# ---- servisia_mem_bridge_flat ----
==> servisia_mem_bridge_flat/final_clocks.png <==
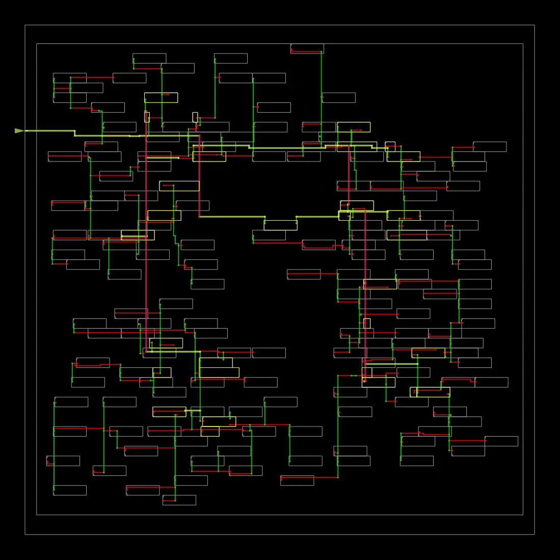

===== src/rtl/servisia_pkg.sv =====
// Shared types and constants for the servisia byte-wide memory bridge.
package servisia_pkg;

  localparam int MEM_AW_DEF = 21;
  localparam int NUM_BYTES  = 4;

  typedef enum logic [1:0] {
    ST_IDLE   = 2'd0,
    ST_ACCESS = 2'd1,
    ST_DRAIN  = 2'd2,
    ST_ACK    = 2'd3
  } state_e;

  // Request fields latched at acceptance; the address is kept separately
  // because its width follows MEM_AW.
  typedef struct packed {
    logic        we;
    logic [3:0]  sel;
    logic [31:0] dat;
  } req_t;

endpackage


===== src/rtl/servisia_mem_bridge_if.sv =====
// CPU-side Wishbone-style bus and byte-wide memory-side bus of the bridge.
interface servisia_wb_if;
  logic [31:0] adr;
  logic [31:0] dat;
  logic [3:0]  sel;
  logic        we;
  logic        cyc;
  logic [31:0] rdt;
  logic        ack;

  modport master (output adr, dat, sel, we, cyc, input rdt, ack);
  modport slave  (input adr, dat, sel, we, cyc, output rdt, ack);
endinterface

interface servisia_mem_if #(parameter int MEM_AW = 21);
  logic              read;
  logic              write;
  logic [MEM_AW-1:0] addr;
  logic [7:0]        wdata;
  logic [7:0]        rdata;

  modport master (output read, write, addr, wdata, input rdata);
  modport slave  (input read, write, addr, wdata, output rdata);
endinterface


===== src/rtl/servisia_mem_bridge.sv =====
// Splits a 32-bit bus request into four byte strobes and reassembles reads.
// Optional: SERVISIA_MEM_BRIDGE_ROM_PROTECT_EN blocks write strobes to flash.
module servisia_mem_bridge
  import servisia_pkg::*;
#(
    parameter int MEM_AW = MEM_AW_DEF
) (
    input  logic            clk_i,
    input  logic            rst_i,
    servisia_wb_if.slave    wb,
    servisia_mem_if.master  mem
);

    state_e              state_q, state_d;
    logic [1:0]          cnt_q, cnt_d;
    req_t                req_q, req_d;
    logic [MEM_AW-3:0]   adr_q, adr_d;
    logic [31:0]         rdata_q, rdata_d;
    logic [31:0]         rdt_q, rdt_d;
    logic                ack_q, ack_d;
    logic                read_q, read_d;
    logic                write_q, write_d;
    logic [MEM_AW-1:0]   addr_q, addr_d;
    logic [7:0]          wdata_q, wdata_d;
    logic                issue;
    logic                wr_allowed;
    logic                unused_adr;

    assign unused_adr = ^{wb.adr[31:MEM_AW], wb.adr[1:0]};

    always_comb begin
        state_d    = state_q;
        cnt_d      = cnt_q;
        req_d      = req_q;
        adr_d      = adr_q;
        rdata_d    = rdata_q;
        rdt_d      = rdt_q;
        ack_d      = 1'b0;
        read_d     = 1'b0;
        write_d    = 1'b0;
        addr_d     = addr_q;
        wdata_d    = wdata_q;
        issue      = 1'b0;
        wr_allowed = 1'b1;

        case (state_q)
            ST_IDLE: begin
                if (wb.cyc) begin
                    req_d   = '{we: wb.we, sel: wb.sel, dat: wb.dat};
                    adr_d   = wb.adr[MEM_AW-1:2];
                    cnt_d   = 2'd0;
                    state_d = ST_ACCESS;
                    issue   = 1'b1;
                end
            end
            ST_ACCESS: begin
                if (!wb.cyc) begin
                    state_d = ST_IDLE;
                    cnt_d   = 2'd0;
                end else begin
                    // Memory data lags its strobe by one cycle.
                    if (!req_q.we && cnt_q != 2'd0)
                        rdata_d[{cnt_q - 2'd1, 3'b000} +: 8] = mem.rdata;
                    if (cnt_q == 2'(NUM_BYTES - 1)) begin
                        cnt_d   = 2'd0;
                        state_d = req_q.we ? ST_ACK : ST_DRAIN;
                        ack_d   = req_q.we;
                    end else begin
                        cnt_d = cnt_q + 2'd1;
                        issue = 1'b1;
                    end
                end
            end
            ST_DRAIN: begin
                if (!wb.cyc) begin
                    state_d = ST_IDLE;
                end else begin
                    rdata_d[31:24] = mem.rdata;
                    rdt_d          = {mem.rdata, rdata_q[23:0]};
                    ack_d          = 1'b1;
                    state_d        = ST_ACK;
                end
            end
            ST_ACK: state_d = ST_IDLE;
            default: state_d = ST_IDLE;
        endcase

`ifdef SERVISIA_MEM_BRIDGE_ROM_PROTECT_EN
        wr_allowed = adr_d[MEM_AW-3];
`else
        wr_allowed = 1'b1;
`endif

        if (issue) begin
            addr_d  = {adr_d, cnt_d};
            read_d  = !req_d.we;
            write_d = req_d.we && req_d.sel[cnt_d] && wr_allowed;
            wdata_d = req_d.dat[{cnt_d, 3'b000} +: 8];
        end
    end

    always_ff @(posedge clk_i or posedge rst_i) begin
        if (rst_i) begin
            state_q <= ST_IDLE;
            cnt_q   <= 2'd0;
            req_q   <= '0;
            adr_q   <= '0;
            rdata_q <= '0;
            rdt_q   <= '0;
            ack_q   <= 1'b0;
            read_q  <= 1'b0;
            write_q <= 1'b0;
            addr_q  <= '0;
            wdata_q <= '0;
        end else begin
            state_q <= state_d;
            cnt_q   <= cnt_d;
            req_q   <= req_d;
            adr_q   <= adr_d;
            rdata_q <= rdata_d;
            rdt_q   <= rdt_d;
            ack_q   <= ack_d;
            read_q  <= read_d;
            write_q <= write_d;
            addr_q  <= addr_d;
            wdata_q <= wdata_d;
        end
    end

    assign wb.rdt    = rdt_q;
    assign wb.ack    = ack_q;
    assign mem.read  = read_q;
    assign mem.write = write_q;
    assign mem.addr  = addr_q;
    assign mem.wdata = wdata_q;

endmodule

===== src/flat_wrapper.sv =====
// flat-port wrapper written by rule: the top's interface ports become plain ports
module servisia_mem_bridge_flat import servisia_pkg::*;
#(
    parameter int MEM_AW = MEM_AW_DEF
)
  (clk_i, rst_i, wb_adr, wb_dat, wb_sel, wb_we, wb_cyc, wb_rdt, wb_ack, mem_read, mem_write, mem_addr, mem_wdata, mem_rdata);
  servisia_wb_if wb_i ();
  servisia_mem_if #(.MEM_AW(MEM_AW)) mem_i ();
  input  logic clk_i;
  input  logic rst_i;
  input wire logic [$bits(wb_i.adr)-1:0] wb_adr;
  input wire logic [$bits(wb_i.dat)-1:0] wb_dat;
  input wire logic [$bits(wb_i.sel)-1:0] wb_sel;
  input wire logic [$bits(wb_i.we)-1:0] wb_we;
  input wire logic [$bits(wb_i.cyc)-1:0] wb_cyc;
  output wire logic [$bits(wb_i.rdt)-1:0] wb_rdt;
  output wire logic [$bits(wb_i.ack)-1:0] wb_ack;
  output wire logic [$bits(mem_i.read)-1:0] mem_read;
  output wire logic [$bits(mem_i.write)-1:0] mem_write;
  output wire logic [$bits(mem_i.addr)-1:0] mem_addr;
  output wire logic [$bits(mem_i.wdata)-1:0] mem_wdata;
  input wire logic [$bits(mem_i.rdata)-1:0] mem_rdata;
  assign wb_i.adr = wb_adr;
  assign wb_i.dat = wb_dat;
  assign wb_i.sel = wb_sel;
  assign wb_i.we = wb_we;
  assign wb_i.cyc = wb_cyc;
  assign wb_rdt = wb_i.rdt;
  assign wb_ack = wb_i.ack;
  assign mem_read = mem_i.read;
  assign mem_write = mem_i.write;
  assign mem_addr = mem_i.addr;
  assign mem_wdata = mem_i.wdata;
  assign mem_i.rdata = mem_rdata;
  servisia_mem_bridge #(.MEM_AW(MEM_AW)) u_core (.clk_i(clk_i), .rst_i(rst_i), .wb(wb_i), .mem(mem_i));
endmodule

===== config.mk =====
export PLATFORM = sky130hd
export DESIGN_NAME = servisia_mem_bridge_flat
export DESIGN_NICKNAME = d
export VERILOG_FILES = /design/src/rtl/servisia_pkg.sv /design/src/rtl/servisia_mem_bridge_if.sv /design/src/rtl/servisia_mem_bridge.sv /design/src/flat_wrapper.sv
export SDC_FILE = /design/constraint.sdc
export NUM_CORES = 1
export LEC_CHECK = 0
export ABC_AREA = 0
export CAP_MARGIN = 5
export CORE_MARGIN = 3
export CORE_UTILIZATION = 34
export DETAILED_ROUTE_END_ITERATION = 8
export GPL_TIMING_DRIVEN = 1
export PLACE_DENSITY = 0.59
export SYNTH_ARGS = -nofsm -noshare
export SYNTH_HDL_FRONTEND = slang
export SYNTH_SLANG_ARGS = --single-unit

===== constraint.sdc =====
create_clock -name clk_i -period 4.6 [get_ports clk_i]
set_input_delay 0.92 -clock clk_i [delete_from_list [all_inputs] [get_ports clk_i]]
set_output_delay 0.92 -clock clk_i [all_outputs]
set_load 0.05 [all_outputs]

# ---- mem_if ----
==> config.mk <==
export PLATFORM = sky130hd
export DESIGN_NAME = mem_if
export DESIGN_NICKNAME = d
export VERILOG_FILES = /design/src/rtl/mem_if_pkg.sv /design/src/rtl/mem_if_timer.sv /design/src/rtl/mem_if.sv
export SDC_FILE = /design/constraint.sdc
export NUM_CORES = 1
export LEC_CHECK = 0
export ABC_AREA = 1
export CAP_MARGIN = 20
export CORE_MARGIN = 3
export CORE_UTILIZATION = 30
export CTS_CLUSTER_DIAMETER = 50
export DETAILED_ROUTE_END_ITERATION = 16
export PLACE_DENSITY = 0.69
export SLEW_MARGIN = 20
export SYNTH_ARGS = -nofsm -noshare
export SYNTH_HDL_FRONTEND = slang
export SYNTH_SLANG_ARGS = --single-unit
export TNS_END_PERCENT = 5
==> constraint.sdc <==
create_clock -name clk -period 2.35 [get_ports clk]
set_input_delay 0.235 -clock clk [delete_from_list [all_inputs] [get_ports clk]]
set_output_delay 0.235 -clock clk [all_outputs]
set_load 0.01 [all_outputs]
==> src/rtl/mem_if_pkg.sv <==
// -----------------------------------------------------------------------------
// mem_if_pkg
// Shared definitions for the 65C02 memory bus controller:
//   - state_t      : controller state encoding (RUN / WAIT / ACK / DONE)
//   - TMR_W        : width of the shared wait/timeout counter
//   - BUS_ERR_FILL : read data returned to the core when a slow access times out
// -----------------------------------------------------------------------------
package mem_if_pkg;

   typedef enum logic [1:0] {
      ST_RUN  = 2'd0,
      ST_WAIT = 2'd1,
      ST_ACK  = 2'd2,
      ST_DONE = 2'd3
   } state_t;

   localparam int          TMR_W        = 8;
   localparam logic [7:0]  BUS_ERR_FILL = 8'hFF;

endpackage

==> src/rtl/mem_if_timer.sv <==
// -----------------------------------------------------------------------------
// mem_if_timer
// Loadable 8-bit up/down counter with a terminal flag. One instance serves both
// the wait-state countdown and the handshake timeout count-up, since those two
// phases never overlap.
// Ports:
//   clk      in   clock, rising edge
//   rst_n    in   asynchronous active-low reset (count -> 0)
//   load     in   load load_val this cycle (wins over en)
//   load_val in   value to load
//   en       in   count this cycle
//   up       in   1 = increment, 0 = decrement
//   term_val in   value at which term is flagged
//   term     out  count == term_val (combinational from the register)
// -----------------------------------------------------------------------------
module mem_if_timer
   import mem_if_pkg::*;
(
   input  logic             clk,
   input  logic             rst_n,
   input  logic             load,
   input  logic [TMR_W-1:0] load_val,
   input  logic             en,
   input  logic             up,
   input  logic [TMR_W-1:0] term_val,
   output logic             term
);

   logic [TMR_W-1:0] count;

   always_ff @(posedge clk or negedge rst_n) begin
      if (!rst_n) begin
         count <= '0;
      end else if (load) begin
         count <= load_val;
      end else if (en) begin
         if (up) count <= count + 1'b1;
         else    count <= count - 1'b1;
      end
   end

   assign term = (count == term_val);

endmodule

==> src/rtl/mem_if.sv <==
// -----------------------------------------------------------------------------
// mem_if
// Bus controller between the 65C02 core pins and two targets: zero-wait
// on-chip RAM (fast region) and a req/ack slow region with programmable wait
// states and a timeout. Generates the core's RDY and multiplexes its DI.
// Ports:
//   clk, RST_n          clock (rising edge) / async active-low reset
//   AD, DO, WE          core address, write data, write enable
//   rdy_in              external stall request, 1 = run
//   RDY, DI             ready and read data to the core
//   fast_we, fast_rdata on-chip RAM write strobe / registered read data
//   ext_req, ext_we     slow-region request (held until ack/timeout), write flag
//   ext_addr, ext_wdata latched slow address / write data
//   ext_ack, ext_rdata  slow completion pulse / read data valid with ack
//   bus_err             one-cycle pulse when a slow access times out
// -----------------------------------------------------------------------------
module mem_if
   import mem_if_pkg::*;
#(
   parameter logic [15:0] SLOW_BASE   = 16'hC000,
   parameter logic [15:0] SLOW_MASK   = 16'hF000,
   parameter int          WAIT_CYCLES = 2,
   parameter int          TIMEOUT     = 64
) (
   input  logic        clk,
   input  logic        RST_n,
   input  logic [15:0] AD,
   input  logic [7:0]  DO,
   input  logic        WE,
   input  logic        rdy_in,
   output logic        RDY,
   output logic [7:0]  DI,
   output logic        fast_we,
   input  logic [7:0]  fast_rdata,
   output logic        ext_req,
   output logic        ext_we,
   output logic [15:0] ext_addr,
   output logic [7:0]  ext_wdata,
   input  logic        ext_ack,
   input  logic [7:0]  ext_rdata,
   output logic        bus_err
);

   localparam logic [TMR_W-1:0] WAIT_LOAD = TMR_W'(WAIT_CYCLES);
   localparam logic [TMR_W-1:0] TO_TERM   = TMR_W'(TIMEOUT - 1);

   state_t           state, next_state;
   logic             slow;
   logic             rdy_c, fwe_c;
   logic             latch_en, cap_en;
   logic [7:0]       cap_val, cap_data;
   logic             tmr_load, tmr_en, tmr_up, tmr_term;
   logic [TMR_W-1:0] tmr_load_val, tmr_term_val;

   assign slow = ((AD & SLOW_MASK) == SLOW_BASE);

   always_ff @(posedge clk or negedge RST_n) begin
      if (!RST_n) state <= ST_RUN;
      else        state <= next_state;
   end

   always_comb begin
      next_state   = state;
      rdy_c        = 1'b0;
      fwe_c        = 1'b0;
      DI           = fast_rdata;
      ext_req      = 1'b0;
      bus_err      = 1'b0;
      latch_en     = 1'b0;
      cap_en       = 1'b0;
      cap_val      = ext_rdata;
      tmr_load     = 1'b0;
      tmr_load_val = '0;
      tmr_en       = 1'b0;
      tmr_up       = 1'b0;
      tmr_term_val = TMR_W'(1);

      case (state)
         ST_RUN: begin
            // Slow decode stalls the core combinationally in the same cycle.
            rdy_c = rdy_in & ~slow;
            fwe_c = WE & rdy_c;
            if (slow && rdy_in) begin
               latch_en     = 1'b1;
               tmr_load     = 1'b1;
               tmr_load_val = WAIT_LOAD;
               next_state   = (WAIT_CYCLES == 0) ? ST_ACK : ST_WAIT;
            end
         end

         ST_WAIT: begin
            // Leave when the countdown reads 1, so exactly WAIT_CYCLES cycles
            // are spent here; reload 0 for the timeout count-up.
            tmr_en = 1'b1;
            if (tmr_term) begin
               tmr_load     = 1'b1;
               tmr_load_val = '0;
               next_state   = ST_ACK;
            end
         end

         ST_ACK: begin
            ext_req      = 1'b1;
            tmr_en       = 1'b1;
            tmr_up       = 1'b1;
            tmr_term_val = TO_TERM;
            // A late ack coinciding with the timeout still counts as success.
            if (ext_ack) begin
               cap_en     = 1'b1;
               cap_val    = ext_rdata;
               next_state = ST_DONE;
            end else if (tmr_term) begin
               cap_en     = 1'b1;
               cap_val    = BUS_ERR_FILL;
               bus_err    = 1'b1;
               next_state = ST_DONE;
            end
         end

         ST_DONE: begin
            DI    = cap_data;
            rdy_c = rdy_in;
            if (rdy_in) next_state = ST_RUN;
         end

         default: next_state = ST_RUN;
      endcase

      // State is held in RUN during reset, so only the core-facing strobes
      // need explicit gating.
      RDY     = rdy_c & RST_n;
      fast_we = fwe_c & RST_n;
   end

   always_ff @(posedge clk or negedge RST_n) begin
      if (!RST_n) begin
         ext_addr  <= '0;
         ext_we    <= 1'b0;
         ext_wdata <= '0;
      end else if (latch_en) begin
         ext_addr  <= AD;
         ext_we    <= WE;
         ext_wdata <= DO;
      end
   end

   always_ff @(posedge clk or negedge RST_n) begin
      if (!RST_n)      cap_data <= 8'h00;
      else if (cap_en) cap_data <= cap_val;
   end

   mem_if_timer u_timer (
      .clk      (clk),
      .rst_n    (RST_n),
      .load     (tmr_load),
      .load_val (tmr_load_val),
      .en       (tmr_en),
      .up       (tmr_up),
      .term_val (tmr_term_val),
      .term     (tmr_term)
   );

endmodule

# ---- mem_port_arbiter ----
`config.mk`:
```
export PLATFORM = sky130hd
export DESIGN_NAME = mem_port_arbiter
export DESIGN_NICKNAME = d
export VERILOG_FILES = /design/src/rtl/mem_port_arbiter.sv
export SDC_FILE = /design/constraint.sdc
export NUM_CORES = 1
export LEC_CHECK = 0
export CORE_UTILIZATION = 36
export CTS_CLUSTER_SIZE = 12
export DETAILED_ROUTE_END_ITERATION = 10
export PLACE_DENSITY = 0.94
export SLEW_MARGIN = 25
export SYNTH_ARGS = -nofsm -noshare
export SYNTH_HDL_FRONTEND = slang
export SYNTH_SLANG_ARGS = --single-unit
```
`constraint.sdc`:
```
create_clock -name clk -period 3.2 [get_ports clk]
set_input_delay 0.8 -clock clk [delete_from_list [all_inputs] [get_ports clk]]
set_output_delay 0.8 -clock clk [all_outputs]
set_load 0.02 [all_outputs]
```
`src/rtl/mem_port_arbiter.sv`:
```
// Single-port memory arbiter between the CPU sequencer and the front-panel loader.
// One owner per cycle, combinational address/data mux, registered read-return strobes.
module mem_port_arbiter #(
    parameter int ADDR_W   = 4,
    parameter int DATA_W   = 8,
    parameter int MAX_WAIT = 7,
    parameter int LOCK_MAX = 15
) (
    input  logic              clk,
    input  logic              clr,
    input  logic              cpu_req,
    input  logic              cpu_we,
    input  logic [ADDR_W-1:0] cpu_addr,
    input  logic [DATA_W-1:0] cpu_wdata,
    output logic              cpu_gnt,
    output logic              cpu_stall,
    output logic              cpu_rvalid,
    input  logic              ldr_req,
    input  logic              ldr_lock,
    input  logic              ldr_we,
    input  logic [ADDR_W-1:0] ldr_addr,
    input  logic [DATA_W-1:0] ldr_wdata,
    output logic              ldr_gnt,
    output logic              ldr_rvalid,
    output logic              mem_en,
    output logic              mem_we,
    output logic [ADDR_W-1:0] mem_addr,
    output logic [DATA_W-1:0] mem_wdata,
    input  logic [DATA_W-1:0] mem_rdata
);

    typedef enum logic [1:0] {
        OWN_IDLE = 2'd0,
        OWN_CPU  = 2'd1,
        OWN_LDR  = 2'd2
    } owner_t;

    localparam logic [3:0] WAIT_LIMIT = 4'(MAX_WAIT);
    localparam logic [3:0] BURST_SAT  = 4'(LOCK_MAX);
    localparam logic [3:0] BURST_LAST = 4'(LOCK_MAX - 1);

    owner_t     r_owner;
    owner_t     w_owner_next;
    logic [3:0] r_wait_cnt;
    logic [3:0] w_wait_next;
    logic [3:0] r_burst_cnt;
    logic [3:0] w_burst_next;
    logic       r_cpu_rvalid;
    logic       r_ldr_rvalid;
    logic       w_cpu_xfer;
    logic       w_ldr_xfer;
    logic       w_ldr_keep;
    logic       w_unused_rdata;

    // Read data goes straight from memory to both masters; the rvalid strobes tag its owner.
    assign w_unused_rdata = ^mem_rdata;

    assign w_cpu_xfer = cpu_req & (r_owner == OWN_CPU);
    assign w_ldr_xfer = ldr_req & (r_owner == OWN_LDR);

    // burst_cnt counts completed locked transfers, so the current one is the last when it hits LOCK_MAX-1.
    assign w_ldr_keep = ldr_req & ldr_lock & (r_burst_cnt < BURST_LAST);

    always_ff @(posedge clk or negedge clr) begin
        if (!clr) begin
            r_owner <= OWN_IDLE;
        end else begin
            r_owner <= w_owner_next;
        end
    end

    always_comb begin
        w_owner_next = OWN_IDLE;
        case (r_owner)
            OWN_IDLE: begin
                if (cpu_req)      w_owner_next = OWN_CPU;
                else if (ldr_req) w_owner_next = OWN_LDR;
                else              w_owner_next = OWN_IDLE;
            end
            OWN_CPU: begin
                if (ldr_req && (r_wait_cnt == WAIT_LIMIT)) w_owner_next = OWN_LDR;
                else if (cpu_req)                          w_owner_next = OWN_CPU;
                else if (ldr_req)                          w_owner_next = OWN_LDR;
                else                                       w_owner_next = OWN_IDLE;
            end
            OWN_LDR: begin
                if (w_ldr_keep)   w_owner_next = OWN_LDR;
                else if (cpu_req) w_owner_next = OWN_CPU;
                else if (ldr_req) w_owner_next = OWN_LDR;
                else              w_owner_next = OWN_IDLE;
            end
            default: w_owner_next = OWN_IDLE;
        endcase
    end

    always_comb begin
        cpu_gnt   = (r_owner == OWN_CPU);
        ldr_gnt   = (r_owner == OWN_LDR);
        cpu_stall = cpu_req & ~cpu_gnt;
        mem_en    = 1'b0;
        mem_we    = 1'b0;
        mem_addr  = '0;
        mem_wdata = '0;
        if (w_cpu_xfer) begin
            mem_en    = 1'b1;
            mem_we    = cpu_we;
            mem_addr  = cpu_addr;
            mem_wdata = cpu_wdata;
        end else if (w_ldr_xfer) begin
            mem_en    = 1'b1;
            mem_we    = ldr_we;
            mem_addr  = ldr_addr;
            mem_wdata = ldr_wdata;
        end
    end

    always_comb begin
        w_wait_next = r_wait_cnt;
        if (!ldr_req || (w_owner_next == OWN_LDR)) begin
            w_wait_next = '0;
        end else if ((r_owner != OWN_LDR) && (r_wait_cnt < WAIT_LIMIT)) begin
            w_wait_next = r_wait_cnt + 4'd1;
        end
    end

    always_comb begin
        w_burst_next = r_burst_cnt;
        if ((r_owner != OWN_LDR) || (w_owner_next != OWN_LDR)) begin
            w_burst_next = '0;
        end else if (w_ldr_xfer) begin
            if (!ldr_lock)                    w_burst_next = '0;
            else if (r_burst_cnt < BURST_SAT) w_burst_next = r_burst_cnt + 4'd1;
        end
    end

    always_ff @(posedge clk or negedge clr) begin
        if (!clr) begin
            r_wait_cnt   <= '0;
            r_burst_cnt  <= '0;
            r_cpu_rvalid <= 1'b0;
            r_ldr_rvalid <= 1'b0;
        end else begin
            r_wait_cnt   <= w_wait_next;
            r_burst_cnt  <= w_burst_next;
            r_cpu_rvalid <= w_cpu_xfer & ~cpu_we;
            r_ldr_rvalid <= w_ldr_xfer & ~ldr_we;
        end
    end

    assign cpu_rvalid = r_cpu_rvalid;
    assign ldr_rvalid = r_ldr_rvalid;

endmodule

```

==> gallery <==
Wire density map.
Plate I
28 x 28 tiles, from dark blue (low) to red (high), scaled to the fullest tile. Values are wire area over tile area, all layers added.
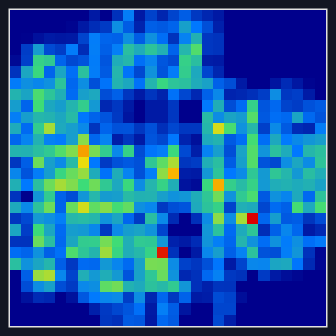
Plate II
10 x 10 tiles, from dark blue (low) to red (high), scaled to the fullest tile. Values are wire area over tile area, all layers added.
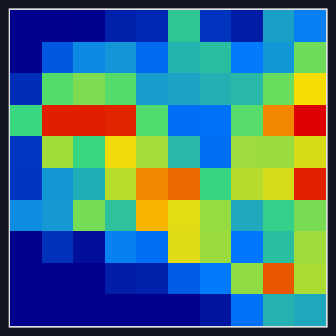
Plate III
19 x 19 tiles, from dark blue (low) to red (high), scaled to the fullest tile. Values are wire area over tile area, all layers added.
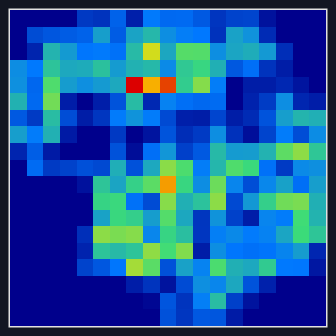
Plate III comes from mem_if.
Plate I comes from servisia_mem_bridge_flat.
Plate II comes from mem_port_arbiter.

Key to Plate III:
mean over tiles: 0.10
emptiest ninth of the die: south-west
nearly empty tiles: 25%
densest ninth of the die: north

==> mem_if/final_clocks.png <==
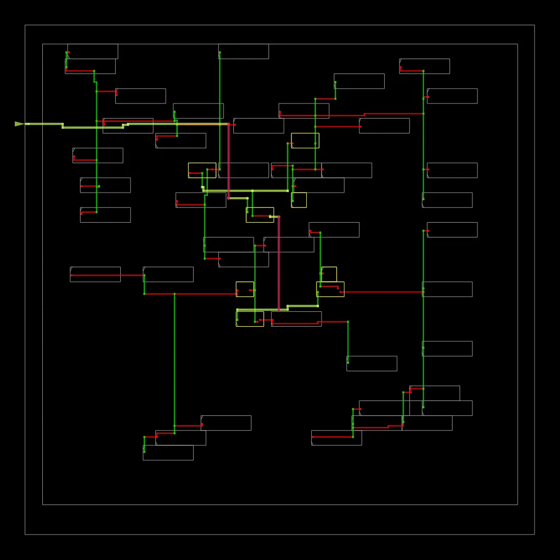
clock buffers: 5
Setup Skew: 0.00975 ns
registers: 43

==> metrics.yaml, mem_if <==
setup_path:
  cp-startpoint: "state[1]"
  reg2reg_slack_ns: 0.18
drt:
  num_vias: 2081
  met2WireLength_mm: 2.71
  drt_wl_total_mm: 5.59
  drc: 0
power:
  peakVddDrop_mv: 0.465
  power_clock_uw: 496
run_status:
  outcome: "finished clean"
global_routing:
  grt_use_total_pct: 13.0
  busiest_layer: "met2"
final_layout:
  num-multi-input-gates: 202
  seq_area_share_pct: 31.9
  layout_top_cell: "nand2_1"
  clk_share_pct: 2.74
  buf_share_pct: 26.2
synthesis:
  synth-edff-count: 0
  ys_cells: 283
clock_network:
  cts_tree: "yes"
  cts_buffers: 5
flow_run:
  maxCapViolCount: 0
sta:
  finalClockPeriodUsage_pct: 94.4
  setup_ws_ns: 0.131
  rsz0062_at_grt: "true"
die:
  initCoreUtil_pct: 31.1
  nWellTaps: 99
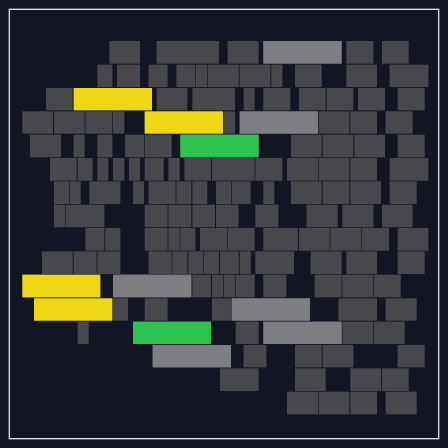
(mem_port_arbiter/registers.png)
legend:
  r_burst_cnt:
    color: yellow
    placed_flops: 4
  r_owner:
    color: green
    placed_flops: 2

==> metrics.yaml, mem_port_arbiter <==
run_status:
  outcome: "finished clean"
global_routing:
  busiest_layer: "met2"
  grt_use_met3_pct: 8.02
  grt_util_met1_pct: 23.9
  grt_pass1_vias: 940
  grt_use_total_pct: 22.0
  grt_first_pass_wirelength_mm: 4.23
synthesis:
  ys.flops: 12
  top_cell_area_share_pct: 36.5
  ys_sh_aoi_pct: 32.4
  ys_async_sr_fraction_pct: 100
  simple_gate_area_share_pct: 24.2
  synth-warning-count: 0
  synth_cell_types: 35
  yosys_area_sq_um: 823
  ys_sh_xor_pct: 0
setup_path:
  reg2reg_depth: 4
  rr_endpoint: "r_wait_cnt[0]"
  path_cells: "clkdlybuf4s50_1, buf_4, nand2_1, nand2_1, clkdlybuf4s50_1"
  worstPathMaxFanout: 9
  worstPathRequired_ns: 2.40
  worstSetupEndpointType: "output port"
  crit_type: "primary input to output port"
  r2r-start: "r_wait_cnt[0]"
  reg2reg_slack_ns: 1.62
  worstSetupEndpoint: "mem_en"
  critPathBufInv: 3
  crit_slowest_cell: "clkdlybuf4s50_1"
final_layout:
  num-multi-input-gates: 72
  buf_share_pct: 37.9
  regArea_sq_um: 300
  fin_nets: 188
  clk_share_pct: 2.57
  diodes: 0
  syn_to_final_growth_pct: 71.7
  num-nonclk-buffers: 54
  inverters_excl_clock: 4
  largestClassByArea: "buffers"
clock_network:
  hold_buffers: 0
  cts_buffers: 3
  cts_tree: "yes"
  h-tree-depth: 1
  cts_buffer_depth: 2
die:
  die_h_microns: 49.8
  core_sq_um: 2060
  io_pins: 58
drt:
  ant_nets: 0
  highest_layer: "met4"
  viasPerCell: 5.62
power:
  p_sw_share_pct: 27.3
  leakagePower_nw: 0.674
  power_leader: "registers"
  seq_power_share_pct: 39.2
  peakVddDrop_mv: 0.283
sta:
  rsz0062_at_grt: "false"
  slew_headroom_pct: 63.8
  fin_setup_tns_ns: 0
  setup_viol: 0
hold_path:
  hold_end: "r_owner[0]"
  worstHoldPathCells: 1
placement:
  placed_area_sq_um: 1380
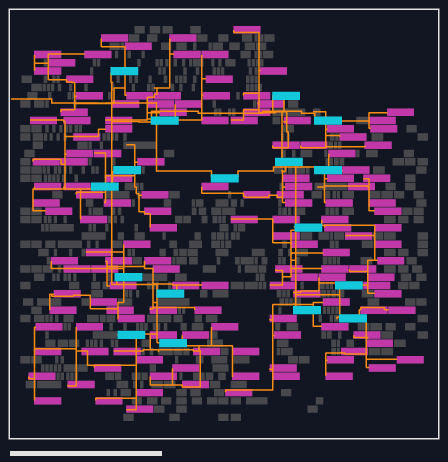
(servisia_mem_bridge_flat/clock_map.png)
Scale bar: 50 microns.
legend:
  flip-flops:
    color: magenta
    count: 148
  cells driving clock nets:
    color: cyan
    count: 17
  clock wires:
    color: orange
    length: 1840 microns
flops lie: widely spread
routed clock nets: 18

Notes on servisia_mem_bridge_flat/final_clocks.png above:
registers: 148
Late-Pin Clk Latency: 0.42 ns
TritonCTS Sinks: 148
clock buffers: 21

==> metrics.yaml, servisia_mem_bridge_flat <==
run_status:
  outcome: "finished clean"
drt:
  first_iter_violations: 240
  num_vias: 4575
final_layout:
  seq_area_share_pct: 44.3
  clk_share_pct: 7.34
  layout_top_cell: "nand2_1"
  diodes: 0
  comb_area_sq_um: 2350
  inverters_excl_clock: 7
  buf_share_pct: 16.6
  drive_above_1_share_pct: 13.7
  fin_nets: 801
  num-multi-input-gates: 398
power:
  combPwrFrac_pct: 38.1
  power_leader: "combinational cells"
  p_sw_share_pct: 36.9
  seq_power_share_pct: 35.5
  clock_power_share_pct: 26.4
global_routing:
  grt_pass1_vias: 4778
  antenna_found_initial: 0
  grt_max_degree: 67
  grt_first_pass_wirelength_mm: 24.6
  grt_use_total_pct: 15.6
  groute.layer.met2.usage_pct: 24.1
  grt_use_met3_pct: 4.85
sta:
  drv_slew: 0
  rsz0062_at_grt: "false"
setup_path:
  worstSetupStartpointType: "primary input"
  worst-path-stages: 7
  path_cells: "clkdlybuf4s50_1, and2_4, buf_4, mux2_2, nand2b_1, a32oi_1, nor2_1"
  reg2reg_depth: 8
  reg2reg_slack_ns: 1.81
die:
  std_cell_rows: 48
synthesis:
  yosysMostFrequentCell: "nand2_1"
  yosysSeqAreaShare_pct: 59.6
  logic_family: "simple AND/OR/NAND/NOR gates"
  top_cell_area_share_pct: 59.6
  adder_share_pct: 1.81
  ys_async_sr_fraction_pct: 100
  common_cells: "239 x nand2_1, 148 x dfrtp_1, 42 x mux2_2, 26 x o21ai_0, 19 x nor2_1"
  synthTopCellsByArea: "dfrtp_1 60%, nand2_1 14%, mux2_2 7.6%"
  ff_type: "dfrtp_1"
placement:
  io_buffers: 130
clock_network:
  hold_buffers: 0

# ---- result_drain_flat ----
`config.mk`:
```
export PLATFORM = sky130hd
export DESIGN_NAME = result_drain_flat
export DESIGN_NICKNAME = d
export VERILOG_FILES = /design/src/rtl/calculator_pkg.sv /design/src/rtl/result_drain_if.sv /design/src/rtl/result_drain_word_fifo.sv /design/src/rtl/result_drain.sv /design/src/flat_wrapper.sv
export SDC_FILE = /design/constraint.sdc
export NUM_CORES = 1
export LEC_CHECK = 0
export ABC_AREA = 1
export CAP_MARGIN = 20
export CORE_ASPECT_RATIO = 2
export CORE_MARGIN = 4
export CORE_UTILIZATION = 45
export CTS_CLUSTER_SIZE = 10
export DETAILED_ROUTE_END_ITERATION = 16
export PLACE_DENSITY = 0.68
export SLEW_MARGIN = 20
export SYNTH_ARGS = -nofsm -noshare
export SYNTH_HDL_FRONTEND = slang
export SYNTH_SLANG_ARGS = --single-unit
```
`constraint.sdc`:
```
create_clock -name clk_i -period 10.7 [get_ports clk_i]
set_input_delay 2.14 -clock clk_i [delete_from_list [all_inputs] [get_ports clk_i]]
set_output_delay 2.14 -clock clk_i [all_outputs]
set_load 0.01 [all_outputs]
```
`src/rtl/calculator_pkg.sv`:
```
// Shared widths and drain FSM state type for the calculator datapath.
// Latency: none (types and constants only).
// Backpressure: not applicable.
package calculator_pkg;

  localparam int ADDR_W        = 8;
  localparam int DATA_W        = 32;
  localparam int MEM_WORD_SIZE = 64;

  typedef enum logic [1:0] {
    S_IDLE = 2'd0,
    S_RUN  = 2'd1,
    S_DONE = 2'd2
  } drain_state_t;

endpackage

```
`src/rtl/result_drain_if.sv`:
```
// Memory read port plus 32-bit result stream of the result drain.
// Latency: memory data returns the cycle after read_o.
// Backpressure: stream uses valid/ready; the memory port has none.
interface result_drain_if;
  import calculator_pkg::*;

  logic                     read_o;
  logic [ADDR_W-1:0]        r_addr_o;
  logic [MEM_WORD_SIZE-1:0] r_data_i;
  logic                     m_valid_o;
  logic                     m_ready_i;
  logic [DATA_W-1:0]        m_data_o;
  logic                     m_last_o;

  modport master (
    output read_o, r_addr_o,
    input  r_data_i,
    output m_valid_o, m_data_o, m_last_o,
    input  m_ready_i
  );

  modport slave (
    input  read_o, r_addr_o,
    output r_data_i,
    input  m_valid_o, m_data_o, m_last_o,
    output m_ready_i
  );

endinterface

```
`src/rtl/result_drain_word_fifo.sv`:
```
// Small synchronous FIFO holding prefetched result words.
// Latency: a pushed word is visible at data_o the cycle after the push.
// Backpressure: push is dropped when full, pop ignored when empty; the caller prevents both.
module word_fifo #(
  parameter int WIDTH = 64,
  parameter int DEPTH = 2
) (
  input  logic                       clk_i,
  input  logic                       rst_ni,
  input  logic                       push_i,
  input  logic                       pop_i,
  input  logic [WIDTH-1:0]           data_i,
  output logic [WIDTH-1:0]           data_o,
  output logic                       full_o,
  output logic                       empty_o,
  output logic [$clog2(DEPTH+1)-1:0] count_o
);

  // DEPTH is a power of two, so the pointers wrap naturally.
  localparam int PTR_W = $clog2(DEPTH);
  localparam int CNT_W = $clog2(DEPTH + 1);

  logic [WIDTH-1:0] mem_q [DEPTH];
  logic [PTR_W-1:0] wr_ptr_q;
  logic [PTR_W-1:0] rd_ptr_q;
  logic [CNT_W-1:0] count_q;
  logic             do_push;
  logic             do_pop;

  assign do_push = push_i && !full_o;
  assign do_pop  = pop_i && !empty_o;
  assign full_o  = (count_q == CNT_W'(DEPTH));
  assign empty_o = (count_q == '0);
  assign count_o = count_q;
  assign data_o  = mem_q[rd_ptr_q];

  // Storage array: written on push, contents need no reset.
  always_ff @(posedge clk_i) begin
    if (do_push) mem_q[wr_ptr_q] <= data_i;
  end

  // Pointers and occupancy.
  always_ff @(posedge clk_i or negedge rst_ni) begin
    if (!rst_ni) begin
      wr_ptr_q <= '0;
      rd_ptr_q <= '0;
      count_q  <= '0;
    end else begin
      if (do_push) wr_ptr_q <= wr_ptr_q + 1'b1;
      if (do_pop)  rd_ptr_q <= rd_ptr_q + 1'b1;
      case ({do_push, do_pop})
        2'b10:   count_q <= count_q + 1'b1;
        2'b01:   count_q <= count_q - 1'b1;
        default: count_q <= count_q;
      endcase
    end
  end

endmodule

```
`src/rtl/result_drain.sv`:
```
// Reads result words from memory and streams each as two 32-bit beats, low half first.
// Latency: start in cycle 0 -> read in cycle 1 -> first beat valid in cycle 3.
// Backpressure: m_ready_i low holds the beat; prefetch stops once buffer plus in-flight read fill it.
module result_drain
  import calculator_pkg::*;
#(
  parameter int PREFETCH_DEPTH = 2  // 2 or 4
) (
  input  logic              clk_i,
  input  logic              rst_ni,
  input  logic              start_i,
  input  logic [ADDR_W-1:0] write_start_addr,
  input  logic [ADDR_W-1:0] write_end_addr,
  result_drain_if.master    bus,
  output logic              busy_o,
  output logic              done_o
);

  localparam int CNT_W = $clog2(PREFETCH_DEPTH + 1);

  drain_state_t             state_q, state_d;
  logic [ADDR_W-1:0]        rd_ptr_q, rd_ptr_d;
  logic [ADDR_W:0]          words_left_q, words_left_d;
  logic                     half_q, half_d;
  logic                     inflight_q;

  logic                     issue;
  logic                     pop;
  logic                     beat_xfer;
  logic                     fifo_full;
  logic                     fifo_empty;
  logic [CNT_W-1:0]         fifo_count;
  logic [MEM_WORD_SIZE-1:0] head;
  logic [CNT_W:0]           occupancy;
  logic [ADDR_W:0]          span;

  // Extra bit lets a region ending at the top address count correctly.
  assign span      = ({1'b0, write_end_addr} - {1'b0, write_start_addr}) + (ADDR_W+1)'(1);
  // Words buffered plus a read whose data has not landed yet.
  assign occupancy = (CNT_W+1)'(fifo_count) + (CNT_W+1)'(inflight_q);

  assign issue = (state_q == S_RUN) && (words_left_q != '0) && !fifo_full
              && (occupancy < (CNT_W+1)'(PREFETCH_DEPTH));

  assign bus.read_o    = issue;
  assign bus.r_addr_o  = rd_ptr_q;
  // Valid depends only on registered state, never on m_ready_i.
  assign bus.m_valid_o = (state_q == S_RUN) && !fifo_empty;
  assign bus.m_data_o  = !bus.m_valid_o ? '0
                       : half_q ? head[MEM_WORD_SIZE-1:DATA_W] : head[DATA_W-1:0];
  // Final beat: upper half of the only remaining word with nothing left to fetch.
  // Once true for a held beat it stays true, and vice versa, so it is stable under stall.
  assign bus.m_last_o  = bus.m_valid_o && half_q && (words_left_q == '0) && !inflight_q
                      && (fifo_count == CNT_W'(1));

  assign beat_xfer = bus.m_valid_o && bus.m_ready_i;
  assign pop       = beat_xfer && half_q;

  assign busy_o = (state_q != S_IDLE);
  assign done_o = (state_q == S_DONE);

  word_fifo #(
    .WIDTH (MEM_WORD_SIZE),
    .DEPTH (PREFETCH_DEPTH)
  ) u_word_fifo (
    .clk_i   (clk_i),
    .rst_ni  (rst_ni),
    .push_i  (inflight_q),
    .pop_i   (pop),
    .data_i  (bus.r_data_i),
    .data_o  (head),
    .full_o  (fifo_full),
    .empty_o (fifo_empty),
    .count_o (fifo_count)
  );

  // Next-state: start acceptance, fetch pointer/count, half select, completion.
  always_comb begin
    state_d      = state_q;
    rd_ptr_d     = rd_ptr_q;
    words_left_d = words_left_q;
    half_d       = half_q;
    case (state_q)
      S_IDLE: begin
        if (start_i) begin
          rd_ptr_d     = write_start_addr;
          words_left_d = span;
          half_d       = 1'b0;
          state_d      = (write_start_addr > write_end_addr) ? S_DONE : S_RUN;
        end
      end
      S_RUN: begin
        if (issue) begin
          words_left_d = words_left_q - 1'b1;
          // Hold the pointer after the final read so it never wraps.
          if (words_left_q != (ADDR_W+1)'(1)) rd_ptr_d = rd_ptr_q + 1'b1;
        end
        if (beat_xfer) begin
          half_d = ~half_q;
          if (bus.m_last_o) state_d = S_DONE;
        end
      end
      S_DONE:  state_d = S_IDLE;
      default: state_d = S_IDLE;
    endcase
  end

  // State registers; clearing inflight_q on reset discards any late read data.
  always_ff @(posedge clk_i or negedge rst_ni) begin
    if (!rst_ni) begin
      state_q      <= S_IDLE;
      rd_ptr_q     <= '0;
      words_left_q <= '0;
      half_q       <= 1'b0;
      inflight_q   <= 1'b0;
    end else begin
      state_q      <= state_d;
      rd_ptr_q     <= rd_ptr_d;
      words_left_q <= words_left_d;
      half_q       <= half_d;
      inflight_q   <= issue;
    end
  end

endmodule

```
`src/flat_wrapper.sv`:
```
// flat-port wrapper written by rule: the top's interface ports become plain ports
module result_drain_flat import calculator_pkg::*;
#(
  parameter int PREFETCH_DEPTH = 2           
)
  (clk_i, rst_ni, start_i, write_start_addr, write_end_addr, busy_o, done_o, bus_read_o, bus_r_addr_o, bus_r_data_i, bus_m_valid_o, bus_m_data_o, bus_m_last_o, bus_m_ready_i);
  result_drain_if bus_i ();
  input  logic clk_i;
  input  logic rst_ni;
  input  logic start_i;
  input  logic [ADDR_W-1:0] write_start_addr;
  input  logic [ADDR_W-1:0] write_end_addr;
  output logic busy_o;
  output logic done_o;
  output wire logic [$bits(bus_i.read_o)-1:0] bus_read_o;
  output wire logic [$bits(bus_i.r_addr_o)-1:0] bus_r_addr_o;
  input wire logic [$bits(bus_i.r_data_i)-1:0] bus_r_data_i;
  output wire logic [$bits(bus_i.m_valid_o)-1:0] bus_m_valid_o;
  output wire logic [$bits(bus_i.m_data_o)-1:0] bus_m_data_o;
  output wire logic [$bits(bus_i.m_last_o)-1:0] bus_m_last_o;
  input wire logic [$bits(bus_i.m_ready_i)-1:0] bus_m_ready_i;
  assign bus_read_o = bus_i.read_o;
  assign bus_r_addr_o = bus_i.r_addr_o;
  assign bus_i.r_data_i = bus_r_data_i;
  assign bus_m_valid_o = bus_i.m_valid_o;
  assign bus_m_data_o = bus_i.m_data_o;
  assign bus_m_last_o = bus_i.m_last_o;
  assign bus_i.m_ready_i = bus_m_ready_i;
  result_drain #(.PREFETCH_DEPTH(PREFETCH_DEPTH)) u_core (.clk_i(clk_i), .rst_ni(rst_ni), .start_i(start_i), .write_start_addr(write_start_addr), .write_end_addr(write_end_addr), .bus(bus_i), .busy_o(busy_o), .done_o(done_o));
endmodule
```
# ---- cpu_sequencer ----
$ cat config.mk
export PLATFORM = sky130hd
export DESIGN_NAME = cpu_sequencer
export DESIGN_NICKNAME = d
export VERILOG_FILES = /design/src/rtl/cpu_sequencer.sv
export SDC_FILE = /design/constraint.sdc
export NUM_CORES = 1
export LEC_CHECK = 0
export ABC_AREA = 1
export CORE_MARGIN = 2
export CORE_UTILIZATION = 40
export CTS_CLUSTER_DIAMETER = 60
export DETAILED_ROUTE_END_ITERATION = 8
export PLACE_DENSITY_LB_ADDON = 0.08
export SYNTH_ARGS = -nofsm -noshare
export SYNTH_HDL_FRONTEND = slang
export SYNTH_SLANG_ARGS = --single-unit
$ cat constraint.sdc
create_clock -name clk -period 2.95 [get_ports clk]
set_input_delay 0.885 -clock clk [delete_from_list [all_inputs] [get_ports clk]]
set_output_delay 0.885 -clock clk [all_outputs]
set_load 0.02 [all_outputs]
$ cat src/rtl/cpu_sequencer.sv
// cpu_sequencer: multicycle CPU control FSM (fetch/decode/exec/mem/wb) with retired-instruction count.
// Optional handshake watchdog enabled by defining SEQ_TIMEOUT_EN.
module cpu_sequencer #(
  parameter int TO_CYCLES = 255
) (
  input  logic        clk,
  input  logic        reset,
  input  logic        imem_ack,
  input  logic [3:0]  op,
  input  logic        zero,
  input  logic        mem_ack,
  output logic        imem_req,
  output logic        ir_en,
  output logic        pc_en,
  output logic        pcsrc,
  output logic        jump,
  output logic        alusrc,
  output logic        regdst,
  output logic        regwrite,
  output logic        memtoreg,
  output logic [3:0]  alucontrol,
  output logic        mem_req,
  output logic        mem_we,
  output logic        halted,
  output logic        trap,
  output logic        timeout,
  output logic [2:0]  state,
  output logic [15:0] instret
);
  typedef enum logic [2:0] {
    FETCH  = 3'd0,
    DECODE = 3'd1,
    EXEC   = 3'd2,
    MEM    = 3'd3,
    WB     = 3'd4,
    HALT   = 3'd5,
    TRAP   = 3'd6
  } state_t;
  state_t state_q, state_d;
  logic [15:0] instret_q, instret_d;
  logic is_r, is_addi, is_lw, is_sw, is_beq, is_j, is_halt, is_legal;
  logic [3:0] alu_op;
  logic to_hit;
  always_comb begin
    is_r     = op <= 4'h6;
    is_addi  = op == 4'h8;
    is_lw    = op == 4'h9;
    is_sw    = op == 4'hA;
    is_beq   = op == 4'hB;
    is_j     = op == 4'hC;
    is_halt  = op == 4'hF;
    is_legal = is_r | is_addi | is_lw | is_sw | is_beq | is_j;
    alu_op   = (op == 4'h0 || is_addi || is_lw || is_sw) ? 4'b0010 :
               (op == 4'h1 || is_beq)                     ? 4'b0110 :
               (op == 4'h3)                               ? 4'b0001 :
               (op == 4'h4)                               ? 4'b0111 :
               (op == 4'h5)                               ? 4'b1000 :
               (op == 4'h6)                               ? 4'b1001 : 4'b0000;
  end
  // Controls are forced low while reset is held so nothing leaks before the first edge.
  always_comb begin
    state_d    = state_q;
    imem_req   = 1'b0;
    ir_en      = 1'b0;
    pc_en      = 1'b0;
    pcsrc      = 1'b0;
    jump       = 1'b0;
    alusrc     = 1'b0;
    regdst     = 1'b0;
    regwrite   = 1'b0;
    memtoreg   = 1'b0;
    alucontrol = 4'b0000;
    mem_req    = 1'b0;
    mem_we     = 1'b0;
    if (reset) begin
      case (state_q)
        FETCH: begin
          imem_req = 1'b1;
          ir_en    = imem_ack;
          state_d  = imem_ack ? DECODE : to_hit ? TRAP : FETCH;
        end
        DECODE: state_d = is_halt ? HALT : is_legal ? EXEC : TRAP;
        EXEC: begin
          alucontrol = alu_op;
          regdst     = is_r;
          alusrc     = is_addi | is_lw | is_sw;
          pcsrc      = is_beq & zero;
          jump       = is_j;
          pc_en      = is_beq | is_j;
          state_d    = (is_lw | is_sw) ? MEM : (is_beq | is_j) ? FETCH : WB;
        end
        MEM: begin
          alucontrol = alu_op;
          alusrc     = 1'b1;
          mem_req    = 1'b1;
          mem_we     = is_sw;
          pc_en      = is_sw & mem_ack;
          state_d    = mem_ack ? (is_sw ? FETCH : WB) : to_hit ? TRAP : MEM;
        end
        WB: begin
          alucontrol = alu_op;
          regdst     = is_r;
          alusrc     = is_addi | is_lw;
          memtoreg   = is_lw;
          regwrite   = 1'b1;
          pc_en      = 1'b1;
          state_d    = FETCH;
        end
        default: state_d = state_q;
      endcase
    end
  end
  assign instret_d = instret_q + {15'd0, pc_en};
  always_ff @(posedge clk) begin
    if (!reset) begin
      state_q   <= FETCH;
      instret_q <= '0;
    end else begin
      state_q   <= state_d;
      instret_q <= instret_d;
    end
  end
`ifdef SEQ_TIMEOUT_EN
  localparam int CW = (TO_CYCLES > 255) ? $clog2(TO_CYCLES + 1) : 8;
  logic [CW-1:0] wait_q, wait_d;
  logic timeout_q, timeout_d;
  logic waiting;
  // Any state change (including entry to FETCH/MEM) restarts the wait count.
  always_comb begin
    waiting   = (state_q == FETCH && !imem_ack) || (state_q == MEM && !mem_ack);
    wait_d    = (state_d == state_q) ? wait_q + 1'b1 : '0;
    timeout_d = timeout_q | (waiting & to_hit);
  end
  assign to_hit  = wait_q == CW'(TO_CYCLES - 1);
  assign timeout = timeout_q;
  always_ff @(posedge clk) begin
    if (!reset) begin
      wait_q    <= '0;
      timeout_q <= 1'b0;
    end else begin
      wait_q    <= wait_d;
      timeout_q <= timeout_d;
    end
  end
`else
  assign to_hit  = 1'b0 & (TO_CYCLES == 0);
  assign timeout = 1'b0;
`endif
  assign state   = state_q;
  assign instret = instret_q;
  assign halted  = state_q == HALT;
  assign trap    = state_q == TRAP;
endmodule

# ---- speck_block_fifo ----
$ cat src/rtl/speck_block_fifo.sv
// speck_block_fifo
// ----------------
// First-word-fall-through FIFO for Speck cipher blocks. It sits between a
// Speck datapath producer and its consumer, and decouples their rates.
//
// Ports
//   clk        sole clock; all state changes happen on the rising edge
//   reset      synchronous, active-low reset
//   in1        block to enqueue
//   ld         active-low write strobe (low = enqueue in1)
//   rd         active-high read strobe; pops the head entry
//   flush      active-high synchronous clear of contents and error flags
//   out        head entry (first-word-fall-through); 0 when empty
//   out_valid  high while the FIFO holds at least one entry
//   full       occupancy == DEPTH
//   empty      occupancy == 0
//   count      current occupancy, 0..DEPTH
//   ovf        sticky overflow flag (write dropped while full)
//   udf        sticky underflow flag (read requested while empty)
//
// Parameters
//   BLOCK_W    cipher block width (64 for Speck64, 128 for Speck128)
//   DEPTH      number of entries; power of two, at least 2
//   AW         pointer width, derived from DEPTH

module speck_block_fifo #(
    parameter int  BLOCK_W = 64,
    parameter int  DEPTH   = 4,
    localparam int AW      = $clog2(DEPTH)
) (
    input  logic               clk,
    input  logic               reset,
    input  logic [BLOCK_W-1:0] in1,
    input  logic               ld,
    input  logic               rd,
    input  logic               flush,
    output logic [BLOCK_W-1:0] out,
    output logic               out_valid,
    output logic               full,
    output logic               empty,
    output logic [AW:0]        count,
    output logic               ovf,
    output logic               udf
);

    localparam logic [AW-1:0] PtrOne    = AW'(1);
    localparam logic [AW:0]   CountOne  = (AW + 1)'(1);
    localparam logic [AW:0]   FullCount = (AW + 1)'(DEPTH);

    // Storage and bookkeeping registers
    logic [BLOCK_W-1:0] mem_q [DEPTH];
    logic [AW-1:0]      wp_q, wp_d;
    logic [AW-1:0]      rp_q, rp_d;
    logic [AW:0]        count_q, count_d;
    logic               ovf_q, ovf_d;
    logic               udf_q, udf_d;

    logic               rdFire;
    logic               wrFire;
    logic               memWrEn;

    // Status decode, handshake qualification and next-state computation.
    // A write into a full FIFO is only accepted when a pop frees a slot in
    // the same cycle, which gives one-in/one-out pass-through at full.
    // Pointers are exactly AW bits wide, so they wrap modulo DEPTH for free.
    always_comb begin
        wp_d    = wp_q;
        rp_d    = rp_q;
        count_d = count_q;
        ovf_d   = ovf_q;
        udf_d   = udf_q;

        empty   = (count_q == '0);
        full    = (count_q == FullCount);
        rdFire  = rd && !empty;
        wrFire  = !ld && (!full || rdFire);
        memWrEn = wrFire && !flush;

        if (flush) begin
            wp_d    = '0;
            rp_d    = '0;
            count_d = '0;
            ovf_d   = 1'b0;
            udf_d   = 1'b0;
        end else begin
            if (wrFire) begin
                wp_d = wp_q + PtrOne;
            end
            if (rdFire) begin
                rp_d = rp_q + PtrOne;
            end
            if (wrFire && !rdFire) begin
                count_d = count_q + CountOne;
            end else if (rdFire && !wrFire) begin
                count_d = count_q - CountOne;
            end
            if (!ld && full && !rdFire) begin
                ovf_d = 1'b1;
            end
            if (rd && empty) begin
                udf_d = 1'b1;
            end
        end
    end

    // Pointer, occupancy and flag registers; reset wins over everything
    always_ff @(posedge clk) begin
        if (!reset) begin
            wp_q    <= '0;
            rp_q    <= '0;
            count_q <= '0;
            ovf_q   <= 1'b0;
            udf_q   <= 1'b0;
        end else begin
            wp_q    <= wp_d;
            rp_q    <= rp_d;
            count_q <= count_d;
            ovf_q   <= ovf_d;
            udf_q   <= udf_d;
        end
    end

    // Data array has no reset; stale entries are hidden by the empty gating
    // on the output mux. Writes are suppressed while reset is held low.
    always_ff @(posedge clk) begin
        if (reset && memWrEn) begin
            mem_q[wp_q] <= in1;
        end
    end

    // Head-of-queue output, driven only from registered state so in1 has
    // no combinational path to out
    always_comb begin
        out       = empty ? '0 : mem_q[rp_q];
        out_valid = !empty;
        count     = count_q;
        ovf       = ovf_q;
        udf       = udf_q;
    end

endmodule
$ cat config.mk
export PLATFORM = sky130hd
export DESIGN_NAME = speck_block_fifo
export DESIGN_NICKNAME = d
export VERILOG_FILES = /design/src/rtl/speck_block_fifo.sv
export SDC_FILE = /design/constraint.sdc
export NUM_CORES = 1
export LEC_CHECK = 0
export ABC_CLOCK_PERIOD_IN_PS = 4000
export CAP_MARGIN = 10
export CELL_PAD_IN_SITES_DETAIL_PLACEMENT = 0
export CELL_PAD_IN_SITES_GLOBAL_PLACEMENT = 1
export CORE_ASPECT_RATIO = 2
export CORE_MARGIN = 2
export CORE_UTILIZATION = 30
export CTS_CLUSTER_DIAMETER = 40
export DETAILED_ROUTE_END_ITERATION = 10
export GPL_TIMING_DRIVEN = 0
export PLACE_DENSITY = 0.6
export SETUP_SLACK_MARGIN = 0.5
export SYNTH_ARGS = -nofsm -noshare
export SYNTH_HDL_FRONTEND = slang
export SYNTH_SLANG_ARGS = --single-unit
export TNS_END_PERCENT = 30
$ cat constraint.sdc
create_clock -name clk -period 4 [get_ports clk]
set_input_delay 0.4 -clock clk [delete_from_list [all_inputs] [get_ports clk]]
set_output_delay 0.4 -clock clk [all_outputs]
set_load 0.05 [all_outputs]
# ---- width_downsizer ----
--- src/rtl/width_downsizer.sv ---
// Purpose : splits one IN_W-bit word into up to IN_W/OUT_W OUT_W-bit beats, LS chunk first.
// Latency : first beat appears the cycle after the word is accepted; one beat per cycle sustained.
// Backpressure: out_ready low freezes all state and holds in_ready low; a new word loads on the last beat's edge.
//
// Ports:
//   clk, rst_n            rising-edge clock, synchronous active-low reset
//   in_valid/in_ready     input word handshake; in_ready never depends on in_valid
//   in_data[IN_W]         word to split
//   in_len[LW]            beats to emit; 0 means all RATIO beats, k means k beats
//   out_valid/out_ready   beat handshake; out_valid is registered
//   out_data[OUT_W]       current beat, driven from registers only
//   out_last              current beat is the final one of its word
module width_downsizer #(
  parameter  int IN_W  = 32,
  parameter  int OUT_W = 16,
  localparam int RATIO = IN_W / OUT_W,
  localparam int LW    = $clog2(RATIO)
) (
  input  logic             clk,
  input  logic             rst_n,
  input  logic             in_valid,
  output logic             in_ready,
  input  logic [IN_W-1:0]  in_data,
  input  logic [LW-1:0]    in_len,
  output logic             out_valid,
  input  logic             out_ready,
  output logic [OUT_W-1:0] out_data,
  output logic             out_last
);

  // Non-integral or sub-2 ratios make the beat index meaningless; stop elaboration.
  if ((IN_W % OUT_W) != 0 || (IN_W / OUT_W) < 2) begin : g_bad_ratio
    $fatal(1, "FAILED -- bad ratio");
  end

  localparam logic [LW:0]   NB_FULL = (LW+1)'(RATIO);
  localparam logic [LW:0]   ONE_W   = (LW+1)'(1);
  localparam logic [LW-1:0] ONE_I   = LW'(1);

  logic              busy_q,      busy_d;
  logic              out_valid_q, out_valid_d;
  logic [LW-1:0]     idx_q,       idx_d;
  logic [LW:0]       nbeats_q,    nbeats_d;
  logic [IN_W-1:0]   hold_q,      hold_d;

  logic              accept;
  logic              beat_xfer;
  logic [LW:0]       idx_ext;
  logic [LW:0]       last_idx;
  logic [OUT_W-1:0]  beat [RATIO];

  // Slice the held word into beats once so the output mux is a plain index.
  for (genvar i = 0; i < RATIO; i++) begin : g_beat
    assign beat[i] = hold_q[i*OUT_W +: OUT_W];
  end

  // Compare at LW+1 bits: nbeats can equal RATIO, which does not fit in LW bits.
  assign idx_ext   = {1'b0, idx_q};
  assign last_idx  = nbeats_q - ONE_W;
  assign out_last  = (idx_ext == last_idx);
  assign out_data  = beat[idx_q];
  assign out_valid = out_valid_q;

  assign beat_xfer = out_valid_q & out_ready;
  assign in_ready  = rst_n & (~busy_q | (out_valid_q & out_ready & out_last));
  assign accept    = in_valid & in_ready;

  always_comb begin
    busy_d      = busy_q;
    out_valid_d = out_valid_q;
    idx_d       = idx_q;
    nbeats_d    = nbeats_q;
    hold_d      = hold_q;

    if (beat_xfer) begin
      if (!out_last) begin
        // Not last means idx < nbeats-1 <= RATIO-1, so LW bits cannot wrap here.
        idx_d = idx_q + ONE_I;
      end else begin
        busy_d      = 1'b0;
        out_valid_d = 1'b0;
        idx_d       = '0;
      end
    end

    // A word arriving on the last beat's edge overrides the drain above: no bubble.
    if (accept) begin
      hold_d      = in_data;
      nbeats_d    = (in_len == '0) ? NB_FULL : {1'b0, in_len};
      idx_d       = '0;
      busy_d      = 1'b1;
      out_valid_d = 1'b1;
    end
  end

  always_ff @(posedge clk) begin
    if (!rst_n) begin
      busy_q      <= 1'b0;
      out_valid_q <= 1'b0;
      idx_q       <= '0;
      nbeats_q    <= '0;
      hold_q      <= '0;
    end else begin
      busy_q      <= busy_d;
      out_valid_q <= out_valid_d;
      idx_q       <= idx_d;
      nbeats_q    <= nbeats_d;
      hold_q      <= hold_d;
    end
  end

endmodule

--- config.mk ---
export PLATFORM = sky130hd
export DESIGN_NAME = width_downsizer
export DESIGN_NICKNAME = d
export VERILOG_FILES = /design/src/rtl/width_downsizer.sv
export SDC_FILE = /design/constraint.sdc
export NUM_CORES = 1
export LEC_CHECK = 0
export CORE_ASPECT_RATIO = 1.5
export CORE_MARGIN = 8
export CORE_UTILIZATION = 60
export CTS_BUF_LIST = sky130_fd_sc_hd__clkbuf_8 sky130_fd_sc_hd__clkbuf_16
export CTS_CLUSTER_DIAMETER = 200
export DETAILED_ROUTE_END_ITERATION = 10
export DONT_BUFFER_PORTS = 1
export GPL_ROUTABILITY_DRIVEN = 0
export GPL_TIMING_DRIVEN = 0
export PLACE_DENSITY = 0.84
export SLEW_MARGIN = 40
export SYNTH_ARGS = -nofsm -noshare
export SYNTH_HDL_FRONTEND = slang
export SYNTH_SLANG_ARGS = --single-unit
--- constraint.sdc ---
create_clock -name clk -period 1.8 [get_ports clk]
set_input_delay 0.36 -clock clk [delete_from_list [all_inputs] [get_ports clk]]
set_output_delay 0.36 -clock clk [all_outputs]
set_load 0.005 [all_outputs]
# ---- brent_kung_adder32 ----
## src/rtl/brent_kung_adder32.sv

```systemverilog
// 32-bit adder with a Brent-Kung parallel-prefix carry network and a registered
// sum/carry-out; one result per cycle with one cycle of latency.
module brent_kung_adder32 #(
  parameter int unsigned WIDTH = 32
) (
  input  logic             clk,
  input  logic             rst,
  input  logic [WIDTH-1:0] a,
  input  logic [WIDTH-1:0] b,
  output logic [WIDTH-1:0] sum,
  output logic             cout
);

  localparam int unsigned LEVELS = $clog2(WIDTH);

  logic [WIDTH-1:0] g;
  logic [WIDTH-1:0] p;
  logic [WIDTH-1:0] g_grp;
  // Group propagate is never needed for bit 0 since the carry-in is zero
  logic [WIDTH-1:1] p_grp;
  logic [WIDTH-1:0] carry;
  logic [WIDTH-1:0] sum_next;
  logic             cout_next;

  assign g = a & b;
  assign p = a ^ b;

  // Prefix tree evaluated in place: each level only overwrites nodes whose
  // partner node at that level is left untouched.
  always_comb begin
    g_grp = g;
    p_grp = p[WIDTH-1:1];
    // Up-sweep: nodes whose span reaches bit 0 only need a gray cell
    for (int k = 1; k <= int'(LEVELS); k++) begin
      for (int i = 1; i < int'(WIDTH); i++) begin
        if (((i + 1) % (1 << k)) == 0) begin
          if ((i + 1) == (1 << k)) begin
            g_grp[i] = g_grp[i] | (p_grp[i] & g_grp[i - (1 << (k - 1))]);
          end else begin
            g_grp[i] = g_grp[i] | (p_grp[i] & g_grp[i - (1 << (k - 1))]);
            p_grp[i] = p_grp[i] & p_grp[i - (1 << (k - 1))];
          end
        end
      end
    end
    // Down-sweep: the lower partner is already complete, so gray cells only
    for (int k = int'(LEVELS) - 1; k >= 1; k--) begin
      for (int i = 1; i < int'(WIDTH); i++) begin
        if ((((i + 1) % (1 << k)) == (1 << (k - 1))) && (i >= (1 << k))) begin
          g_grp[i] = g_grp[i] | (p_grp[i] & g_grp[i - (1 << (k - 1))]);
        end
      end
    end
  end

  assign carry     = {g_grp[WIDTH-2:0], 1'b0};
  assign sum_next  = p ^ carry;
  assign cout_next = g_grp[WIDTH-1];

  always_ff @(posedge clk or posedge rst) begin
    if (rst) begin
      sum  <= '0;
      cout <= 1'b0;
    end else begin
      sum  <= sum_next;
      cout <= cout_next;
    end
  end

endmodule

```

## config.mk

```make
export PLATFORM = sky130hd
export DESIGN_NAME = brent_kung_adder32
export DESIGN_NICKNAME = d
export VERILOG_FILES = /design/src/rtl/brent_kung_adder32.sv
export SDC_FILE = /design/constraint.sdc
export NUM_CORES = 1
export LEC_CHECK = 0
export CORE_MARGIN = 5
export CORE_UTILIZATION = 46
export DETAILED_ROUTE_END_ITERATION = 7
export PLACE_DENSITY = 0.87
export REMOVE_ABC_BUFFERS = 1
export SYNTH_ARGS = -nofsm -noshare
export SYNTH_HDL_FRONTEND = slang
export SYNTH_SLANG_ARGS = --single-unit
```

## constraint.sdc

```tcl
create_clock -name clk -period 1.75 [get_ports clk]
set_clock_uncertainty 0.1 [all_clocks]
set_input_delay 0.525 -clock clk [delete_from_list [all_inputs] [get_ports clk]]
set_output_delay 0.525 -clock clk [all_outputs]
set_load 0.01 [all_outputs]
```

==> cpu_sequencer/final_clocks.png <==
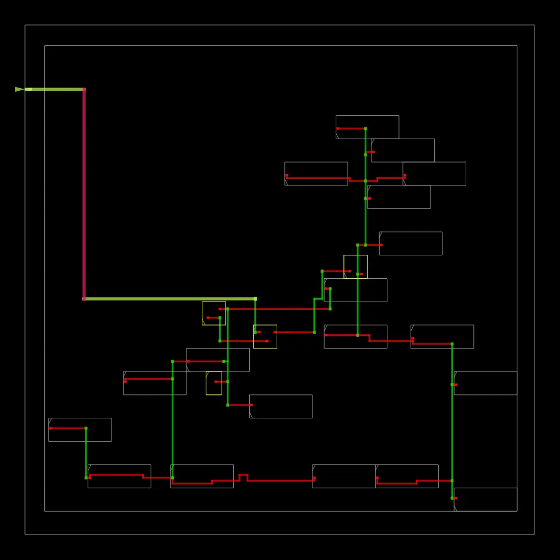
clock buffers: 3
registers: 19
Late-Pin Clk Latency: 0.29 ns

==> metrics.yaml, cpu_sequencer <==
synthesis:
  synth-edff-count: 0
  common_cells: "44 x nand2_1, 39 x nor2_1, 24 x inv_1, 19 x dfxtp_1, 15 x a21oi_1"
  logic_family: "simple AND/OR/NAND/NOR gates"
  ys.flops: 19
  ys_sh_aoi_pct: 15.1
  synthTopCellsByArea: "dfxtp_1 31%, nand2_1 13%, nor2_1 12%"
  ys_async_sr_fraction_pct: 0
  post-synth-top-area-cell: "dfxtp_1"
  ff_type: "dfxtp_1"
run_status:
  outcome: "finished clean"
drt:
  wire_per_inst_microns: 11.0
  num_vias: 1476
  met2WireLength_mm: 1.60
  viasPerCell: 4.84
  wl_met3_microns: 163
setup_path:
  rr_endpoint: "instret[6]"
  cpMostUsedCell: "nor2_2"
  cp-startpoint: "op[3]"
  worst-path-stages: 8
  worstSetupEndpoint: "pc_en"
final_layout:
  utilization_pct: 64.6
  inverters_excl_clock: 28
  drive_above_1_share_pct: 26.5
  largestClassByArea: "combinational gates"
  fin_nets: 284
  comb_area_share_pct: 40.9
  regArea_sq_um: 380
die:
  die_x_microns: 59.5
  io_pins: 46
  core_sq_um: 3000
clock_network:
  cts_buffer_depth: 2
  clk_pin_slew_ns: 0.11
  h-tree-depth: 1
placement:
  io_buffers: 44
  gp_congestion: 0.917
  place_worst_setup_slack_ns: -0.675
global_routing:
  grt_util_met1_pct: 25.4
sta:
  rsz0062_at_grt: "false"
  fin_setup_tns_ns: 0
  fmax_ghz: 0.350
power:
  p_int_uw: 470
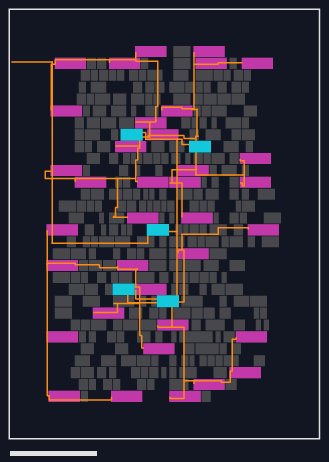
(width_downsizer/clock_map.png)
Scale bar: 20 microns.
legend:
  clock wires:
    color: orange
    length: 588 microns
  flip-flops:
    color: magenta
    count: 36
  cells driving clock nets:
    color: cyan
    count: 5
flops lie: widely spread
routed clock nets: 6

==> metrics.yaml, width_downsizer <==
run_status:
  outcome: "finished clean"
drt:
  wl_met3_mm: 1.11
  drtPass1Iterations: 5
clock_network:
  cts_buffer_depth: 2
  clk_pin_slew_ns: 0.08
  hold_buffers: 0
final_layout:
  diodes: 0
  largestRegisters: "hold_q x32, nbeats_q x2"
  inverters_excl_clock: 3
  num-multi-input-gates: 232
  regArea_sq_um: 721
  layout_top_cell: "nand3_1"
  syn_to_final_growth_pct: 6.20
  num-nonclk-buffers: 49
  clk_share_pct: 3.38
die:
  io_pins: 56
  nWellTaps: 48
  core_sq_um: 4430
flow_run:
  maxCapViolCount: 0
sta:
  drv_slew: 0
  slew_headroom_pct: 63.9
  hold_slack_ns: 0.168
  fmax_ghz: 0.576
synthesis:
  ys_sh_xor_pct: 0
  mux_share_pct: 6.72
  synth-warning-count: 0
  logic_family: "simple AND/OR/NAND/NOR gates"
  post-synth-top-area-cell: "dfxtp_1"
  yosysMostFrequentCell: "nand3_1"
  ff_type: "dfxtp_1"
  yosysSeqAreaShare_pct: 26.9
  ys_sh_aoi_pct: 20.9
  syn-instance-count: 321
  yosys_area_sq_um: 2680
  common_cells: "66 x nand3_1, 36 x dfxtp_1, 34 x a31oi_1, 33 x and4b_1"
power:
  total_power_mw: 1.96
  seq_power_share_pct: 47.5
  p_int_mw: 1.35
  power_clock_uw: 661
  clock_power_share_pct: 33.8
  switchingPower_uw: 604
setup_path:
  worstPathRequired_ns: 1.44
  worstSetupStartpointType: "flop"
  worstPathMaxFanout: 17
  worstSetupEndpointType: "output port"
  cp.arrival_ns: 1.38
  rr_endpoint: "hold_q[10]"
  r2r-start: "out_valid"
  path_cells: "buf_4, nand4bb_1, buf_4, a31oi_2"
global_routing:
  antenna_found_initial: 0
  grt_use_total_pct: 25.0
hold_path:
  hold_start: "in_len"
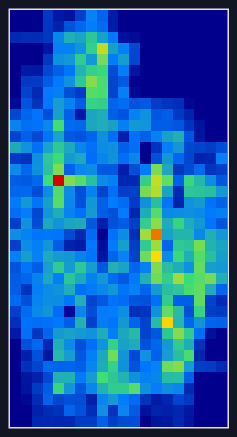
(result_drain_flat/wire_density.png)
20 x 38 tiles, from dark blue (low) to red (high), scaled to the fullest tile. Values are wire area over tile area, all layers added.
nearly empty tiles: 17%
densest ninth of the die: east
tiles over half the peak: 5.9%

==> metrics.yaml, result_drain_flat <==
setup_path:
  worstSetupStartpointType: "flop"
  worstSetupEndpoint: "bus_m_data_o[8]"
  cp.arrival_ns: 2.87
  cp_top_family: "buffers and inverters"
  reg2reg_depth: 6
  worst-path-stages: 6
  worstPathMaxFanout: 66
  worstPathRequired_ns: 8.56
synthesis:
  synthTopCellsByArea: "edfxtp_1 53%, dfrtp_1 8.6%, nor2_1 8.1%"
  post-synth-top-area-cell: "edfxtp_1"
  top_cell_area_share_pct: 52.9
  yosysSeqAreaShare_pct: 61.5
  ff_type: "edfxtp_1"
  avgSynthCellArea_sq_um: 9.99
  ys_cells: 728
placement:
  hpwl_mm: 12.0
  gp_congestion: 0.893
  io_buffers: 128
sta:
  fin_setup_tns_ns: 0
  slew_headroom_pct: 42.3
  rsz0062_at_grt: "false"
  skew_ns: 0.0114
  setup_ws_ns: 5.69
  hold_slack_ns: 0.514
drt:
  wire_per_inst_microns: 15.9
  ant_nets: 0
  num_vias: 5433
die:
  std_cell_rows: 65
  die_h_microns: 188
clock_network:
  clk_pin_slew_ns: 0.06
  clock-sinks: 153
  hold_buffers: 0
  cts-root-buf: "clkbuf_16"
  cts_tree: "yes"
final_layout:
  seq_area_share_pct: 47.8
  comb_area_sq_um: 2460
  lay_top_cells: "155 x nor2_1, 128 x clkdlybuf4s50_1, 128 x edfxtp_1"
  nFillCells: 1303
  final.clkbuf_count: 18
hold_path:
  hold_start: "u_core.words_left_q[8]"
  holdCritPathClass: "flop to flop"
flow_run:
  maxCapViolCount: 0
global_routing:
  grt_max_degree: 67
  grt_first_pass_wirelength_mm: 27.2
power:
  p_sw_share_pct: 37.3
  p_per_area_nw_per_um2: 260
  seq-power_uw: 861
run_status:
  outcome: "finished clean"
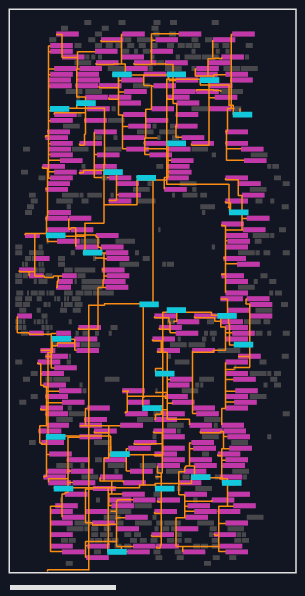
(speck_block_fifo/clock_map.png)
Scale bar: 50 microns.
legend:
  flip-flops:
    color: magenta
    count: 267
  clock wires:
    color: orange
    length: 3220 microns
  cells driving clock nets:
    color: cyan
    count: 26
flops lie: widely spread
routed clock nets: 27

==> metrics.yaml, speck_block_fifo <==
sta:
  fmax_ghz: 0.298
  setup_ws_ns: 0.639
  fin_setup_tns_ns: 0
  hold_slack_ns: 0.476
die:
  die_h_microns: 266
  nWellTaps: 436
  die_area_sq_um: 35800
  die_x_microns: 135
final_layout:
  syn_to_final_growth_pct: 28.6
  final.clkbuf_count: 31
  num-multi-input-gates: 171
  fin_nets: 711
  layout_top_cell: "edfxtp_1"
  regMostFlops: "mem_q"
  fin_area_sq_um: 13200
  clk_share_pct: 6.45
  finalNonFillerCells: 1089
  regArea_sq_um: 7910
  num-nonclk-buffers: 166
  inverters_excl_clock: 4
synthesis:
  adder_share_pct: 0.804
  top_cell_area_share_pct: 74.8
  synth-edff-count: 256
  ff_type: "edfxtp_1"
  synthTopCellsByArea: "edfxtp_1 75%, mux4_2 13%, and2_1 3.9%"
  synth_area_sq_um: 10300
  synth_cell_types: 27
  ys_cells: 464
  fp_nets: 539
  avgSynthCellArea_sq_um: 22.1
  ys.flops: 267
  ys_sh_aoi_pct: 0.414
  yosysSeqAreaShare_pct: 77.0
drt:
  viasPerCell: 4.52
  met1_length_mm: 7.96
  drtPass1Iterations: 4
  first_iter_violations: 237
  highest_layer: "met4"
  ant_nets: 0
run_status:
  outcome: "finished clean"
clock_network:
  clkLatencyLatePin_ns: 0.53
  cts_setup_buffers: 0
setup_path:
  reg2reg_depth: 8
  path_cells: "or3_1, clkbuf_2, clkbuf_1, and2_1, clkdlybuf4s50_1"
  cp-startpoint: "count[0]"
  worstSetupEndpoint: "out[42]"
  reg2reg_slack_ns: 1.53
global_routing:
  groute.layer.met2.usage_pct: 24.0
  antenna_found_initial: 0
  grt_use_total_pct: 12.4
  grt_util_met1_pct: 13.3
  grt_pass1_vias: 5712
power:
  p_per_area_nw_per_um2: 491
  seq-power_mw: 3.11
  power_leader: "registers"
  comb_power_uw: 913
  leakagePower_nw: 4.17
hold_path:
  worstHoldPathCells: 2
  hold_start: "ovf"
flow_run:
  warnings: 31
placement:
  gp_congestion: 0.670
  dp_cells: 1044
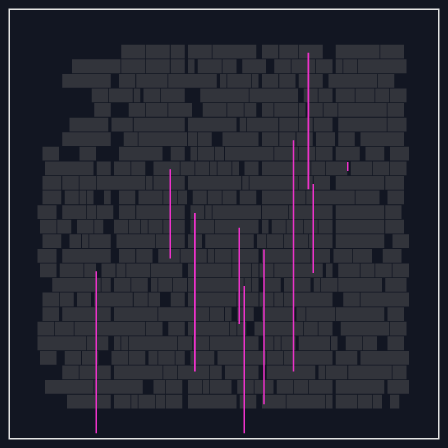
(brent_kung_adder32/met4.png)
Cells faint in the background.
nets with wire on the layer: 10
main direction: vertical
longest straight run: 42.8 microns
share of all routed wire: 2.8%
wire length on this layer: 235 microns

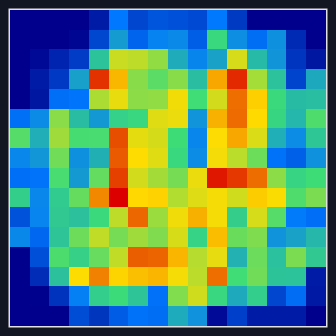
(brent_kung_adder32/wire_density.png)
16 x 16 tiles, from dark blue (low) to red (high), scaled to the fullest tile. Values are wire area over tile area, all layers added.
nearly empty tiles: 9.8%
emptiest ninth of the die: north-west
densest ninth of the die: center
tiles over half the peak: 43%
fullest tile: 0.48
mean over tiles: 0.21

==> metrics.yaml, brent_kung_adder32 <==
drt:
  num_vias: 2176
  wire_per_inst_microns: 20.0
  viasPerCell: 5.16
  wl_met3_microns: 525
  ant_nets: 0
run_status:
  violations: "setup timing"
  outcome: "complete, but fails checks"
synthesis:
  synth_area_sq_um: 2240
  ff_type: "dfrtp_1"
  adder_share_pct: 31.5
  avgSynthCellArea_sq_um: 11.9
  ys_sh_xor_pct: 5.85
  synth-warning-count: 0
  synth_cell_types: 37
  ys_sh_aoi_pct: 15.5
  ys_async_sr_fraction_pct: 100
  syn-instance-count: 188
sta:
  fin_setup_tns_ns: -24.77
  finalHoldViolations: 0
  finalClockPeriodUsage_pct: 158
  setup_ws_ns: -1.01
  setup_viol: 31
global_routing:
  groute.layer.met2.usage_pct: 43.9
  grt_use_total_pct: 22.6
  grt_remaining_overflow: 0
  antenna_found_initial: 0
  grt_util_met1_pct: 24.0
  grt_first_pass_wirelength_mm: 11.0
clock_network:
  cts_setup_buffers: 15
  hold_buffers: 0
  cts_buffer_depth: 2
  cts_buffers: 5
final_layout:
  largest_reg_flops: 32
  regArea_sq_um: 826
  diodes: 0
  syn_to_final_growth_pct: 87.6
  buf_share_pct: 33.6
  seq_area_share_pct: 19.6
  num-multi-input-gates: 122
  finalNonFillerCells: 422
  inverters_excl_clock: 33
power:
  power_leader: "combinational cells"
  p_sw_share_pct: 33.5
  comb_power_mw: 1.35
  peakVddDrop_mv: 0.404
  p_per_area_nw_per_um2: 678
  combPwrFrac_pct: 47.3
  leakagePower_nw: 2.12
setup_path:
  crit_type: "primary input to flop"
  worstPathMaxFanout: 3
  cp.arrival_ns: 2.88
  worstSetupEndpointType: "flop"
  critPathBufInv: 4
  worstSetupEndpoint: "sum[18]"
hold_path:
  holdCritPathClass: "primary input to flop"
  hold_start: "a[0]"
  worstHoldPathCells: 2
flow_run:
  warnings: 27
  maxCapViolCount: 0
die:
  nWellTaps: 67
  die_h_microns: 79.9
  initCoreUtil_pct: 47.5
  std_cell_rows: 25
placement:
  dp_cells: 392
  io_buffers: 98
  hpwl_mm: 4.82

# ---- wave_capture_flat ----
File: config.mk
export PLATFORM = sky130hd
export DESIGN_NAME = wave_capture_flat
export DESIGN_NICKNAME = d
export VERILOG_FILES = /design/src/rtl/wave_capture_pkg.sv /design/src/rtl/wave_capture_if.sv /design/src/rtl/wave_deser.sv /design/src/rtl/wave_capture.sv /design/src/flat_wrapper.sv
export SDC_FILE = /design/constraint.sdc
export NUM_CORES = 1
export LEC_CHECK = 0
export ABC_CLOCK_PERIOD_IN_PS = 6320
export CAP_MARGIN = 10
export CORE_ASPECT_RATIO = 0.9
export CORE_MARGIN = 3
export CORE_UTILIZATION = 55
export CTS_BUF_LIST = sky130_fd_sc_hd__clkbuf_16
export DETAILED_ROUTE_END_ITERATION = 12
export PLACE_DENSITY = 0.73
export SLEW_MARGIN = 10
export SYNTH_ARGS = -nofsm -noshare
export SYNTH_HDL_FRONTEND = slang
export SYNTH_SLANG_ARGS = --single-unit
File: constraint.sdc
create_clock -name clock -period 6.32 [get_ports clock]
set_input_delay 0.632 -clock clock [delete_from_list [all_inputs] [get_ports clock]]
set_output_delay 0.632 -clock clock [all_outputs]
set_load 0.01 [all_outputs]
File: src/rtl/wave_capture_pkg.sv
// Shared constants for the waveform capture block and its generator counterpart.
// Optional build macro used by the capture top: WAVE_CAPTURE_WRAP_EN.
package wave_capture_pkg;

    localparam int unsigned WIDTH  = 8;
    localparam int unsigned DEPTH  = 16;
    localparam int unsigned ADDR_W = 4;
    localparam int unsigned CNT_W  = $clog2(WIDTH);
    localparam int unsigned BCNT_W = ADDR_W + 1;

    localparam logic [1:0] S_IDLE    = 2'd0;
    localparam logic [1:0] S_CAPTURE = 2'd1;
    localparam logic [1:0] S_DONE    = 2'd2;

endpackage

File: src/rtl/wave_capture_if.sv
// Host/stream-side signal bundle of wave_capture; master drives stimulus and reads back.
interface wave_capture_if;
    import wave_capture_pkg::*;

    logic              start;
    logic              wf_in;
    logic              wf_valid;
    logic [ADDR_W-1:0] rd_addr;
    logic [WIDTH-1:0]  rd_data;
    logic              busy;
    logic              done;
    logic              byte_done;
    logic [BCNT_W-1:0] byte_count;
    logic              overflow;

    modport master (
        output start, wf_in, wf_valid, rd_addr,
        input  rd_data, busy, done, byte_done, byte_count, overflow
    );

    modport slave (
        input  start, wf_in, wf_valid, rd_addr,
        output rd_data, busy, done, byte_done, byte_count, overflow
    );

endinterface

File: src/rtl/wave_deser.sv
// LSB-first serial-to-byte assembler: bit counter plus the lower WIDTH-1 shift bits.
module wave_deser
    import wave_capture_pkg::*;
(
    input  logic             clock,
    input  logic             clear,
    input  logic             restart,
    input  logic             en,
    input  logic             bit_in,
    output logic             byte_ready_c,
    output logic [WIDTH-1:0] byte_value_c
);

    logic [CNT_W-1:0] bit_cnt;
    logic [WIDTH-2:0] shift;

    // The final bit bypasses the register and is merged straight into the byte.
    always_ff @(posedge clock or posedge clear) begin
        if (clear) begin
            bit_cnt <= '0;
            shift   <= '0;
        end else if (restart) begin
            bit_cnt <= '0;
        end else if (en) begin
            if (bit_cnt != CNT_W'(WIDTH - 1))
                shift[bit_cnt] <= bit_in;
            bit_cnt <= bit_cnt + CNT_W'(1);
        end
    end

    assign byte_ready_c = en && (bit_cnt == CNT_W'(WIDTH - 1));
    assign byte_value_c = {bit_in, shift};

endmodule

File: src/rtl/wave_capture.sv
// Serial waveform capture into a DEPTH-entry byte memory with a registered read port.
// Build macro WAVE_CAPTURE_WRAP_EN selects continuous (wrapping) capture.
module wave_capture
    import wave_capture_pkg::*;
(
    input  logic          clock,
    input  logic          clear,
    wave_capture_if.slave bus
);

    logic [1:0]        state;
    logic [1:0]        next_state;
    logic              start_cap;
    logic              cap_en;
    logic              byte_ready;
    logic [WIDTH-1:0]  byte_value;
    logic [ADDR_W-1:0] wr_addr;
    logic [BCNT_W-1:0] byte_count;
    logic              busy;
    logic              done;
    logic              byte_done;
    logic [WIDTH-1:0]  rd_data;
    logic [WIDTH-1:0]  mem [DEPTH];

    wave_deser u_deser (
        .clock        (clock),
        .clear        (clear),
        .restart      (start_cap),
        .en           (cap_en),
        .bit_in       (bus.wf_in),
        .byte_ready_c (byte_ready),
        .byte_value_c (byte_value)
    );

    always_ff @(posedge clock or posedge clear) begin
        if (clear) state <= S_IDLE;
        else       state <= next_state;
    end

    // Next state plus the capture/arm strobes.
    always_comb begin
        next_state = state;
        start_cap  = 1'b0;
        cap_en     = 1'b0;
        case (state)
            S_IDLE, S_DONE: begin
                if (bus.start) begin
                    next_state = S_CAPTURE;
                    start_cap  = 1'b1;
                end
            end
            S_CAPTURE: begin
                cap_en = bus.wf_valid;
`ifndef WAVE_CAPTURE_WRAP_EN
                if (byte_ready && (wr_addr == ADDR_W'(DEPTH - 1)))
                    next_state = S_DONE;
`endif
            end
            default: next_state = S_IDLE;
        endcase
    end

    always_ff @(posedge clock or posedge clear) begin
        if (clear) begin
            wr_addr    <= '0;
            byte_count <= '0;
            busy       <= 1'b0;
            done       <= 1'b0;
            byte_done  <= 1'b0;
        end else begin
            busy      <= (next_state == S_CAPTURE);
            done      <= (next_state == S_DONE);
            byte_done <= byte_ready;
            if (start_cap) begin
                wr_addr    <= '0;
                byte_count <= '0;
            end else if (byte_ready) begin
                wr_addr <= wr_addr + ADDR_W'(1);
                if (byte_count != BCNT_W'(DEPTH))
                    byte_count <= byte_count + BCNT_W'(1);
            end
        end
    end

    // Nonblocking write/read gives old data on a same-address collision.
    always_ff @(posedge clock or posedge clear) begin
        if (clear) begin
            for (int i = 0; i < int'(DEPTH); i++)
                mem[i] <= '0;
            rd_data <= '0;
        end else begin
            if (byte_ready)
                mem[wr_addr] <= byte_value;
            rd_data <= mem[bus.rd_addr];
        end
    end

`ifdef WAVE_CAPTURE_WRAP_EN
    logic overflow;

    always_ff @(posedge clock or posedge clear) begin
        if (clear)
            overflow <= 1'b0;
        else if (start_cap)
            overflow <= 1'b0;
        else if (byte_ready && (wr_addr == ADDR_W'(DEPTH - 1)))
            overflow <= 1'b1;
    end

    assign bus.overflow = overflow;
`else
    assign bus.overflow = 1'b0;
`endif

    assign bus.rd_data    = rd_data;
    assign bus.busy       = busy;
    assign bus.done       = done;
    assign bus.byte_done  = byte_done;
    assign bus.byte_count = byte_count;

endmodule

File: src/flat_wrapper.sv
// flat-port wrapper written by rule: the top's interface ports become plain ports
module wave_capture_flat import wave_capture_pkg::*;
  (clock, clear, bus_start, bus_wf_in, bus_wf_valid, bus_rd_addr, bus_rd_data, bus_busy, bus_done, bus_byte_done, bus_byte_count, bus_overflow);
  wave_capture_if bus_i ();
  input  logic clock;
  input  logic clear;
  input wire logic [$bits(bus_i.start)-1:0] bus_start;
  input wire logic [$bits(bus_i.wf_in)-1:0] bus_wf_in;
  input wire logic [$bits(bus_i.wf_valid)-1:0] bus_wf_valid;
  input wire logic [$bits(bus_i.rd_addr)-1:0] bus_rd_addr;
  output wire logic [$bits(bus_i.rd_data)-1:0] bus_rd_data;
  output wire logic [$bits(bus_i.busy)-1:0] bus_busy;
  output wire logic [$bits(bus_i.done)-1:0] bus_done;
  output wire logic [$bits(bus_i.byte_done)-1:0] bus_byte_done;
  output wire logic [$bits(bus_i.byte_count)-1:0] bus_byte_count;
  output wire logic [$bits(bus_i.overflow)-1:0] bus_overflow;
  assign bus_i.start = bus_start;
  assign bus_i.wf_in = bus_wf_in;
  assign bus_i.wf_valid = bus_wf_valid;
  assign bus_i.rd_addr = bus_rd_addr;
  assign bus_rd_data = bus_i.rd_data;
  assign bus_busy = bus_i.busy;
  assign bus_done = bus_i.done;
  assign bus_byte_done = bus_i.byte_done;
  assign bus_byte_count = bus_i.byte_count;
  assign bus_overflow = bus_i.overflow;
  wave_capture u_core (.clock(clock), .clear(clear), .bus(bus_i));
endmodule
# ---- mem_stage_ctrl ----
File: src/rtl/riscv_pkg.sv
// riscv_pkg: shared encodings and state type for the memory stage
package riscv_pkg;
    localparam logic [1:0] RESULT_ALU = 2'b00;
    localparam logic [1:0] RESULT_MEM = 2'b01;
    localparam logic [1:0] RESULT_PC4 = 2'b10;
    typedef enum logic [1:0] {IDLE, REQ, WAIT} mem_state_t;
endpackage

File: src/rtl/mem_wb_reg.sv
// mem_wb_reg: MEM/WB pipeline register that loads a bubble when told to
module mem_wb_reg (
    input  logic        clk,
    input  logic        rst,
    input  logic        i_bubble,
    input  logic        i_reg_write,
    input  logic [4:0]  i_rd,
    input  logic [31:0] i_result,
    output logic        o_reg_write,
    output logic [4:0]  o_rd,
    output logic [31:0] o_result
);
    // capture the retiring instruction, or zeros for reset and bubbles
    always_ff @(posedge clk) begin
        if (rst || i_bubble) begin
            o_reg_write <= 1'b0;
            o_rd        <= '0;
            o_result    <= '0;
        end else begin
            o_reg_write <= i_reg_write;
            o_rd        <= i_rd;
            o_result    <= i_result;
        end
    end
endmodule

File: src/rtl/mem_stage_ctrl.sv
// mem_stage_ctrl: data-memory handshake, pipeline stall and W-stage write-back
module mem_stage_ctrl
    import riscv_pkg::*;
#(
    parameter int TIMEOUT_CYCLES = 64,
    parameter int CNT_W          = 7
) (
    input  logic        clk,
    input  logic        rst,
    input  logic        memWriteM,
    input  logic        regWriteM,
    input  logic        luiM,
    input  logic [1:0]  resultSrcM,
    input  logic [4:0]  RdM,
    input  logic [31:0] ALUResultM,
    input  logic [31:0] writeDataM,
    input  logic [31:0] PCPlus4M,
    input  logic [31:0] extImmM,
    output logic        dmemReq,
    output logic        dmemWe,
    output logic [31:0] dmemAddr,
    output logic [31:0] dmemWData,
    input  logic        dmemGnt,
    input  logic        dmemRValid,
    input  logic [31:0] dmemRData,
    output logic        stallM,
    output logic        regWriteW,
    output logic [4:0]  RdW,
    output logic [31:0] resultW,
    output logic        busErr
);
    mem_state_t       r_state;
    mem_state_t       w_next;
    logic [CNT_W-1:0] r_cnt;
    logic             r_bus_err;
    logic             w_store;
    logic             w_load;
    logic             w_acc;
    logic             w_wait;
    logic             w_rvalid;
    logic             w_timeout;
    logic             w_bubble;
    logic [31:0]      w_result;

    // request/stall decode, next state and write-back select
    always_comb begin
        w_store   = memWriteM;
        w_load    = (resultSrcM == RESULT_MEM) && !memWriteM;
        w_acc     = w_store || w_load;
        w_wait    = r_state == WAIT;
        w_rvalid  = w_wait && dmemRValid;
        w_timeout = w_wait && !dmemRValid && (r_cnt == CNT_W'(TIMEOUT_CYCLES - 1));
        dmemReq   = (r_state == IDLE && w_acc) || r_state == REQ;
        dmemWe    = dmemReq && w_store;
        dmemAddr  = dmemReq ? ALUResultM : '0;
        dmemWData = dmemReq ? writeDataM : '0;
        // a granted store is finished this cycle, so the pipe may advance
        stallM    = w_wait ? !(w_rvalid || w_timeout) : dmemReq && !(dmemGnt && w_store);
        w_bubble  = stallM || w_timeout;
        w_next    = w_wait ? ((w_rvalid || w_timeout) ? IDLE : WAIT)
                  : (dmemReq && !dmemGnt) ? REQ
                  : (dmemReq && w_load) ? WAIT : IDLE;
        w_result  = luiM ? extImmM
                  : resultSrcM == RESULT_MEM ? dmemRData
                  : resultSrcM == RESULT_PC4 ? PCPlus4M : ALUResultM;
        busErr    = r_bus_err;
    end

    // access FSM, WAIT-cycle counter and sticky bus error
    always_ff @(posedge clk) begin
        if (rst) begin
            r_state   <= IDLE;
            r_cnt     <= '0;
            r_bus_err <= 1'b0;
        end else begin
            r_state   <= w_next;
            r_cnt     <= (w_next == WAIT && w_wait) ? r_cnt + CNT_W'(1) : '0;
            r_bus_err <= r_bus_err || w_timeout;
        end
    end

    mem_wb_reg u_wb (
        .clk         (clk),
        .rst         (rst),
        .i_bubble    (w_bubble),
        .i_reg_write (regWriteM),
        .i_rd        (RdM),
        .i_result    (w_result),
        .o_reg_write (regWriteW),
        .o_rd        (RdW),
        .o_result    (resultW)
    );
endmodule

File: config.mk
export PLATFORM = sky130hd
export DESIGN_NAME = mem_stage_ctrl
export DESIGN_NICKNAME = d
export VERILOG_FILES = /design/src/rtl/riscv_pkg.sv /design/src/rtl/mem_wb_reg.sv /design/src/rtl/mem_stage_ctrl.sv
export SDC_FILE = /design/constraint.sdc
export NUM_CORES = 1
export LEC_CHECK = 0
export CORE_AREA = 2 2 109 111
export CTS_CLUSTER_DIAMETER = 80
export DETAILED_ROUTE_END_ITERATION = 10
export DIE_AREA = 0 0 111 113
export DONT_BUFFER_PORTS = 1
export SLEW_MARGIN = 10
export SYNTH_ARGS = -nofsm -noshare
export SYNTH_HDL_FRONTEND = slang
export SYNTH_SLANG_ARGS = --single-unit
File: constraint.sdc
create_clock -name clk -period 1.85 [get_ports clk]
set_input_delay 0.37 -clock clk [delete_from_list [all_inputs] [get_ports clk]]
set_output_delay 0.37 -clock clk [all_outputs]
set_load 0.05 [all_outputs]
# ---- operand_sequencer ----
<file path="config.mk">
export PLATFORM = sky130hd
export DESIGN_NAME = operand_sequencer
export DESIGN_NICKNAME = d
export VERILOG_FILES = /design/src/rtl/operand_sequencer.sv
export SDC_FILE = /design/constraint.sdc
export NUM_CORES = 1
export LEC_CHECK = 0
export CAP_MARGIN = 20
export CORE_MARGIN = 3
export CORE_UTILIZATION = 49
export CTS_CLUSTER_SIZE = 12
export DETAILED_ROUTE_END_ITERATION = 16
export PLACE_DENSITY = 0.81
export SETUP_SLACK_MARGIN = 0.05
export SLEW_MARGIN = 15
export SYNTH_ARGS = -nofsm -noshare
export SYNTH_HDL_FRONTEND = slang
export SYNTH_SLANG_ARGS = --single-unit
export TNS_END_PERCENT = 5
</file>
<file path="constraint.sdc">
create_clock -name clk -period 3 [get_ports clk]
set_clock_uncertainty 0.1 [all_clocks]
set_input_delay 0.3 -clock clk [delete_from_list [all_inputs] [get_ports clk]]
set_output_delay 0.3 -clock clk [all_outputs]
set_load 0.01 [all_outputs]
</file>
<file path="src/rtl/operand_sequencer.sv">
// Two-player operand entry followed by a WIDTH-cycle shift-and-add multiply.
// Enter strobes are edge-detected; res updates only when a full product is ready.
module operand_sequencer #(
  parameter int WIDTH = 3
) (
  input  logic             clk,
  input  logic             reset,
  input  logic [WIDTH-1:0] num1,
  input  logic [WIDTH-1:0] num2,
  input  logic             enter1,
  input  logic             enter2,
  output logic [7:0]       res,
  output logic             busy,
  output logic             done,
  output logic [1:0]       stage
);

  localparam int CW = (WIDTH > 1) ? $clog2(WIDTH) : 1;
  localparam logic [CW-1:0] LAST_STEP = CW'(WIDTH - 1);

  typedef enum logic [1:0] {
    S_A    = 2'b00,
    S_B    = 2'b01,
    S_MUL  = 2'b10,
    S_DONE = 2'b11
  } state_e;

  state_e           state_q, state_d;
  logic [WIDTH-1:0] a_q, a_d;
  logic [WIDTH-1:0] b_q, b_d;
  logic [7:0]       acc_q, acc_d;
  logic [CW-1:0]    cnt_q, cnt_d;
  logic             e1_q, e1_d;
  logic             e2_q, e2_d;
  logic [7:0]       res_q, res_d;
  logic             done_q, done_d;
  logic             busy_q, busy_d;

  logic             press1;
  logic             press2;
  logic [7:0]       a_ext;
  logic [7:0]       addend;
  logic [7:0]       sum;

  // Next-state, operand latching and one multiply step per S_MUL cycle.
  always_comb begin
    state_d = state_q;
    a_d     = a_q;
    b_d     = b_q;
    acc_d   = acc_q;
    cnt_d   = cnt_q;
    res_d   = res_q;
    done_d  = 1'b0;
    e1_d    = enter1;
    e2_d    = enter2;
    press1  = enter1 & ~e1_q;
    press2  = enter2 & ~e2_q;
    a_ext   = {{(8-WIDTH){1'b0}}, a_q};
    if (b_q[cnt_q]) begin
      addend = a_ext << cnt_q;
    end else begin
      addend = 8'd0;
    end
    sum = acc_q + addend;

    case (state_q)
      S_A, S_DONE: begin
        if (press1) begin
          a_d     = num1;
          state_d = S_B;
        end else begin
          state_d = state_q;
        end
      end
      S_B: begin
        if (press1) begin
          a_d = num1;
        end else begin
          a_d = a_q;
        end
        if (press2) begin
          b_d     = num2;
          acc_d   = 8'd0;
          cnt_d   = {CW{1'b0}};
          state_d = S_MUL;
        end else begin
          state_d = S_B;
        end
      end
      S_MUL: begin
        acc_d = sum;
        cnt_d = cnt_q + CW'(1);
        if (cnt_q == LAST_STEP) begin
          res_d   = sum;
          done_d  = 1'b1;
          state_d = S_DONE;
        end else begin
          state_d = S_MUL;
        end
      end
      default: begin
        state_d = S_A;
      end
    endcase

    busy_d = (state_d == S_MUL);
  end

  // State and datapath registers with synchronous active-low reset.
  always_ff @(posedge clk) begin
    if (!reset) begin
      state_q <= S_A;
      a_q     <= {WIDTH{1'b0}};
      b_q     <= {WIDTH{1'b0}};
      acc_q   <= 8'd0;
      cnt_q   <= {CW{1'b0}};
      e1_q    <= 1'b0;
      e2_q    <= 1'b0;
      res_q   <= 8'd0;
      done_q  <= 1'b0;
      busy_q  <= 1'b0;
    end else begin
      state_q <= state_d;
      a_q     <= a_d;
      b_q     <= b_d;
      acc_q   <= acc_d;
      cnt_q   <= cnt_d;
      e1_q    <= e1_d;
      e2_q    <= e2_d;
      res_q   <= res_d;
      done_q  <= done_d;
      busy_q  <= busy_d;
    end
  end

  assign res   = res_q;
  assign done  = done_q;
  assign busy  = busy_q;
  assign stage = state_q;

endmodule

</file>
==> mem_stage_ctrl/cell_classes.png <==
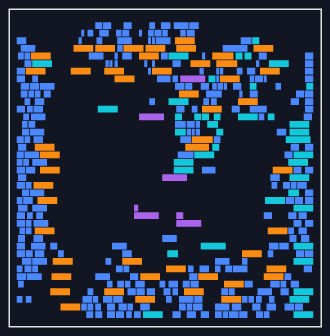
legend:
  flip-flops:
    color: orange
    cells: 48
    share_of_their_area: 24%
  clock drivers and dummy loads:
    color: purple
    cells: 7
    share_of_their_area: 3.4%
  other buffers and delay cells:
    color: cyan
    cells: 41
    share_of_their_area: 16%
  all other logic:
    color: blue
    cells: 275
    share_of_their_area: 57%

==> metrics.yaml, mem_stage_ctrl <==
run_status:
  outcome: "complete, but fails checks"
  violations: "setup timing"
sta:
  fin_crit_ns: 1.91
  skew_ns: 0.00256
  setup_ws_ns: -0.0618
  worst_slew_pin_slew_ns: 0.548
  setup_viol: 14
  finalHoldViolations: 0
  finalClockPeriodUsage_pct: 103
placement:
  dp_cells: 491
  place_worst_setup_slack_ns: -0.193
die:
  io_pins: 280
  std_cell_rows: 39
  die_x_microns: 111
  die_area_sq_um: 12500
clock_network:
  cts-root-buf: "clkbuf_16"
  h-tree-depth: 2
  cts_tree: "yes"
  clkLatencyLatePin_ns: 0.29
  cts_setup_buffers: 5
  cts_resized: 66
power:
  p_per_area_nw_per_um2: 792
  clock_power_share_pct: 26.4
  power_leader: "registers"
  p_int_mw: 2.05
  power_clock_uw: 886
  total_power_mw: 3.36
  combPwrFrac_pct: 34.4
  seq-power_mw: 1.32
final_layout:
  num-multi-input-gates: 267
  drive_above_1_share_pct: 41.0
  utilization_pct: 37.6
  inverters_excl_clock: 8
  final.clkbuf_count: 5
synthesis:
  common_cells: "68 x nor2b_1, 64 x and2_1, 48 x dfxtp_1, 32 x a211oi_1, 32 x mux2i_1"
  synth-edff-count: 0
  yosysSeqAreaShare_pct: 30.7
  yosysMostFrequentCell: "nor2b_1"
  logic_family: "simple AND/OR/NAND/NOR gates"
  synth_area_sq_um: 3130
  syn-instance-count: 355
  ys.flops: 48
  avgSynthCellArea_sq_um: 8.80
  synth_cell_types: 30
drt:
  drc: 0
  drt_wl_total_mm: 11.9
  wl_met3_mm: 1.01
  viasPerCell: 5.48
  wire_per_inst_microns: 23.0
setup_path:
  cp_top_family: "simple AND/OR/NAND/NOR gates"
  worstPathMaxFanout: 12
  cp.arrival_ns: 1.54
  worst-path-stages: 6
  worstSetupStartpointType: "flop"
  worstPathRequired_ns: 1.48
global_routing:
  antenna_found_initial: 3
  grt_max_degree: 98
  busiest_layer: "met2"
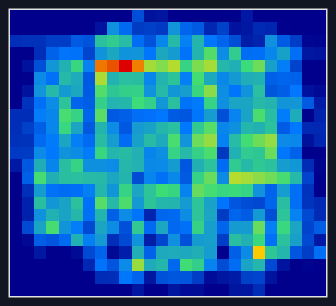
(wave_capture_flat/wire_density.png)
26 x 23 tiles, from dark blue (low) to red (high), scaled to the fullest tile. Values are wire area over tile area, all layers added.
mean over tiles: 0.15
tiles over half the peak: 7.5%
nearly empty tiles: 18%

==> metrics.yaml, wave_capture_flat <==
run_status:
  outcome: "finished clean"
final_layout:
  syn_to_final_growth_pct: 12.1
  finalNonFillerCells: 674
  regArea_sq_um: 4000
  lay_top_cells: "160 x dfrtp_1, 123 x mux2_2, 32 x mux4_2"
  nFillCells: 956
  fin_area_sq_um: 8260
  comb_area_sq_um: 3170
  largestRegisters: "u_core.mem x128, u_core.bus.rd_data x8, u_core.u_deser.shift x7"
  flops: 160
  clk_share_pct: 6.94
  fin_nets: 516
global_routing:
  antenna_found_initial: 0
  busiest_layer: "met2"
  grt_max_degree: 99
  grt_use_met3_pct: 5.81
  grt_pass1_vias: 4323
  groute.layer.met2.usage_pct: 32.4
synthesis:
  ys_cells: 484
  fp_nets: 501
  synth-edff-count: 0
  post-synth-top-area-cell: "dfrtp_1"
  common_cells: "160 x dfrtp_1, 123 x mux2_2, 32 x mux4_2, 16 x a22oi_1, 16 x clkbuf_1"
  syn-instance-count: 484
  synth_area_sq_um: 7360
  ys_async_sr_fraction_pct: 100
  ys.flops: 160
  ys_sh_xor_pct: 0.119
setup_path:
  cp_top_family: "simple AND/OR/NAND/NOR gates"
  slowest_delay_ns: 0.62
  r2r-start: "u_core.u_deser.bit_cnt[0]"
  crit_slowest_cell: "nand4_1"
  cp-startpoint: "u_core.u_deser.bit_cnt[0]"
  cpMostUsedCell: "ha_1"
  path_cells: "ha_1, ha_1, nand4b_4, inv_2, nand4_1, mux2_2"
drt:
  drc: 0
  drt_wl_total_mm: 14.2
clock_network:
  clkLatencyLatePin_ns: 0.42
  cts_tree: "yes"
  hold_buffers: 0
  cts-root-buf: "clkbuf_16"
  clock-sinks: 160
  cts_buffer_depth: 2
sta:
  worst_slew_pin_slew_ns: 0.919
  fin_setup_tns_ns: 0
  fin_crit_ns: 2.93
  fmax_ghz: 0.341
  setup_viol: 0
die:
  core_sq_um: 12900
power:
  clock_power_share_pct: 39.7
  comb_power_uw: 274
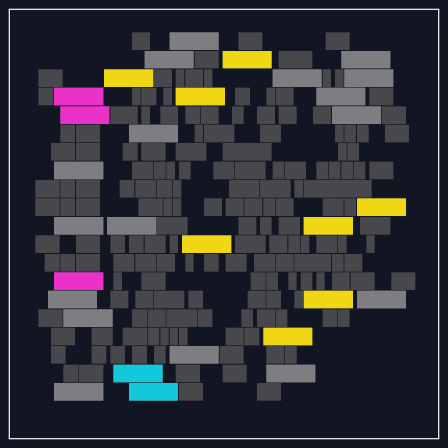
(operand_sequencer/registers.png)
legend:
  stage:
    color: cyan
    placed_flops: 2
  a_q:
    color: magenta
    placed_flops: 3
  acc_q:
    color: yellow
    placed_flops: 8

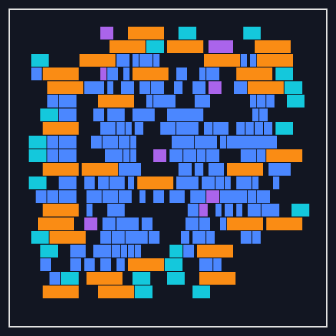
(operand_sequencer/cell_classes.png)
legend:
  other buffers and delay cells:
    color: cyan
    cells: 22
    share_of_their_area: 12%
  all other logic:
    color: blue
    cells: 136
    share_of_their_area: 52%
  clock drivers and dummy loads:
    color: purple
    cells: 8
    share_of_their_area: 3.3%
  flip-flops:
    color: orange
    cells: 30
    share_of_their_area: 33%

==> metrics.yaml, operand_sequencer <==
final_layout:
  buf_share_pct: 11.5
  seq_area_share_pct: 31.6
  comb_area_sq_um: 933
  lay_top_cells: "30 x dfxtp_1, 21 x clkdlybuf4s50_1, 16 x nor2b_1"
  layout_top_cell: "dfxtp_1"
synthesis:
  fp_nets: 193
  synth_cell_types: 46
  ys_cells: 173
setup_path:
  r2r-start: "cnt_q[1]"
  cp-startpoint: "cnt_q[1]"
  rr_endpoint: "acc_q[6]"
  worstSetupEndpoint: "acc_q[6]"
clock_network:
  cts_tree: "yes"
drt:
  highest_layer: "met4"
  drt_wl_total_mm: 3.27
  wl_met3_microns: 132
die:
  die_x_microns: 63.1
  std_cell_rows: 20
sta:
  finalHoldViolations: 0
  slew_headroom_pct: 55.0
hold_path:
  worstHoldPathCells: 2
run_status:
  outcome: "finished clean"
global_routing:
  grt_max_degree: 19

# ---- nn_frame_loader ----
==> nn_frame_loader/final_clocks.png <==
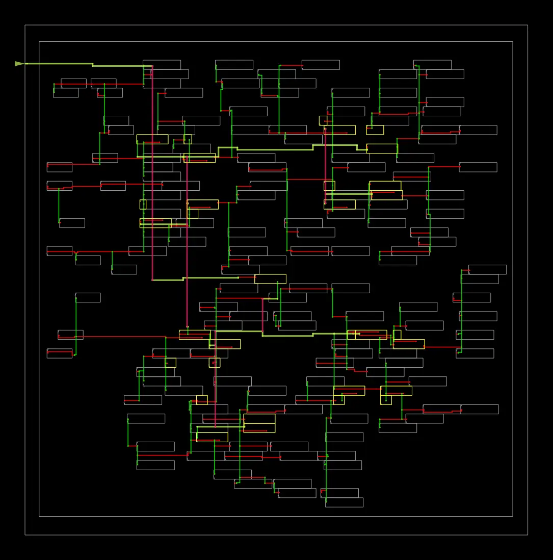

`src/rtl/nn_frame_loader.sv`:
```
// Host byte loader: captures strobed bytes into one frame buffer, then streams it out.
// Optional running checksum of committed bytes when NN_LOADER_CHECKSUM_EN is defined.
module nn_frame_loader #(
  parameter int DATA_W    = 8,
  parameter int FRAME_LEN = 16,
  parameter int PTR_W     = 4
) (
  input  logic              clk,
  input  logic              reset,
  input  logic [DATA_W-1:0] wr_data,
  input  logic              wr_strobe,
  input  logic              frame_start,
  output logic [DATA_W-1:0] out_data,
  output logic              out_valid,
  input  logic              out_ready,
  output logic              out_last,
  output logic              busy,
  output logic              frame_done,
  output logic              overflow,
  output logic [7:0]        checksum
);

  typedef enum logic [0:0] {LOAD, STREAM} state_t;

  localparam logic [PTR_W-1:0] LAST_IDX = PTR_W'(FRAME_LEN - 1);

  state_t            state, state_nxt;
  logic              s1, s2, s3;
  logic              commit, load_commit, wr_last, handshake, last_hs;
  logic [PTR_W-1:0]  wr_ptr, rd_ptr;
  logic [DATA_W-1:0] frame_mem [FRAME_LEN];

  // Rising edge of the synchronized strobe; a held strobe commits once.
  assign commit      = s2 & ~s3;
  assign load_commit = commit & (state == LOAD) & ~frame_start;
  assign wr_last     = load_commit & (wr_ptr == LAST_IDX);
  assign handshake   = (state == STREAM) & out_ready;
  assign last_hs     = handshake & (rd_ptr == LAST_IDX);

  always_ff @(posedge clk) begin
    if (reset) state <= LOAD;
    else       state <= state_nxt;
  end

  always_comb begin
    state_nxt = state;
    busy      = 1'b0;
    out_valid = 1'b0;
    out_last  = 1'b0;
    out_data  = '0;
    case (state)
      LOAD: begin
        if (wr_last) state_nxt = STREAM;
      end
      STREAM: begin
        busy      = 1'b1;
        out_valid = 1'b1;
        out_data  = frame_mem[rd_ptr];
        out_last  = (rd_ptr == LAST_IDX);
        if (last_hs) state_nxt = LOAD;
      end
      default: state_nxt = LOAD;
    endcase
    if (frame_start) state_nxt = LOAD;
  end

  always_ff @(posedge clk) begin
    if (reset) begin
      s1         <= 1'b0;
      s2         <= 1'b0;
      s3         <= 1'b0;
      wr_ptr     <= '0;
      rd_ptr     <= '0;
      frame_done <= 1'b0;
      overflow   <= 1'b0;
    end else begin
      s1         <= wr_strobe;
      s2         <= s1;
      s3         <= s2;
      frame_done <= last_hs & ~frame_start;
      if (frame_start) begin
        wr_ptr   <= '0;
        rd_ptr   <= '0;
        overflow <= 1'b0;
      end else begin
        if (load_commit) wr_ptr <= wr_last ? '0 : wr_ptr + 1'b1;
        if (commit && state == STREAM) overflow <= 1'b1;
        if (handshake) rd_ptr <= last_hs ? '0 : rd_ptr + 1'b1;
      end
    end
  end

  // Buffer is data only: not reset, and left intact by frame_start.
  always_ff @(posedge clk) begin
    if (load_commit) frame_mem[wr_ptr] <= wr_data;
  end

`ifdef NN_LOADER_CHECKSUM_EN
  logic [7:0] csum_acc;

  function automatic logic [7:0] add_mod256(input logic [7:0] acc, input logic [DATA_W-1:0] d);
    return acc + 8'(d);
  endfunction

  always_ff @(posedge clk) begin
    if (reset || frame_start || last_hs) csum_acc <= '0;
    else if (load_commit)                csum_acc <= add_mod256(csum_acc, wr_data);
  end

  assign checksum = busy ? csum_acc : 8'h00;
`else
  assign checksum = 8'h00;
`endif

endmodule
```
`config.mk`:
```
export PLATFORM = sky130hd
export DESIGN_NAME = nn_frame_loader
export DESIGN_NICKNAME = d
export VERILOG_FILES = /design/src/rtl/nn_frame_loader.sv
export SDC_FILE = /design/constraint.sdc
export NUM_CORES = 1
export LEC_CHECK = 0
export ABC_CLOCK_PERIOD_IN_PS = 3620
export CAP_MARGIN = 20
export CORE_AREA = 4 4 143 145
export DETAILED_ROUTE_END_ITERATION = 8
export DIE_AREA = 0 0 147 149
export HOLD_SLACK_MARGIN = 0.1
export PLACE_DENSITY_LB_ADDON = 0.05
export SLEW_MARGIN = 20
export SYNTH_ARGS = -nofsm -noshare
export SYNTH_HDL_FRONTEND = slang
export SYNTH_SLANG_ARGS = --single-unit
```
`constraint.sdc`:
```
create_clock -name clk -period 3.62 [get_ports clk]
set_input_delay 0.724 -clock clk [delete_from_list [all_inputs] [get_ports clk]]
set_output_delay 0.724 -clock clk [all_outputs]
set_load 0.005 [all_outputs]
```
# ---- rename_dispatch ----
`src/rtl/rename_pkg.sv`:
```
// Shared types and sizing constants for the rename / dispatch front end.
// Register ids and ROB tags are 4 bits; operands are 16 bits.
package rename_pkg;

    localparam int WIDTH       = 4;
    localparam int ROB_DEPTH   = 16;
    localparam int ROB_MAX_OCC = 15;
    localparam int NUM_REGS    = 16;
    localparam int DATA_W      = 16;

    typedef logic [3:0]        tag_t;
    typedef logic [3:0]        reg_t;
    typedef logic [DATA_W-1:0] data_t;

    typedef struct packed {
        logic valid;
        tag_t tag;
    } rat_entry_t;

    // One renamed source operand.
    typedef struct packed {
        tag_t  tag;
        logic  rdy;
        logic  rf;
        data_t val;
    } src_t;

endpackage

```
`src/rtl/rename_rat.sv`:
```
// Register alias table: 16 entries, 8 combinational read ports,
// 4 rename write ports, 4 commit-clear ports and a flush.
// Ports: rd_reg/rd_valid/rd_tag (8 reads), wr_* (rename), clr_* (commit),
// flush; clk, rst_n async active-low.
module rename_rat
    import rename_pkg::*;
(
    input  logic        clk,
    input  logic        rst_n,
    input  logic        flush,
    input  logic [31:0] rd_reg,
    output logic [7:0]  rd_valid,
    output logic [31:0] rd_tag,
    input  logic [3:0]  wr_en,
    input  logic [15:0] wr_reg,
    input  logic [15:0] wr_tag,
    input  logic [3:0]  clr_en,
    input  logic [15:0] clr_reg,
    input  logic [15:0] clr_tag
);

    rat_entry_t rat_q [NUM_REGS];
    rat_entry_t rat_d [NUM_REGS];

    always_comb begin
        for (int p = 0; p < 8; p++) begin
            rd_valid[p]     = rat_q[rd_reg[4*p +: 4]].valid;
            rd_tag[4*p +: 4] = rat_q[rd_reg[4*p +: 4]].tag;
        end
    end

    // Commit clears are judged against the current table, then rename
    // writes override them; a higher write slot overrides a lower one.
    always_comb begin
        rat_d = rat_q;
        for (int l = 0; l < WIDTH; l++) begin
            if (clr_en[l] && rat_q[clr_reg[4*l +: 4]].valid &&
                rat_q[clr_reg[4*l +: 4]].tag == clr_tag[4*l +: 4])
                rat_d[clr_reg[4*l +: 4]].valid = 1'b0;
        end
        for (int w = 0; w < WIDTH; w++) begin
            if (wr_en[w]) begin
                rat_d[wr_reg[4*w +: 4]].valid = 1'b1;
                rat_d[wr_reg[4*w +: 4]].tag   = wr_tag[4*w +: 4];
            end
        end
        if (flush) begin
            for (int e = 0; e < NUM_REGS; e++)
                rat_d[e].valid = 1'b0;
        end
    end

    always_ff @(posedge clk or negedge rst_n) begin
        if (!rst_n)
            rat_q <= '{default: '0};
        else
            rat_q <= rat_d;
    end

endmodule

```
`src/rtl/rename_dispatch.sv`:
```
// Rename/dispatch stage feeding a 16-entry ROB: up to 4 ops per cycle get
// consecutive ROB tags, renamed sources and a one-cycle registered output.
// Inputs: in_valid/in_count/in_dst/in_src_a/b, flush, rob_size,
// rob_finished, rob_values, commit_en/reg/tag. Outputs: in_ready,
// alloc_count/targets, out_valid, out_tag, out_src_tag/rdy/rf/val_a/b.
// Optional macro RENAME_BYPASS_EN: forward finished ROB results to sources.
module rename_dispatch
    import rename_pkg::*;
(
    input  logic         clk,
    input  logic         rst_n,
    input  logic         in_valid,
    input  logic [2:0]   in_count,
    input  logic [15:0]  in_dst,
    input  logic [15:0]  in_src_a,
    input  logic [15:0]  in_src_b,
    output logic         in_ready,
    input  logic         flush,
    input  logic [3:0]   rob_size,
    input  logic [15:0]  rob_finished,
    input  logic [255:0] rob_values,
    input  logic [3:0]   commit_en,
    input  logic [15:0]  commit_reg,
    input  logic [15:0]  commit_tag,
    output logic [2:0]   alloc_count,
    output logic [15:0]  alloc_targets,
    output logic         out_valid,
    output logic [15:0]  out_tag,
    output logic [15:0]  out_src_tag_a,
    output logic [15:0]  out_src_tag_b,
    output logic [3:0]   out_src_rdy_a,
    output logic [3:0]   out_src_rdy_b,
    output logic [3:0]   out_src_rf_a,
    output logic [3:0]   out_src_rf_b,
    output logic [63:0]  out_src_val_a,
    output logic [63:0]  out_src_val_b
);

    tag_t        tag_head;
    logic [4:0]  occ;
    logic [2:0]  cnt;
    logic        accept;
    logic [3:0]  wr_en;
    logic [15:0] wr_tag;
    logic [7:0]  rat_valid;
    logic [31:0] rat_tag;
    src_t        sa [WIDTH];
    src_t        sb [WIDTH];

    // Occupancy includes the group still in flight to the ROB; a full
    // group must fit under 15 so in_count is not needed here.
    assign occ      = {1'b0, rob_size} + {2'b0, alloc_count};
    assign in_ready = rst_n && !flush &&
                      (occ <= 5'(ROB_MAX_OCC - WIDTH));
    assign cnt      = (in_count > 3'(WIDTH)) ? 3'(WIDTH) : in_count;
    assign accept   = in_valid && in_ready && (in_count != 3'd0);

    always_comb begin
        wr_en  = '0;
        wr_tag = '0;
        for (int i = 0; i < WIDTH; i++) begin
            wr_en[i]          = accept && (3'(i) < cnt);
            wr_tag[4*i +: 4]  = tag_head + tag_t'(i);
        end
    end

`ifndef RENAME_BYPASS_EN
    logic unused_rob;
    assign unused_rob = ^{rob_finished, rob_values};
`endif

    function automatic src_t map_src(input int i, input reg_t s,
                                     input logic rv, input tag_t rt);
        src_t r;
        r     = '0;
        r.rf  = 1'b1;
        r.rdy = 1'b1;
        if (rv) begin
            r.rf  = 1'b0;
            r.rdy = 1'b0;
            r.tag = rt;
`ifdef RENAME_BYPASS_EN
            if (rob_finished[rt]) begin
                r.rdy = 1'b1;
                r.val = rob_values[{rt, 4'h0} +: 16];
            end
`endif
        end
        // Later matches override earlier ones: nearest producer wins.
        for (int j = 0; j < WIDTH; j++) begin
            if (j < i && in_dst[4*j +: 4] == s) begin
                r.tag = tag_head + tag_t'(j);
                r.rdy = 1'b0;
                r.rf  = 1'b0;
                r.val = '0;
            end
        end
        return r;
    endfunction

    always_comb begin
        for (int i = 0; i < WIDTH; i++) begin
            sa[i] = map_src(i, in_src_a[4*i +: 4], rat_valid[i],
                            rat_tag[4*i +: 4]);
            sb[i] = map_src(i, in_src_b[4*i +: 4], rat_valid[i+4],
                            rat_tag[4*(i+4) +: 4]);
        end
    end

    rename_rat u_rat (
        .clk     (clk),
        .rst_n   (rst_n),
        .flush   (flush),
        .rd_reg  ({in_src_b, in_src_a}),
        .rd_valid(rat_valid),
        .rd_tag  (rat_tag),
        .wr_en   (wr_en),
        .wr_reg  (in_dst),
        .wr_tag  (wr_tag),
        .clr_en  (commit_en),
        .clr_reg (commit_reg),
        .clr_tag (commit_tag)
    );

    always_ff @(posedge clk or negedge rst_n) begin
        if (!rst_n) begin
            tag_head      <= '0;
            alloc_count   <= '0;
            alloc_targets <= '0;
            out_valid     <= 1'b0;
            out_tag       <= '0;
            out_src_tag_a <= '0;
            out_src_tag_b <= '0;
            out_src_rdy_a <= '0;
            out_src_rdy_b <= '0;
            out_src_rf_a  <= '0;
            out_src_rf_b  <= '0;
            out_src_val_a <= '0;
            out_src_val_b <= '0;
        end else begin
            alloc_count   <= '0;
            alloc_targets <= '0;
            out_valid     <= 1'b0;
            out_tag       <= '0;
            out_src_tag_a <= '0;
            out_src_tag_b <= '0;
            out_src_rdy_a <= '0;
            out_src_rdy_b <= '0;
            out_src_rf_a  <= '0;
            out_src_rf_b  <= '0;
            out_src_val_a <= '0;
            out_src_val_b <= '0;
            if (accept) begin
                tag_head      <= tag_head + tag_t'(cnt);
                alloc_count   <= cnt;
                alloc_targets <= in_dst;
                out_valid     <= 1'b1;
                out_tag       <= wr_tag;
                for (int i = 0; i < WIDTH; i++) begin
                    out_src_tag_a[4*i +: 4]  <= sa[i].tag;
                    out_src_tag_b[4*i +: 4]  <= sb[i].tag;
                    out_src_rdy_a[i]         <= sa[i].rdy;
                    out_src_rdy_b[i]         <= sb[i].rdy;
                    out_src_rf_a[i]          <= sa[i].rf;
                    out_src_rf_b[i]          <= sb[i].rf;
                    out_src_val_a[16*i +: 16] <= sa[i].val;
                    out_src_val_b[16*i +: 16] <= sb[i].val;
                end
            end
        end
    end

endmodule

```
`config.mk`:
```
export PLATFORM = sky130hd
export DESIGN_NAME = rename_dispatch
export DESIGN_NICKNAME = d
export VERILOG_FILES = /design/src/rtl/rename_pkg.sv /design/src/rtl/rename_rat.sv /design/src/rtl/rename_dispatch.sv
export SDC_FILE = /design/constraint.sdc
export NUM_CORES = 1
export LEC_CHECK = 0
export CORE_AREA = 2 2 227 229
export DETAILED_ROUTE_END_ITERATION = 10
export DIE_AREA = 0 0 229 231
export PLACE_DENSITY = 0.68
export SETUP_SLACK_MARGIN = 0.2
export SYNTH_ARGS = -nofsm -noshare
export SYNTH_HDL_FRONTEND = slang
export SYNTH_SLANG_ARGS = --single-unit
```
`constraint.sdc`:
```
create_clock -name clk -period 3.8 [get_ports clk]
set_input_delay 0.38 -clock clk [delete_from_list [all_inputs] [get_ports clk]]
set_output_delay 0.38 -clock clk [all_outputs]
set_load 0.05 [all_outputs]
```
==> rename_dispatch/clock_map.png <==
Scale bar: 50 microns.
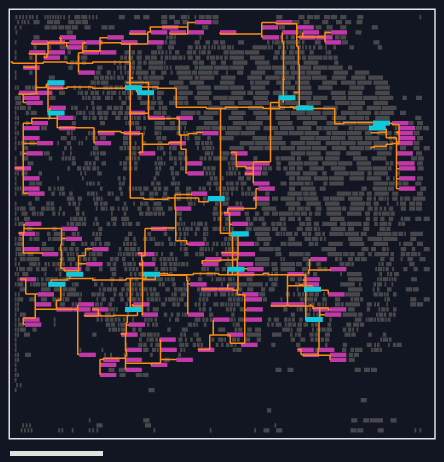
legend:
  clock wires:
    color: orange
    length: 2550 microns
  cells driving clock nets:
    color: cyan
    count: 17
  flip-flops:
    color: magenta
    count: 158
routed clock nets: 18

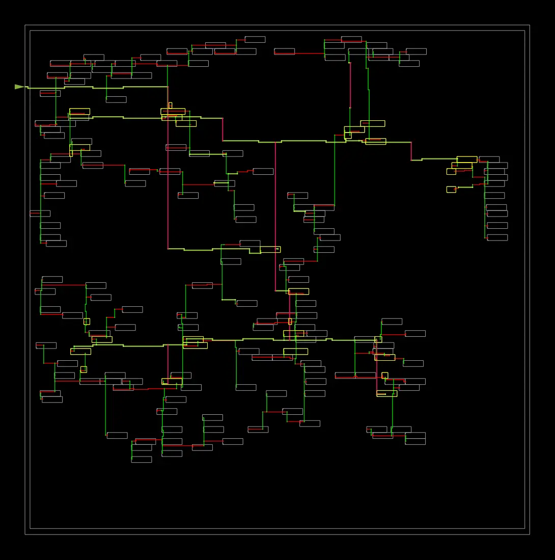
(rename_dispatch/final_clocks.png)
CTS buffer count: 17
Setup Skew: 0.0183 ns
TritonCTS Sinks: 158
Late-Pin Clk Latency: 0.47 ns
P_clk: 1.90 mW

==> metrics.yaml, rename_dispatch <==
setup_path:
  cp_top_family: "multiplexers"
  worstSetupStartpointType: "flop"
  reg2reg_slack_ns: 0.29
  crit_type: "flop to flop"
  worstSetupEndpointType: "flop"
  worstPathRequired_ns: 4.15
  critPathBufInv: 0
  cpMostUsedCell: "mux2i_1"
  rr_endpoint: "u_rat.rat_q[79]"
  worstPathMaxFanout: 13
  cp-startpoint: "u_rat.rat_q[70]"
final_layout:
  buf_share_pct: 14.0
  utilization_pct: 45.2
  finalNonFillerCells: 2854
  syn_to_final_growth_pct: 15.8
  inverters_excl_clock: 26
  final.clkbuf_count: 20
  clk_share_pct: 2.71
  comb_area_sq_um: 14100
  nFillCells: 4822
  lay_top_cells: "259 x mux4_2, 175 x clkdlybuf4s50_1, 167 x buf_4"
  drive_above_1_share_pct: 24.0
synthesis:
  yosysMostFrequentCell: "mux4_2"
  synth_cell_types: 79
  synth_area_sq_um: 19800
  avgSynthCellArea_sq_um: 9.62
  ff_type: "dfrtp_1"
  simple_gate_area_share_pct: 16.5
  post-synth-top-area-cell: "mux4_2"
  top_cell_area_share_pct: 29.5
drt:
  first_iter_violations: 2801
  drc: 0
  viasPerCell: 6.87
  highest_layer: "met5"
placement:
  dp_cells: 2817
  placed_area_sq_um: 22200
  io_buffers: 179
  hpwl_mm: 61.9
global_routing:
  grt_remaining_overflow: 0
  grt_use_met3_pct: 13.2
  grt_util_met1_pct: 40.5
  antenna_found_initial: 9
  grt_first_pass_wirelength_mm: 125
  busiest_layer: "met2"
  grt_max_degree: 126
hold_path:
  worstHoldPathCells: 3
flow_run:
  maxCapViolCount: 0
power:
  p_per_area_nw_per_um2: 522
  comb_power_mw: 6.62
  combPwrFrac_pct: 55.4
  power_leader: "combinational cells"
sta:
  worst_slew_pin_slew_ns: 1.19
  setup_viol: 0
  fin_crit_ns: 3.51
die:
  io_pins: 580
  initCoreUtil_pct: 39.0
  die_h_microns: 231
  die_x_microns: 229
  nWellTaps: 680
clock_network:
  clk_pin_slew_ns: 0.07
  cts_setup_buffers: 0
  cts_resized: 0
  h-tree-depth: 4
run_status:
  outcome: "finished clean"
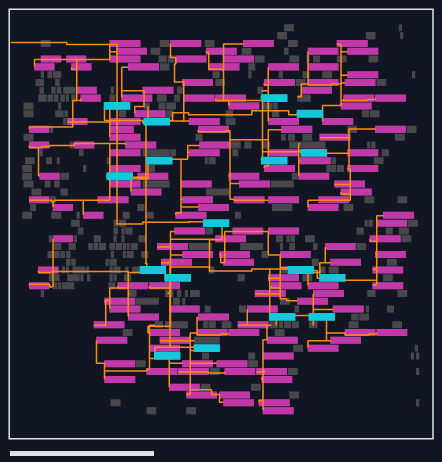
(nn_frame_loader/clock_map.png)
Scale bar: 50 microns.
legend:
  cells driving clock nets:
    color: cyan
    count: 17
  clock wires:
    color: orange
    length: 1870 microns
  flip-flops:
    color: magenta
    count: 146
flops lie: widely spread

About nn_frame_loader/final_clocks.png:
P_clk: 1.70 mW
CTS buffer count: 17
TritonCTS Sinks: 146

==> metrics.yaml, nn_frame_loader <==
run_status:
  outcome: "finished clean"
power:
  comb_power_uw: 44.9
  p_int_mw: 2.83
  seq-power_mw: 1.83
  power_leader: "registers"
  peakVddDrop_mv: 0.335
  p_per_area_nw_per_um2: 507
  switchingPower_uw: 748
  p_sw_share_pct: 20.9
synthesis:
  syn-instance-count: 364
  ys_async_sr_fraction_pct: 0
  top_cell_area_share_pct: 65.5
  adder_share_pct: 1.07
  ff_type: "edfxtp_1"
  ys_cells: 364
  yosysMostFrequentCell: "edfxtp_1"
  synthTopCellsByArea: "edfxtp_1 66%, mux2i_1 8.2%, dfxtp_1 6.1%"
  common_cells: "128 x edfxtp_1, 48 x mux2i_1, 22 x a22oi_1, 20 x nor2_1, 19 x nand2_1"
  avgSynthCellArea_sq_um: 16.1
  synth_cell_types: 37
  synth_area_sq_um: 5870
placement:
  dp_cells: 661
  placed_area_sq_um: 6480
die:
  die_area_sq_um: 21900
  die_x_microns: 147
  nWellTaps: 265
clock_network:
  cts_resized: 0
  clkLatencyLatePin_ns: 0.42
  clk_pin_slew_ns: 0.06
  cts_tree: "yes"
  cts_buffer_depth: 2
drt:
  first_iter_violations: 186
  drtPass1Iterations: 4
  ant_nets: 0
  highest_layer: "met4"
  wire_per_inst_microns: 21.1
  wl_met3_microns: 475
global_routing:
  grt_first_pass_wirelength_mm: 21.8
  groute.layer.met2.usage_pct: 22.4
  grt_max_degree: 36
  antenna_found_initial: 0
setup_path:
  reg2reg_depth: 4
  critPathBufInv: 2
  rr_endpoint: "frame_mem[15][5]"
  crit_slowest_cell: "nor2b_1"
  r2r-start: "state"
  cp.arrival_ns: 2.58
  cp_top_family: "buffers and inverters"
final_layout:
  largestRegisters: "frame_mem x128, rd_ptr x4, wr_ptr x4"
  fin_area_sq_um: 7060
  largestClassByArea: "sequential cells"
  lay_top_cells: "128 x edfxtp_1, 48 x mux2i_1, 26 x buf_4"
  num-nonclk-buffers: 52
  clk_share_pct: 8.22
  diodes: 0
sta:
  slew_headroom_pct: 60.1
  setup_viol: 0
  fin_crit_ns: 3.31
flow_run:
  maxCapViolCount: 0
  warnings: 29
hold_path:
  hold_end: "s2"
  hold_start: "s1"

==> screenshots <==
Wire density map.
image #1
29 x 30 tiles, from dark blue (low) to red (high), scaled to the fullest tile. Values are wire area over tile area, all layers added.
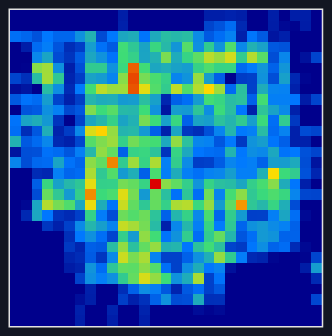
image #2
23 x 23 tiles, from dark blue (low) to red (high), scaled to the fullest tile. Values are wire area over tile area, all layers added.
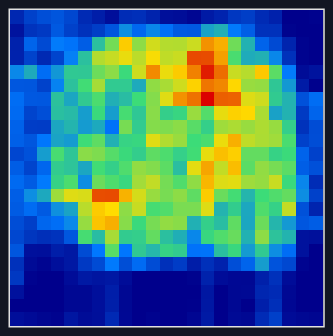
rename_dispatch is image #2.
nn_frame_loader is image #1.


# ---- wavegen_cfg_master ----
==> wavegen_cfg_master/cell_classes.png <==
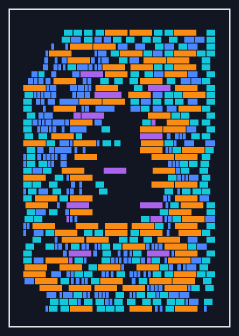

<file path="src/rtl/wavegen_cfg_master.sv">
// wavegen_cfg_master: turns single register read/write commands into
// AXI4-Lite master transactions, one at a time, and hands back the
// captured response together with a saturating error counter.
module wavegen_cfg_master #(
  parameter int C_M00_AXI_DATA_WIDTH = 32,
  parameter int C_M00_AXI_ADDR_WIDTH = 6
) (
  input  logic                              clk,
  input  logic                              rst,
  // command side
  input  logic                              cmd_valid,
  output logic                              cmd_ready,
  input  logic                              cmd_write,
  input  logic [C_M00_AXI_ADDR_WIDTH-1:0]   cmd_addr,
  input  logic [C_M00_AXI_DATA_WIDTH-1:0]   cmd_wdata,
  input  logic [C_M00_AXI_DATA_WIDTH/8-1:0] cmd_wstrb,
  // response side
  output logic                              rsp_valid,
  input  logic                              rsp_ready,
  output logic [C_M00_AXI_DATA_WIDTH-1:0]   rsp_rdata,
  output logic [1:0]                        rsp_resp,
  output logic [7:0]                        err_count,
  // AXI4-Lite master
  output logic [C_M00_AXI_ADDR_WIDTH-1:0]   m00_axi_awaddr,
  output logic [2:0]                        m00_axi_awprot,
  output logic                              m00_axi_awvalid,
  input  logic                              m00_axi_awready,
  output logic [C_M00_AXI_DATA_WIDTH-1:0]   m00_axi_wdata,
  output logic [C_M00_AXI_DATA_WIDTH/8-1:0] m00_axi_wstrb,
  output logic                              m00_axi_wvalid,
  input  logic                              m00_axi_wready,
  input  logic [1:0]                        m00_axi_bresp,
  input  logic                              m00_axi_bvalid,
  output logic                              m00_axi_bready,
  output logic [C_M00_AXI_ADDR_WIDTH-1:0]   m00_axi_araddr,
  output logic [2:0]                        m00_axi_arprot,
  output logic                              m00_axi_arvalid,
  input  logic                              m00_axi_arready,
  input  logic [C_M00_AXI_DATA_WIDTH-1:0]   m00_axi_rdata,
  input  logic [1:0]                        m00_axi_rresp,
  input  logic                              m00_axi_rvalid,
  output logic                              m00_axi_rready
);

  localparam int AW = C_M00_AXI_ADDR_WIDTH;
  localparam int DW = C_M00_AXI_DATA_WIDTH;
  localparam int SW = C_M00_AXI_DATA_WIDTH / 8;

  typedef enum logic [2:0] {
    IDLE    = 3'd0,
    WR_REQ  = 3'd1,
    WR_RESP = 3'd2,
    RD_REQ  = 3'd3,
    RD_DATA = 3'd4,
    RSP     = 3'd5
  } state_t;

  state_t          state_q, state_d;
  logic [AW-1:0]   addr_q, addr_d;
  logic [DW-1:0]   wdata_q, wdata_d;
  logic [SW-1:0]   wstrb_q, wstrb_d;
  logic            awvalid_q, awvalid_d;
  logic            wvalid_q, wvalid_d;
  logic            arvalid_q, arvalid_d;
  logic            bready_q, bready_d;
  logic            rready_q, rready_d;
  logic [DW-1:0]   rsp_rdata_q, rsp_rdata_d;
  logic [1:0]      rsp_resp_q, rsp_resp_d;
  logic [7:0]      err_count_q, err_count_d;
  logic            capture;
  logic [1:0]      cap_resp;

  // Command acceptance is only possible in IDLE and never while reset is held.
  assign cmd_ready = (state_q == IDLE) && !rst;
  assign rsp_valid = (state_q == RSP);
  assign rsp_rdata = rsp_rdata_q;
  assign rsp_resp  = rsp_resp_q;
  assign err_count = err_count_q;

  assign m00_axi_awaddr  = addr_q;
  assign m00_axi_araddr  = addr_q;
  assign m00_axi_awprot  = 3'b000;
  assign m00_axi_arprot  = 3'b000;
  assign m00_axi_wdata   = wdata_q;
  assign m00_axi_wstrb   = wstrb_q;
  assign m00_axi_awvalid = awvalid_q;
  assign m00_axi_wvalid  = wvalid_q;
  assign m00_axi_arvalid = arvalid_q;
  assign m00_axi_bready  = bready_q;
  assign m00_axi_rready  = rready_q;

  // Next-state, next AXI handshake outputs and response capture.
  always_comb begin
    state_d     = state_q;
    addr_d      = addr_q;
    wdata_d     = wdata_q;
    wstrb_d     = wstrb_q;
    awvalid_d   = awvalid_q;
    wvalid_d    = wvalid_q;
    arvalid_d   = 1'b0;
    bready_d    = 1'b0;
    rready_d    = 1'b0;
    rsp_rdata_d = rsp_rdata_q;
    rsp_resp_d  = rsp_resp_q;
    err_count_d = err_count_q;
    capture     = 1'b0;
    cap_resp    = 2'b00;
    unique case (state_q)
      IDLE: begin
        if (cmd_valid && cmd_ready) begin
          // Registers are word aligned: the byte offset is dropped.
          addr_d  = cmd_addr & ~AW'(3);
          wdata_d = cmd_wdata;
          wstrb_d = cmd_wstrb;
          if (cmd_write) begin
            state_d   = WR_REQ;
            awvalid_d = 1'b1;
            wvalid_d  = 1'b1;
          end else begin
            state_d   = RD_REQ;
            arvalid_d = 1'b1;
          end
        end
      end
      WR_REQ: begin
        // AW and W complete independently; a dropped valid marks its channel done.
        if (awvalid_q && m00_axi_awready) awvalid_d = 1'b0;
        if (wvalid_q && m00_axi_wready)   wvalid_d  = 1'b0;
        if (!awvalid_d && !wvalid_d) begin
          state_d  = WR_RESP;
          bready_d = 1'b1;
        end
      end
      WR_RESP: begin
        if (m00_axi_bvalid && bready_q) begin
          capture     = 1'b1;
          cap_resp    = m00_axi_bresp;
          rsp_rdata_d = '0;
          rsp_resp_d  = m00_axi_bresp;
          state_d     = RSP;
        end else begin
          bready_d = 1'b1;
        end
      end
      RD_REQ: begin
        if (arvalid_q && m00_axi_arready) begin
          state_d  = RD_DATA;
          rready_d = 1'b1;
        end else begin
          arvalid_d = 1'b1;
        end
      end
      RD_DATA: begin
        if (m00_axi_rvalid && rready_q) begin
          capture     = 1'b1;
          cap_resp    = m00_axi_rresp;
          rsp_rdata_d = m00_axi_rdata;
          rsp_resp_d  = m00_axi_rresp;
          state_d     = RSP;
        end else begin
          rready_d = 1'b1;
        end
      end
      RSP: begin
        if (rsp_ready) state_d = IDLE;
      end
      default: state_d = IDLE;
    endcase
    if (capture && (cap_resp != 2'b00) && (err_count_q != 8'hFF)) begin
      err_count_d = err_count_q + 8'd1;
    end
  end

  // State and all registered outputs; reset abandons any transaction in flight.
  always_ff @(posedge clk or posedge rst) begin
    if (rst) begin
      state_q     <= IDLE;
      addr_q      <= '0;
      wdata_q     <= '0;
      wstrb_q     <= '0;
      awvalid_q   <= 1'b0;
      wvalid_q    <= 1'b0;
      arvalid_q   <= 1'b0;
      bready_q    <= 1'b0;
      rready_q    <= 1'b0;
      rsp_rdata_q <= '0;
      rsp_resp_q  <= 2'b00;
      err_count_q <= 8'd0;
    end else begin
      state_q     <= state_d;
      addr_q      <= addr_d;
      wdata_q     <= wdata_d;
      wstrb_q     <= wstrb_d;
      awvalid_q   <= awvalid_d;
      wvalid_q    <= wvalid_d;
      arvalid_q   <= arvalid_d;
      bready_q    <= bready_d;
      rready_q    <= rready_d;
      rsp_rdata_q <= rsp_rdata_d;
      rsp_resp_q  <= rsp_resp_d;
      err_count_q <= err_count_d;
    end
  end

endmodule

</file>
<file path="config.mk">
export PLATFORM = sky130hd
export DESIGN_NAME = wavegen_cfg_master
export DESIGN_NICKNAME = d
export VERILOG_FILES = /design/src/rtl/wavegen_cfg_master.sv
export SDC_FILE = /design/constraint.sdc
export NUM_CORES = 1
export LEC_CHECK = 0
export CORE_ASPECT_RATIO = 1.5
export CORE_MARGIN = 5
export CORE_UTILIZATION = 44
export DETAILED_ROUTE_END_ITERATION = 8
export PLACE_DENSITY = 0.95
export SYNTH_ARGS = -nofsm -noshare
export SYNTH_HDL_FRONTEND = slang
export SYNTH_SLANG_ARGS = --single-unit
</file>
<file path="constraint.sdc">
create_clock -name clk -period 8.5 [get_ports clk]
set_clock_uncertainty 0.05 [all_clocks]
set_input_delay 2.55 -clock clk [delete_from_list [all_inputs] [get_ports clk]]
set_output_delay 2.55 -clock clk [all_outputs]
set_load 0.02 [all_outputs]
</file>
# ---- demux2_stream ----
--- src/rtl/demux2_stream.sv ---
// Registered 1-to-2 stream demultiplexer: one-hot route code steers each word into a
// per-port one-entry register; illegal codes are sunk and counted. Optional per-port
// transfer counters are enabled with `define DEMUX2_STREAM_STATS_EN.
module demux2_stream #(
  parameter int WIDTH = 2,
  parameter int ERR_W = 8
) (
  input  logic             CLK,
  input  logic             ASYNCRESETN,
  input  logic [WIDTH-1:0] I,
  input  logic [1:0]       code,
  input  logic             I_valid,
  output logic             I_ready,
  output logic [WIDTH-1:0] O0,
  output logic             O0_valid,
  input  logic             O0_ready,
  output logic [WIDTH-1:0] O1,
  output logic             O1_valid,
  input  logic             O1_ready,
  output logic [ERR_W-1:0] err_count
`ifdef DEMUX2_STREAM_STATS_EN
  ,
  output logic [ERR_W-1:0] cnt0,
  output logic [ERR_W-1:0] cnt1
`endif
);

  localparam logic [1:0] CODE_P0 = 2'h1;
  localparam logic [1:0] CODE_P1 = 2'h2;

  function automatic logic [ERR_W-1:0] sat_inc(input logic [ERR_W-1:0] v);
    return (&v) ? v : v + {{(ERR_W-1){1'b0}}, 1'b1};
  endfunction

  logic [WIDTH-1:0] o0_data_q, o0_data_d;
  logic [WIDTH-1:0] o1_data_q, o1_data_d;
  logic             o0_vld_q, o0_vld_d;
  logic             o1_vld_q, o1_vld_d;
  logic [ERR_W-1:0] err_q, err_d;

  logic sel0, sel1, xfer, load0, load1, drain0, drain1;

  always_comb begin
    sel0 = (code == CODE_P0);
    sel1 = (code == CODE_P1);
    // Ready is a function of code and port state only, never of I_valid.
    if (sel0)      I_ready = !o0_vld_q || O0_ready;
    else if (sel1) I_ready = !o1_vld_q || O1_ready;
    else           I_ready = 1'b1;

    xfer   = I_valid && I_ready;
    load0  = xfer && sel0;
    load1  = xfer && sel1;
    drain0 = o0_vld_q && O0_ready;
    drain1 = o1_vld_q && O1_ready;

    o0_data_d = load0 ? I : o0_data_q;
    o1_data_d = load1 ? I : o1_data_q;
    o0_vld_d  = load0 ? 1'b1 : (drain0 ? 1'b0 : o0_vld_q);
    o1_vld_d  = load1 ? 1'b1 : (drain1 ? 1'b0 : o1_vld_q);
    err_d     = (xfer && !sel0 && !sel1) ? sat_inc(err_q) : err_q;
  end

  always_ff @(posedge CLK or negedge ASYNCRESETN) begin
    if (!ASYNCRESETN) begin
      o0_data_q <= '0;
      o1_data_q <= '0;
      o0_vld_q  <= 1'b0;
      o1_vld_q  <= 1'b0;
      err_q     <= '0;
    end else begin
      o0_data_q <= o0_data_d;
      o1_data_q <= o1_data_d;
      o0_vld_q  <= o0_vld_d;
      o1_vld_q  <= o1_vld_d;
      err_q     <= err_d;
    end
  end

  assign O0        = o0_data_q;
  assign O1        = o1_data_q;
  assign O0_valid  = o0_vld_q;
  assign O1_valid  = o1_vld_q;
  assign err_count = err_q;

`ifdef DEMUX2_STREAM_STATS_EN
  logic [ERR_W-1:0] cnt0_q, cnt0_d;
  logic [ERR_W-1:0] cnt1_q, cnt1_d;

  always_comb begin
    cnt0_d = drain0 ? sat_inc(cnt0_q) : cnt0_q;
    cnt1_d = drain1 ? sat_inc(cnt1_q) : cnt1_q;
  end

  always_ff @(posedge CLK or negedge ASYNCRESETN) begin
    if (!ASYNCRESETN) begin
      cnt0_q <= '0;
      cnt1_q <= '0;
    end else begin
      cnt0_q <= cnt0_d;
      cnt1_q <= cnt1_d;
    end
  end

  assign cnt0 = cnt0_q;
  assign cnt1 = cnt1_q;
`endif

endmodule
--- config.mk ---
export PLATFORM = sky130hd
export DESIGN_NAME = demux2_stream
export DESIGN_NICKNAME = d
export VERILOG_FILES = /design/src/rtl/demux2_stream.sv
export SDC_FILE = /design/constraint.sdc
export NUM_CORES = 1
export LEC_CHECK = 0
export ABC_AREA = 1
export CORE_MARGIN = 10
export CORE_UTILIZATION = 45
export CTS_CLUSTER_DIAMETER = 50
export DETAILED_ROUTE_END_ITERATION = 6
export PLACE_DENSITY = 0.77
export SLEW_MARGIN = 20
export SYNTH_ARGS = -nofsm -noshare
export SYNTH_HDL_FRONTEND = slang
export SYNTH_SLANG_ARGS = --single-unit
--- constraint.sdc ---
create_clock -name CLK -period 1.6 [get_ports CLK]
set_input_delay 0.16 -clock CLK [delete_from_list [all_inputs] [get_ports CLK]]
set_output_delay 0.16 -clock CLK [all_outputs]
set_load 0.02 [all_outputs]
# ---- mem_arbiter ----
[config.mk]
export PLATFORM = sky130hd
export DESIGN_NAME = mem_arbiter
export DESIGN_NICKNAME = d
export VERILOG_FILES = /design/src/rtl/mem_arbiter_pkg.sv /design/src/rtl/mem_arbiter_arb_timer.sv /design/src/rtl/mem_arbiter.sv
export SDC_FILE = /design/constraint.sdc
export NUM_CORES = 1
export LEC_CHECK = 0
export ABC_AREA = 1
export CAP_MARGIN = 10
export CORE_MARGIN = 2
export CORE_UTILIZATION = 45
export DETAILED_ROUTE_END_ITERATION = 8
export PLACE_DENSITY = 0.95
export SYNTH_ARGS = -nofsm -noshare
export SYNTH_HDL_FRONTEND = slang
export SYNTH_SLANG_ARGS = --single-unit
[constraint.sdc]
create_clock -name clk -period 3.32 [get_ports clk]
set_clock_uncertainty 0.1 [all_clocks]
set_input_delay 0.332 -clock clk [delete_from_list [all_inputs] [get_ports clk]]
set_output_delay 0.332 -clock clk [all_outputs]
set_load 0.005 [all_outputs]
[src/rtl/mem_arbiter_pkg.sv]
// Shared encodings and helpers for the CPU/DMA memory-port arbiter.
package mem_arbiter_pkg;

  localparam logic [1:0] ARB_IDLE = 2'd0;
  localparam logic [1:0] ARB_CPU  = 2'd1;
  localparam logic [1:0] ARB_DMA  = 2'd2;

  localparam int WORD_SIZE   = 16;
  localparam int TIMER_WIDTH = 8;
  localparam int NUM_REQ     = 2;

  localparam logic OWNER_CPU = 1'b0;
  localparam logic OWNER_DMA = 1'b1;

  // Alternating priority: on contention the requester that did not own the port last wins.
  function automatic logic pick_dma(input logic cpu_elig, input logic dma_elig, input logic owner);
    return dma_elig & (~cpu_elig | (owner == OWNER_CPU));
  endfunction

endpackage

[src/rtl/mem_arbiter_arb_timer.sv]
// Saturating access-cycle counter; tc flags that TIMEOUT cycles have elapsed since clear.
module arb_timer
  import mem_arbiter_pkg::*;
#(
  parameter int TIMEOUT = 15
) (
  input  logic clk,
  input  logic reset_n,
  input  logic clear,
  output logic tc
);

  localparam logic [TIMER_WIDTH-1:0] TC_VALUE = TIMER_WIDTH'(TIMEOUT);

  logic [TIMER_WIDTH-1:0] count_reg;

  always_ff @(posedge clk or negedge reset_n) begin
    if (!reset_n) begin
      count_reg <= '0;
    end else if (clear) begin
      count_reg <= '0;
    end else if (count_reg != TC_VALUE) begin
      count_reg <= count_reg + TIMER_WIDTH'(1);
    end
  end

  assign tc = (count_reg == TC_VALUE);

endmodule

[src/rtl/mem_arbiter.sv]
// Shares one memory port between the CPU memory path and a DMA requester with
// alternating priority, wait-state tolerance and a timeout watchdog.
module mem_arbiter
  import mem_arbiter_pkg::*;
#(
  parameter int ADDR_WIDTH = 16,
  parameter int DATA_WIDTH = WORD_SIZE,
  parameter int TIMEOUT    = 15
) (
  input  logic                  clk,
  input  logic                  reset_n,
  input  logic                  cpu_req,
  input  logic                  cpu_we,
  input  logic [ADDR_WIDTH-1:0] cpu_addr,
  input  logic [DATA_WIDTH-1:0] cpu_wdata,
  output logic [DATA_WIDTH-1:0] cpu_rdata,
  output logic                  cpu_ack,
  input  logic                  dma_req,
  input  logic                  dma_we,
  input  logic [ADDR_WIDTH-1:0] dma_addr,
  input  logic [DATA_WIDTH-1:0] dma_wdata,
  output logic [DATA_WIDTH-1:0] dma_rdata,
  output logic                  dma_ack,
  output logic                  err,
  output logic                  mem_en,
  output logic                  mem_we,
  output logic [ADDR_WIDTH-1:0] mem_addr,
  output logic [DATA_WIDTH-1:0] mem_wdata,
  input  logic [DATA_WIDTH-1:0] mem_rdata,
  input  logic                  mem_ready,
  output logic                  owner
);

  logic [1:0]            state_reg;
  logic                  owner_reg;
  logic                  mem_en_reg;
  logic                  mem_we_reg;
  logic [ADDR_WIDTH-1:0] mem_addr_reg;
  logic [DATA_WIDTH-1:0] mem_wdata_reg;
  logic                  err_reg;

  logic cpu_elig;
  logic dma_elig;
  logic grant_dma;
  logic busy;
  logic finish;
  logic timer_clear;
  logic timer_tc;

  assign busy        = (state_reg != ARB_IDLE);
  // A requester is masked in its own ack cycle so a held req cannot be regranted.
  assign cpu_elig    = cpu_req & ~cpu_ack;
  assign dma_elig    = dma_req & ~dma_ack;
  assign grant_dma   = pick_dma(cpu_elig, dma_elig, owner_reg);
  assign finish      = busy & (mem_ready | timer_tc);
  assign timer_clear = ~busy;

  arb_timer #(
    .TIMEOUT(TIMEOUT)
  ) u_timer (
    .clk    (clk),
    .reset_n(reset_n),
    .clear  (timer_clear),
    .tc     (timer_tc)
  );

  always_ff @(posedge clk or negedge reset_n) begin
    if (!reset_n) begin
      state_reg     <= ARB_IDLE;
      owner_reg     <= OWNER_DMA;
      mem_en_reg    <= 1'b0;
      mem_we_reg    <= 1'b0;
      mem_addr_reg  <= '0;
      mem_wdata_reg <= '0;
      err_reg       <= 1'b0;
    end else begin
      err_reg <= finish & ~mem_ready;
      case (state_reg)
        ARB_IDLE: begin
          if (cpu_elig || dma_elig) begin
            owner_reg     <= grant_dma;
            mem_en_reg    <= 1'b1;
            state_reg     <= grant_dma ? ARB_DMA : ARB_CPU;
            mem_addr_reg  <= grant_dma ? dma_addr : cpu_addr;
            mem_we_reg    <= grant_dma ? dma_we : cpu_we;
            mem_wdata_reg <= grant_dma ? dma_wdata : cpu_wdata;
          end
        end
        ARB_CPU, ARB_DMA: begin
          if (finish) begin
            state_reg  <= ARB_IDLE;
            mem_en_reg <= 1'b0;
          end
        end
        default: begin
          state_reg  <= ARB_IDLE;
          mem_en_reg <= 1'b0;
        end
      endcase
    end
  end

  // Per-requester ack pulse and read-data holding register; index 0 is CPU, 1 is DMA.
  for (genvar gi = 0; gi < NUM_REQ; gi++) begin : g_chan
    localparam logic ID = (gi == 1) ? OWNER_DMA : OWNER_CPU;

    logic                  ack_reg;
    logic [DATA_WIDTH-1:0] rdata_reg;
    logic                  mine;

    assign mine = busy & (owner_reg == ID);

    always_ff @(posedge clk or negedge reset_n) begin
      if (!reset_n) begin
        ack_reg   <= 1'b0;
        rdata_reg <= '0;
      end else begin
        ack_reg <= mine & finish;
        if (mine && mem_ready && !mem_we_reg) begin
          rdata_reg <= mem_rdata;
        end
      end
    end
  end

  assign cpu_ack   = g_chan[0].ack_reg;
  assign cpu_rdata = g_chan[0].rdata_reg;
  assign dma_ack   = g_chan[1].ack_reg;
  assign dma_rdata = g_chan[1].rdata_reg;

  assign err       = err_reg;
  assign mem_en    = mem_en_reg;
  assign mem_we    = mem_we_reg;
  assign mem_addr  = mem_addr_reg;
  assign mem_wdata = mem_wdata_reg;
  assign owner     = owner_reg;

endmodule

# ---- dataload_pp ----
<file path="src/rtl/dataload_pkg.sv">
// dataload_pkg: shared definitions for the packed data loader.
//   load_type_t  - tag carried with each loaded word
//   LOAD_WEIGHT  - word goes to the weight FIFO
//   LOAD_INPUT   - word goes to the packed input banks
//   DATA_W_DEFAULT - default loaded word width
package dataload_pkg;

    typedef logic load_type_t;

    localparam load_type_t  LOAD_WEIGHT    = 1'b0;
    localparam load_type_t  LOAD_INPUT     = 1'b1;
    localparam int unsigned DATA_W_DEFAULT = 32;

endpackage

</file>
<file path="src/rtl/dataload_wfifo.sv">
// dataload_wfifo: first-word-fall-through weight FIFO.
//   clk, rst     - clock, asynchronous active-high reset
//   flush        - synchronous clear (pointers and count), wins over push/pop
//   push         - write push_data (ignored when full)
//   push_data    - word to write
//   pop          - consumer takes head (ignored when empty)
//   head         - current head word, 0 while empty
//   valid        - FIFO not empty
//   count        - number of stored words
module dataload_wfifo
    import dataload_pkg::*;
#(
    parameter int unsigned DATA_W  = DATA_W_DEFAULT,
    parameter int unsigned W_DEPTH = 8,
    localparam int unsigned CW     = $clog2(W_DEPTH + 1)
) (
    input  logic              clk,
    input  logic              rst,
    input  logic              flush,
    input  logic              push,
    input  logic [DATA_W-1:0] push_data,
    input  logic              pop,
    output logic [DATA_W-1:0] head,
    output logic              valid,
    output logic [CW-1:0]     count
);

    localparam int unsigned PW = $clog2(W_DEPTH);

    logic [DATA_W-1:0] mem [W_DEPTH];
    logic [PW-1:0]     wr_ptr;
    logic [PW-1:0]     rd_ptr;
    logic              do_push;
    logic              do_pop;

    assign valid   = (count != '0);
    assign do_push = push && (count != CW'(W_DEPTH)) && !flush;
    assign do_pop  = pop && valid && !flush;
    assign head    = valid ? mem[rd_ptr] : '0;

    // Storage needs no reset: head is masked to 0 whenever the FIFO is empty.
    always_ff @(posedge clk) begin
        if (do_push) begin
            mem[wr_ptr] <= push_data;
        end
    end

    // Depth is a power of two, so the pointers wrap naturally.
    always_ff @(posedge clk or posedge rst) begin
        if (rst) begin
            wr_ptr <= '0;
            rd_ptr <= '0;
            count  <= '0;
        end else if (flush) begin
            wr_ptr <= '0;
            rd_ptr <= '0;
            count  <= '0;
        end else begin
            if (do_push) begin
                wr_ptr <= wr_ptr + 1'b1;
            end
            if (do_pop) begin
                rd_ptr <= rd_ptr + 1'b1;
            end
            if (do_push && !do_pop) begin
                count <= count + 1'b1;
            end else if (do_pop && !do_push) begin
                count <= count - 1'b1;
            end
        end
    end

endmodule

</file>
<file path="src/rtl/dataload_pp.sv">
// dataload_pp: packs tagged input words into IN_WORDS-wide vectors held in
// two ping-pong banks and buffers weight words in a FIFO. Both outputs are
// valid/ready so the PE array can stall without data loss.
//   clk, rst        - clock, asynchronous active-high reset
//   flush_i         - sync clear of partial frame, both banks, weight FIFO
//   data_i          - loaded word
//   load_en_i       - word present on data_i
//   load_type       - LOAD_WEIGHT / LOAD_INPUT
//   load_ready_o    - word accepted when load_en_i & load_ready_o
//   input_data_o    - packed vector, word k at [k*DATA_W +: DATA_W]
//   input_valid_o   - input_data_o holds a complete vector
//   input_ready_i   - consumer takes vector
//   weight_o        - weight FIFO head, 0 when empty
//   weight_valid_o  - weight FIFO not empty
//   weight_ready_i  - consumer pops weight head
//   fill_cnt_o      - words in the partial input frame
// Build option DATALOAD_STAT_EN adds stat_frames_o / stat_wwords_o:
// saturating counts of completed vectors and accepted weight words,
// cleared by rst only.
module dataload_pp
    import dataload_pkg::*;
#(
    parameter int unsigned DATA_W   = DATA_W_DEFAULT,
    parameter int unsigned IN_WORDS = 8,
    parameter int unsigned W_DEPTH  = 8,
    localparam int unsigned FW      = $clog2(IN_WORDS + 1),
    localparam int unsigned VW      = IN_WORDS * DATA_W
) (
    input  logic              clk,
    input  logic              rst,
    input  logic              flush_i,
    input  logic [DATA_W-1:0] data_i,
    input  logic              load_en_i,
    input  logic              load_type,
    output logic              load_ready_o,
    output logic [VW-1:0]     input_data_o,
    output logic              input_valid_o,
    input  logic              input_ready_i,
    output logic [DATA_W-1:0] weight_o,
    output logic              weight_valid_o,
    input  logic              weight_ready_i,
    output logic [FW-1:0]     fill_cnt_o
`ifdef DATALOAD_STAT_EN
    ,
    output logic [15:0]       stat_frames_o,
    output logic [15:0]       stat_wwords_o
`endif
);

    localparam int unsigned CW = $clog2(W_DEPTH + 1);

    logic [VW-1:0] bank [2];
    logic [1:0]    bank_full;
    logic [1:0]    bank_full_nxt;
    logic          wr_bank;
    logic          rd_bank;
    logic [FW-1:0] fill_cnt;
    logic [CW-1:0] w_count;
    logic          is_input;
    logic          in_accept;
    logic          in_last;
    logic          in_take;
    logic          w_push;

    assign is_input     = (load_type == LOAD_INPUT);
    assign load_ready_o = is_input ? !bank_full[wr_bank] : (w_count < CW'(W_DEPTH));

    assign in_accept = load_en_i && load_ready_o && is_input && !flush_i;
    assign in_last   = (fill_cnt == FW'(IN_WORDS - 1));
    assign in_take   = input_valid_o && input_ready_i && !flush_i;
    assign w_push    = load_en_i && load_ready_o && !is_input && !flush_i;

    assign input_valid_o = bank_full[rd_bank];
    assign input_data_o  = bank[rd_bank];
    assign fill_cnt_o    = fill_cnt;

    // Draining rd_bank and completing wr_bank in the same cycle touch
    // different banks (wr_bank can't be full while accepting), so both apply.
    always_comb begin
        bank_full_nxt = bank_full;
        if (in_take) begin
            bank_full_nxt[rd_bank] = 1'b0;
        end
        if (in_accept && in_last) begin
            bank_full_nxt[wr_bank] = 1'b1;
        end
    end

    always_ff @(posedge clk or posedge rst) begin
        if (rst) begin
            bank[0]   <= '0;
            bank[1]   <= '0;
            bank_full <= '0;
            wr_bank   <= 1'b0;
            rd_bank   <= 1'b0;
            fill_cnt  <= '0;
        end else if (flush_i) begin
            bank[0]   <= '0;
            bank[1]   <= '0;
            bank_full <= '0;
            wr_bank   <= 1'b0;
            rd_bank   <= 1'b0;
            fill_cnt  <= '0;
        end else begin
            bank_full <= bank_full_nxt;
            if (in_take) begin
                rd_bank <= !rd_bank;
            end
            if (in_accept) begin
                for (int unsigned k = 0; k < IN_WORDS; k++) begin
                    if (fill_cnt == FW'(k)) begin
                        bank[wr_bank][k*DATA_W +: DATA_W] <= data_i;
                    end
                end
                if (in_last) begin
                    fill_cnt <= '0;
                    wr_bank  <= !wr_bank;
                end else begin
                    fill_cnt <= fill_cnt + 1'b1;
                end
            end
        end
    end

    dataload_wfifo #(
        .DATA_W  (DATA_W),
        .W_DEPTH (W_DEPTH)
    ) u_wfifo (
        .clk       (clk),
        .rst       (rst),
        .flush     (flush_i),
        .push      (w_push),
        .push_data (data_i),
        .pop       (weight_ready_i),
        .head      (weight_o),
        .valid     (weight_valid_o),
        .count     (w_count)
    );

`ifdef DATALOAD_STAT_EN
    always_ff @(posedge clk or posedge rst) begin
        if (rst) begin
            stat_frames_o <= '0;
            stat_wwords_o <= '0;
        end else begin
            if (in_accept && in_last && (stat_frames_o != '1)) begin
                stat_frames_o <= stat_frames_o + 1'b1;
            end
            if (w_push && (stat_wwords_o != '1)) begin
                stat_wwords_o <= stat_wwords_o + 1'b1;
            end
        end
    end
`endif

endmodule
</file>
<file path="config.mk">
export PLATFORM = sky130hd
export DESIGN_NAME = dataload_pp
export DESIGN_NICKNAME = d
export VERILOG_FILES = /design/src/rtl/dataload_pkg.sv /design/src/rtl/dataload_wfifo.sv /design/src/rtl/dataload_pp.sv
export SDC_FILE = /design/constraint.sdc
export NUM_CORES = 1
export LEC_CHECK = 0
export CAP_MARGIN = 15
export CORE_UTILIZATION = 58
export DETAILED_ROUTE_END_ITERATION = 10
export PLACE_DENSITY_LB_ADDON = 0.08
export SETUP_SLACK_MARGIN = 0.2
export SLEW_MARGIN = 0
export SYNTH_ARGS = -nofsm -noshare
export SYNTH_HDL_FRONTEND = slang
export SYNTH_HIERARCHICAL = 1
export SYNTH_SLANG_ARGS = --single-unit
</file>
<file path="constraint.sdc">
create_clock -name clk -period 22.1 [get_ports clk]
set_clock_uncertainty 0.05 [all_clocks]
set_input_delay 4.42 -clock clk [delete_from_list [all_inputs] [get_ports clk]]
set_output_delay 4.42 -clock clk [all_outputs]
set_load 0.05 [all_outputs]
</file>

==> gallery <==
Routed clock nets over the placement.
shot_01.png
Scale bar: 50 microns.
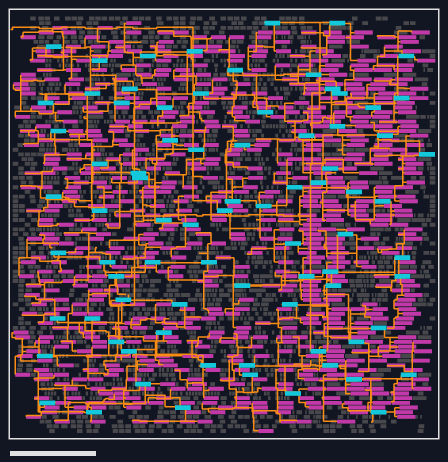
shot_02.png
Scale bar: 20 microns.
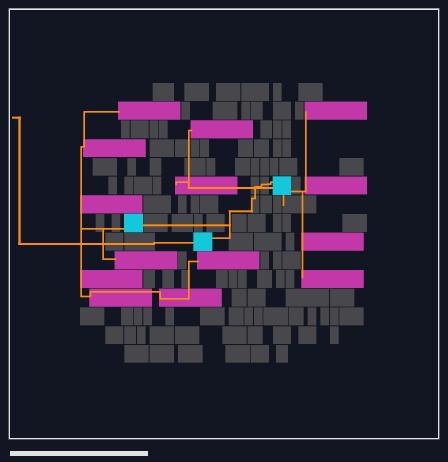
shot_03.png
Scale bar: 20 microns.
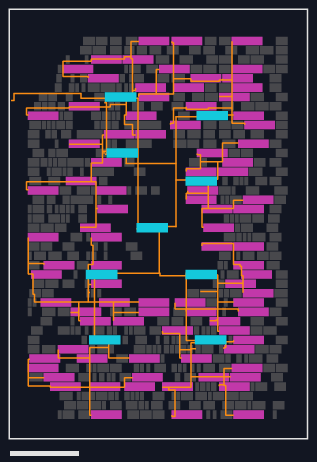
shot_04.png
Scale bar: 20 microns.
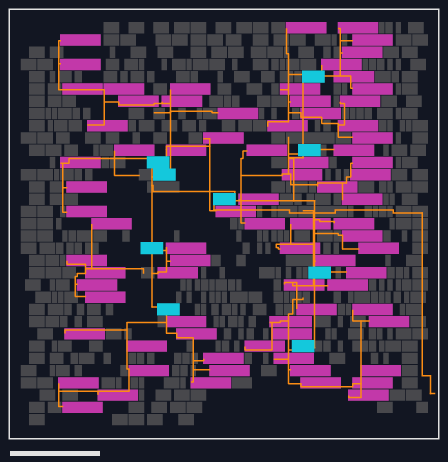
| picture | from |
|---|---|
| shot_01.png | dataload_pp |
| shot_04.png | mem_arbiter |
| shot_02.png | demux2_stream |
| shot_03.png | wavegen_cfg_master |

==> wavegen_cfg_master/wire_density.png <==
17 x 25 tiles, from dark blue (low) to red (high), scaled to the fullest tile. Values are wire area over tile area, all layers added.
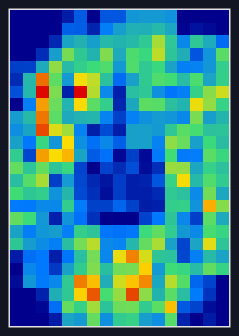
fullest tile: 0.44
mean over tiles: 0.16
densest ninth of the die: south
tiles over half the peak: 23%

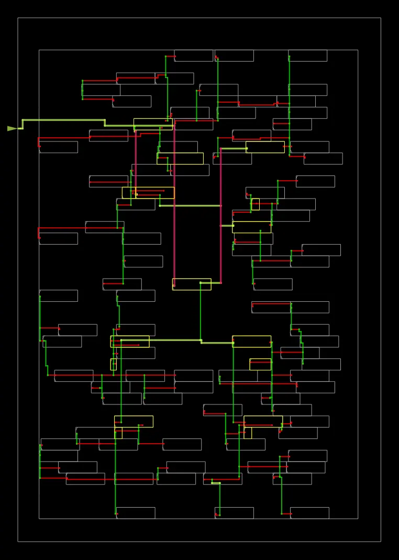
(wavegen_cfg_master/final_clocks.png)
Late-Pin Clk Latency: 0.33 ns
registers: 90

About wavegen_cfg_master/cell_classes.png:
legend:
  other buffers and delay cells:
    color: cyan
    cells: 181
    share_of_their_area: 31%
  clock drivers and dummy loads:
    color: purple
    cells: 16
    share_of_their_area: 5.1%
  flip-flops:
    color: orange
    cells: 90
    share_of_their_area: 39%
  all other logic:
    color: blue
    cells: 231
    share_of_their_area: 25%

==> metrics.yaml, wavegen_cfg_master <==
sta:
  finalClockPeriodUsage_pct: 76.3
  rsz0062_at_grt: "false"
  drv_slew: 0
setup_path:
  reg2reg_slack_ns: 5.76
  cp_top_family: "buffers and inverters"
  critPathBufInv: 2
  worstSetupEndpoint: "cmd_ready"
  slowest_delay_ns: 0.66
  worstPathRequired_ns: 5.90
  crit_type: "primary input to output port"
  worstSetupStartpointType: "primary input"
hold_path:
  worstHoldPathCells: 2
  holdCritPathClass: "flop to flop"
synthesis:
  syn-instance-count: 343
  yosysMostFrequentCell: "dfrtp_1"
  avgSynthCellArea_sq_um: 11.2
  adder_share_pct: 0.325
  synth_cell_types: 41
final_layout:
  seq_area_share_pct: 38.0
  buf_share_pct: 30.4
  diodes: 0
  num-multi-input-gates: 226
  syn_to_final_growth_pct: 53.9
  regArea_sq_um: 2250
  drive_above_1_share_pct: 5.41
placement:
  place_worst_setup_slack_ns: 2.00
  placed_area_sq_um: 5630
  dp_cells: 609
flow_run:
  maxCapViolCount: 0
power:
  switchingPower_uw: 730
  peakVddDrop_mv: 0.196
  p_sw_share_pct: 36.3
die:
  nWellTaps: 107
  die_area_sq_um: 10800
drt:
  drc: 0
  viasPerCell: 4.97
  ant_nets: 0
run_status:
  outcome: "finished clean"
global_routing:
  busiest_layer: "met2"
  grt_use_total_pct: 19.1
  groute.layer.met2.usage_pct: 33.6
clock_network:
  clock-sinks: 90
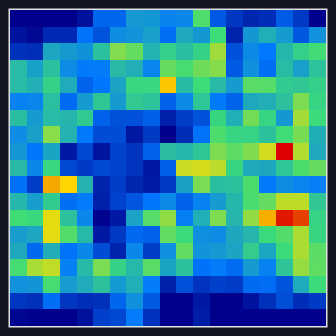
(mem_arbiter/wire_density.png)
19 x 19 tiles, from dark blue (low) to red (high), scaled to the fullest tile. Values are wire area over tile area, all layers added.
densest ninth of the die: east
tiles over half the peak: 18%
fullest tile: 0.54
mean over tiles: 0.18
nearly empty tiles: 6.9%

==> metrics.yaml, mem_arbiter <==
run_status:
  outcome: "finished clean"
die:
  die_h_microns: 95.1
  nWellTaps: 105
final_layout:
  largestClassByArea: "sequential cells"
  regArea_sq_um: 2000
  nFillCells: 627
  clk_share_pct: 3.99
setup_path:
  worstSetupEndpointType: "flop"
  worstPathMaxFanout: 43
  cp.arrival_ns: 2.57
  critPathBufInv: 3
sta:
  worst_slew_pin_slew_ns: 0.978
  hold_slack_ns: 0.0274
synthesis:
  ys_cells: 392
  ys_async_sr_fraction_pct: 100
  synth_cell_types: 26
clock_network:
  h-tree-depth: 3
power:
  p_per_area_nw_per_um2: 839
placement:
  placed_area_sq_um: 5270
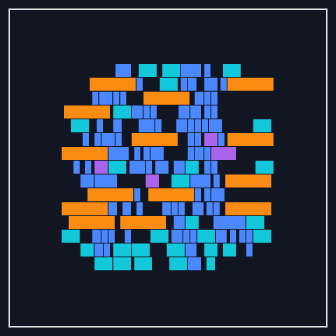
(demux2_stream/cell_classes.png)
legend:
  all other logic:
    color: blue
    cells: 88
    share_of_their_area: 41%
  other buffers and delay cells:
    color: cyan
    cells: 28
    share_of_their_area: 24%
  flip-flops:
    color: orange
    cells: 14
    share_of_their_area: 32%
  clock drivers and dummy loads:
    color: purple
    cells: 4
    share_of_their_area: 3.3%

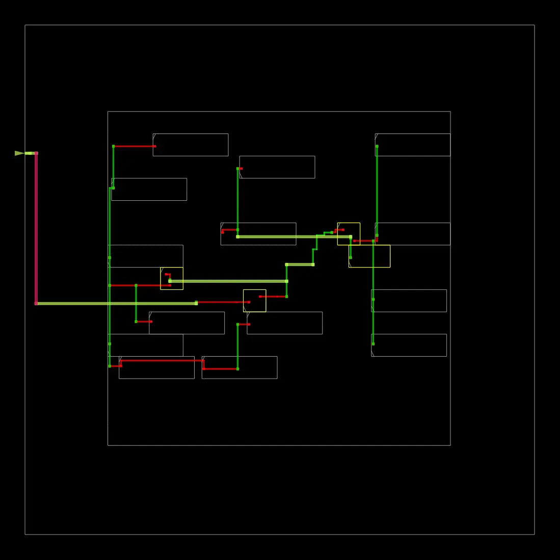
(demux2_stream/final_clocks.png)
P_clk: 254 uW
CTS buffer count: 3
registers: 14
Late-Pin Clk Latency: 0.28 ns
Setup Skew: 0.000487 ns

==> metrics.yaml, demux2_stream <==
final_layout:
  seq_area_share_pct: 30.7
  comb_area_share_pct: 34.8
  largestClassByArea: "combinational gates"
  inverters_excl_clock: 17
  num-nonclk-buffers: 28
  fin_nets: 145
  layout_top_cell: "nand2_1"
  num-multi-input-gates: 71
  nFillCells: 135
  lay_top_cells: "30 x nand2_1, 22 x clkdlybuf4s50_1, 17 x inv_1"
  utilization_pct: 66.8
  fin_area_sq_um: 1140
  drive_above_1_share_pct: 16.4
drt:
  ant_nets: 0
  first_iter_violations: 19
  wire_per_inst_microns: 13.2
  drtPass1Iterations: 4
setup_path:
  cp_top_family: "buffers and inverters"
  crit_type: "flop to output port"
  worstSetupEndpoint: "err_count[4]"
  critPathBufInv: 1
  worstPathMaxFanout: 5
  cp.arrival_ns: 1.37
  rr_endpoint: "err_count[5]"
  cp-startpoint: "err_count[4]"
  path_cells: "clkdlybuf4s50_1"
  worstPathRequired_ns: 1.44
  r2r-start: "err_count[0]"
synthesis:
  ys_sh_aoi_pct: 11.2
  ys.flops: 14
  ys_cells: 102
  simple_gate_area_share_pct: 32.4
  synthTopCellsByArea: "dfrtp_1 44%, nand2_1 14%, inv_1 7.9%"
  logic_family: "simple AND/OR/NAND/NOR gates"
  fp_nets: 112
die:
  die_area_sq_um: 3880
  die_x_microns: 62.3
  initCoreUtil_pct: 47.0
power:
  combPwrFrac_pct: 19.8
  peakVddDrop_mv: 0.522
  leakagePower_nw: 0.582
run_status:
  outcome: "finished clean"
clock_network:
  cts_tree: "yes"
  h-tree-depth: 1
  cts-root-buf: "clkbuf_4"
  clock-sinks: 14
  cts_buffer_depth: 2
placement:
  hpwl_mm: 1.61
  placed_area_sq_um: 1100
  gp_congestion: 0.876
flow_run:
  warnings: 26
sta:
  fin_crit_ns: 1.53
  setup_ws_ns: 0.0742
  worst_slew_pin_slew_ns: 0.245
  drv_slew: 0
hold_path:
  holdCritPathClass: "primary input to async pin"
global_routing:
  grt_first_pass_wirelength_mm: 3.49
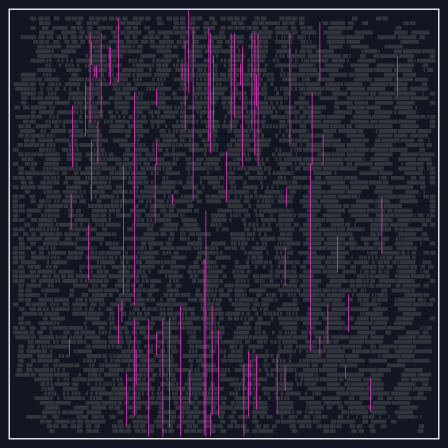
(dataload_pp/met4.png)
Cells faint in the background.
share of all routed wire: 2.9%
wire length on this layer: 2920 microns
longest straight run: 131 microns
nets with wire on the layer: 55

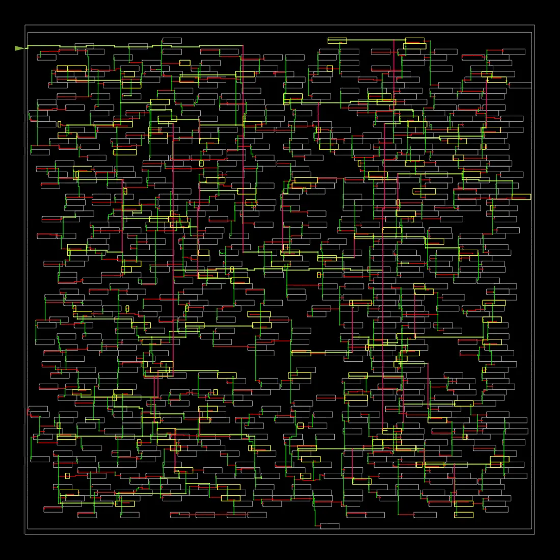
(dataload_pp/final_clocks.png)
Late-Pin Clk Latency: 0.61 ns
registers: 786
P_clk: 1.45 mW
TritonCTS Sinks: 786

==> metrics.yaml, dataload_pp <==
clock_network:
  h-tree-depth: 3
setup_path:
  reg2reg_depth: 5
  cpMostUsedCell: "clkdlybuf4s50_1"
  worstSetupStartpointType: "primary input"
  worst-path-stages: 3
  worstPathMaxFanout: 9
  path_cells: "clkdlybuf4s50_1, o21ai_0, clkdlybuf4s50_1"
  rr_endpoint: "rd_bank"
die:
  nWellTaps: 773
  die_h_microns: 248
  die_area_sq_um: 61700
  die_x_microns: 248
  io_pins: 334
power:
  leakagePower_nw: 16.2
  p_per_area_nw_per_um2: 85.0
  total_power_mw: 3.51
  power_leader: "registers"
  peakVddDrop_mv: 0.0634
  combPwrFrac_pct: 14.7
  seq-power_mw: 1.55
  clock_power_share_pct: 41.3
  seq_power_share_pct: 44.0
drt:
  met1_length_mm: 42.2
  wire_per_inst_microns: 26.9
  highest_layer: "met4"
  first_iter_violations: 2786
  drt_wl_total_mm: 102
synthesis:
  ys_cells: 2793
  mux_share_pct: 14.3
  ys.flops: 786
  adder_share_pct: 0.341
  synth-warning-count: 6
  simple_gate_area_share_pct: 7.50
  yosysMostFrequentCell: "dfrtp_1"
  fp_nets: 2841
placement:
  hpwl_mm: 62.1
sta:
  finalHoldViolations: 0
  setup_viol: 0
  worst_slew_pin_slew_ns: 1.23
  hold_slack_ns: 0.440
flow_run:
  warnings: 44
  maxCapViolCount: 0
run_status:
  outcome: "finished clean"
final_layout:
  inverters_excl_clock: 10
  layout_top_cell: "dfrtp_1"
  regMostFlops: "bank"
  clk_share_pct: 6.89
  seq_area_share_pct: 50.7
  finalNonFillerCells: 3777
  comb_area_share_pct: 30.9
global_routing:
  grt_first_pass_wirelength_mm: 154
  grt_util_met1_pct: 48.7
  grt_remaining_overflow: 0
hold_path:
  hold_end: "bank[355]"
  hold_start: "bank[355]"


## Gallery

The clock network.
picture 1
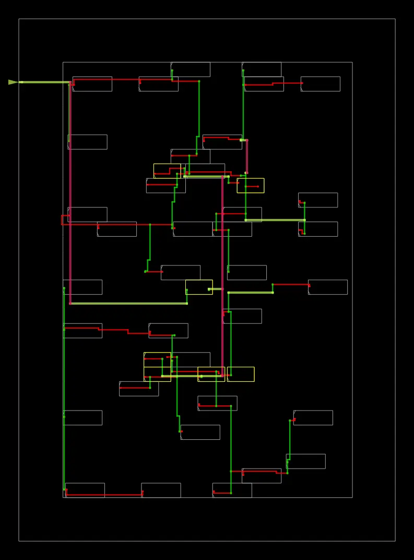
picture 2
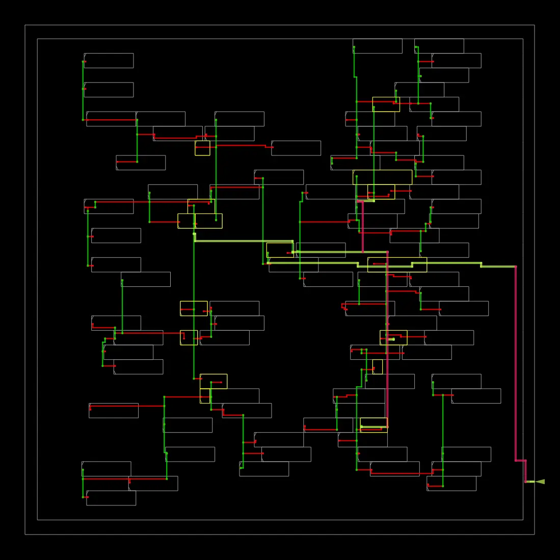
picture 3
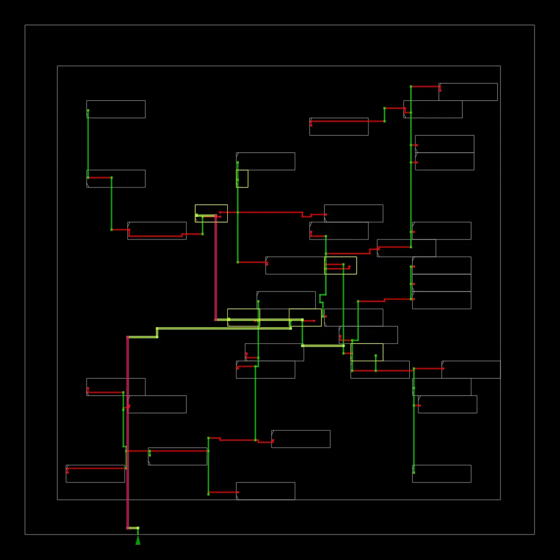
picture 4
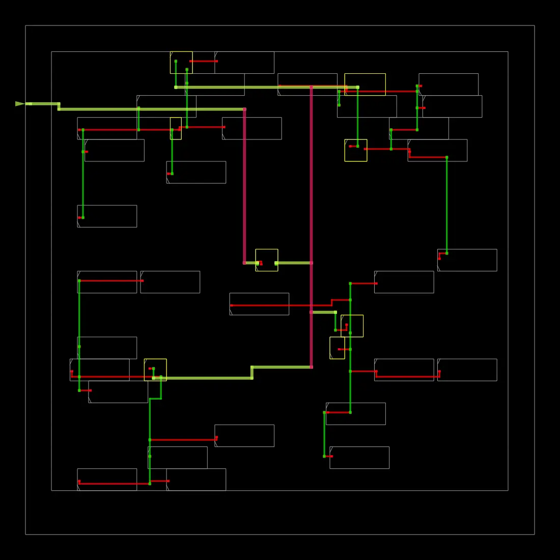
picture 5
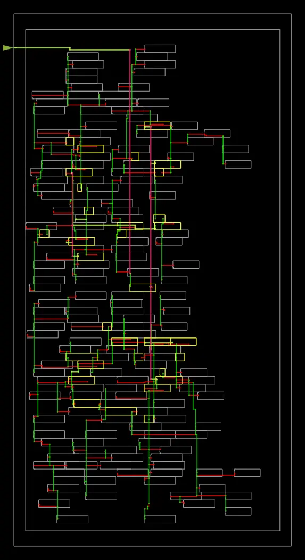
picture 6
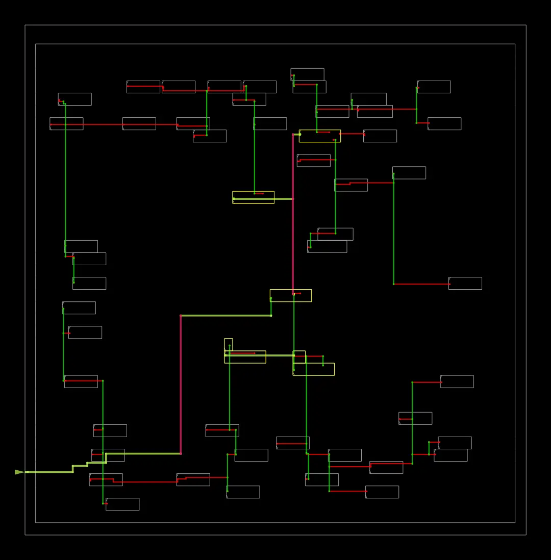
- picture 3 = brent_kung_adder32
- picture 6 = mem_stage_ctrl
- picture 1 = width_downsizer
- picture 2 = mem_arbiter
- picture 4 = operand_sequencer
- picture 5 = result_drain_flat


==> notes/layouts.md <==
Pictures saved along the way, in no particular order.

Metal 4.
Cells faint in the background.
panel A
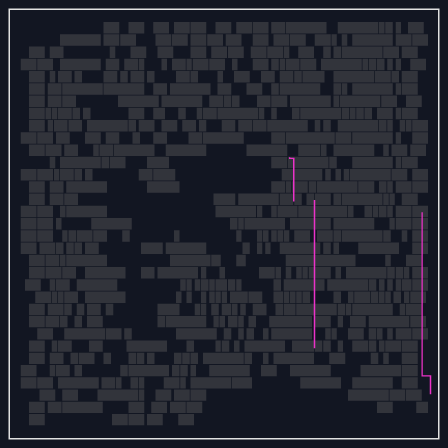
panel B
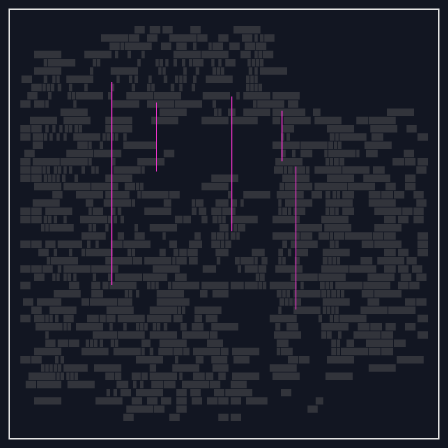
panel C
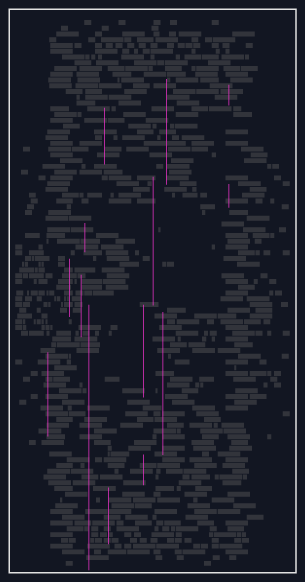
panel D
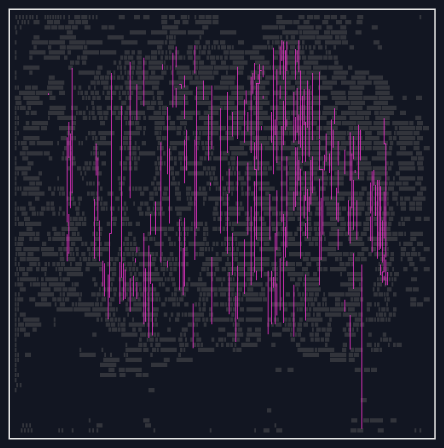
panel E
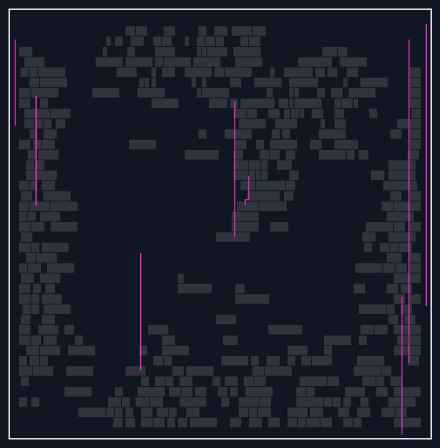
panel F
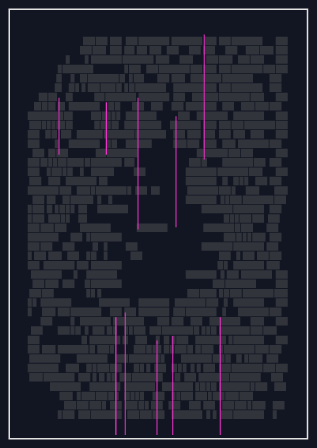
| picture | from |
|---|---|
| panel D | rename_dispatch |
| panel F | wavegen_cfg_master |
| panel A | mem_arbiter |
| panel E | mem_stage_ctrl |
| panel B | servisia_mem_bridge_flat |
| panel C | speck_block_fifo |

Key to panel B:
main direction: vertical
share of all routed wire: 1.3%
longest straight run: 66.6 microns
nets with wire on the layer: 3

Power figures rest on the tool's default switching activity, not on a simulated workload.
